# ---- design 1 ----
**config.mk**
```make
export PLATFORM = sky130hd
export DESIGN_NAME = serial_add_sub
export DESIGN_NICKNAME = d
export VERILOG_FILES = /design/src/rtl/serial_add_sub.sv
export SDC_FILE = /design/constraint.sdc
export NUM_CORES = 1
export LEC_CHECK = 0
export ABC_CLOCK_PERIOD_IN_PS = 1790
export CAP_MARGIN = 20
export CELL_PAD_IN_SITES_DETAIL_PLACEMENT = 1
export CELL_PAD_IN_SITES_GLOBAL_PLACEMENT = 1
export CORE_MARGIN = 3
export CORE_UTILIZATION = 40
export CTS_CLUSTER_DIAMETER = 30
export DETAILED_ROUTE_END_ITERATION = 16
export HOLD_SLACK_MARGIN = 0.12
export PLACE_DENSITY = 0.84
export SYNTH_ARGS = -nofsm -noshare
export SYNTH_HDL_FRONTEND = slang
export SYNTH_SLANG_ARGS = --single-unit
```
**constraint.sdc**
```tcl
create_clock -name clk -period 1.79 [get_ports clk]
set_clock_uncertainty 0.05 [all_clocks]
set_input_delay 0.358 -clock clk [delete_from_list [all_inputs] [get_ports clk]]
set_output_delay 0.358 -clock clk [all_outputs]
set_load 0.05 [all_outputs]
```
**src/rtl/serial_add_sub.sv**
```systemverilog
// serial_add_sub: bit-serial adder/subtractor, one full-adder cell, LSB first, start/busy/done handshake
module serial_add_sub #(
    parameter int WIDTH = 8
) (
    input  logic             clk,
    input  logic             rst_n,
    input  logic             start,
    input  logic             sub,
    input  logic [WIDTH-1:0] a,
    input  logic [WIDTH-1:0] b,
    input  logic             cin,
    output logic             busy,
    output logic             done,
    output logic [WIDTH-1:0] sum,
    output logic             cout,
    output logic             ovf
);
    localparam int CW = $clog2(WIDTH);

    typedef enum logic [1:0] {S_IDLE, S_RUN, S_FIN} state_t;

    state_t state, state_nx;
    logic [WIDTH-1:0] op_a, op_b, res;
    logic [CW-1:0] cnt;
    logic carry, s, c_next, last;

    assign s      = op_a[0] ^ op_b[0] ^ carry;
    assign c_next = (op_a[0] & op_b[0]) | (op_a[0] & carry) | (op_b[0] & carry);
    assign last   = cnt == CW'(WIDTH - 1);
    assign busy   = state == S_RUN;
    assign done   = state == S_FIN;

    // state register
    always_ff @(posedge clk or negedge rst_n) begin
        if (!rst_n) state <= S_IDLE;
        else        state <= state_nx;
    end

    // next-state: FIN lasts exactly one cycle so done is a single pulse
    always_comb begin
        state_nx = state;
        case (state)
            S_IDLE:  state_nx = start ? S_RUN : S_IDLE;
            S_RUN:   state_nx = last ? S_FIN : S_RUN;
            default: state_nx = S_IDLE;
        endcase
    end

    // datapath: operand capture, one bit per clock, results load only on the final bit
    always_ff @(posedge clk or negedge rst_n) begin
        if (!rst_n) begin
            op_a  <= '0;
            op_b  <= '0;
            res   <= '0;
            cnt   <= '0;
            carry <= 1'b0;
            sum   <= '0;
            cout  <= 1'b0;
            ovf   <= 1'b0;
        end else if (state == S_IDLE && start) begin
            op_a  <= a;
            op_b  <= sub ? ~b : b;
            carry <= sub ? 1'b1 : cin;
            cnt   <= '0;
        end else if (state == S_RUN) begin
            op_a  <= op_a >> 1;
            op_b  <= op_b >> 1;
            carry <= c_next;
            res   <= {s, res[WIDTH-1:1]};
            cnt   <= last ? cnt : cnt + 1'b1;
            if (last) begin
                sum  <= {s, res[WIDTH-1:1]};
                cout <= c_next;
                ovf  <= carry ^ c_next;
            end
        end
    end
endmodule
```
# ---- design 2 ----
$ cat src/rtl/card_dealer.sv
// Card shoe for the blackjack game: deals ranks 1..13 without replacement from
// DECKS x 52 cards, using a free-running 16-bit Galois LFSR to pick the starting rank.
module card_dealer #(
    parameter int          DECKS     = 1,
    parameter logic [15:0] LFSR_SEED = 16'hACE1
) (
    input  logic       clk,
    input  logic       rst_n,
    input  logic       shuffle,
    input  logic       deal_req,
    output logic [3:0] card,
    output logic       card_valid,
    output logic       busy,
    output logic       deal_err,
    output logic       deck_empty,
    output logic [7:0] cards_left
);
    // An all-zero seed would lock the LFSR, so it is promoted to 1.
    localparam logic [15:0] SEED      = (LFSR_SEED == 16'h0000) ? 16'h0001 : LFSR_SEED;
    localparam logic [4:0]  RANK_FULL = 5'(4 * DECKS);
    localparam logic [7:0]  SHOE_FULL = 8'(52 * DECKS);

    typedef enum logic {IDLE = 1'b0, SEARCH = 1'b1} state_t;

    state_t      state;
    logic [15:0] lfsr;
    logic [15:0] lfsr_next;
    logic [4:0]  count [13];
    logic [3:0]  probe;
    logic [3:0]  start_rank;
    logic [3:0]  idx;

    always_comb begin
        lfsr_next = {1'b0, lfsr[15:1]};
        if (lfsr[0]) begin
            lfsr_next = lfsr_next ^ 16'hB400;
        end
    end

    assign start_rank = 4'(lfsr % 16'd13) + 4'd1;
    assign idx        = probe - 4'd1;
    assign busy       = (state == SEARCH);
    assign deck_empty = (cards_left == 8'd0);

    // The LFSR free-runs and is deliberately untouched by shuffle.
    always_ff @(posedge clk or negedge rst_n) begin
        if (!rst_n) begin
            lfsr <= SEED;
        end else begin
            lfsr <= lfsr_next;
        end
    end

    always_ff @(posedge clk or negedge rst_n) begin
        if (!rst_n) begin
            state      <= IDLE;
            probe      <= 4'd1;
            card       <= 4'd0;
            card_valid <= 1'b0;
            deal_err   <= 1'b0;
            cards_left <= SHOE_FULL;
            for (int i = 0; i < 13; i++) begin
                count[i] <= RANK_FULL;
            end
        end else begin
            card_valid <= 1'b0;
            deal_err   <= 1'b0;
            if (shuffle) begin
                state      <= IDLE;
                card       <= 4'd0;
                cards_left <= SHOE_FULL;
                for (int i = 0; i < 13; i++) begin
                    count[i] <= RANK_FULL;
                end
            end else begin
                case (state)
                    IDLE: begin
                        if (deal_req) begin
                            if (cards_left != 8'd0) begin
                                probe <= start_rank;
                                state <= SEARCH;
                            end else begin
                                deal_err <= 1'b1;
                            end
                        end
                    end
                    SEARCH: begin
                        // Walk upward (13 wraps to 1) until a rank with cards remains.
                        if (count[idx] != 5'd0) begin
                            count[idx] <= count[idx] - 5'd1;
                            cards_left <= cards_left - 8'd1;
                            card       <= probe;
                            card_valid <= 1'b1;
                            state      <= IDLE;
                        end else begin
                            probe <= (probe == 4'd13) ? 4'd1 : probe + 4'd1;
                        end
                    end
                    default: state <= IDLE;
                endcase
            end
        end
    end
endmodule

$ cat config.mk
export PLATFORM = sky130hd
export DESIGN_NAME = card_dealer
export DESIGN_NICKNAME = d
export VERILOG_FILES = /design/src/rtl/card_dealer.sv
export SDC_FILE = /design/constraint.sdc
export NUM_CORES = 1
export LEC_CHECK = 0
export CORE_MARGIN = 1.5
export CORE_UTILIZATION = 50
export CTS_BUF_LIST = sky130_fd_sc_hd__clkbuf_8
export CTS_CLUSTER_SIZE = 30
export DETAILED_ROUTE_END_ITERATION = 8
export GPL_ROUTABILITY_DRIVEN = 0
export PLACE_DENSITY_LB_ADDON = 0.2
export SLEW_MARGIN = 20
export SYNTH_ARGS = -nofsm -noshare
export SYNTH_HDL_FRONTEND = slang
export SYNTH_SLANG_ARGS = --single-unit
export TNS_END_PERCENT = 30
$ cat constraint.sdc
create_clock -name clk -period 8.7 [get_ports clk]
set_input_delay 1.74 -clock clk [delete_from_list [all_inputs] [get_ports clk]]
set_output_delay 1.74 -clock clk [all_outputs]
set_load 0.05 [all_outputs]
# ---- design 3 ----
<file path="src/rtl/alu_pkg.sv">
// Shared ALU definitions: op encodings, default widths and flag bit positions.
package alu_pkg;

    localparam int unsigned ALU_L = 16;
    localparam int unsigned ALU_P = 0;

    localparam int unsigned OP_DIV = 0;
    localparam int unsigned OP_MUL = 1;

    // Bits 0..3 describe the current op; FLAG_ERR is sticky through FlagsIn.
    localparam int unsigned FLAG_Z   = 0;
    localparam int unsigned FLAG_N   = 1;
    localparam int unsigned FLAG_V   = 2;
    localparam int unsigned FLAG_DZ  = 3;
    localparam int unsigned FLAG_ERR = 4;

endpackage

</file>
<file path="src/rtl/alu_exec_stage_alu.sv">
// Combinational signed divide/multiply ALU with flag generation and sticky error bit.
module alu_exec_stage_alu
    import alu_pkg::*;
#(
    parameter int unsigned L = ALU_L,
    parameter int unsigned P = ALU_P
) (
    input  logic        [P:0]   op,
    input  logic signed [L-1:0] a,
    input  logic signed [L-1:0] b,
    input  logic        [L-1:0] flags_in,
    output logic signed [L-1:0] r,
    output logic        [L-1:0] flags_out
);

    logic [2*L-1:0]      prod;
    logic signed [L-1:0] b_safe;
    logic signed [L-1:0] quot;
    logic signed [L-1:0] min_val;
    logic                ovf;
    logic                dz;
    logic                unused_flags;

    assign unused_flags = ^{flags_in[L-1:FLAG_ERR+1], flags_in[FLAG_ERR-1:0]};

    always_comb begin
        prod    = {{L{a[L-1]}}, a} * {{L{b[L-1]}}, b};
        min_val = {1'b1, {(L-1){1'b0}}};
        // Divisor forced non-zero so the divider never produces X.
        b_safe  = (b == '0) ? L'(1) : b;
        quot    = a / b_safe;
        r       = '0;
        ovf     = 1'b0;
        dz      = 1'b0;
        case (int'(op))
            OP_DIV: begin
                if (b == '0) begin
                    dz = 1'b1;
                end else if (a == min_val && b == '1) begin
                    ovf = 1'b1;
                    r   = a;
                end else begin
                    r = quot;
                end
            end
            OP_MUL: begin
                r   = prod[L-1:0];
                ovf = (prod[2*L-1:L] != {L{prod[L-1]}});
            end
            default: ;
        endcase
    end

    always_comb begin
        flags_out           = '0;
        flags_out[FLAG_Z]   = (r == '0);
        flags_out[FLAG_N]   = r[L-1];
        flags_out[FLAG_V]   = ovf;
        flags_out[FLAG_DZ]  = dz;
        flags_out[FLAG_ERR] = flags_in[FLAG_ERR] | ovf | dz;
    end

endmodule

</file>
<file path="src/rtl/alu_exec_stage.sv">
// Two-register ALU execute stage (operand latch -> ALU -> result latch) with flag feedback.
module alu_exec_stage
    import alu_pkg::*;
#(
    parameter int unsigned L = ALU_L,
    parameter int unsigned P = ALU_P
) (
    input  logic               clk,
    input  logic               rst,
    input  logic               in_valid,
    output logic               in_ready,
    input  logic [P:0]         in_op,
    input  logic signed [L-1:0] in_a,
    input  logic signed [L-1:0] in_b,
    output logic               out_valid,
    input  logic               out_ready,
    output logic signed [L-1:0] out_r,
    output logic [L-1:0]       out_flags,
    output logic [L-1:0]       flags,
    input  logic               flags_clr
);

    logic               s1_valid;
    logic [P:0]         s1_op;
    logic signed [L-1:0] s1_a;
    logic signed [L-1:0] s1_b;
    logic               s2_valid;
    logic               s2_load;
    logic               in_fire;
    logic signed [L-1:0] alu_r;
    logic [L-1:0]       alu_flags;

    assign s2_load   = s1_valid && (!s2_valid || out_ready);
    assign in_ready  = !s1_valid || s2_load;
    assign in_fire   = in_valid && in_ready;
    assign out_valid = s2_valid;

    alu_exec_stage_alu #(
        .L(L),
        .P(P)
    ) u_alu (
        .op       (s1_op),
        .a        (s1_a),
        .b        (s1_b),
        .flags_in (flags),
        .r        (alu_r),
        .flags_out(alu_flags)
    );

    always_ff @(posedge clk or posedge rst) begin
        if (rst) begin
            s1_valid <= 1'b0;
            s1_op    <= '0;
            s1_a     <= '0;
            s1_b     <= '0;
        end else begin
            if (in_fire) begin
                s1_valid <= 1'b1;
                s1_op    <= in_op;
                s1_a     <= in_a;
                s1_b     <= in_b;
            end else if (s2_load) begin
                s1_valid <= 1'b0;
            end
        end
    end

    always_ff @(posedge clk or posedge rst) begin
        if (rst) begin
            s2_valid  <= 1'b0;
            out_r     <= '0;
            out_flags <= '0;
        end else begin
            if (s2_load) begin
                s2_valid  <= 1'b1;
                out_r     <= alu_r;
                out_flags <= alu_flags;
            end else if (out_ready) begin
                s2_valid <= 1'b0;
            end
        end
    end

    // Clear beats a coincident load; out_flags still records the ALU's view.
    always_ff @(posedge clk or posedge rst) begin
        if (rst) begin
            flags <= '0;
        end else if (flags_clr) begin
            flags <= '0;
        end else if (s2_load) begin
            flags <= alu_flags;
        end
    end

endmodule

</file>
<file path="config.mk">
export PLATFORM = sky130hd
export DESIGN_NAME = alu_exec_stage
export DESIGN_NICKNAME = d
export VERILOG_FILES = /design/src/rtl/alu_pkg.sv /design/src/rtl/alu_exec_stage_alu.sv /design/src/rtl/alu_exec_stage.sv
export SDC_FILE = /design/constraint.sdc
export NUM_CORES = 1
export LEC_CHECK = 0
export CAP_MARGIN = 0
export CORE_MARGIN = 2
export CORE_UTILIZATION = 40
export CTS_CLUSTER_DIAMETER = 200
export DETAILED_ROUTE_END_ITERATION = 8
export REMOVE_ABC_BUFFERS = 1
export SYNTH_ARGS = -nofsm -noshare
export SYNTH_HDL_FRONTEND = slang
export SYNTH_HIERARCHICAL = 1
export SYNTH_SLANG_ARGS = --single-unit
</file>
<file path="constraint.sdc">
create_clock -name clk -period 28.5 [get_ports clk]
set_input_delay 8.55 -clock clk [delete_from_list [all_inputs] [get_ports clk]]
set_output_delay 8.55 -clock clk [all_outputs]
set_load 0.005 [all_outputs]
</file>
# ---- design 4 ----
<file path="config.mk">
export PLATFORM = sky130hd
export DESIGN_NAME = gray_mem_arbiter_flat
export DESIGN_NICKNAME = d
export VERILOG_FILES = /design/src/rtl/gray_mem_arbiter_if.sv /design/src/rtl/gray_mem_arbiter.sv /design/src/flat_wrapper.sv
export SDC_FILE = /design/constraint.sdc
export NUM_CORES = 1
export LEC_CHECK = 0
export CAP_MARGIN = 20
export CELL_PAD_IN_SITES_DETAIL_PLACEMENT = 0
export CELL_PAD_IN_SITES_GLOBAL_PLACEMENT = 1
export CORE_MARGIN = 3
export CORE_UTILIZATION = 33
export DETAILED_ROUTE_END_ITERATION = 8
export HOLD_SLACK_MARGIN = 0.02
export PLACE_DENSITY = 0.81
export SLEW_MARGIN = 40
export SYNTH_ARGS = -nofsm -noshare
export SYNTH_HDL_FRONTEND = slang
export SYNTH_SLANG_ARGS = --single-unit
</file>
<file path="constraint.sdc">
create_clock -name clk -period 2.6 [get_ports clk]
set_input_delay 0.65 -clock clk [delete_from_list [all_inputs] [get_ports clk]]
set_output_delay 0.65 -clock clk [all_outputs]
set_load 0.02 [all_outputs]
</file>
<file path="src/rtl/gray_mem_arbiter_if.sv">
// Requester and gray-memory read-port bundle for gray_mem_arbiter.
// The arbiter takes the slave view; the memory/requester side takes master.
interface gray_mem_arbiter_if #(
  parameter int AW = 14,
  parameter int DW = 8
);
  logic [1:0]    rq_req;
  logic [AW-1:0] rq_addr0;
  logic [AW-1:0] rq_addr1;
  logic [1:0]    rq_last;
  logic [1:0]    rq_gnt;
  logic [1:0]    rq_valid;
  logic [DW-1:0] rq_data;
  logic [AW-1:0] gray_addr;
  logic          gray_req;
  logic          gray_ready;
  logic [DW-1:0] gray_data;

  modport slave (
    input  rq_req, rq_addr0, rq_addr1, rq_last,
    input  gray_ready, gray_data,
    output rq_gnt, rq_valid, rq_data,
    output gray_addr, gray_req
  );

  modport master (
    output rq_req, rq_addr0, rq_addr1, rq_last,
    output gray_ready, gray_data,
    input  rq_gnt, rq_valid, rq_data,
    input  gray_addr, gray_req
  );
endinterface

</file>
<file path="src/rtl/gray_mem_arbiter.sv">
// Round-robin burst arbiter sharing the gray-image read port between two requesters.
// Define GRAY_MEM_ARB_STATS_EN to add saturating per-requester beat counters.
module gray_mem_arbiter #(
  parameter int AW        = 14,
  parameter int DW        = 8,
  parameter int MAX_BURST = 16
) (
  input  logic clk,
  input  logic reset,
  gray_mem_arbiter_if.slave bus
`ifdef GRAY_MEM_ARB_STATS_EN
  ,
  output logic [15:0] stat_beats0,
  output logic [15:0] stat_beats1
`endif
);

  typedef enum logic [1:0] {
    IDLE,
    GRANT,
    REARB
  } state_t;

  localparam logic [7:0] MAXB = 8'(MAX_BURST);

  state_t        state, state_n;
  logic [1:0]    gnt, gnt_n, pick;
  logic          ptr, ptr_n;
  logic [7:0]    cnt, cnt_n, cnt_inc;
  logic [AW-1:0] addr, addr_n, sel_addr;
  logic          req, req_n;
  logic          g, sel_req, sel_last;
  logic          accept, rel;
  logic          v1, t1, v2, t2;
  logic [1:0]    valid;
  logic [DW-1:0] data;

  always_comb begin
    g        = gnt[1];
    sel_req  = g ? bus.rq_req[1] : bus.rq_req[0];
    sel_last = g ? bus.rq_last[1] : bus.rq_last[0];
    sel_addr = g ? bus.rq_addr1 : bus.rq_addr0;
    cnt_inc  = cnt + 8'd1;
    accept   = (state == GRANT) && sel_req && (gnt != 2'b00);
    // without a request this is the idle release
    rel      = !sel_req || sel_last || (cnt_inc == MAXB);
    pick     = (&bus.rq_req) ? {ptr, ~ptr} : bus.rq_req;
    state_n  = state;
    gnt_n    = gnt;
    ptr_n    = ptr;
    cnt_n    = cnt;
    addr_n   = addr;
    req_n    = 1'b0;
    unique case (state)
      IDLE: begin
        if (bus.gray_ready && (|bus.rq_req)) begin
          gnt_n   = pick;
          state_n = GRANT;
        end
      end
      GRANT: begin
        if (accept) begin
          req_n  = 1'b1;
          addr_n = sel_addr;
          cnt_n  = cnt_inc;
        end
        if (rel) begin
          gnt_n   = 2'b00;
          ptr_n   = ~g;
          cnt_n   = 8'd0;
          state_n = REARB;
        end
      end
      REARB: state_n = IDLE;
      default: state_n = IDLE;
    endcase
  end

  always_ff @(posedge clk) begin
    if (reset) state <= IDLE;
    else       state <= state_n;
  end

  always_ff @(posedge clk) begin
    if (reset) begin
      gnt   <= 2'b00;
      ptr   <= 1'b0;
      cnt   <= 8'd0;
      addr  <= '0;
      req   <= 1'b0;
      v1    <= 1'b0;
      t1    <= 1'b0;
      v2    <= 1'b0;
      t2    <= 1'b0;
      valid <= 2'b00;
      data  <= '0;
    end else begin
      gnt   <= gnt_n;
      ptr   <= ptr_n;
      cnt   <= cnt_n;
      addr  <= addr_n;
      req   <= req_n;
      // tag follows the beat until its data shows up
      v1    <= accept;
      t1    <= g;
      v2    <= v1;
      t2    <= t1;
      valid <= 2'b00;
      if (v2) begin
        valid <= t2 ? 2'b10 : 2'b01;
        data  <= bus.gray_data;
      end
    end
  end

  assign bus.rq_gnt    = gnt;
  assign bus.rq_valid  = valid;
  assign bus.rq_data   = data;
  assign bus.gray_addr = addr;
  assign bus.gray_req  = req;

`ifdef GRAY_MEM_ARB_STATS_EN
  always_ff @(posedge clk) begin
    if (reset) begin
      stat_beats0 <= 16'd0;
      stat_beats1 <= 16'd0;
    end else if (accept) begin
      if (!g && stat_beats0 != 16'hFFFF)
        stat_beats0 <= stat_beats0 + 16'd1;
      if (g && stat_beats1 != 16'hFFFF)
        stat_beats1 <= stat_beats1 + 16'd1;
    end
  end
`endif

endmodule

</file>
<file path="src/flat_wrapper.sv">
// flat-port wrapper written by rule: the top's interface ports become plain ports
module gray_mem_arbiter_flat 
#(
  parameter int AW        = 14,
  parameter int DW        = 8,
  parameter int MAX_BURST = 16
)
  (clk, reset, bus_rq_req, bus_rq_addr0, bus_rq_addr1, bus_rq_last, bus_gray_ready, bus_gray_data, bus_rq_gnt, bus_rq_valid, bus_rq_data, bus_gray_addr, bus_gray_req);
  gray_mem_arbiter_if #(.AW(AW), .DW(DW)) bus_i ();
  input  logic clk;
  input  logic reset;
  input wire logic [$bits(bus_i.rq_req)-1:0] bus_rq_req;
  input wire logic [$bits(bus_i.rq_addr0)-1:0] bus_rq_addr0;
  input wire logic [$bits(bus_i.rq_addr1)-1:0] bus_rq_addr1;
  input wire logic [$bits(bus_i.rq_last)-1:0] bus_rq_last;
  input wire logic [$bits(bus_i.gray_ready)-1:0] bus_gray_ready;
  input wire logic [$bits(bus_i.gray_data)-1:0] bus_gray_data;
  output wire logic [$bits(bus_i.rq_gnt)-1:0] bus_rq_gnt;
  output wire logic [$bits(bus_i.rq_valid)-1:0] bus_rq_valid;
  output wire logic [$bits(bus_i.rq_data)-1:0] bus_rq_data;
  output wire logic [$bits(bus_i.gray_addr)-1:0] bus_gray_addr;
  output wire logic [$bits(bus_i.gray_req)-1:0] bus_gray_req;
  assign bus_i.rq_req = bus_rq_req;
  assign bus_i.rq_addr0 = bus_rq_addr0;
  assign bus_i.rq_addr1 = bus_rq_addr1;
  assign bus_i.rq_last = bus_rq_last;
  assign bus_i.gray_ready = bus_gray_ready;
  assign bus_i.gray_data = bus_gray_data;
  assign bus_rq_gnt = bus_i.rq_gnt;
  assign bus_rq_valid = bus_i.rq_valid;
  assign bus_rq_data = bus_i.rq_data;
  assign bus_gray_addr = bus_i.gray_addr;
  assign bus_gray_req = bus_i.gray_req;
  gray_mem_arbiter #(.AW(AW), .DW(DW), .MAX_BURST(MAX_BURST)) u_core (.clk(clk), .reset(reset), .bus(bus_i));
endmodule
</file>
Fig. 1: design 4, I/O pins on the die edge
Pins as bars across the die edge, other pins in grey.
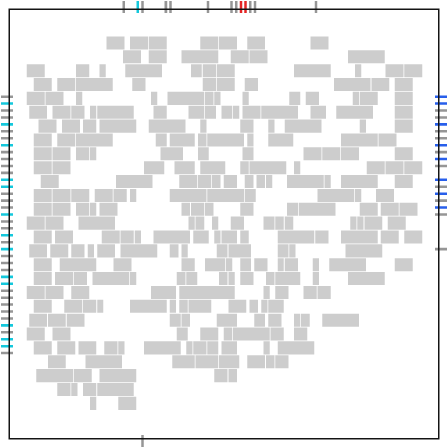
legend:
  bus_gray_data:
    colour: blue
    pins: 8
    direction: input
    edge: right
  bus_rq_gnt:
    colour: red
    pins: 2
    direction: output
    edge: top
  bus_rq_addr0:
    colour: cyan
    pins: 14
    direction: input
    edge: 13 left, 1 top
all pins by edge: 38 left, 18 right, 13 top, 1 bottom
Die Span Y: 84.0 um
Port Buffers: 69
Die X: 84.0 um

==> results.yml, design 4 <==
# implementation run metrics
outcome:
  outcome: "finished, final reports clean"
job:
  cap_violations: 0
  warnings: 27
global_routing:
  grt_pass1_vias: 1719
  grt_pass1_wl_mm: 7.47
worst_setup_path:
  crit_family: "simple AND/OR/NAND/NOR gates"
  crit_path_start: "u_core.cnt[1]"
sta:
  slew_headroom_pct: 53.8
  setup_viol: 0
detailed_routing:
  drt_iter0_drc: 86
  wl_mm: 4.49
  highest_layer: "met4"
cts:
  ctsResizeCount: 0
cells_and_area:
  area_growth_syn_to_layout_pct: 42.6
logic_synthesis:
  synthCells: 219
==> design 4: placed cells by master, fill, tap and decap left out, types with 6 or more instances in the layout <==
cell type        synthesis  layout
nand3_1                  6       6
buf_4                    1       6
dfxtp_1                 42      42
nor3_1                   6       6
mux2i_1                 22      22
nand2_1                 11      11
clkdlybuf4s50_1          0      69
nor2_1                  29      28
a211oi_1                14      14
==> design 4: layer usage <==
layer / global-route usage [%] / vias to the layer above
met1: 15.1 / 783
met4: 3.51 / 0
met2: 20.6 / 72
met3: 5.63 / 7
met5: 0 / -
li1: - / 916
==> design 4: flip-flops by register name (all words and copies together) (netlist names) <==
register / count
u_core.bus.rq_valid: 2
u_core.t1: 1
u_core.v1: 1
u_core.bus.rq_data: 8
u_core.v2: 1
u_core.bus.rq_gnt: 2
u_core.bus.gray_addr: 14
u_core.bus.gray_req: 1
u_core.cnt: 8
u_core.state: 2
u_core.ptr: 1
u_core.t2: 1
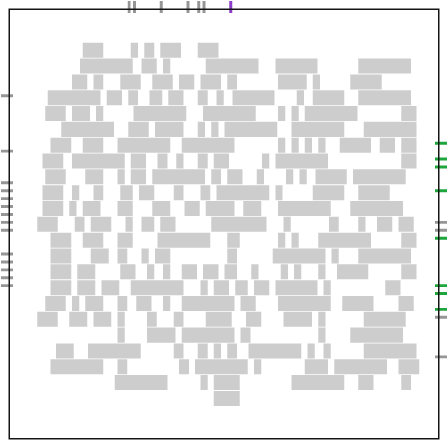
Fig. 2. I/O pins on the die edge (design 1).
Pins as bars across the die edge, other pins in grey.
legend:
  done:
    colour: purple
    pins: 1
    direction: output
    edge: top
  sum:
    colour: green
    pins: 8
    direction: output
    edge: right
all pins by edge: 14 left, 12 right, 7 top
Die X: 73.6 um
Die Span Y: 73.6 um
Port Buffers: 32

Fig. 3: design 1, clock network drawn from the DEF
Scale bar: 20 um.
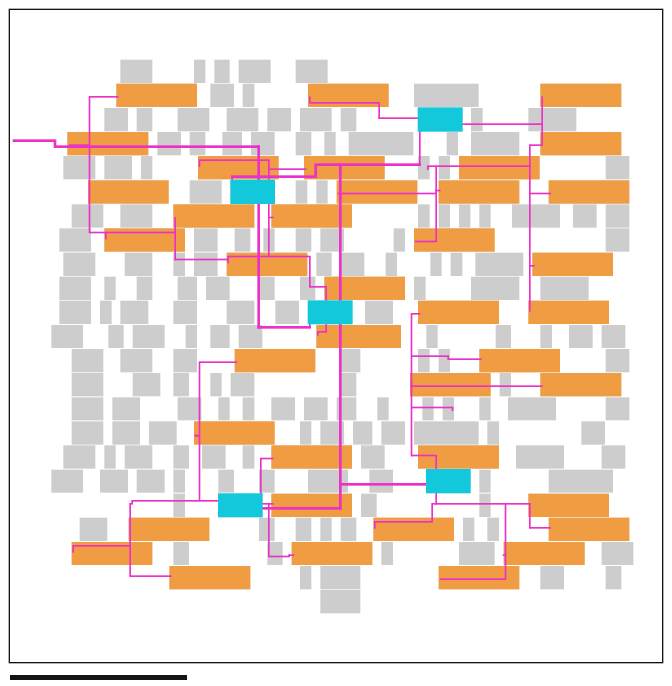
legend:
  cells driving clock nets:
    colour: cyan
    count: 5
  clock wires:
    colour: magenta
    length: 495 um
  flip-flops:
    colour: orange
    count: 39
flops lie: all over the die
routed clock nets: 6
Clock Latency Late Sink: 290 ps

==> results.yml, design 1 <==
# implementation run metrics
cells_and_area:
  comb_cells: 114
  reg_top3: "op_a x8, op_b x8, sum x8"
min_path:
  hold_class: "reg -> reg"
worst_setup_path:
  worstSetupPathType: "reg -> reg"
logic_synthesis:
  yosysUniqueCellTypes: 32
  synthArstFlopShare_pct: 100
  ys_cells: 169
sta:
  rsz0062_at_grt: "false"
  setup_ws_ps: 94.6
place:
  pre_cts_ws_ps: -2.99
floorplan:
  row_count: 23
detailed_routing:
  wl_met1_mm: 1.76
cts:
  cts_setup_buffers: 0
global_routing:
  grt_overflow_total: 0
job:
  cap_violations: 0
outcome:
  outcome: "finished, final reports clean"
==> design 1: cells by family after synthesis <==
logic type,share of synthesized area [%]
buf+inv,5.21
fa+ha+maj,3.15
simple gates,12.1
mux,8.84
compound gates,13.0
xor+xnor,4.32
flops,53.5
==> design 1: worst max-delay path, cell delays in order (launching register included) <==
cell      delay (ps)
dfrtp_1          410
ha_1             230
ha_1             250
nand3b_1         160
buf_12           160
mux2_2           330
==> design 1: cells in the final DEF (no fill, tap or decap), types with 5 or more instances in the layout <==
| master | n |
|---|---|
| inv_1 | 5 |
| a22oi_1 | 11 |
| xor2_1 | 5 |
| clkbuf_8 | 5 |
| o21ai_0 | 11 |
| nand2_1 | 36 |
| mux2_4 | 8 |
| nor2_1 | 5 |
| dfrtp_1 | 38 |
| clkdlybuf4s50_1 | 19 |
| buf_4 | 20 |
==> design 1: per-stage QoR <==
step	setup TNS (ps)	utilization [%]	hold WS [ps]
detailed placement	-2.99	52.9	394
CTS	0	55.0	445
floorplan	0	-	12.4
global route	0	55.1	470
global placement	0	52.9	381
finish	0	55.1	440
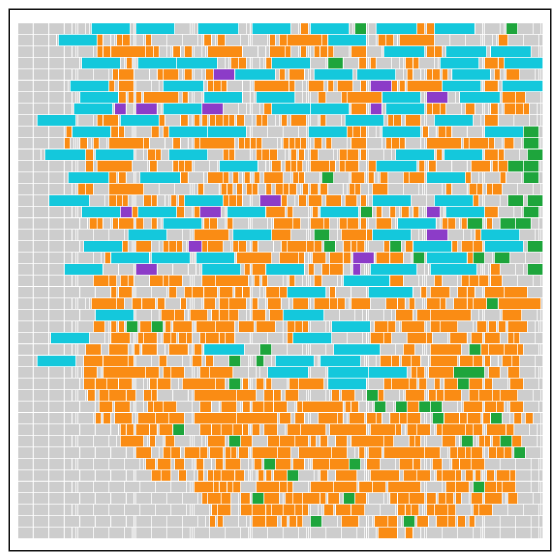
Fig. 4. Cells coloured by class (design 2).
Fill, decap, tap and diode cells in grey.
legend:
  clock drivers and dummy loads:
    colour: purple
    cells: 16
    share_of_their_area: 2.1%
  flip-flops:
    colour: cyan
    cells: 100
    share_of_their_area: 30%
  all other logic:
    colour: orange
    cells: 754
    share_of_their_area: 62%
  other buffers and delay cells:
    colour: green
    cells: 55
    share_of_their_area: 5.5%

==> results.yml, design 2 <==
# implementation run metrics
logic_synthesis:
  adder_share_pct: 2.67
  logic_family: "AND-OR/OR-AND gates"
  ys_cells: 908
  synth-edff-count: 0
  synthArstFlopShare_pct: 100
  most_common_cell: "nand2_1"
sta:
  tightest_slew_ps: 1130
  slew_headroom_pct: 24.5
  finalSetupTns_ps: 0
  drv_slew: 0
detailed_routing:
  post_drt_wl_per_cell_um: 17.4
  antenna_left: 0
place:
  place_hpwl_mm: 13.4
cts:
  ctsHoldBuffers: 0
  ctsResizeCount: 0
  root_buffer: "clkbuf_8"
global_routing:
  grt_max_degree: 85
  grt_pass1_wl_mm: 31.7
  grt_overflow_total: 0
worst_setup_path:
  crit_path_start: "lfsr[10]"
  cp_num_buf_inv: 4
  crit_arrival_ps: 8530
outcome:
  outcome: "finished, final reports clean"
==> design 2: layer usage <==
metal	up-vias	global-route usage, %	routed length [um]
met3	32	4.47	1070
met4	0	4.89	289
met1	3371	36.4	9510
li1	3387	-	-
met2	229	35.3	8870
met5	-	0	0
==> design 2: layout make-up <==
class                      instances  area [sq um]
timing repair buffer              55           465
inverter                          20          75.1
sequential                       100          2550
fill                            1338          6490
clock buffer                      10           138
clock inverter                     6          45.0
tap                              211           264
multi-input combinational        734          5230
antenna                            1          2.50
==> design 2: layout by cell type, fill, tap and decap left out, drive strengths merged, types with 6 or more instances in the layout <==
cell type / Yosys / final
nand3: 30 / 30
a211o: 11 / 11
mux2i: 27 / 27
nand2b: 6 / 6
nor3: 28 / 28
xnor2: 19 / 19
and2: 7 / 7
a21oi: 86 / 86
or2: 7 / 7
clkbuf: 35 / 12
xor2: 11 / 11
nand2: 127 / 127
clkdlybuf4s50: 0 / 17
ha: 15 / 15
dfstp: 25 / 25
a31oi: 9 / 9
buf: 19 / 36
and3: 10 / 10
o21ai: 57 / 57
dfrtp: 75 / 75
inv: 16 / 18
a211oi: 10 / 10
o211ai: 19 / 19
mux4: 15 / 15
nor2: 101 / 101
o22ai: 12 / 12
Fig. 5: design 3, placed standard cells
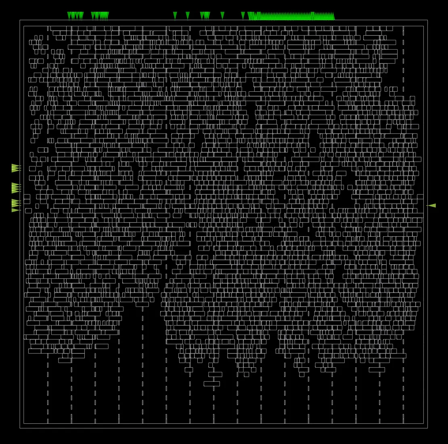
flop share of the area: 7.11%
core area: 0.0538 sq mm

==> results.yml, design 3 <==
# implementation run metrics
sta:
  slew_headroom_pct: 14.4
detailed_routing:
  wl_mm: 76.9
  antenna_left: 0
  drc: 0
  drt_pre_antenna_iters: 5
worst_setup_path:
  r2r_cells: 147
  r2r_end: "out_r[3]"
  r2r_start: "s1_b[4]"
logic_synthesis:
  ys.flop_type: "dfrtp_1"
  synthCells: 2581
cts:
  clk_latency_ps: 380
  cts_inserted_buffers: 9
  ctsHoldBuffers: 0
  clock_path_buffers: 2
cells_and_area:
  final_layout_size_suffix_gt1_share_pct: 29.7
  final_cells: 3831
  n_antenna_cell: 0
min_path:
  min_to: "out_flags[0]"
  min_path_cells: 2
outcome:
  outcome: "finished, final reports clean"
floorplan:
  row_count: 85
  ios: 88
## design 3: synth_stat cells (all sizes together), types with 54 or more instances
cell,instances
a21oi,138
and2,177
clkbuf,89
dfrtp,83
fa,262
ha,222
inv,361
mux2,84
nand2,192
nand3,54
nor2,150
o21ai,116
xnor2,90
xor2,59
## design 3: worst min-delay path: stages (launching register included)
cell and delay [ps]:
dfrtp_1 340, o21ai_0 80, nand2_1 60
## design 3: kinds of logic after synthesis
logic type	Yosys count	synth area share, %
flops	83	9.53
simple gates	772	18.4
mux	90	4.80
compound gates	515	15.5
buf+inv	487	8.99
xor+xnor	149	5.99
other cells	1	0.0172
fa+ha+maj	484	36.8
## design 3: per-stage QoR
step                util, %  cell area, sq um
floorplan                 -             21200
global placement       48.8             26300
detailed placement     48.8             26300
CTS                    51.1             27500
global route           54.3             29200
finish                 54.3             29200
## design 3: registers in the layout (all words and copies together) (netlist names)
register / count
flags: 16
out_flags: 16
out_r: 16
out_valid: 1
s1_a: 16
s1_b: 16
s1_op: 1
s1_valid: 1
## design 3: timing repair
action,CTS,global route
gates resized,92,238
gates cloned,1,0
setup endpoints to repair,20,20
pin swaps,47,163
setup buffers,75,59

# ---- design 5 ----
Fig. 6: design 5, placed standard cells
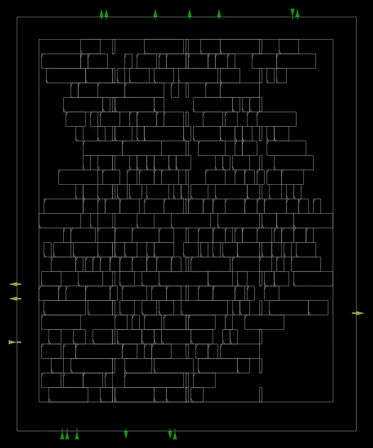

### config.mk
export PLATFORM = sky130hd
export DESIGN_NAME = keypad_scanner
export DESIGN_NICKNAME = d
export VERILOG_FILES = /design/src/rtl/kp_pkg.sv /design/src/rtl/kp_row_sync.sv /design/src/rtl/keypad_scanner.sv
export SDC_FILE = /design/constraint.sdc
export NUM_CORES = 1
export LEC_CHECK = 0
export CAP_MARGIN = 20
export CORE_ASPECT_RATIO = 1.25
export CORE_MARGIN = 4
export CORE_UTILIZATION = 52
export CTS_CLUSTER_DIAMETER = 50
export DETAILED_ROUTE_END_ITERATION = 10
export GPL_TIMING_DRIVEN = 0
export PLACE_DENSITY = 0.76
export SLEW_MARGIN = 20
export SYNTH_ARGS = -nofsm -noshare
export SYNTH_HDL_FRONTEND = slang
export SYNTH_HIERARCHICAL = 1
export SYNTH_SLANG_ARGS = --single-unit
### constraint.sdc
create_clock -name clk -period 2.7 [get_ports clk]
set_input_delay 0.675 -clock clk [delete_from_list [all_inputs] [get_ports clk]]
set_output_delay 0.675 -clock clk [all_outputs]
set_load 0.03 [all_outputs]
### src/rtl/kp_pkg.sv
// Shared definitions for the 4x4 keypad scanner.
//
// Purpose:
//   Holds the debounce FSM state encoding, the per-frame scan result
//   encoding and the physical key map of the board keypad. The package
//   also provides a lookup helper that turns a row/column position into
//   its key code.
//
// Contents:
//   kp_state_t   - ST_IDLE / ST_DEBOUNCE / ST_HELD
//   frame_res_t  - RES_NONE / RES_SINGLE / RES_MULTI
//   KEYMAP       - 16 x 4-bit codes, nibble index {row,col}
//   key_lookup() - returns the code printed on the key at (row, col)

package kp_pkg;

  typedef enum logic [1:0] {
    ST_IDLE     = 2'd0,
    ST_DEBOUNCE = 2'd1,
    ST_HELD     = 2'd2
  } kp_state_t;

  typedef enum logic [1:0] {
    RES_NONE   = 2'd0,
    RES_SINGLE = 2'd1,
    RES_MULTI  = 2'd2
  } frame_res_t;

  // Keypad layout, nibble n holds the code of the key at {row,col} = n:
  //   r0: 1 2 3 A | r1: 4 5 6 B | r2: 7 8 9 C | r3: E 0 F D
  // Listed here from nibble 15 down to nibble 0.
  localparam logic [63:0] KEYMAP = {
    4'hD, 4'hF, 4'h0, 4'hE,
    4'hC, 4'h9, 4'h8, 4'h7,
    4'hB, 4'h6, 4'h5, 4'h4,
    4'hA, 4'h3, 4'h2, 4'h1
  };

  function automatic logic [3:0] key_lookup(input logic [1:0] row,
                                            input logic [1:0] col);
    logic [5:0] base;
    base = {row, col, 2'b00};
    return KEYMAP[base +: 4];
  endfunction

endpackage

### src/rtl/kp_row_sync.sv
// Two-flop synchronizer for the keypad row lines.
//
// Purpose:
//   The row inputs come straight from the keypad pins and change at any
//   time relative to clk. Two back-to-back flops give the first stage a
//   full cycle to resolve before the scanner samples the value.
//   Both stages reset to 4'b1111, i.e. "no row pulled low".
//
// Ports:
//   clk       in   1  system clock
//   rst       in   1  synchronous active-high reset
//   row_async in   4  raw active-low row lines
//   row_sync  out  4  synchronized active-low row lines

module kp_row_sync (
  input  logic       clk,
  input  logic       rst,
  input  logic [3:0] row_async,
  output logic [3:0] row_sync
);

  logic [3:0] row_meta;

  // Two-stage shift; the first stage may go metastable and is never
  // used by anything except the second stage.
  always_ff @(posedge clk) begin
    if (rst) begin
      row_meta <= 4'b1111;
      row_sync <= 4'b1111;
    end else begin
      row_meta <= row_async;
      row_sync <= row_meta;
    end
  end

endmodule

### src/rtl/keypad_scanner.sv
// 4x4 matrix keypad scanner with frame-based debouncing.
//
// Purpose:
//   Drives one column low at a time, samples the synchronized rows at the
//   end of each column slot and classifies every full scan frame as no
//   key, exactly one key, or several keys. A three-state FSM accepts a
//   key once it has been the only key seen for DEBOUNCE_FRAMES frames in a
//   row, emits a single key_valid pulse, and then waits for
//   DEBOUNCE_FRAMES empty frames before it will accept another press.
//
// Ports:
//   clk          in   1  system clock (1 kHz)
//   rst          in   1  synchronous active-high reset
//   key_row      in   4  active-low row lines, asynchronous to clk
//   key_col      out  4  active-low one-hot column drive
//   key_code     out  4  code of the last accepted key, held until the next
//   key_valid    out  1  one-cycle pulse when a new press is accepted
//   key_held     out  1  high from acceptance until the release is debounced
//   key_is_digit out  1  key_code <= 9, registered alongside key_code

module keypad_scanner
  import kp_pkg::*;
#(
  parameter int COL_TICKS       = 4,
  parameter int DEBOUNCE_FRAMES = 3
) (
  input  logic       clk,
  input  logic       rst,
  input  logic [3:0] key_row,
  output logic [3:0] key_col,
  output logic [3:0] key_code,
  output logic       key_valid,
  output logic       key_held,
  output logic       key_is_digit
);

  localparam int TICK_W = (COL_TICKS > 1) ? $clog2(COL_TICKS) : 1;
  localparam int CNT_W  = (DEBOUNCE_FRAMES > 0) ? $clog2(DEBOUNCE_FRAMES + 1) : 1;

  localparam logic [TICK_W-1:0] TICK_LAST = TICK_W'(COL_TICKS - 1);
  localparam logic [CNT_W-1:0]  CNT_DONE  = CNT_W'(DEBOUNCE_FRAMES);
  localparam logic [CNT_W-1:0]  CNT_ONE   = CNT_W'(1);

  logic [3:0]        row_sync;
  logic [TICK_W-1:0] tick;
  logic [1:0]        col_idx;
  logic              col_last;
  logic              frame_end;

  logic [3:0]        col_hits;
  logic [1:0]        col_pop;
  logic [3:0]        col_code;

  // Running frame accumulators; hit count saturates at 2 since anything
  // above one key is simply "multi".
  logic [1:0]        frame_hits;
  logic [3:0]        frame_code;
  logic [1:0]        sum_hits;
  logic [3:0]        sum_code;
  frame_res_t        frame_res;

  kp_state_t         state, state_next;
  logic [3:0]        cand, cand_next;
  logic [CNT_W-1:0]  cnt, cnt_next;
  logic [CNT_W-1:0]  rel_cnt, rel_cnt_next;
  logic [3:0]        code_next;
  logic              digit_next;
  logic              valid_next;
  logic              held_next;

  kp_row_sync u_row_sync (
    .clk       (clk),
    .rst       (rst),
    .row_async (key_row),
    .row_sync  (row_sync)
  );

  assign key_col   = ~(4'b0001 << col_idx);
  assign col_last  = (tick == TICK_LAST);
  assign frame_end = col_last && (col_idx == 2'd3);
  assign col_hits  = ~row_sync;

  // Classify the rows seen on the current column: how many are pressed
  // (saturating at 2) and, if any, the code of the first pressed one.
  always_comb begin
    col_pop  = 2'd0;
    col_code = 4'd0;
    for (int r = 0; r < 4; r++) begin
      if (col_hits[r]) begin
        if (col_pop == 2'd0) begin
          col_code = key_lookup(2'(r), col_idx);
        end
        col_pop = (col_pop == 2'd0) ? 2'd1 : 2'd2;
      end
    end
  end

  // Merge this column into what the frame has seen so far. The code is
  // only meaningful when the merged count is exactly one, so whichever
  // side contributed the single hit supplies it.
  always_comb begin
    if (frame_hits == 2'd0) begin
      sum_hits = col_pop;
    end else if (col_pop == 2'd0) begin
      sum_hits = frame_hits;
    end else begin
      sum_hits = 2'd2;
    end
    sum_code = (frame_hits != 2'd0) ? frame_code : col_code;

    case (sum_hits)
      2'd0:    frame_res = RES_NONE;
      2'd1:    frame_res = RES_SINGLE;
      default: frame_res = RES_MULTI;
    endcase
  end

  // Column scan timing and per-frame accumulation. Accumulators clear at
  // the frame end because the merged result is consumed by the FSM on
  // that same edge.
  always_ff @(posedge clk) begin
    if (rst) begin
      tick       <= '0;
      col_idx    <= 2'd0;
      frame_hits <= 2'd0;
      frame_code <= 4'd0;
    end else if (col_last) begin
      tick    <= '0;
      col_idx <= col_idx + 2'd1;
      if (frame_end) begin
        frame_hits <= 2'd0;
        frame_code <= 4'd0;
      end else begin
        frame_hits <= sum_hits;
        frame_code <= sum_code;
      end
    end else begin
      tick <= tick + TICK_W'(1);
    end
  end

  // Debounce FSM state and output registers.
  always_ff @(posedge clk) begin
    if (rst) begin
      state        <= ST_IDLE;
      cand         <= 4'd0;
      cnt          <= '0;
      rel_cnt      <= '0;
      key_code     <= 4'd0;
      key_is_digit <= 1'b0;
      key_valid    <= 1'b0;
      key_held     <= 1'b0;
    end else begin
      state        <= state_next;
      cand         <= cand_next;
      cnt          <= cnt_next;
      rel_cnt      <= rel_cnt_next;
      key_code     <= code_next;
      key_is_digit <= digit_next;
      key_valid    <= valid_next;
      key_held     <= held_next;
    end
  end

  // Debounce FSM next-state logic. Decisions are only taken at frame end;
  // at every other cycle everything holds and key_valid falls back low.
  always_comb begin
    state_next   = state;
    cand_next    = cand;
    cnt_next     = cnt;
    rel_cnt_next = rel_cnt;
    code_next    = key_code;
    digit_next   = key_is_digit;
    valid_next   = 1'b0;
    held_next    = key_held;

    if (frame_end) begin
      case (state)
        ST_IDLE: begin
          if (frame_res == RES_SINGLE) begin
            cand_next  = sum_code;
            cnt_next   = CNT_ONE;
            state_next = ST_DEBOUNCE;
          end
        end

        ST_DEBOUNCE: begin
          if (frame_res == RES_SINGLE && sum_code == cand) begin
            if (cnt + CNT_ONE == CNT_DONE) begin
              code_next    = cand;
              digit_next   = (cand <= 4'd9);
              valid_next   = 1'b1;
              held_next    = 1'b1;
              cnt_next     = '0;
              rel_cnt_next = '0;
              state_next   = ST_HELD;
            end else begin
              cnt_next = cnt + CNT_ONE;
            end
          end else if (frame_res == RES_SINGLE) begin
            cand_next = sum_code;
            cnt_next  = CNT_ONE;
          end else begin
            cnt_next   = '0;
            state_next = ST_IDLE;
          end
        end

        ST_HELD: begin
          // Any frame that still shows a key, even a different one or
          // several, restarts the release count.
          if (frame_res == RES_NONE) begin
            if (rel_cnt + CNT_ONE == CNT_DONE) begin
              held_next    = 1'b0;
              rel_cnt_next = '0;
              state_next   = ST_IDLE;
            end else begin
              rel_cnt_next = rel_cnt + CNT_ONE;
            end
          end else begin
            rel_cnt_next = '0;
          end
        end

        default: begin
          state_next = ST_IDLE;
        end
      endcase
    end
  end

endmodule

# ---- design 6 ----
`src/rtl/sevseg_scan_driver.sv`:
```
// ---------------------------------------------------------------------------
// sevseg_scan_driver
//
// Time-multiplexed seven-segment driver for NUM_DIGITS hex digits sharing one
// set of segment lines. Each digit is driven for REFRESH_DIV cycles, separated
// by GAP_CYCLES cycles with every digit deselected so the previous digit's
// pattern cannot ghost onto the next one. New display data is staged in a
// shadow register and only copied into the display register at the start of
// a frame (the transition into digit 0), so a frame never mixes old and new
// digits.
//
// Ports
//   clk          in   system clock, rising edge
//   reset_n      in   asynchronous active-low reset
//   value        in   packed hex nibbles, nibble k = value[4k+3:4k], digit 0 = LSB
//   dp_in        in   decimal point per digit, 1 = lit
//   lz_en        in   1 = suppress leading zeros
//   load         in   1-cycle strobe capturing value/dp_in/lz_en into the shadow
//   pending      out  shadow holds data not yet shown
//   seg          out  segments, bit0 = a .. bit6 = g, polarity per SEG_ACTIVE_LOW
//   dp           out  decimal point, same polarity as seg
//   dig_en       out  one-hot digit select, polarity per DIG_ACTIVE_LOW
//   frame_tick   out  1-cycle pulse in the first cycle digit 0 is driven
//   scan_active  out  debug view of the scan FSM: 1 = SCAN, 0 = GAP
//
// Load handshake: load has no ready; it is accepted in every cycle it is high.
// A load while pending=1 replaces the staged data (latest wins). pending rises
// the cycle after a load and falls the cycle after the shadow is transferred,
// unless a load coincides with that transfer, in which case the transfer
// takes the older shadow and the new data stays pending.
//
// All pin outputs are registered: they reflect the FSM state and digit index
// of the previous cycle.
// ---------------------------------------------------------------------------
module sevseg_scan_driver #(
    parameter int NUM_DIGITS     = 4,
    parameter int REFRESH_DIV    = 50000,
    parameter int GAP_CYCLES     = 2,
    parameter int SEG_ACTIVE_LOW = 1,
    parameter int DIG_ACTIVE_LOW = 1
) (
    input  logic                    clk,
    input  logic                    reset_n,
    input  logic [4*NUM_DIGITS-1:0] value,
    input  logic [NUM_DIGITS-1:0]   dp_in,
    input  logic                    lz_en,
    input  logic                    load,
    output logic                    pending,
    output logic [6:0]              seg,
    output logic                    dp,
    output logic [NUM_DIGITS-1:0]   dig_en,
    output logic                    frame_tick,
    output logic                    scan_active
);

    localparam int IDX_W = (NUM_DIGITS > 1) ? $clog2(NUM_DIGITS) : 1;
    localparam int REF_W = $clog2(REFRESH_DIV);
    localparam int GAP_W = (GAP_CYCLES > 1) ? $clog2(GAP_CYCLES) : 1;

    localparam logic [IDX_W-1:0] LAST_IDX = IDX_W'(NUM_DIGITS - 1);
    localparam logic [REF_W-1:0] REF_LAST = REF_W'(REFRESH_DIV - 1);
    localparam logic [GAP_W-1:0] GAP_LAST = GAP_W'(GAP_CYCLES - 1);

    // "Off" levels for each pin group; XOR-ing an active-high pattern with
    // these yields the pin level for the configured polarity.
    localparam logic                  DP_OFF  = (SEG_ACTIVE_LOW != 0);
    localparam logic [6:0]            SEG_OFF = {7{DP_OFF}};
    localparam logic                  DIG_OFF_BIT = (DIG_ACTIVE_LOW != 0);
    localparam logic [NUM_DIGITS-1:0] DIG_OFF = {NUM_DIGITS{DIG_OFF_BIT}};

    typedef enum logic {
        ST_GAP  = 1'b0,
        ST_SCAN = 1'b1
    } state_t;

    state_t           state;
    logic [GAP_W-1:0] gap_cnt;
    logic [REF_W-1:0] ref_cnt;
    logic [IDX_W-1:0] idx;

    logic [4*NUM_DIGITS-1:0] shadow_value;
    logic [NUM_DIGITS-1:0]   shadow_dp;
    logic                    shadow_lz;
    logic [4*NUM_DIGITS-1:0] disp_value;
    logic [NUM_DIGITS-1:0]   disp_dp;
    logic                    disp_lz;

    logic                  start_frame;
    logic [3:0]            cur_nib;
    logic                  cur_dp;
    logic                  blank;
    logic [NUM_DIGITS-1:0] sel;
    logic [6:0]            glyph_on;

    assign scan_active = (state == ST_SCAN);

    // The index has already advanced to 0 during the gap before digit 0, so
    // the last gap cycle with idx==0 is the frame boundary.
    assign start_frame = (state == ST_GAP) && (gap_cnt == GAP_LAST) && (idx == '0);

    // -----------------------------------------------------------------------
    // Scan FSM: counters clear on every state entry.
    // -----------------------------------------------------------------------
    always_ff @(posedge clk or negedge reset_n) begin
        if (!reset_n) begin
            state   <= ST_GAP;
            gap_cnt <= '0;
            ref_cnt <= '0;
            idx     <= '0;
        end else begin
            case (state)
                ST_GAP: begin
                    if (gap_cnt == GAP_LAST) begin
                        state   <= ST_SCAN;
                        gap_cnt <= '0;
                        ref_cnt <= '0;
                    end else begin
                        gap_cnt <= gap_cnt + 1'b1;
                    end
                end
                ST_SCAN: begin
                    if (ref_cnt == REF_LAST) begin
                        state   <= ST_GAP;
                        gap_cnt <= '0;
                        ref_cnt <= '0;
                        idx     <= (idx == LAST_IDX) ? '0 : idx + 1'b1;
                    end else begin
                        ref_cnt <= ref_cnt + 1'b1;
                    end
                end
                default: state <= ST_GAP;
            endcase
        end
    end

    // -----------------------------------------------------------------------
    // Shadow / display registers. The shadow always holds the newest data, so
    // copying it unconditionally at a frame start is harmless when nothing is
    // pending (shadow and display are then already equal).
    // -----------------------------------------------------------------------
    always_ff @(posedge clk or negedge reset_n) begin
        if (!reset_n) begin
            shadow_value <= '0;
            shadow_dp    <= '0;
            shadow_lz    <= 1'b0;
            disp_value   <= '0;
            disp_dp      <= '0;
            disp_lz      <= 1'b0;
            pending      <= 1'b0;
        end else begin
            if (start_frame) begin
                disp_value <= shadow_value;
                disp_dp    <= shadow_dp;
                disp_lz    <= shadow_lz;
            end
            if (load) begin
                shadow_value <= value;
                shadow_dp    <= dp_in;
                shadow_lz    <= lz_en;
                pending      <= 1'b1;
            end else if (start_frame) begin
                pending <= 1'b0;
            end
        end
    end

    // -----------------------------------------------------------------------
    // Current digit selection and leading-zero blanking. A digit is blank when
    // it and every more significant nibble are zero; digit 0 is never blank.
    // -----------------------------------------------------------------------
    always_comb begin
        cur_nib = 4'h0;
        cur_dp  = 1'b0;
        sel     = '0;
        blank   = disp_lz && (idx != '0);
        for (int k = 0; k < NUM_DIGITS; k++) begin
            if (idx == IDX_W'(k)) begin
                cur_nib = disp_value[4*k +: 4];
                cur_dp  = disp_dp[k];
                sel[k]  = 1'b1;
            end
            if ((k >= int'(idx)) && (disp_value[4*k +: 4] != 4'h0)) begin
                blank = 1'b0;
            end
        end
    end

    // Active-high glyph table, bit0 = a .. bit6 = g.
    always_comb begin
        case (cur_nib)
            4'h0: glyph_on = 7'h3F;
            4'h1: glyph_on = 7'h06;
            4'h2: glyph_on = 7'h5B;
            4'h3: glyph_on = 7'h4F;
            4'h4: glyph_on = 7'h66;
            4'h5: glyph_on = 7'h6D;
            4'h6: glyph_on = 7'h7D;
            4'h7: glyph_on = 7'h07;
            4'h8: glyph_on = 7'h7F;
            4'h9: glyph_on = 7'h6F;
            4'hA: glyph_on = 7'h77;
            4'hB: glyph_on = 7'h7C;
            4'hC: glyph_on = 7'h39;
            4'hD: glyph_on = 7'h5E;
            4'hE: glyph_on = 7'h79;
            default: glyph_on = 7'h71;
        endcase
    end

    // -----------------------------------------------------------------------
    // Registered pin outputs.
    // -----------------------------------------------------------------------
    always_ff @(posedge clk or negedge reset_n) begin
        if (!reset_n) begin
            seg        <= SEG_OFF;
            dp         <= DP_OFF;
            dig_en     <= DIG_OFF;
            frame_tick <= 1'b0;
        end else if (state == ST_SCAN) begin
            seg        <= (blank ? 7'h00 : glyph_on) ^ SEG_OFF;
            dp         <= cur_dp ^ DP_OFF;
            dig_en     <= sel ^ DIG_OFF;
            frame_tick <= (idx == '0) && (ref_cnt == '0);
        end else begin
            seg        <= SEG_OFF;
            dp         <= DP_OFF;
            dig_en     <= DIG_OFF;
            frame_tick <= 1'b0;
        end
    end

endmodule

```
`config.mk`:
```
export PLATFORM = sky130hd
export DESIGN_NAME = sevseg_scan_driver
export DESIGN_NICKNAME = d
export VERILOG_FILES = /design/src/rtl/sevseg_scan_driver.sv
export SDC_FILE = /design/constraint.sdc
export NUM_CORES = 1
export LEC_CHECK = 0
export CAP_MARGIN = 10
export CORE_MARGIN = 2
export CORE_UTILIZATION = 40
export DETAILED_ROUTE_END_ITERATION = 8
export SYNTH_ARGS = -nofsm -noshare
export SYNTH_HDL_FRONTEND = slang
export SYNTH_SLANG_ARGS = --single-unit
```
`constraint.sdc`:
```
create_clock -name clk -period 2.6 [get_ports clk]
set_clock_uncertainty 0.2 [all_clocks]
set_input_delay 0.78 -clock clk [delete_from_list [all_inputs] [get_ports clk]]
set_output_delay 0.78 -clock clk [all_outputs]
set_load 0.05 [all_outputs]
```
Fig. 7: design 5, signal wires by layer
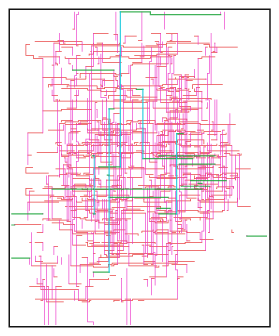
legend:
  met3:
    colour: green
    wire_length: 177 um
  met1:
    colour: red
    wire_length: 1920 um
  met4:
    colour: cyan
    wire_length: 129 um
  met2:
    colour: magenta
    wire_length: 2180 um

About Fig. 6:
core area: 0.00375 sq mm
FF+latch count: 35

==> results.yml, design 5 <==
# implementation run metrics
outcome:
  outcome: "finished, final reports clean"
global_routing:
  track_usage_pct: 19.7
  grt_use_met3_pct: 4.78
logic_synthesis:
  common_cells: "35 x dfxtp_1, 22 x nor2_1, 21 x nand2_1"
  synthArstFlopShare_pct: 0
min_path:
  min_path_cells: 1
  worstHoldStart: "u_row_sync/row_meta[0]"
floorplan:
  tapCellCount: 40
  fp.dieW_um: 63.7
cells_and_area:
  sh_comb_area_pct: 51.4
  comb_cells: 172
cts:
  ctsHoldBuffers: 0
power_and_ir_drop:
  pwr-share-comb_pct: 14.9
  p_clk_uw: 484
  ir_drop_uv: 366
sta:
  finalHoldViolCount: 0
worst_setup_path:
  cp-endpoint: "cnt[0]"
detailed_routing:
  post_drt_wl_per_cell_um: 14.6
[design 5: kinds of logic after synthesis]
kind of cell,Yosys count,share of synthesized area [%]
AND-OR/OR-AND,58,22.1
XOR/XNOR,5,2.17
adder cells (fa/ha/maj),9,5.58
buffers and inverters,25,5.52
flip-flops,35,34.7
multiplexers,14,7.32
AND/OR/NAND/NOR,86,22.6
[design 5: critical path, cell delays in order, from the launching register on]
cell     delay [ps]
dfxtp_4         370
inv_2            60
ha_4            260
mux2_4          280
a21o_1          210
a221o_2         430
buf_4           160
or4_1           520
a21o_1          180
a21oi_2         100
[design 5: through the flow]
step / cell area [sq um] / setup slack, ps / cells
after detailed placement: 2230 / -130 / 288
final: 2450 / 91.7 / 301
after CTS: 2380 / 37.4 / 298
after floorplan: 2020 / 94.9 / 232
after global routing: 2450 / -5.19 / 301
after global placement: 2230 / -121 / 288
[design 5: routing by layer]
| metal | vias to the layer above | wire, um |
|---|---|---|
| met5 | - | 0 |
| met4 | 0 | 129 |
| met3 | 12 | 177 |
| met2 | 35 | 2180 |
| met1 | 802 | 1920 |
| li1 | 895 | - |
Fig. 8: design 6, placed standard cells
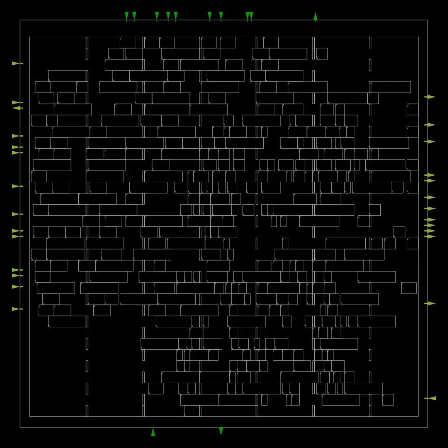
Placement Rows: 34
n_taps: 108

Fig. 9: design 6, cells coloured by class
Fill, decap, tap and diode cells in grey.
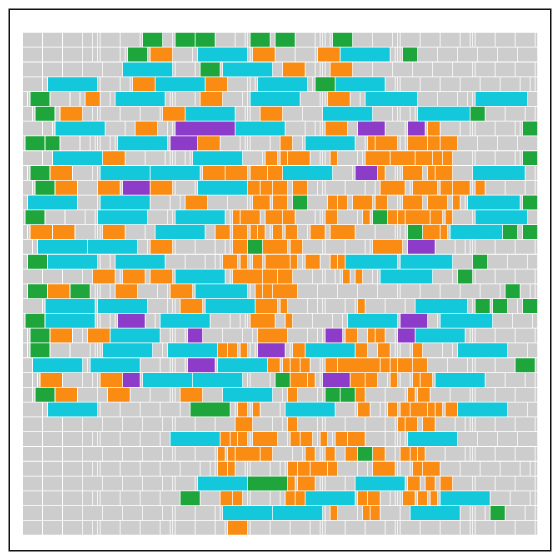
legend:
  other buffers and delay cells:
    colour: green
    cells: 49
    share_of_their_area: 11%
  clock drivers and dummy loads:
    colour: purple
    cells: 16
    share_of_their_area: 4.9%
  flip-flops:
    colour: cyan
    cells: 76
    share_of_their_area: 45%
  all other logic:
    colour: orange
    cells: 221
    share_of_their_area: 39%

==> results.yml, design 6 <==
# implementation run metrics
worst_setup_path:
  r2r_end: "seg[3]"
  regToRegSetupSlack_ps: 150
  worst_setup_path_end_kind: "primary output"
cts:
  cts_inserted_buffers: 9
  ctsHoldBuffers: 0
  clock-sinks: 76
logic_synthesis:
  ys.flops: 76
  ys.flop_type: "dfrtp_1"
  ys_cells: 313
  syn_area_per_cell_sq_um: 11.6
  yosys_area_sq_mm: 0.00363
  postSynthSeqShare_pct: 52.7
detailed_routing:
  drt_iter0_drc: 108
  wl_met1_mm: 3.41
  drc: 0
  via_per_inst: 5.32
  drt_pre_antenna_iters: 5
floorplan:
  core_sq_mm: 0.00876
cells_and_area:
  final_cells: 470
outcome:
  outcome: "finished, final reports clean"
global_routing:
  grt_max_degree: 37
-- design 6: state kept, by name (all words and copies together) (netlist names) --
| register | flops |
|---|---|
| frame_tick | 1 |
| idx | 2 |
| disp_lz | 1 |
| dp | 1 |
| disp_dp | 4 |
| gap_cnt | 1 |
| scan_active | 1 |
| shadow_value | 16 |
| pending | 1 |
| ref_cnt | 16 |
| dig_en | 4 |
| disp_value | 16 |
| seg | 7 |
| shadow_lz | 1 |
| shadow_dp | 4 |
-- design 6: layout by cell type, fill, tap and decap left out, types with 4 or more instances in the layout --
cell,n
nand2b_1,4
a31oi_1,8
a21oi_1,10
dfstp_2,12
nor2b_1,7
ha_1,11
buf_4,23
mux2i_1,5
o21ai_0,10
inv_1,13
nand2_1,28
clkbuf_8,9
nand3_1,12
mux2_2,43
nand4_1,5
clkdlybuf4s50_1,24
o221ai_1,4
nor2_1,5
o21ai_1,4
nand3b_1,4
dfrtp_1,63
-- design 6: logic make-up (layout without fill, tap and decap cells) --
kind of cell | count (synthesis) | after routing
flops | 76 | 76
xor+xnor | 3 | 3
buf+inv | 29 | 78
simple gates | 92 | 92
mux | 49 | 49
compound gates | 50 | 50
fa+ha+maj | 14 | 14

==> screenshots <==
I/O pins on the die edge.
Pins as bars across the die edge, other pins in grey.
shot_01.png
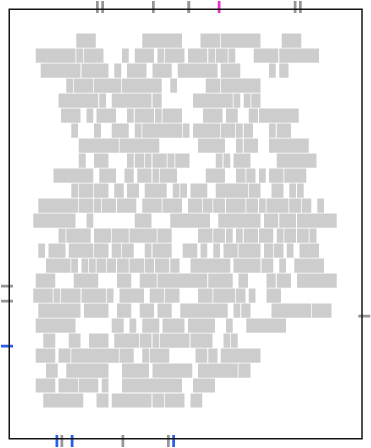
shot_02.png
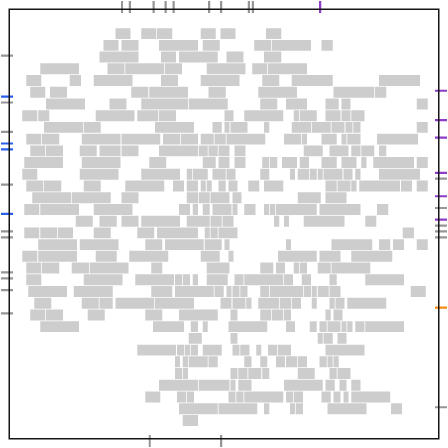
Of these, most pins: shot_02.png
| picture | from |
|---|---|
| shot_01.png | design 5 |
| shot_02.png | design 6 |

Key to shot_01.png:
legend:
  key_is_digit:
    colour: magenta
    pins: 1
    direction: output
    edge: top
  key_row:
    colour: blue
    pins: 4
    direction: input
    edge: 3 bottom, 1 left
all pins by edge: 7 top, 6 bottom, 3 left, 1 right


# ---- design 7 ----
Fig. 10: design 7, clock network drawn from the DEF
Scale bar: 20 um.
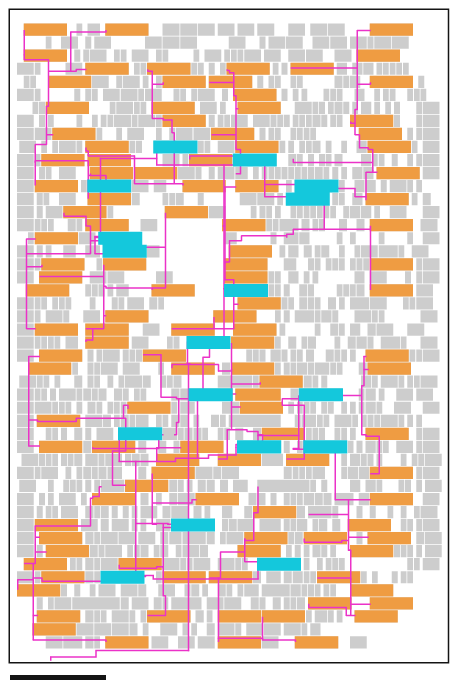

===== src/rtl/mips_mem_pkg.sv =====
// Shared encodings for the MEM-stage data-memory controller.
// Contents: access-size codes, FSM state codes, data-path widths and a
// size-decode helper.
package mips_mem_pkg;

  localparam int unsigned XLEN = 32;
  localparam int unsigned BE_W = XLEN / 8;

  // MEM_mem_size encodings; 2'b11 is decoded as a word access
  localparam logic [1:0] SZ_BYTE = 2'b00;
  localparam logic [1:0] SZ_HALF = 2'b01;
  localparam logic [1:0] SZ_WORD = 2'b10;

  // Controller state encodings
  localparam logic [1:0] ST_IDLE = 2'd0;
  localparam logic [1:0] ST_REQ  = 2'd1;
  localparam logic [1:0] ST_DONE = 2'd2;

  // Both SZ_WORD and the reserved 2'b11 select a full word
  function automatic logic is_word(input logic [1:0] size);
    return size[1];
  endfunction

endpackage


===== src/rtl/mem_lane_align.sv =====
// Combinational byte-lane steering for the data-memory port.
// Store side: byte enables, lane-replicated write data and alignment check
//   from the live access size / low address bits.
// Load side: extracts the addressed byte/halfword from the raw bus word and
//   sign- or zero-extends it, using the size/offset captured at issue.
// Ports:
//   st_size_i, st_addr_lo_i, st_wdata_i  - store-side size, addr[1:0], data
//   ld_size_i, ld_addr_lo_i, ld_unsigned_i, ld_rdata_i - load-side controls, raw word
//   be_o, wdata_o, misaligned_o          - store-side results
//   ld_data_o                            - aligned/extended load data
module mem_lane_align
  import mips_mem_pkg::*;
(
  input  logic [1:0]      st_size_i,
  input  logic [1:0]      st_addr_lo_i,
  input  logic [XLEN-1:0] st_wdata_i,
  input  logic [1:0]      ld_size_i,
  input  logic [1:0]      ld_addr_lo_i,
  input  logic            ld_unsigned_i,
  input  logic [XLEN-1:0] ld_rdata_i,
  output logic [BE_W-1:0] be_o,
  output logic [XLEN-1:0] wdata_o,
  output logic            misaligned_o,
  output logic [XLEN-1:0] ld_data_o
);

  logic [7:0]  ld_byte;
  logic [15:0] ld_half;

  // Store lanes: replicate the narrow datum so any lane select picks it up
  always_comb begin
    be_o         = '0;
    wdata_o      = st_wdata_i;
    misaligned_o = 1'b0;
    if (is_word(st_size_i)) begin
      be_o         = 4'b1111;
      wdata_o      = st_wdata_i;
      misaligned_o = (st_addr_lo_i != 2'b00);
    end else if (st_size_i == SZ_HALF) begin
      be_o         = st_addr_lo_i[1] ? 4'b1100 : 4'b0011;
      wdata_o      = {2{st_wdata_i[15:0]}};
      misaligned_o = st_addr_lo_i[0];
    end else begin
      be_o         = 4'(4'b0001 << st_addr_lo_i);
      wdata_o      = {4{st_wdata_i[7:0]}};
    end
  end

  // Load lane select
  always_comb begin
    ld_byte = ld_rdata_i[7:0];
    case (ld_addr_lo_i)
      2'd0:    ld_byte = ld_rdata_i[7:0];
      2'd1:    ld_byte = ld_rdata_i[15:8];
      2'd2:    ld_byte = ld_rdata_i[23:16];
      default: ld_byte = ld_rdata_i[31:24];
    endcase
    ld_half = ld_addr_lo_i[1] ? ld_rdata_i[31:16] : ld_rdata_i[15:0];
  end

  // Load extension
  always_comb begin
    ld_data_o = ld_rdata_i;
    if (is_word(ld_size_i)) begin
      ld_data_o = ld_rdata_i;
    end else if (ld_size_i == SZ_HALF) begin
      ld_data_o = {{16{~ld_unsigned_i & ld_half[15]}}, ld_half};
    end else begin
      ld_data_o = {{24{~ld_unsigned_i & ld_byte[7]}}, ld_byte};
    end
  end

endmodule


===== src/rtl/mem_stage_dmem_ctrl.sv =====
// MEM-stage data-memory controller feeding the MEM/WB register.
// Issues one req/ack bus transaction per aligned load/store, stalls the
// pipeline while it is outstanding, aborts after TIMEOUT_CYCLES REQ cycles
// without ack, and flags misaligned accesses without touching the bus.
// Ports:
//   clk, rst_n                      - clock, async active-low reset
//   MEM_ALU_out, MEM_write_data     - address and store data from EX/MEM
//   MEM_MemRead, MEM_MemWrite       - access type (both high = read)
//   MEM_mem_size, MEM_load_unsigned - access size, load extension mode
//   MEM_Data_mem_out                - load result to MEM/WB (valid in DONE)
//   MEM_stall                       - pipeline hold
//   mem_misaligned, mem_bus_err     - one-cycle fault flags
//   dmem_req/we/addr/wdata/be       - registered bus request
//   dmem_ack, dmem_rdata            - bus completion and read word
module mem_stage_dmem_ctrl
  import mips_mem_pkg::*;
#(
  parameter int unsigned TIMEOUT_CYCLES = 255,
  parameter int unsigned CNT_W          = 8
) (
  input  logic            clk,
  input  logic            rst_n,
  input  logic [XLEN-1:0] MEM_ALU_out,
  input  logic [XLEN-1:0] MEM_write_data,
  input  logic            MEM_MemRead,
  input  logic            MEM_MemWrite,
  input  logic [1:0]      MEM_mem_size,
  input  logic            MEM_load_unsigned,
  output logic [XLEN-1:0] MEM_Data_mem_out,
  output logic            MEM_stall,
  output logic            mem_misaligned,
  output logic            mem_bus_err,
  output logic            dmem_req,
  output logic            dmem_we,
  output logic [XLEN-1:0] dmem_addr,
  output logic [XLEN-1:0] dmem_wdata,
  output logic [BE_W-1:0] dmem_be,
  input  logic            dmem_ack,
  input  logic [XLEN-1:0] dmem_rdata
);

  localparam logic [CNT_W-1:0] CNT_LAST = CNT_W'(TIMEOUT_CYCLES - 1);

  logic [1:0]      state_q, state_d;
  logic [CNT_W-1:0] cnt_q, cnt_d;
  logic            req_q, req_d;
  logic            we_q, we_d;
  logic [XLEN-1:0] addr_q, addr_d;
  logic [XLEN-1:0] wdata_q, wdata_d;
  logic [BE_W-1:0] be_q, be_d;
  logic [1:0]      size_q, size_d;
  logic            uns_q, uns_d;
  logic [1:0]      lo_q, lo_d;
  logic [XLEN-1:0] data_q, data_d;
  logic            err_q, err_d;

  logic            access_c;
  logic            write_c;
  logic            lane_mis_c;
  logic            mis_c;
  logic            start_c;
  logic            timeout_c;
  logic [BE_W-1:0] st_be_c;
  logic [XLEN-1:0] st_wdata_c;
  logic [XLEN-1:0] ld_data_c;

  // Read has priority when both strobes are set
  assign access_c  = MEM_MemRead | MEM_MemWrite;
  assign write_c   = MEM_MemWrite & ~MEM_MemRead;
  assign mis_c     = access_c & lane_mis_c;
  assign start_c   = (state_q == ST_IDLE) & access_c & ~lane_mis_c;
  // Ack on the final counted cycle still completes normally
  assign timeout_c = (state_q == ST_REQ) & ~dmem_ack & (cnt_q == CNT_LAST);

  mem_lane_align u_lane (
    .st_size_i     (MEM_mem_size),
    .st_addr_lo_i  (MEM_ALU_out[1:0]),
    .st_wdata_i    (MEM_write_data),
    .ld_size_i     (size_q),
    .ld_addr_lo_i  (lo_q),
    .ld_unsigned_i (uns_q),
    .ld_rdata_i    (dmem_rdata),
    .be_o          (st_be_c),
    .wdata_o       (st_wdata_c),
    .misaligned_o  (lane_mis_c),
    .ld_data_o     (ld_data_c)
  );

  // State register
  always_ff @(posedge clk or negedge rst_n) begin
    if (!rst_n) begin
      state_q <= ST_IDLE;
    end else begin
      state_q <= state_d;
    end
  end

  // Next-state logic
  always_comb begin
    state_d = state_q;
    case (state_q)
      ST_IDLE: if (start_c) state_d = ST_REQ;
      ST_REQ:  if (dmem_ack || timeout_c) state_d = ST_DONE;
      ST_DONE: state_d = ST_IDLE;
      default: state_d = ST_IDLE;
    endcase
  end

  // Pipeline-facing outputs
  always_comb begin
    MEM_stall        = 1'b0;
    MEM_Data_mem_out = '0;
    mem_misaligned   = 1'b0;
    case (state_q)
      ST_IDLE: begin
        MEM_stall      = start_c;
        mem_misaligned = mis_c;
      end
      ST_REQ:  MEM_stall = 1'b1;
      ST_DONE: MEM_Data_mem_out = data_q;
      default: ;
    endcase
  end

  // Bus request, capture and timeout bookkeeping
  always_comb begin
    cnt_d   = cnt_q;
    req_d   = req_q;
    we_d    = we_q;
    addr_d  = addr_q;
    wdata_d = wdata_q;
    be_d    = be_q;
    size_d  = size_q;
    uns_d   = uns_q;
    lo_d    = lo_q;
    data_d  = data_q;
    err_d   = 1'b0;
    case (state_q)
      ST_IDLE: begin
        cnt_d = '0;
        if (start_c) begin
          req_d   = 1'b1;
          we_d    = write_c;
          addr_d  = {MEM_ALU_out[XLEN-1:2], 2'b00};
          wdata_d = st_wdata_c;
          be_d    = st_be_c;
          size_d  = MEM_mem_size;
          uns_d   = MEM_load_unsigned;
          lo_d    = MEM_ALU_out[1:0];
        end
      end
      ST_REQ: begin
        cnt_d = cnt_q + CNT_W'(1);
        if (dmem_ack) begin
          req_d  = 1'b0;
          data_d = we_q ? '0 : ld_data_c;
        end else if (timeout_c) begin
          req_d  = 1'b0;
          data_d = '0;
          err_d  = 1'b1;
        end
      end
      ST_DONE: cnt_d = '0;
      default: ;
    endcase
  end

  always_ff @(posedge clk or negedge rst_n) begin
    if (!rst_n) begin
      cnt_q   <= '0;
      req_q   <= 1'b0;
      we_q    <= 1'b0;
      addr_q  <= '0;
      wdata_q <= '0;
      be_q    <= '0;
      size_q  <= SZ_WORD;
      uns_q   <= 1'b0;
      lo_q    <= 2'b00;
      data_q  <= '0;
      err_q   <= 1'b0;
    end else begin
      cnt_q   <= cnt_d;
      req_q   <= req_d;
      we_q    <= we_d;
      addr_q  <= addr_d;
      wdata_q <= wdata_d;
      be_q    <= be_d;
      size_q  <= size_d;
      uns_q   <= uns_d;
      lo_q    <= lo_d;
      data_q  <= data_d;
      err_q   <= err_d;
    end
  end

  assign dmem_req    = req_q;
  assign dmem_we     = we_q;
  assign dmem_addr   = addr_q;
  assign dmem_wdata  = wdata_q;
  assign dmem_be     = be_q;
  assign mem_bus_err = err_q;

endmodule


===== config.mk =====
export PLATFORM = sky130hd
export DESIGN_NAME = mem_stage_dmem_ctrl
export DESIGN_NICKNAME = d
export VERILOG_FILES = /design/src/rtl/mips_mem_pkg.sv /design/src/rtl/mem_lane_align.sv /design/src/rtl/mem_stage_dmem_ctrl.sv
export SDC_FILE = /design/constraint.sdc
export NUM_CORES = 1
export LEC_CHECK = 0
export ABC_AREA = 1
export CORE_ASPECT_RATIO = 1.5
export CORE_MARGIN = 1
export CORE_UTILIZATION = 49
export CTS_CLUSTER_DIAMETER = 150
export DETAILED_ROUTE_END_ITERATION = 6
export GPL_TIMING_DRIVEN = 0
export PLACE_DENSITY = 0.86
export SYNTH_ARGS = -nofsm -noshare
export SYNTH_HDL_FRONTEND = slang
export SYNTH_SLANG_ARGS = --single-unit

===== constraint.sdc =====
create_clock -name clk -period 2.9 [get_ports clk]
set_clock_uncertainty 0.15 [all_clocks]
set_input_delay 0.58 -clock clk [delete_from_list [all_inputs] [get_ports clk]]
set_output_delay 0.58 -clock clk [all_outputs]
set_load 0.01 [all_outputs]

# ---- design 8 ----
### config.mk
export PLATFORM = sky130hd
export DESIGN_NAME = top
export DESIGN_NICKNAME = d
export VERILOG_FILES = /design/src/rtl/top_pkg.sv /design/src/rtl/data_mem.sv /design/src/rtl/rf16x8.sv /design/src/rtl/top.sv
export SDC_FILE = /design/constraint.sdc
export NUM_CORES = 1
export LEC_CHECK = 0
export CAP_MARGIN = 5
export CORE_MARGIN = 2
export CORE_UTILIZATION = 50
export CTS_CLUSTER_DIAMETER = 30
export DETAILED_ROUTE_END_ITERATION = 7
export PLACE_DENSITY_LB_ADDON = 0.05
export SLEW_MARGIN = 10
export SYNTH_ARGS = -nofsm -noshare
export SYNTH_HDL_FRONTEND = slang
export SYNTH_SLANG_ARGS = --single-unit
### constraint.sdc
create_clock -name clk -period 2.9 [get_ports clk]
set_input_delay 0.58 -clock clk [delete_from_list [all_inputs] [get_ports clk]]
set_output_delay 0.58 -clock clk [all_outputs]
set_load 0.05 [all_outputs]
### src/rtl/top_pkg.sv
// Shared types and constants for the all-pairs min/max distance block.
// Defining PAIR_INDEX_EN adds the winning pair indices to the result bytes.
package top_pkg;

  typedef enum logic [2:0] {
    S_IDLE    = 3'd0,
    S_LOAD    = 3'd1,
    S_COMPARE = 3'd2,
    S_WRITE   = 3'd3,
    S_DONE    = 3'd4
  } state_e;

  typedef logic signed [15:0] operand_t;
  typedef logic        [15:0] dist_t;

  localparam logic [7:0] MIN_ADDR = 8'd66;
  localparam logic [7:0] MAX_ADDR = 8'd68;
  localparam logic [7:0] IDX_ADDR = 8'd70;
  localparam int         NUM_VALS = 32;

  // Address of the final result byte; reaching it ends the WRITE phase.
`ifdef PAIR_INDEX_EN
  localparam logic [7:0] LAST_ADDR = IDX_ADDR + 8'd3;
`else
  localparam logic [7:0] LAST_ADDR = IDX_ADDR - 8'd1;
`endif

  function automatic dist_t abs_diff(input operand_t a, input operand_t b);
    logic [16:0] d;
    logic [16:0] n;
    d = {a[15], a} - {b[15], b};
    n = 17'd0 - d;
    return d[16] ? 16'(n) : 16'(d);
  endfunction

endpackage

### src/rtl/data_mem.sv
// 256 x 8 data memory: asynchronous read, synchronous write, never reset.
module data_mem (
  input  logic       clk,
  input  logic       we,
  input  logic [7:0] waddr,
  input  logic [7:0] wdata,
  input  logic [7:0] raddr,
  output logic [7:0] rdata
);
  logic [7:0] core [256];

  assign rdata = core[raddr];

  // Single write port.
  always_ff @(posedge clk) begin
    if (we) begin
      core[waddr] <= wdata;
    end
  end
endmodule

### src/rtl/rf16x8.sv
// 16 x 8 register array; not reset, contents are not consumed by the datapath.
module rf16x8 (
  input  logic       clk,
  input  logic       we,
  input  logic [3:0] addr,
  input  logic [7:0] wdata,
  output logic [7:0] rdata
);
  logic [7:0] Core [16];

  assign rdata = Core[addr];

  // Single write port.
  always_ff @(posedge clk) begin
    if (we) begin
      Core[addr] <= wdata;
    end
  end
endmodule

### src/rtl/top.sv
// All-pairs min/max absolute distance over 32 signed 16-bit values held in dm.core[0..63].
// Optional macro PAIR_INDEX_EN also records and writes the (j,k) indices of both winners.
module top
  import top_pkg::*;
(
  input  logic clk,
  input  logic reset,
  output logic done
);
  state_e     state_q, state_d;
  logic [5:0] cnt_q, cnt_d;
  logic [4:0] j_q, j_d, k_q, k_d;
  dist_t      min_q, min_d, max_q, max_d;
  dist_t      dist_s;
  logic       done_q, done_d;
  operand_t   cache_q [NUM_VALS];
  logic [7:0] rdata_s, wdata_s, waddr_s;
  logic       we_s;
  logic [7:0] rf_rdata_s;
  logic       unused_rf_s;
`ifdef PAIR_INDEX_EN
  logic [4:0] min_j_q, min_j_d, min_k_q, min_k_d;
  logic [4:0] max_j_q, max_j_d, max_k_q, max_k_d;
`endif

  // Reset gates the write strobe so an abort during WRITE leaves memory untouched.
  assign waddr_s     = MIN_ADDR + {2'b00, cnt_q};
  assign we_s        = (state_q == S_WRITE) && !reset;
  assign dist_s      = abs_diff(cache_q[j_q], cache_q[k_q]);
  assign done        = done_q;
  assign unused_rf_s = ^rf_rdata_s;

  data_mem dm (
    .clk   (clk),
    .we    (we_s),
    .waddr (waddr_s),
    .wdata (wdata_s),
    .raddr ({2'b00, cnt_q}),
    .rdata (rdata_s)
  );

  rf16x8 RF1 (
    .clk   (clk),
    .we    (1'b0),
    .addr  (4'd0),
    .wdata (8'd0),
    .rdata (rf_rdata_s)
  );

  // Result byte selected by the current write address.
  always_comb begin
    wdata_s = 8'd0;
    case (waddr_s)
      MIN_ADDR:         wdata_s = min_q[15:8];
      MIN_ADDR + 8'd1:  wdata_s = min_q[7:0];
      MAX_ADDR:         wdata_s = max_q[15:8];
      MAX_ADDR + 8'd1:  wdata_s = max_q[7:0];
`ifdef PAIR_INDEX_EN
      IDX_ADDR:         wdata_s = {3'b000, min_j_q};
      IDX_ADDR + 8'd1:  wdata_s = {3'b000, min_k_q};
      IDX_ADDR + 8'd2:  wdata_s = {3'b000, max_j_q};
      IDX_ADDR + 8'd3:  wdata_s = {3'b000, max_k_q};
`endif
      default:          wdata_s = 8'd0;
    endcase
  end

  // Next-state logic for the sequencer, pair walker and accumulators.
  always_comb begin
    state_d = state_q;
    cnt_d   = cnt_q;
    j_d     = j_q;
    k_d     = k_q;
    min_d   = min_q;
    max_d   = max_q;
    done_d  = done_q;
`ifdef PAIR_INDEX_EN
    min_j_d = min_j_q;
    min_k_d = min_k_q;
    max_j_d = max_j_q;
    max_k_d = max_k_q;
`endif
    case (state_q)
      S_IDLE: begin
        state_d = S_LOAD;
        cnt_d   = 6'd0;
        j_d     = 5'd0;
        k_d     = 5'd1;
        min_d   = 16'hFFFF;
        max_d   = 16'h0000;
        done_d  = 1'b0;
`ifdef PAIR_INDEX_EN
        min_j_d = 5'd0;
        min_k_d = 5'd1;
        max_j_d = 5'd0;
        max_k_d = 5'd1;
`endif
      end
      S_LOAD: begin
        if (cnt_q == 6'd63) begin
          state_d = S_COMPARE;
          cnt_d   = 6'd0;
        end else begin
          cnt_d = cnt_q + 6'd1;
        end
      end
      S_COMPARE: begin
        if (dist_s < min_q) begin
          min_d = dist_s;
`ifdef PAIR_INDEX_EN
          min_j_d = j_q;
          min_k_d = k_q;
`endif
        end else begin
          min_d = min_q;
        end
        if (dist_s > max_q) begin
          max_d = dist_s;
`ifdef PAIR_INDEX_EN
          max_j_d = j_q;
          max_k_d = k_q;
`endif
        end else begin
          max_d = max_q;
        end
        // Row j ends at k=31; the next row starts at k=j+1 of the new j.
        if (k_q == 5'd31) begin
          j_d = j_q + 5'd1;
          k_d = j_q + 5'd2;
          if (j_q == 5'd30) begin
            state_d = S_WRITE;
          end else begin
            state_d = S_COMPARE;
          end
        end else begin
          k_d = k_q + 5'd1;
        end
      end
      S_WRITE: begin
        if (waddr_s == LAST_ADDR) begin
          state_d = S_DONE;
          cnt_d   = 6'd0;
          done_d  = 1'b1;
        end else begin
          cnt_d = cnt_q + 6'd1;
        end
      end
      S_DONE: begin
        done_d = 1'b1;
      end
      default: begin
        state_d = S_IDLE;
      end
    endcase
  end

  // State registers; the operand cache is deliberately left out of reset.
  always_ff @(posedge clk) begin
    if (reset) begin
      state_q <= S_IDLE;
      cnt_q   <= 6'd0;
      j_q     <= 5'd0;
      k_q     <= 5'd0;
      min_q   <= 16'hFFFF;
      max_q   <= 16'h0000;
      done_q  <= 1'b0;
`ifdef PAIR_INDEX_EN
      min_j_q <= 5'd0;
      min_k_q <= 5'd0;
      max_j_q <= 5'd0;
      max_k_q <= 5'd0;
`endif
    end else begin
      state_q <= state_d;
      cnt_q   <= cnt_d;
      j_q     <= j_d;
      k_q     <= k_d;
      min_q   <= min_d;
      max_q   <= max_d;
      done_q  <= done_d;
`ifdef PAIR_INDEX_EN
      min_j_q <= min_j_d;
      min_k_q <= min_k_d;
      max_j_q <= max_j_d;
      max_k_q <= max_k_d;
`endif
      if (state_q == S_LOAD) begin
        if (cnt_q[0]) begin
          cache_q[cnt_q[5:1]][7:0] <= rdata_s;
        end else begin
          cache_q[cnt_q[5:1]][15:8] <= rdata_s;
        end
      end
    end
  end
endmodule

# ---- design 9 ----
**src/rtl/csel_adder_pipe.sv**
```systemverilog
// Pipelined carry-select adder/subtractor: one BLOCK-bit slice resolved per stage, valid/ready on both sides.
// Optional feature macro: CSEL_SUB_EN (honour the sub input; otherwise sub is ignored).
module csel_adder_pipe #(
  parameter int unsigned WIDTH = 16,
  parameter int unsigned BLOCK = 4
) (
  input  logic             clk,
  input  logic             rst_n,
  input  logic             in_valid,
  output logic             in_ready,
  input  logic [WIDTH-1:0] a,
  input  logic [WIDTH-1:0] b,
  input  logic             cin,
  input  logic             sub,
  output logic             out_valid,
  input  logic             out_ready,
  output logic [WIDTH-1:0] sum,
  output logic             co,
  output logic             ovf
);

  localparam int unsigned N = WIDTH / BLOCK;

  // Stage k register feeds the slice computation of stage k.
  logic             v  [N];
  logic [WIDTH-1:0] ra [N];
  logic [WIDTH-1:0] rb [N];
  logic [WIDTH-1:0] rs [N];
  logic             rc [N];

  // Combinational result of each stage, captured by the next register.
  logic [WIDTH-1:0] nx_rs [N];
  logic             nx_c  [N];
  logic             nx_m  [N];

  logic             advance;
  logic [WIDTH-1:0] b_eff;
  logic             c_first;

  assign advance  = !out_valid || out_ready;
  assign in_ready = advance;

`ifdef CSEL_SUB_EN
  assign b_eff   = sub ? ~b : b;
  assign c_first = sub | cin;
`else
  logic unused_sub;
  assign unused_sub = sub;
  assign b_eff      = b;
  assign c_first    = cin;
`endif

  // Per-slice dual ripple (carry-in 0 and 1), selected by the carry registered from the previous stage.
  always_comb begin
    logic [BLOCK-1:0] sa, sb, s0, s1;
    logic             c0r, c1r, m0, m1;
    sa  = '0;
    sb  = '0;
    s0  = '0;
    s1  = '0;
    c0r = 1'b0;
    c1r = 1'b1;
    m0  = 1'b0;
    m1  = 1'b0;
    for (int unsigned k = 0; k < N; k++) begin
      nx_rs[k] = rs[k];
      nx_c[k]  = 1'b0;
      nx_m[k]  = 1'b0;
    end
    for (int unsigned k = 0; k < N; k++) begin
      sa  = ra[k][k*BLOCK +: BLOCK];
      sb  = rb[k][k*BLOCK +: BLOCK];
      c0r = 1'b0;
      c1r = 1'b1;
      for (int unsigned i = 0; i < BLOCK; i++) begin
        if (i == BLOCK - 1) begin
          m0 = c0r;
          m1 = c1r;
        end
        s0[i] = sa[i] ^ sb[i] ^ c0r;
        s1[i] = sa[i] ^ sb[i] ^ c1r;
        c0r   = (sa[i] & sb[i]) | (c0r & (sa[i] ^ sb[i]));
        c1r   = (sa[i] & sb[i]) | (c1r & (sa[i] ^ sb[i]));
      end
      nx_rs[k][k*BLOCK +: BLOCK] = rc[k] ? s1 : s0;
      nx_c[k] = rc[k] ? c1r : c0r;
      nx_m[k] = rc[k] ? m1 : m0;
    end
  end

  // Whole pipe moves together on advance; bubbles keep their slot.
  always_ff @(posedge clk or negedge rst_n) begin
    if (!rst_n) begin
      for (int unsigned k = 0; k < N; k++) begin
        v[k]  <= 1'b0;
        ra[k] <= '0;
        rb[k] <= '0;
        rs[k] <= '0;
        rc[k] <= 1'b0;
      end
      out_valid <= 1'b0;
      sum       <= '0;
      co        <= 1'b0;
      ovf       <= 1'b0;
    end else if (advance) begin
      v[0]  <= in_valid;
      ra[0] <= a;
      rb[0] <= b_eff;
      rs[0] <= '0;
      rc[0] <= c_first;
      for (int unsigned k = 1; k < N; k++) begin
        v[k]  <= v[k-1];
        ra[k] <= ra[k-1];
        rb[k] <= rb[k-1];
        rs[k] <= nx_rs[k-1];
        rc[k] <= nx_c[k-1];
      end
      out_valid <= v[N-1];
      sum       <= nx_rs[N-1];
      co        <= nx_c[N-1];
      ovf       <= nx_m[N-1] ^ nx_c[N-1];
    end
  end

endmodule

```
**config.mk**
```make
export PLATFORM = sky130hd
export DESIGN_NAME = csel_adder_pipe
export DESIGN_NICKNAME = d
export VERILOG_FILES = /design/src/rtl/csel_adder_pipe.sv
export SDC_FILE = /design/constraint.sdc
export NUM_CORES = 1
export LEC_CHECK = 0
export CORE_MARGIN = 1.5
export CORE_UTILIZATION = 60
export DETAILED_ROUTE_END_ITERATION = 10
export HOLD_SLACK_MARGIN = 0.03
export PLACE_DENSITY_LB_ADDON = 0.08
export REMOVE_ABC_BUFFERS = 1
export SETUP_SLACK_MARGIN = 0.02
export SLEW_MARGIN = 10
export SYNTH_ARGS = -nofsm -noshare
export SYNTH_HDL_FRONTEND = slang
export SYNTH_SLANG_ARGS = --single-unit
```
**constraint.sdc**
```tcl
create_clock -name clk -period 3.69 [get_ports clk]
set_input_delay 0.738 -clock clk [delete_from_list [all_inputs] [get_ports clk]]
set_output_delay 0.738 -clock clk [all_outputs]
set_load 0.005 [all_outputs]
```

==> screenshots <==
Cells coloured by class.
Fill, decap, tap and diode cells in grey.
Plate I
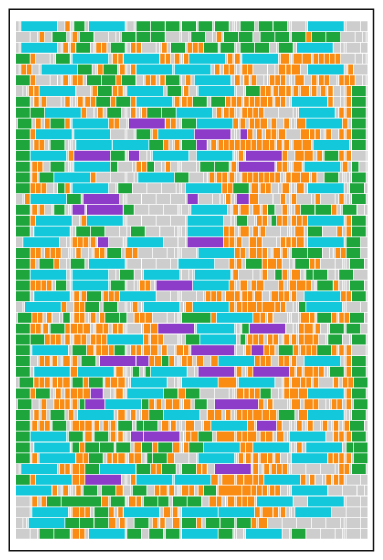
Plate II
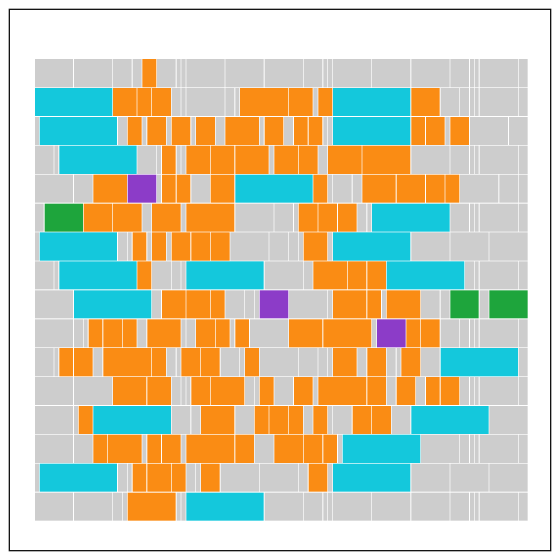
Plate III
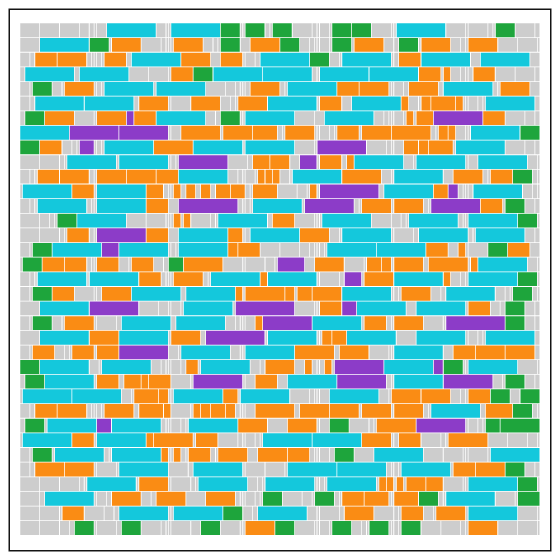
Design 9 is Plate III.
Design 8 is Plate II.
Design 7 is Plate I.

Key to Plate III:
legend:
  all other logic:
    colour: orange
    cells: 201
    share_of_their_area: 34%
  other buffers and delay cells:
    colour: green
    cells: 59
    share_of_their_area: 8.8%
  flip-flops:
    colour: cyan
    cells: 131
    share_of_their_area: 48%
  clock drivers and dummy loads:
    colour: purple
    cells: 31
    share_of_their_area: 9.3%

Fig. 11: design 8, cells by drive strength
Scale bar: 20 um.
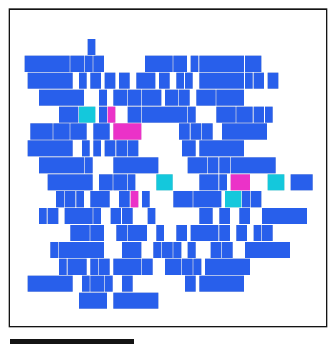
legend:
  drive 2:
    colour: magenta
    cells: 4
    share: 2.9%
    most_used: inv_2
  drive 3 to 4:
    colour: cyan
    cells: 4
    share: 2.9%
    most_used: clkbuf_4
  drive 1 or less:
    colour: blue
    cells: 132
    share: 94%
    most_used: dfxtp_1
Design Area, Final: 0.00115 sq mm
Non-clk bufs: 3
final worst slack: 847 ps
area added between synthesis and finish: 5.14%

==> results.yml, design 8 <==
# implementation run metrics
outcome:
  outcome: "finished, final reports clean"
global_routing:
  grt_pass1_wl_mm: 3.66
  grt_use_met3_pct: 6.14
  use_met1_pct: 26.5
  grt_overflow_total: 0
  antenna_found_initial: 0
cells_and_area:
  seq_share_pct: 34.7
  nNetsFinal: 151
  lay_top_count: "dfxtp_1"
  seq_cells: 20
sta:
  min_period_ps: 2050
  finalSetupTns_ps: 0
  rsz0062_at_grt: "false"
power_and_ir_drop:
  power_density_mw_per_mm2: 648
job:
  warnings: 27
  cap_violations: 0
worst_setup_path:
  worstPathMaxFanout: 11
  crit_top_cell: "ha_1"
  cp-endpoint: "j_q[4]"
floorplan:
  tapCellCount: 27
  die_h_um: 50.8
  row_count: 16
logic_synthesis:
  logic_family: "simple AND/OR/NAND/NOR gates"
  syn-num-nets: 149
  yosysUniqueCellTypes: 34
  postSynthSeqShare_pct: 36.5
  synthCells: 140
cts:
  clk_pin_slew_worst_paths_ps: 100
detailed_routing:
  wl_mm: 2.22
  vias: 975
==> design 8: worst min-delay path, cell delays in order (launching register included) <==
cell and delay, ps:
dfxtp_1 340, nand2_1 60, a21oi_1 50
==> design 8: registers in the layout, summed over array words and instances (netlist names) <==
signal,count
cnt_q,6
k_q,5
done,1
state_q,3
j_q,5
==> design 8: Yosys cell counts (all sizes together) <==
library cell	n	area, sq um
a21oi	20	104
dfxtp	20	400
nor2	16	60.1
nand2	15	56.3
nand3	8	40.0
o21ai	8	40.0
ha	7	87.6
inv	5	18.8
nand4	5	31.3
clkbuf	4	15.0
xor2	4	35.0
nor3	3	15.0
buf	2	12.5
nand3b	2	15.0
o2111ai	2	17.5
o21a	2	15.0
o31a	2	17.5
or3	2	12.5
xnor2	2	17.5
a211o	1	8.76
a21o	1	7.51
a31oi	1	6.26
a32oi	1	8.76
and2	1	6.26
and3	1	6.26
nand2b	1	6.26
nand4b	1	8.76
nor4	1	12.5
o211ai	1	7.51
or2	1	6.26
==> design 8: where the power goes <==
part	total, uW	switching, uW	leakage (uW)	internal (uW)
combinational	257	169	0.000235	87.6
clock	127	78.6	0.0000138	48.4
sequential	363	58.2	0.000162	305
Fig. 12: design 7, I/O pins on the die edge
Pins as bars across the die edge, other pins in grey.
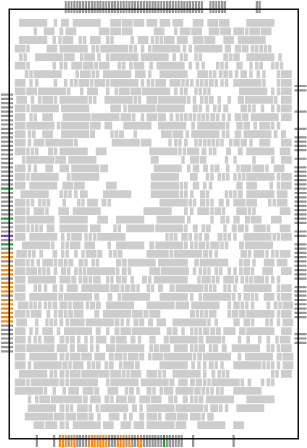
legend:
  MEM_load_unsigned:
    colour: purple
    pins: 1
    direction: input
    edge: left
  dmem_be:
    colour: green
    pins: 4
    direction: output
    edge: 3 left, 1 bottom
  MEM_write_data:
    colour: orange
    pins: 32
    direction: input
    edge: 18 bottom, 14 left
all pins by edge: 61 left, 56 top, 47 bottom, 45 right

Notes on Fig. 10 above:
legend:
  flip-flops:
    colour: orange
    count: 116
  cells driving clock nets:
    colour: cyan
    count: 17
  clock wires:
    colour: magenta
    length: 1510 um
flops lie: all over the die
routed clock nets: 18

==> results.yml, design 7 <==
# implementation run metrics
outcome:
  outcome: "finished, final reports clean"
detailed_routing:
  via_per_inst: 4.99
  wl_met2_mm: 9.25
cts:
  ctsHoldBuffers: 1
logic_synthesis:
  ys.flop_type: "dfrtp_1"
cells_and_area:
  final_cells: 1203
  final_cell_area_sq_mm: 0.00879
  final_layout_size_suffix_gt1_share_pct: 8.55
worst_setup_path:
  crit_arrival_ps: 2080
  worst_setup_path_end_kind: "primary output"
  r2r_start: "cnt_q[0]"
floorplan:
  fp.dieW_um: 91.3
global_routing:
  grt_overflow_total: 0
  grt_max_degree: 73
sta:
  finalHoldViolCount: 0
power_and_ir_drop:
  finalPower_uw: 7970
min_path:
  min_path_cells: 2
-- design 7: final cells by class --
type / instances / area (sq um) / area share (%)
inverters: 89 / 334 / 3.80
clock buffers: 19 / 453 / 5.16
well taps: 150 / 188 / 2.14
plain buffers: 37 / 251 / 2.86
repair buffers: 210 / 2110 / 24.1
clock inverters: 13 / 148 / 1.68
flip-flops and latches: 116 / 2900 / 33.1
multi-input cells: 569 / 2390 / 27.3
-- design 7: per-stage QoR --
stage	hold WS, ps	TNS, ps
4_1_cts	329	0
2_1_floorplan	134	0
5_1_grt	338	0
6_report	324	0
3_3_place_gp	306	-390060
3_5_place_dp	314	-386
-- design 7: critical path, stage by stage, from the launching register on --
cell	delay, ps
dfrtp_1	480
inv_2	130
nand2_2	130
clkbuf_4	230
nor2_1	150
clkdlybuf4s50_1	560
-- design 7: state kept, by name, summed over array words and instances, names as in the netlist --
signal	cells
uns_q	1
dmem_req	1
lo_q	2
dmem_we	1
size_q	2
dmem_wdata	32
mem_bus_err	1
state_q	2
data_q	32
dmem_addr	30
dmem_be	4
cnt_q	8
-- design 7: power by group --
group	total, uW	internal [uW]	switching, uW
sequential	2660	2270	382
combinational	3210	1510	1700
clock	2100	1320	784
total	7970	5110	2860
Fig. 13: design 9, I/O pins on the die edge
Pins as bars across the die edge, other pins in grey.
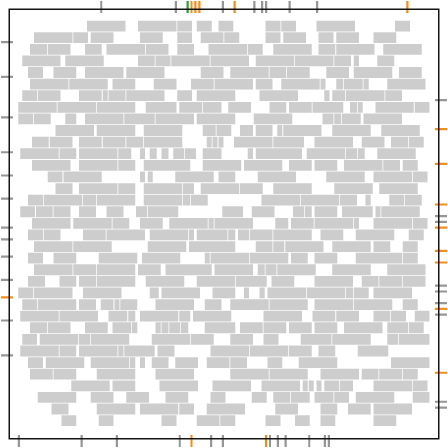
legend:
  co:
    colour: green
    pins: 1
    direction: output
    edge: top
  sum:
    colour: orange
    pins: 16
    direction: output
    edge: 8 right, 5 top, 2 bottom, 1 left
all pins by edge: 17 right, 14 bottom, 14 top, 13 left

==> results.yml, design 9 <==
# implementation run metrics
sta:
  finClkSkew_ps: 7.68
  min_period_ps: 2820
logic_synthesis:
  synth-edff-count: 0
  synthCells: 349
  synth_top_area_share_pct: 57.7
  common_cells: "131 x dfrtp_1, 67 x mux2_4, 53 x mux2_2"
cts:
  clock_path_buffers: 2
  cts_inserted_buffers: 17
  ctsHoldBuffers: 0
worst_setup_path:
  crit_family: "buffers and inverters"
  worst_setup_path_end_kind: "primary output"
  path_cells: "clkdlybuf4s50_1 > buf_4 > nand2b_4 > clkdlybuf4s50_1"
floorplan:
  tapCellCount: 111
global_routing:
  grt_overflow_total: 0
cells_and_area:
  regArea_sq_mm: 0.00328
  comb_cells: 173
  seq_share_pct: 47.4
outcome:
  outcome: "finished, final reports clean"
detailed_routing:
  wl_mm: 8.62
-- design 9: power by group --
part	internal, uW	switching [uW]	leakage [uW]	total [uW]
sequential	2080	408	0.00152	2490
combinational	1390	733	0.00141	2130
clock	1160	618	0.000297	1780
total	4640	1760	0.00322	6400
-- design 9: routing by layer --
metal  global-route usage (%)  up-vias  share of wire (%)
met5                        0        -                  0
li1                         -     1303                  -
met4                     7.48        0                1.7
met3                     5.43       18                3.0
met2                     30.3       53                 48
met1                     25.5     1430                 47
-- design 9: through the flow --
stage / std cells / TNS [ps] / hold slack, ps / worst slack [ps] / total power (uW)
after floorplan: 332 / -235440 / 430 / -1840 / 4170
after global placement: 502 / 0 / 440 / 871 / 4530
after detailed placement: 502 / 0 / 455 / 886 / 4620
after CTS: 533 / 0 / 404 / 858 / 6480
after global routing: 533 / 0 / 425 / 829 / 6800
final: 533 / 0 / 339 / 868 / 6400
-- design 9: state kept, by name, summed over array words and instances (netlist names) --
name,flops
ovf,1
rc,4
rb,40
ra,40
v,4
out_valid,1
nx_rs,24
sum,16
co,1

# ---- design 10 ----
Fig. 14: design 10, signal wires by layer
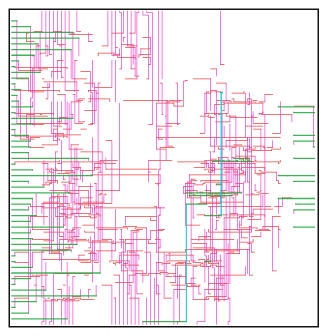

<file path="config.mk">
export PLATFORM = sky130hd
export DESIGN_NAME = fpu_fclass_unit_flat
export DESIGN_NICKNAME = d
export VERILOG_FILES = /design/src/rtl/fpu_fclass_unit_if.sv /design/src/rtl/fpu_fclass_unit.sv /design/src/flat_wrapper.sv
export SDC_FILE = /design/constraint.sdc
export NUM_CORES = 1
export LEC_CHECK = 0
export CAP_MARGIN = 40
export CORE_AREA = 4 4 69 71
export DETAILED_ROUTE_END_ITERATION = 6
export DIE_AREA = 0 0 73 75
export GPL_TIMING_DRIVEN = 0
export PLACE_DENSITY = 0.92
export SETUP_SLACK_MARGIN = 0.2
export SYNTH_ARGS = -nofsm -noshare
export SYNTH_HDL_FRONTEND = slang
export SYNTH_SLANG_ARGS = --single-unit
</file>
<file path="constraint.sdc">
create_clock -name clk -period 3.17 [get_ports clk]
set_clock_uncertainty 0.2 [all_clocks]
set_input_delay 0.4755 -clock clk [delete_from_list [all_inputs] [get_ports clk]]
set_output_delay 0.4755 -clock clk [all_outputs]
set_load 0.02 [all_outputs]
</file>
<file path="src/rtl/fpu_fclass_unit_if.sv">
// rtl/fpu_fclass_unit_if.sv - operand/result handshake bundle for the FCLASS unit
interface fpu_fclass_unit_if #(
    parameter int XLEN = 32,
    parameter int RD_W = 5
);
    logic            i_valid;
    logic            i_ready;
    logic [63:0]     i_frs;
    logic            i_is_dbl;
    logic [RD_W-1:0] i_rd;
    logic            o_valid;
    logic            o_ready;
    logic [RD_W-1:0] o_rd;
    logic [XLEN-1:0] o_res;

    modport master (
        output i_valid, i_frs, i_is_dbl, i_rd, o_ready,
        input  i_ready, o_valid, o_rd, o_res
    );

    modport slave (
        input  i_valid, i_frs, i_is_dbl, i_rd, o_ready,
        output i_ready, o_valid, o_rd, o_res
    );
endinterface

</file>
<file path="src/rtl/fpu_fclass_unit.sv">
// rtl/fpu_fclass_unit.sv - two-stage pipelined FCLASS.S/FCLASS.D unit
module fpu_fclass_unit #(
    parameter int XLEN = 32,
    parameter int RD_W = 5
) (
    input  logic                clk,
    input  logic                rst,
    input  logic                i_flush,
    fpu_fclass_unit_if.slave    bus
);

    logic            w_sign;
    logic            w_exp_all_ones;
    logic            w_exp_zero;
    logic            w_frac_zero;
    logic            w_frac_msb;
    logic            w_nan_unboxed;
    logic            w_s2_adv;
    logic            w_s1_adv;
    logic            w_in_fire;
    logic [9:0]      w_mask;
    logic [XLEN-1:0] w_res;

    logic            r_s1_valid;
    logic [RD_W-1:0] r_s1_rd;
    logic            r_sign;
    logic            r_exp_all_ones;
    logic            r_exp_zero;
    logic            r_frac_zero;
    logic            r_frac_msb;
    logic            r_nan_unboxed;

    logic            r_s2_valid;
    logic [RD_W-1:0] r_s2_rd;
    logic [XLEN-1:0] r_s2_res;

    // Precision-normalised field flags; a single operand must be NaN-boxed in the upper word.
    always_comb begin
        if (bus.i_is_dbl) begin
            w_sign         = bus.i_frs[63];
            w_exp_all_ones = &bus.i_frs[62:52];
            w_exp_zero     = ~|bus.i_frs[62:52];
            w_frac_zero    = ~|bus.i_frs[51:0];
            w_frac_msb     = bus.i_frs[51];
            w_nan_unboxed  = 1'b0;
        end else begin
            w_sign         = bus.i_frs[31];
            w_exp_all_ones = &bus.i_frs[30:23];
            w_exp_zero     = ~|bus.i_frs[30:23];
            w_frac_zero    = ~|bus.i_frs[22:0];
            w_frac_msb     = bus.i_frs[22];
            w_nan_unboxed  = (bus.i_frs[63:32] != 32'hFFFF_FFFF);
        end
    end

    assign w_s2_adv    = !r_s2_valid | bus.o_ready;
    assign w_s1_adv    = r_s1_valid & w_s2_adv;
    assign bus.i_ready = (!r_s1_valid | w_s2_adv) & !i_flush;
    assign w_in_fire   = bus.i_valid & bus.i_ready;

    always_comb begin
        w_mask[0] = r_sign  & r_exp_all_ones & r_frac_zero;
        w_mask[1] = r_sign  & !r_exp_zero & !r_exp_all_ones;
        w_mask[2] = r_sign  & r_exp_zero & !r_frac_zero;
        w_mask[3] = r_sign  & r_exp_zero & r_frac_zero;
        w_mask[4] = !r_sign & r_exp_zero & r_frac_zero;
        w_mask[5] = !r_sign & r_exp_zero & !r_frac_zero;
        w_mask[6] = !r_sign & !r_exp_zero & !r_exp_all_ones;
        w_mask[7] = !r_sign & r_exp_all_ones & r_frac_zero;
        w_mask[8] = r_exp_all_ones & !r_frac_zero & !r_frac_msb;
        w_mask[9] = r_exp_all_ones & !r_frac_zero & r_frac_msb;
        // An unboxed single is the canonical qNaN regardless of its low-word bits.
        if (r_nan_unboxed) begin
            w_mask = 10'b10_0000_0000;
        end
        w_res       = '0;
        w_res[9:0]  = w_mask;
    end

    always_ff @(posedge clk) begin
        if (rst) begin
            r_s1_valid <= 1'b0;
            r_s2_valid <= 1'b0;
            r_s2_rd    <= '0;
            r_s2_res   <= '0;
        end else begin
            if (i_flush) begin
                r_s1_valid <= 1'b0;
            end else if (w_in_fire) begin
                r_s1_valid <= 1'b1;
            end else if (w_s1_adv) begin
                r_s1_valid <= 1'b0;
            end

            if (i_flush) begin
                r_s2_valid <= 1'b0;
            end else if (w_s2_adv) begin
                r_s2_valid <= r_s1_valid;
            end

            if (w_s1_adv) begin
                r_s2_rd  <= r_s1_rd;
                r_s2_res <= w_res;
            end
        end
    end

    always_ff @(posedge clk) begin
        if (w_in_fire) begin
            r_s1_rd        <= bus.i_rd;
            r_sign         <= w_sign;
            r_exp_all_ones <= w_exp_all_ones;
            r_exp_zero     <= w_exp_zero;
            r_frac_zero    <= w_frac_zero;
            r_frac_msb     <= w_frac_msb;
            r_nan_unboxed  <= w_nan_unboxed;
        end
    end

    assign bus.o_valid = r_s2_valid;
    assign bus.o_rd    = r_s2_rd;
    assign bus.o_res   = r_s2_res;

endmodule

</file>
<file path="src/flat_wrapper.sv">
// flat-port wrapper written by rule: the top's interface ports become plain ports
module fpu_fclass_unit_flat 
#(
    parameter int XLEN = 32,
    parameter int RD_W = 5
)
  (clk, rst, i_flush, bus_i_valid, bus_i_frs, bus_i_is_dbl, bus_i_rd, bus_o_ready, bus_i_ready, bus_o_valid, bus_o_rd, bus_o_res);
  fpu_fclass_unit_if #(.XLEN(XLEN), .RD_W(RD_W)) bus_i ();
  input  logic clk;
  input  logic rst;
  input  logic i_flush;
  input wire logic [$bits(bus_i.i_valid)-1:0] bus_i_valid;
  input wire logic [$bits(bus_i.i_frs)-1:0] bus_i_frs;
  input wire logic [$bits(bus_i.i_is_dbl)-1:0] bus_i_is_dbl;
  input wire logic [$bits(bus_i.i_rd)-1:0] bus_i_rd;
  input wire logic [$bits(bus_i.o_ready)-1:0] bus_o_ready;
  output wire logic [$bits(bus_i.i_ready)-1:0] bus_i_ready;
  output wire logic [$bits(bus_i.o_valid)-1:0] bus_o_valid;
  output wire logic [$bits(bus_i.o_rd)-1:0] bus_o_rd;
  output wire logic [$bits(bus_i.o_res)-1:0] bus_o_res;
  assign bus_i.i_valid = bus_i_valid;
  assign bus_i.i_frs = bus_i_frs;
  assign bus_i.i_is_dbl = bus_i_is_dbl;
  assign bus_i.i_rd = bus_i_rd;
  assign bus_i.o_ready = bus_o_ready;
  assign bus_i_ready = bus_i.i_ready;
  assign bus_o_valid = bus_i.o_valid;
  assign bus_o_rd = bus_i.o_rd;
  assign bus_o_res = bus_i.o_res;
  fpu_fclass_unit #(.XLEN(XLEN), .RD_W(RD_W)) u_core (.clk(clk), .rst(rst), .i_flush(i_flush), .bus(bus_i));
endmodule
</file>
# ---- design 11 ----
### src/rtl/lt_serial_pkg.sv
// Shared types and helpers for the serial unsigned less-than sequencer.
package lt_serial_pkg;

  typedef enum logic [1:0] {
    S_IDLE = 2'd0,
    S_RUN  = 2'd1,
    S_DONE = 2'd2
  } state_e;

  // Counter width for n steps, never narrower than one bit.
  function automatic int clog2w(input int n);
    int r;
    r = 0;
    while ((1 << r) < n) r++;
    return (r < 1) ? 1 : r;
  endfunction

endpackage

### src/rtl/lt_uint_serial_seq_if.sv
// Operand/result handshake bundle for the serial less-than sequencer.
interface lt_uint_serial_seq_if #(
  parameter int WIDTH = 16
);
  logic             in_valid;
  logic             in_ready;
  logic [WIDTH-1:0] A;
  logic [WIDTH-1:0] B;
  logic             out_valid;
  logic             out_ready;
  logic             Y;
  logic             busy;

  modport master (
    output in_valid, A, B, out_ready,
    input  in_ready, out_valid, Y, busy
  );

  modport slave (
    input  in_valid, A, B, out_ready,
    output in_ready, out_valid, Y, busy
  );
endinterface

### src/rtl/lt_digit_step.sv
// Combinational DIGIT-bit borrow chain, LSB to MSB.
module lt_digit_step #(
  parameter int DIGIT     = 1,
  parameter int IMPL_TYPE = 0
) (
  input  logic [DIGIT-1:0] a,
  input  logic [DIGIT-1:0] b,
  input  logic             bi,
  output logic             bo
);
  logic [DIGIT:0] c;

  assign c[0] = bi;

  for (genvar i = 0; i < DIGIT; i++) begin : g_bit
    subtractor_1bit_cmp #(
      .IMPL_TYPE(IMPL_TYPE)
    ) u_cell (
      .a (a[i]),
      .b (b[i]),
      .bi(c[i]),
      .bo(c[i+1])
    );
  end

  assign bo = c[DIGIT];
endmodule

### src/rtl/subtractor_1bit_cmp.sv
// One-bit borrow cell: borrow-out of a - b - bi.
module subtractor_1bit_cmp #(
  parameter int IMPL_TYPE = 0
) (
  input  logic a,
  input  logic b,
  input  logic bi,
  output logic bo
);
  if (IMPL_TYPE == 0) begin : g_sop
    assign bo = (~a & b) | (~(a ^ b) & bi);
  end else begin : g_mux
    // Differing bits decide on their own; equal bits pass the borrow.
    assign bo = (a ^ b) ? b : bi;
  end
endmodule

### src/rtl/lt_uint_serial_seq.sv
// Multi-cycle unsigned A<B compare, DIGIT bits per cycle, LSB first.
module lt_uint_serial_seq
  import lt_serial_pkg::*;
#(
  parameter int WIDTH     = 16,
  parameter int DIGIT     = 1,
  parameter int IMPL_TYPE = 0
) (
  input logic                       clk,
  input logic                       rst,
  lt_uint_serial_seq_if.slave       bus
);
  localparam int STEPS = WIDTH / DIGIT;
  localparam int CW    = clog2w(STEPS);

  if ((WIDTH % DIGIT) != 0) begin : g_chk
    $fatal(1, "WIDTH must be a multiple of DIGIT");
  end

  state_e           state_q;
  state_e           state_d;
  logic [CW-1:0]    cnt_q;
  logic [WIDTH-1:0] a_sh;
  logic [WIDTH-1:0] b_sh;
  logic             borrow_q;
  logic             y_q;
  logic             step_bo;
  logic             cnt_last;
  logic             accept;

  lt_digit_step #(
    .DIGIT    (DIGIT),
    .IMPL_TYPE(IMPL_TYPE)
  ) u_step (
    .a (a_sh[DIGIT-1:0]),
    .b (b_sh[DIGIT-1:0]),
    .bi(borrow_q),
    .bo(step_bo)
  );

  assign cnt_last = (cnt_q == CW'(STEPS - 1));
  assign accept   = (state_q == S_IDLE) && bus.in_valid;

  always_comb begin
    state_d = state_q;
    unique case (state_q)
      S_IDLE:  if (bus.in_valid)  state_d = S_RUN;
      S_RUN:   if (cnt_last)      state_d = S_DONE;
      S_DONE:  if (bus.out_ready) state_d = S_IDLE;
      default:                    state_d = S_IDLE;
    endcase
  end

  always_ff @(posedge clk) begin
    if (rst) state_q <= S_IDLE;
    else     state_q <= state_d;
  end

  always_ff @(posedge clk) begin
    if (rst) begin
      cnt_q    <= '0;
      a_sh     <= '0;
      b_sh     <= '0;
      borrow_q <= 1'b0;
      y_q      <= 1'b0;
    end else if (accept) begin
      cnt_q    <= '0;
      a_sh     <= bus.A;
      b_sh     <= bus.B;
      borrow_q <= 1'b0;
    end else if (state_q == S_RUN) begin
      cnt_q    <= cnt_q + 1'b1;
      a_sh     <= a_sh >> DIGIT;
      b_sh     <= b_sh >> DIGIT;
      borrow_q <= step_bo;
      if (cnt_last) y_q <= step_bo;
    end
  end

  assign bus.in_ready  = (state_q == S_IDLE);
  assign bus.out_valid = (state_q == S_DONE);
  assign bus.busy      = (state_q != S_IDLE);
  assign bus.Y         = y_q;
endmodule

### src/flat_wrapper.sv
// flat-port wrapper written by rule: the top's interface ports become plain ports
module lt_uint_serial_seq_flat import lt_serial_pkg::*;
#(
  parameter int WIDTH     = 16,
  parameter int DIGIT     = 1,
  parameter int IMPL_TYPE = 0
)
  (clk, rst, bus_in_valid, bus_A, bus_B, bus_out_ready, bus_in_ready, bus_out_valid, bus_Y, bus_busy);
  lt_uint_serial_seq_if #(.WIDTH(WIDTH)) bus_i ();
  input logic clk;
  input logic rst;
  input wire logic [$bits(bus_i.in_valid)-1:0] bus_in_valid;
  input wire logic [$bits(bus_i.A)-1:0] bus_A;
  input wire logic [$bits(bus_i.B)-1:0] bus_B;
  input wire logic [$bits(bus_i.out_ready)-1:0] bus_out_ready;
  output wire logic [$bits(bus_i.in_ready)-1:0] bus_in_ready;
  output wire logic [$bits(bus_i.out_valid)-1:0] bus_out_valid;
  output wire logic [$bits(bus_i.Y)-1:0] bus_Y;
  output wire logic [$bits(bus_i.busy)-1:0] bus_busy;
  assign bus_i.in_valid = bus_in_valid;
  assign bus_i.A = bus_A;
  assign bus_i.B = bus_B;
  assign bus_i.out_ready = bus_out_ready;
  assign bus_in_ready = bus_i.in_ready;
  assign bus_out_valid = bus_i.out_valid;
  assign bus_Y = bus_i.Y;
  assign bus_busy = bus_i.busy;
  lt_uint_serial_seq #(.WIDTH(WIDTH), .DIGIT(DIGIT), .IMPL_TYPE(IMPL_TYPE)) u_core (.clk(clk), .rst(rst), .bus(bus_i));
endmodule
### config.mk
export PLATFORM = sky130hd
export DESIGN_NAME = lt_uint_serial_seq_flat
export DESIGN_NICKNAME = d
export VERILOG_FILES = /design/src/rtl/lt_serial_pkg.sv /design/src/rtl/lt_uint_serial_seq_if.sv /design/src/rtl/lt_digit_step.sv /design/src/rtl/subtractor_1bit_cmp.sv /design/src/rtl/lt_uint_serial_seq.sv /design/src/flat_wrapper.sv
export SDC_FILE = /design/constraint.sdc
export NUM_CORES = 1
export LEC_CHECK = 0
export CAP_MARGIN = 40
export CORE_MARGIN = 2
export CORE_UTILIZATION = 48
export DETAILED_ROUTE_END_ITERATION = 8
export PLACE_DENSITY = 0.76
export SLEW_MARGIN = 20
export SYNTH_ARGS = -nofsm -noshare
export SYNTH_HDL_FRONTEND = slang
export SYNTH_HIERARCHICAL = 1
export SYNTH_SLANG_ARGS = --single-unit
### constraint.sdc
create_clock -name clk -period 2.2 [get_ports clk]
set_input_delay 0.55 -clock clk [delete_from_list [all_inputs] [get_ports clk]]
set_output_delay 0.55 -clock clk [all_outputs]
set_load 0.01 [all_outputs]
# ---- design 12 ----
**config.mk**
```make
export PLATFORM = sky130hd
export DESIGN_NAME = multi_cycle_adder
export DESIGN_NICKNAME = d
export VERILOG_FILES = /design/src/rtl/chunk_adder.sv /design/src/rtl/multi_cycle_adder.sv
export SDC_FILE = /design/constraint.sdc
export NUM_CORES = 1
export LEC_CHECK = 0
export CELL_PAD_IN_SITES_DETAIL_PLACEMENT = 0
export CELL_PAD_IN_SITES_GLOBAL_PLACEMENT = 2
export CORE_ASPECT_RATIO = 1.5
export CORE_MARGIN = 5
export CORE_UTILIZATION = 38
export CTS_CLUSTER_DIAMETER = 60
export DETAILED_ROUTE_END_ITERATION = 8
export DONT_BUFFER_PORTS = 1
export MAX_ROUTING_LAYER = met4
export PLACE_DENSITY_LB_ADDON = 0.1
export REMOVE_ABC_BUFFERS = 1
export SETUP_SLACK_MARGIN = 0.3
export SLEW_MARGIN = 40
export SYNTH_ARGS = -nofsm -noshare
export SYNTH_HDL_FRONTEND = slang
export SYNTH_SLANG_ARGS = --single-unit
```
**constraint.sdc**
```tcl
create_clock -name clk -period 3.2 [get_ports clk]
set_input_delay 0.48 -clock clk [delete_from_list [all_inputs] [get_ports clk]]
set_output_delay 0.48 -clock clk [all_outputs]
set_load 0.01 [all_outputs]
```
**src/rtl/chunk_adder.sv**
```systemverilog
// chunk_adder: combinational CHUNK-bit ripple adder; also exposes the carry into
// its top bit so the caller can derive signed overflow.
module chunk_adder #(
    parameter int CHUNK = 4
) (
    input  logic [CHUNK-1:0] x,
    input  logic [CHUNK-1:0] y,
    input  logic             ci,
    output logic [CHUNK-1:0] s,
    output logic             co,
    output logic             c_msb
);
    logic [CHUNK:0] c;
    assign c[0] = ci;
    for (genvar i = 0; i < CHUNK; i++) begin : g_bit
        assign s[i]   = x[i] ^ y[i] ^ c[i];
        assign c[i+1] = (x[i] & y[i]) | (c[i] & (x[i] ^ y[i]));
    end
    assign co    = c[CHUNK];
    assign c_msb = c[CHUNK-1];
endmodule

```
**src/rtl/multi_cycle_adder.sv**
```systemverilog
// multi_cycle_adder: digit-serial WIDTH-bit adder, CHUNK bits per clock, LSB chunk
// first, with valid/ready handshakes and sum/carry-out/signed-overflow results.
module multi_cycle_adder #(
    parameter int WIDTH = 16,
    parameter int CHUNK = 4
) (
    input  logic             clk,
    input  logic             rst_n,
    input  logic             in_valid,
    output logic             in_ready,
    input  logic [WIDTH-1:0] a,
    input  logic [WIDTH-1:0] b,
    input  logic             cin,
    output logic             out_valid,
    input  logic             out_ready,
    output logic [WIDTH-1:0] sum,
    output logic             cout,
    output logic             ovf
);
    localparam int NCHUNK = WIDTH / CHUNK;
    localparam int CW = (NCHUNK > 1) ? $clog2(NCHUNK) : 1;
    localparam logic [CW-1:0] LAST = CW'(NCHUNK - 1);

    if (WIDTH < 1 || CHUNK < 1 || WIDTH % CHUNK != 0) begin : g_bad_params
        $fatal(1, "multi_cycle_adder: WIDTH must be a positive multiple of CHUNK");
    end

    typedef enum logic [1:0] {IDLE = 2'd0, CALC = 2'd1, DONE = 2'd2} state_t;

    state_t           state, state_n;
    logic [WIDTH-1:0] a_r, b_r, acc, acc_w;
    logic             carry;
    logic [CW-1:0]    cnt;
    logic [CHUNK-1:0] s;
    logic             co, c_msb;
    logic             last;

    chunk_adder #(.CHUNK(CHUNK)) u_chunk (
        .x     (a_r[cnt*CHUNK +: CHUNK]),
        .y     (b_r[cnt*CHUNK +: CHUNK]),
        .ci    (carry),
        .s     (s),
        .co    (co),
        .c_msb (c_msb)
    );

    assign last      = (cnt == LAST);
    assign in_ready  = (state == IDLE);
    assign out_valid = (state == DONE);

    // Partial sum with the current chunk merged in; becomes visible only on the last chunk.
    always_comb begin
        acc_w = acc;
        acc_w[cnt*CHUNK +: CHUNK] = s;
    end

    always_comb begin
        state_n = state;
        state_n = (state == IDLE && in_valid)  ? CALC :
                  (state == CALC && last)      ? DONE :
                  (state == DONE && out_ready) ? IDLE : state;
    end

    always_ff @(posedge clk or negedge rst_n) begin
        if (!rst_n) begin
            state <= IDLE;
            a_r   <= '0;
            b_r   <= '0;
            acc   <= '0;
            carry <= 1'b0;
            cnt   <= '0;
            sum   <= '0;
            cout  <= 1'b0;
            ovf   <= 1'b0;
        end else begin
            state <= state_n;
            if (state == IDLE && in_valid) begin
                a_r   <= a;
                b_r   <= b;
                carry <= cin;
                cnt   <= '0;
            end
            if (state == CALC) begin
                acc   <= acc_w;
                carry <= co;
                if (last) begin
                    sum  <= acc_w;
                    cout <= co;
                    ovf  <= co ^ c_msb;
                end else begin
                    cnt <= cnt + 1'b1;
                end
            end
        end
    end
endmodule

```
# ---- design 13 ----
File: src/rtl/step_stats_unit.sv
// ---------------------------------------------------------------------------
// step_stats_unit
//
// Consumes the step pulse generator's `pulse` and `clk_1hz` outputs. Both
// inputs are synchronised into the clk domain and edge detected. The unit
// then accumulates step statistics for the display/mux stage.
//
// Ports:
//   clk          in   system clock
//   rst          in   asynchronous active-high reset
//   pulse        in   step pulse train, one rising edge = one step
//   clk_1hz      in   1 Hz square wave, one rising edge = one second boundary
//   total_steps  out  saturating step count (14 bits)
//   saturated    out  high once total_steps has reached SAT_STEPS
//   distance     out  total_steps >> HALF_MILE_SHIFT, in half-miles
//   rate         out  steps counted in the last completed second
//   over32_secs  out  early seconds whose step count exceeded LOW_THRESH
//   high_run_max out  longest run of consecutive high-activity seconds
//   running      out  high while the FSM is in RUN
//
// Handshake: there is no valid/ready handshake. Each input rising edge is an
// event that is consumed exactly once, two clk edges after it is first
// sampled (two sync flops, then a registered edge strobe).
// ---------------------------------------------------------------------------
module step_stats_unit #(
    parameter int SAT_STEPS       = 9999,
    parameter int HALF_MILE_SHIFT = 10,
    parameter int LOW_THRESH      = 32,
    parameter int HIGH_THRESH     = 64,
    parameter int EARLY_WINDOW    = 9
) (
    input  logic        clk,
    input  logic        rst,
    input  logic        pulse,
    input  logic        clk_1hz,
    output logic [13:0] total_steps,
    output logic        saturated,
    output logic [3:0]  distance,
    output logic [7:0]  rate,
    output logic [3:0]  over32_secs,
    output logic [15:0] high_run_max,
    output logic        running
);

    typedef enum logic {
        ALIGN = 1'b0,
        RUN   = 1'b1
    } state_t;

    state_t      state;
    logic        p_s1, p_s2;
    logic        h_s1, h_s2;
    logic        step_ev;
    logic        sec_ev;
    logic [7:0]  win_cnt;
    logic [3:0]  sec_idx;
    logic [15:0] run_cur;
    logic [15:0] run_next;

    // Run length after the closing window is evaluated; high_run_max compares
    // against this so both update on the same edge.
    always_comb begin
        run_next = 16'd0;
        if (win_cnt >= 8'(HIGH_THRESH)) begin
            run_next = (run_cur == 16'hFFFF) ? run_cur : run_cur + 16'd1;
        end
    end

    assign distance = 4'(total_steps >> HALF_MILE_SHIFT);

    always_ff @(posedge clk or posedge rst) begin
        if (rst) begin
            state        <= ALIGN;
            p_s1         <= 1'b0;
            p_s2         <= 1'b0;
            h_s1         <= 1'b0;
            h_s2         <= 1'b0;
            step_ev      <= 1'b0;
            sec_ev       <= 1'b0;
            win_cnt      <= 8'd0;
            sec_idx      <= 4'd0;
            run_cur      <= 16'd0;
            total_steps  <= 14'd0;
            saturated    <= 1'b0;
            rate         <= 8'd0;
            over32_secs  <= 4'd0;
            high_run_max <= 16'd0;
            running      <= 1'b0;
        end else begin
            p_s1    <= pulse;
            p_s2    <= p_s1;
            h_s1    <= clk_1hz;
            h_s2    <= h_s1;
            // Registered one-cycle strobes; an input held high fires once.
            step_ev <= p_s1 & ~p_s2;
            sec_ev  <= h_s1 & ~h_s2;

            if (step_ev && (total_steps < 14'(SAT_STEPS))) begin
                total_steps <= total_steps + 14'd1;
                saturated   <= (total_steps == 14'(SAT_STEPS - 1));
            end

            case (state)
                ALIGN: begin
                    // Window is held empty until the first second boundary so
                    // the first reported rate covers a whole second.
                    win_cnt <= 8'd0;
                    if (sec_ev) begin
                        state   <= RUN;
                        running <= 1'b1;
                        sec_idx <= 4'd0;
                    end
                end
                RUN: begin
                    if (sec_ev) begin
                        rate <= win_cnt;
                        if ((sec_idx < 4'(EARLY_WINDOW)) && (win_cnt > 8'(LOW_THRESH))) begin
                            over32_secs <= over32_secs + 4'd1;
                        end
                        if (sec_idx < 4'(EARLY_WINDOW)) begin
                            sec_idx <= sec_idx + 4'd1;
                        end
                        run_cur <= run_next;
                        if (run_next > high_run_max) begin
                            high_run_max <= run_next;
                        end
                        // A coincident step belongs to the new window.
                        win_cnt <= step_ev ? 8'd1 : 8'd0;
                    end else if (step_ev && (win_cnt != 8'hFF)) begin
                        win_cnt <= win_cnt + 8'd1;
                    end
                end
                default: begin
                    state   <= ALIGN;
                    running <= 1'b0;
                end
            endcase
        end
    end

endmodule

File: config.mk
export PLATFORM = sky130hd
export DESIGN_NAME = step_stats_unit
export DESIGN_NICKNAME = d
export VERILOG_FILES = /design/src/rtl/step_stats_unit.sv
export SDC_FILE = /design/constraint.sdc
export NUM_CORES = 1
export LEC_CHECK = 0
export ABC_AREA = 1
export CELL_PAD_IN_SITES_DETAIL_PLACEMENT = 2
export CELL_PAD_IN_SITES_GLOBAL_PLACEMENT = 2
export CORE_MARGIN = 2
export CORE_UTILIZATION = 30
export DETAILED_ROUTE_END_ITERATION = 16
export GPL_TIMING_DRIVEN = 0
export PLACE_DENSITY_LB_ADDON = 0.1
export SYNTH_ARGS = -nofsm -noshare
export SYNTH_HDL_FRONTEND = slang
export SYNTH_SLANG_ARGS = --single-unit
File: constraint.sdc
create_clock -name clk -period 3.3 [get_ports clk]
set_input_delay 0.66 -clock clk [delete_from_list [all_inputs] [get_ports clk]]
set_output_delay 0.66 -clock clk [all_outputs]
set_load 0.005 [all_outputs]
Fig. 15: design 13, cells coloured by class
Fill, decap, tap and diode cells in grey.
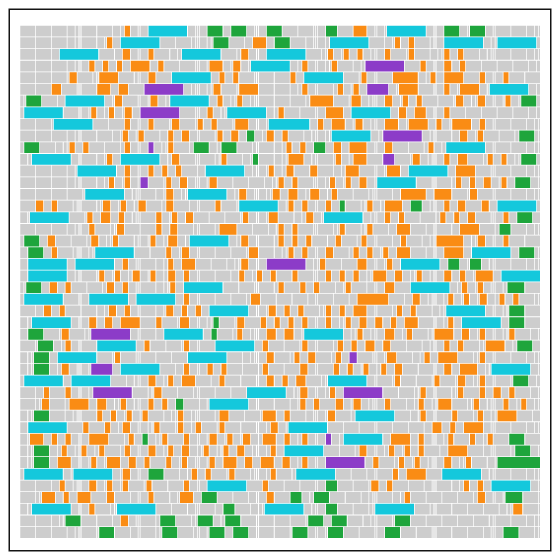
legend:
  other buffers and delay cells:
    colour: green
    cells: 71
    share_of_their_area: 12%
  all other logic:
    colour: orange
    cells: 485
    share_of_their_area: 46%
  flip-flops:
    colour: cyan
    cells: 79
    share_of_their_area: 37%
  clock drivers and dummy loads:
    colour: purple
    cells: 16
    share_of_their_area: 5.1%

==> results.yml, design 13 <==
# implementation run metrics
global_routing:
  antenna_found_initial: 0
cells_and_area:
  layout_top_cells: "161 x nand2_1, 81 x inv_1, 78 x dfrtp_1, 51 x clkdlybuf4s50_1, 47 x nor2_1"
  nNetsFinal: 673
  final_util_pct: 38.7
power_and_ir_drop:
  power.switching_uw: 660
  power.group.top: "sequential cells"
floorplan:
  ios: 52
  row_count: 44
detailed_routing:
  drt_pre_antenna_iters: 4
  met3WireLength_um: 264
  antenna_left: 0
cts:
  tritoncts: "built"
worst_setup_path:
  critPathSlowestCell: "dfrtp_2"
logic_synthesis:
  synthArstFlopShare_pct: 100
  synth-xor-area-share_pct: 4.32
  yosys_area_sq_mm: 0.00446
  syn-cell-area_sq_mm: 0.00446
  common_cells: "165 x nand2_1, 82 x inv_1, 79 x dfrtp_1"
  ys.warnings.count: 0
  adder_share_pct: 6.45
  ys_sh_mux_pct: 0
  ys.flop_type: "dfrtp_1"
sta:
  fmax_ghz: 0.332
  finalSetupTns_ps: 0
  rsz0062_at_grt: "false"
outcome:
  outcome: "finished, final reports clean"
==> design 13: worst max-delay path: cells and delay by family, from the launching register on <==
| family | cells | cell delay, ps |
|---|---|---|
| simple gates | 14 | 1490 |
| fa+ha+maj | 2 | 520 |
| flops | 1 | 450 |
| buf+inv | 3 | 340 |
| compound gates | 1 | 60 |
==> design 13: flip-flops by register name (all words and copies together) (netlist names), 4 cells and up <==
name and count:
high_run_max 16, total_steps 14, sec_idx 4, over32_secs 4, rate 8, run_cur 16
win_cnt 8
==> design 13: cell type report <==
type                    count  area, sq um
plain buffers              13         81.3
clock buffers              13          260
clock inverters             3         17.5
fillers                  1684         8910
inverters                  84          325
multi-input cells         401         2150
flip-flops and latches     79         1980
well taps                 184          230
repair buffers             58          583
==> design 13: final timing paths <==
| kind | start | to | slack, ps | depth (start not counted) |
|---|---|---|---|---|
| hold / removal | h_s1 | h_s2 | 380 | 0 |
| setup / recovery | run_cur[0] | high_run_max[4] | 290 | 20 |
| min in group asynchronous | rst | high_run_max[14] | 710 | 2 |
| hold reg to reg | h_s1 | h_s2 | 380 | 0 |
| max in group asynchronous | rst | p_s1 | 1970 | 3 |
| setup reg to reg | run_cur[0] | high_run_max[4] | 290 | 20 |
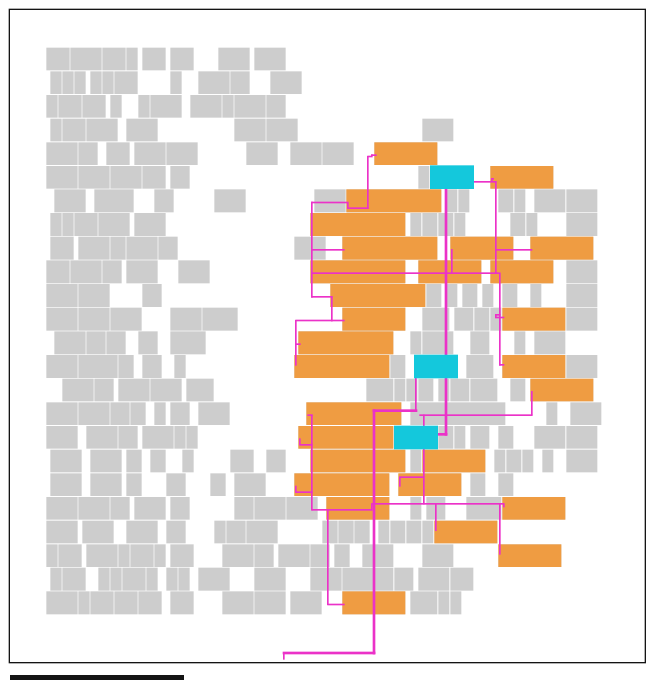
Fig. 16. Clock network drawn from the DEF (design 10).
Scale bar: 20 um.
legend:
  flip-flops:
    colour: orange
    count: 28
  cells driving clock nets:
    colour: cyan
    count: 3
  clock wires:
    colour: magenta
    length: 279 um
routed clock nets: 4

Notes on Fig. 14 above:
legend:
  met1:
    colour: red
    wire_length: 1410 um
  met4:
    colour: cyan
    wire_length: 57.1 um
  met2:
    colour: magenta
    wire_length: 2330 um
  met3:
    colour: green
    wire_length: 470 um

==> results.yml, design 10 <==
# implementation run metrics
outcome:
  outcome: "finished, final reports clean"
logic_synthesis:
  syn-cell-area_sq_mm: 0.00146
  yosysUniqueCellTypes: 29
  logic_family: "simple AND/OR/NAND/NOR gates"
worst_setup_path:
  required_ps: 2490
  max_stage_delay_ps: 630
global_routing:
  antenna_found_initial: 0
  use_met1_pct: 14.4
  top_usage_layer: "met2"
cells_and_area:
  n_antenna_cell: 0
  nNetsFinal: 352
  layout_top_cells: "89 x clkdlybuf4s50_1, 24 x nand2_1, 23 x buf_4, 22 x conb_1, 17 x dfxtp_1"
place:
  dpl.cell_count: 324
detailed_routing:
  wl_mm: 4.27
  wl_met2_mm: 2.33
sta:
  fmax_ghz: 0.403
cts:
  root_buffer: "clkbuf_8"
power_and_ir_drop:
  ir_drop_uv: 173
  p_seq_share_pct: 45.8
floorplan:
  fp_util_pct: 34.5
  row_count: 24
design 10: worst max-delay path, delay by kind of cell:
family / cells / cell delay (ps)
buffers and inverters: 2 / 1100
and+or+nand+nor: 1 / 70
AOI/OAI and AO/OA: 1 / 170
design 10: worst paths after layout:
path                        endpoint  slack [ps]          startpoint  cells after the start
setup / recovery         bus_i_ready         690         bus_o_ready                      4
hold reg to reg   u_core.bus.o_rd[1]         260  u_core.bus.o_rd[1]                      2
setup reg to reg   u_core.r_s1_rd[0]        1560  u_core.bus.o_valid                      3
hold / removal    u_core.bus.o_rd[1]         260  u_core.bus.o_rd[1]                      2
design 10: Yosys cell counts, types with 2 or more instances:
library cell / count
clkbuf_1: 2
nand4b_1: 3
nand2_1: 24
nand3_1: 4
buf_4: 23
edfxtp_1: 11
dfxtp_1: 17
nand4_1: 14
nor4_2: 2
mux2_2: 2
nor2_1: 8
and2_1: 2
a21oi_1: 14
nor3_1: 9
nor2b_1: 2
nor4_1: 12
design 10: cell type report:
cell class / count / area, sq um
fillers: 366 / 1670
repair buffers: 89 / 891
flip-flops and latches: 28 / 671
multi-input cells: 127 / 671
plain buffers: 28 / 200
well taps: 52 / 65.1
clock buffers: 3 / 41.3
clock inverters: 1 / 30.0
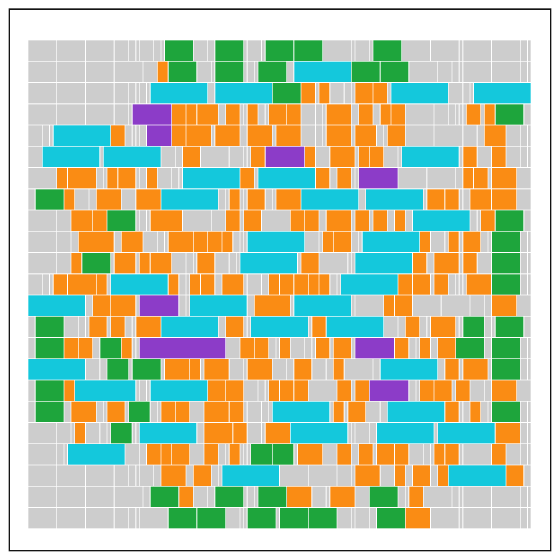
Fig. 17. Cells coloured by class (design 11).
Fill, decap, tap and diode cells in grey.
legend:
  other buffers and delay cells:
    colour: green
    cells: 46
    share_of_their_area: 18%
  clock drivers and dummy loads:
    colour: purple
    cells: 8
    share_of_their_area: 4.9%
  all other logic:
    colour: orange
    cells: 189
    share_of_their_area: 45%
  flip-flops:
    colour: cyan
    cells: 40
    share_of_their_area: 32%

==> results.yml, design 11 <==
# implementation run metrics
cells_and_area:
  buffer_area_share_pct: 17.4
  layout_top_cells: "39 x clkdlybuf4s50_1, 39 x dfxtp_1, 37 x nor2_1, 32 x a21oi_1"
  nNetsFinal: 320
  regArea_sq_um: 802
outcome:
  outcome: "finished, final reports clean"
logic_synthesis:
  ys.flop_type: "dfxtp_1"
  syn_area_per_cell_sq_um: 8.14
  common_cells: "40 x dfxtp_1, 37 x nor2_1, 32 x a21oi_1"
  synth_top_area_share_pct: 39.3
cts:
  ctsResizeCount: 0
  clk_latency_ps: 290
worst_setup_path:
  max_stage_delay_ps: 600
  r2r_start: "u_core/state_q[0]"
  crit_family: "buffers and inverters"
global_routing:
  grt_pass1_wl_mm: 7.67
  grt_pass1_vias: 1718
  grt.met2_usage_pct: 33.1
power_and_ir_drop:
  power_density_mw_per_mm2: 673
  ir_drop_uv: 416
  p_int_uw: 1310
sta:
  finalHoldViolCount: 0
detailed_routing:
  met3WireLength_um: 163
place:
  numPortBuffers: 39
design 11: through the flow:
stage	total power, uW	instances	hold WS, ps
final	1720	333	486
after global placement	1110	325	464
after detailed placement	1120	325	469
after global routing	1810	333	503
after CTS	1740	333	485
after floorplan	1020	250	445
design 11: worst min-delay path: cells and delay by family (launching register included):
kind | cells | cell delay, ps
flip-flops | 1 | 310
AND/OR/NAND/NOR | 2 | 140
design 11: kinds of logic (layout without fill, tap and decap cells):
| logic type | Yosys count | count (layout) | synth area share, % |
|---|---|---|---|
| and+or+nand+nor | 140 | 140 | 40.4 |
| adders and majority gates | 2 | 2 | 1.23 |
| DFF | 40 | 40 | 39.3 |
| AOI/OAI and AO/OA | 43 | 43 | 12.4 |
| buffers and inverters | 24 | 57 | 6.21 |
| muxes | 1 | 1 | 0.492 |
design 11: how the worst min path moves through the flow:
| stage | end | slack (ps) | cells past startpoint |
|---|---|---|---|
| CTS | u_core/bus.Y | 490 | 2 |
| finish | u_core/b_sh[6] | 490 | 2 |
| floorplan | u_core/a_sh[15] | 450 | 2 |
| global route | u_core/bus.Y | 500 | 2 |
| global placement | u_core/b_sh[15] | 460 | 2 |
| detailed placement | u_core/bus.Y | 470 | 2 |
Fig. 18: design 12, cells coloured by class
Fill, decap, tap and diode cells in grey.
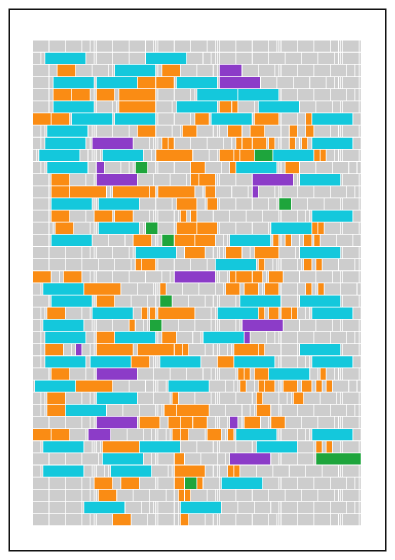
legend:
  other buffers and delay cells:
    colour: green
    cells: 9
    share_of_their_area: 2.7%
  all other logic:
    colour: orange
    cells: 158
    share_of_their_area: 40%
  flip-flops:
    colour: cyan
    cells: 67
    share_of_their_area: 49%
  clock drivers and dummy loads:
    colour: purple
    cells: 16
    share_of_their_area: 8.0%
Placement Rows: 40
core area: 0.00801 sq mm
fin util: 44.4%
flop share of the area: 47.1%
Design Area, Final: 0.00356 sq mm

==> results.yml, design 12 <==
# implementation run metrics
power_and_ir_drop:
  p_seq_uw: 1560
  p_clk_share_pct: 19.5
global_routing:
  use_met1_pct: 16.1
  track_usage_pct: 14.5
detailed_routing:
  drt_pre_antenna_iters: 4
  wl_met2_mm: 3.44
cts:
  ctsResizeCount: 13
cells_and_area:
  area_growth_syn_to_layout_pct: 14.0
  comb_cells: 142
  n_antenna_cell: 0
  buffer_area_share_pct: 2.57
outcome:
  outcome: "finished, final reports clean"
logic_synthesis:
  synth-edff-count: 0
  yosys.area.top_type: "dfrtp_1"
  synth_top_area_share_pct: 53.7
  ys_sh_mux_pct: 17.7
sta:
  rsz0062_at_grt: "true"
floorplan:
  tapCellCount: 105
[design 12: metrics by stage]
stage | worst slack, ps | hold slack [ps] | util (%) | total power, uW | std cells
after floorplan | 22.1 | 184 | - | 2850 | 225
after global placement | 171 | 187 | 39.9 | 3410 | 335
after detailed placement | 124 | 187 | 39.9 | 3460 | 335
after CTS | 265 | 38.8 | 44.3 | 4660 | 354
after global routing | 262 | 46.9 | 44.4 | 4940 | 355
final | 352 | 26.0 | 44.4 | 4610 | 355
[design 12: cell usage in the layout, fill, tap and decap left out, drive strengths merged, types with 3 or more instances in the layout]
cell type  Yosys  layout
nand2         13      13
a22o           6       6
buf           11       9
a32o           4       4
a31oi          3       3
mux2          33      33
inv           16      16
nor2          22      22
mux4           8       8
dfrtp         67      67
o2bb2ai        5       5
fa             4       4
ha             5       5
nand2b         5       5
a221oi         8       8
o21ai          6       6
clkbuf         3      14
[design 12: flip-flops by register name, indices dropped and copies added (netlist names)]
signal  flops
cnt         2
state       2
acc        12
sum        16
cout        1
carry       1
ovf         1
a_r        16
b_r        16


## Gallery

I/O pins on the die edge.
Pins as bars across the die edge, other pins in grey.
(a)
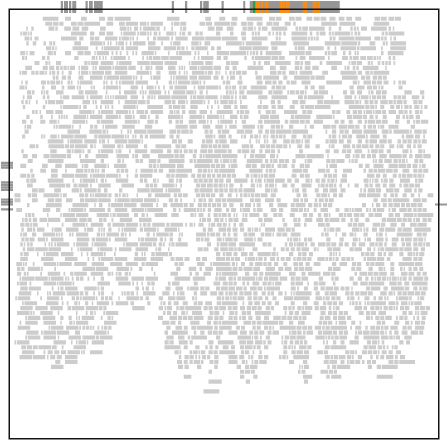
(b)
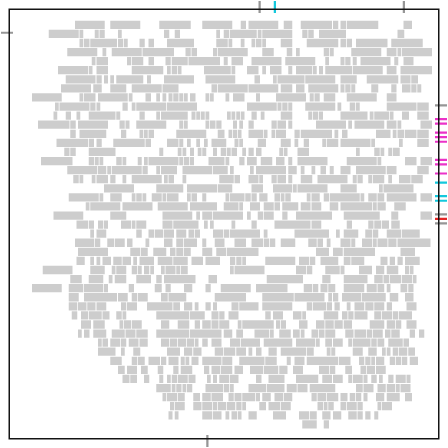
(c)
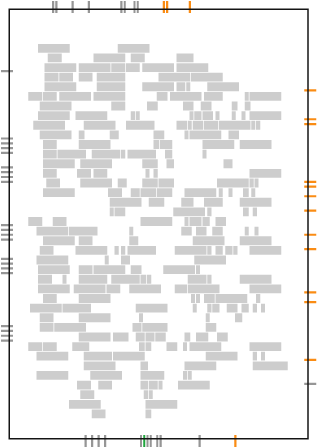
(d)
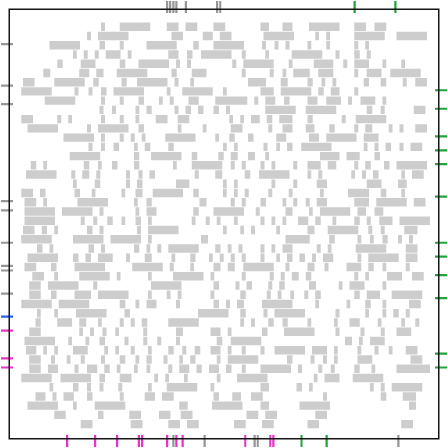
(e)
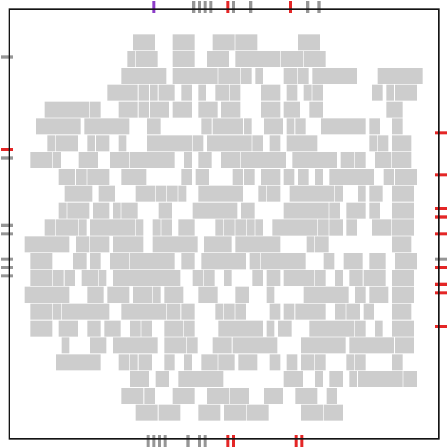
(f)
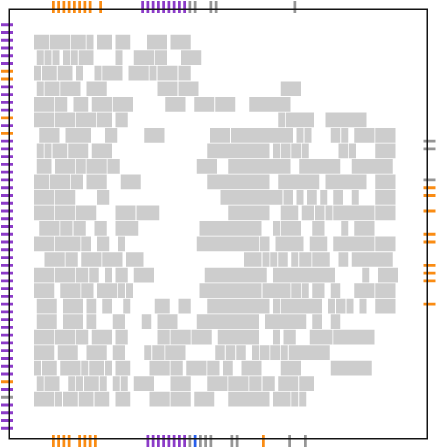
(e) is design 11.
(a) is design 3.
(c) is design 12.
(b) is design 2.
(f) is design 10.
(d) is design 13.
The one with the fewest pins is (b).

Key to (d):
legend:
  high_run_max:
    colour: green
    pins: 16
    direction: output
    edge: 12 right, 2 top, 2 bottom
  saturated:
    colour: blue
    pins: 1
    direction: output
    edge: left
  total_steps:
    colour: magenta
    pins: 14
    direction: output
    edge: 11 bottom, 3 left


## Gallery

Clock network drawn from the DEF.
image #1
Scale bar: 20 um.
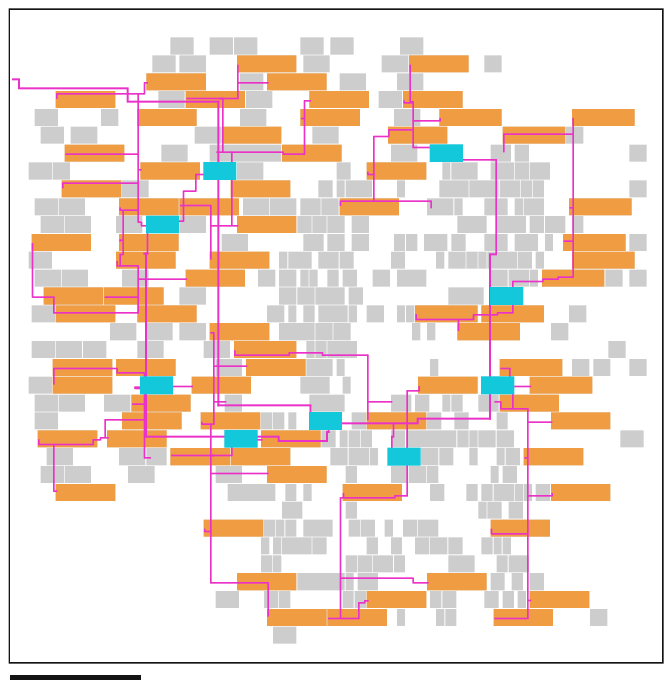
image #2
Scale bar: 20 um.
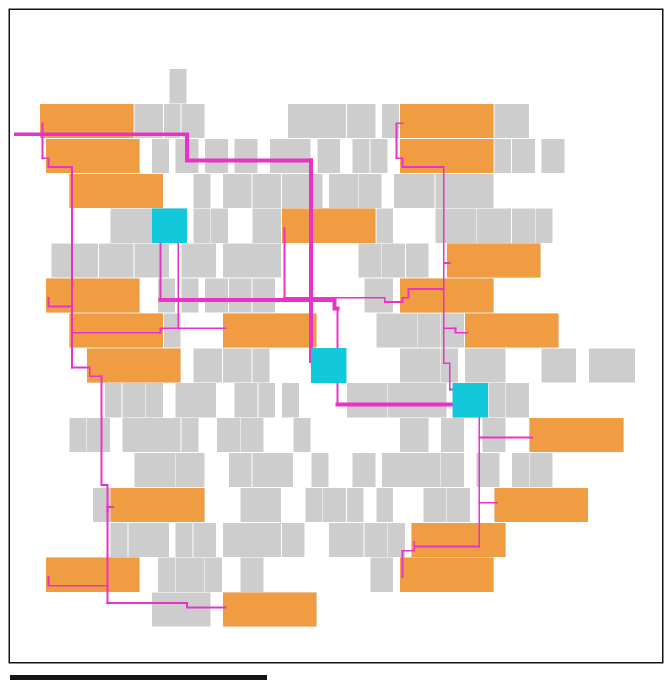
image #3
Scale bar: 20 um.
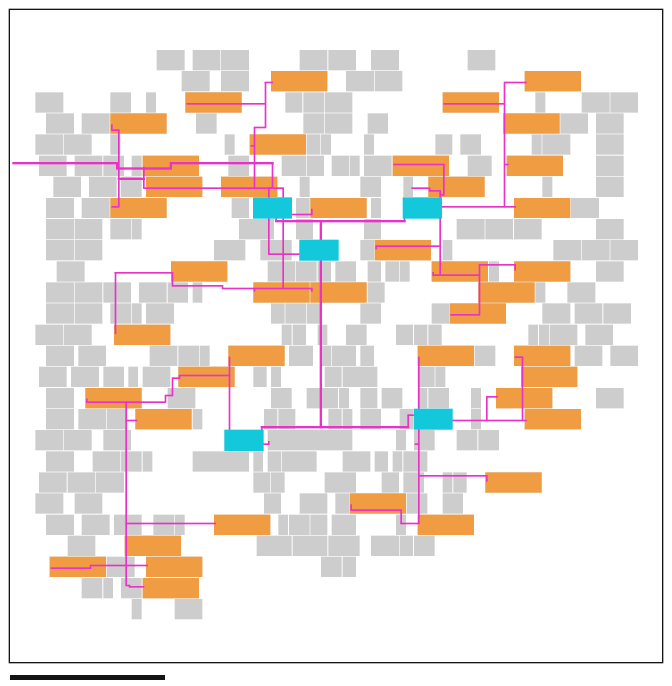
image #4
Scale bar: 20 um.
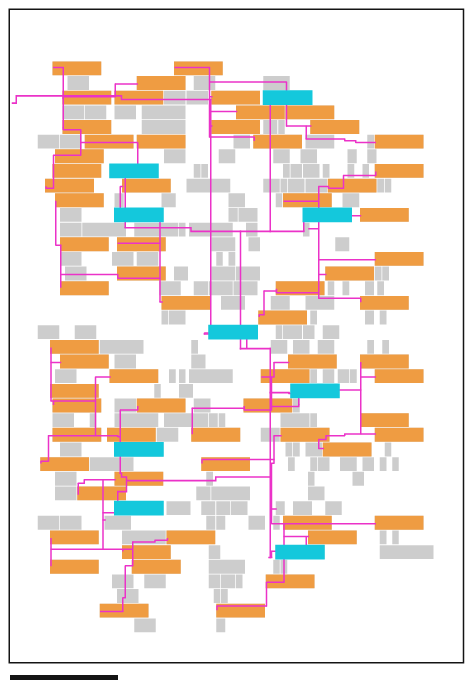
image #5
Scale bar: 20 um.
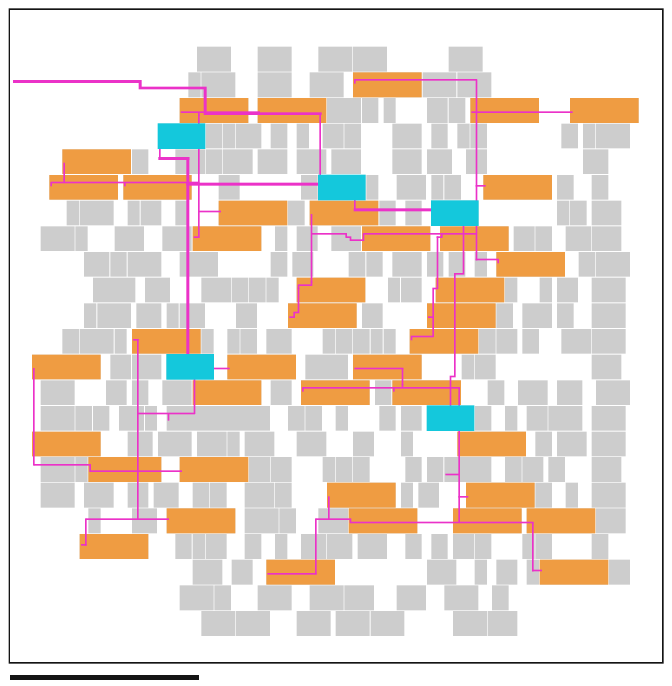
image #6
Scale bar: 50 um.
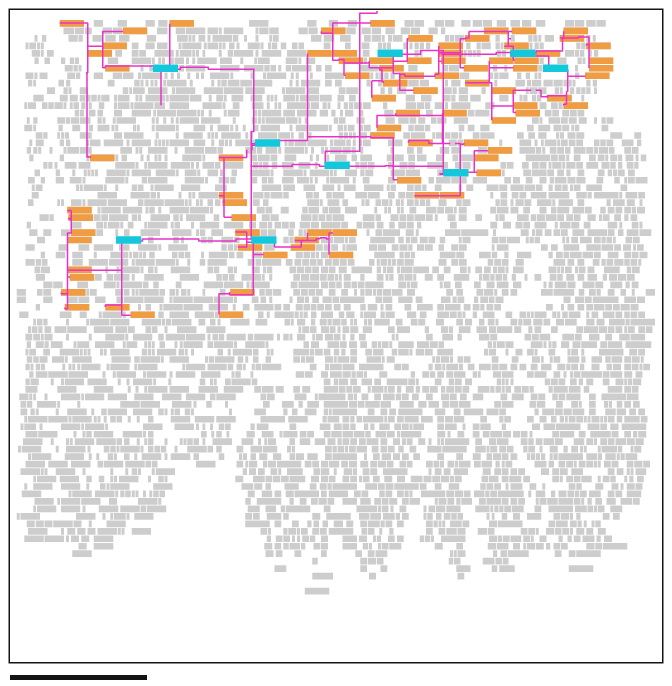
Of these, smallest die: image #2
- design 11 = image #5
- design 8 = image #2
- design 6 = image #1
- design 12 = image #4
- design 4 = image #3
- design 3 = image #6

Key to image #2:
legend:
  cells driving clock nets:
    colour: cyan
    count: 3
  flip-flops:
    colour: orange
    count: 20
  clock wires:
    colour: magenta
    length: 233 um
flops lie: all over the die
routed clock nets: 4

No activity file was given, so power comes from the tool's default toggle rates.
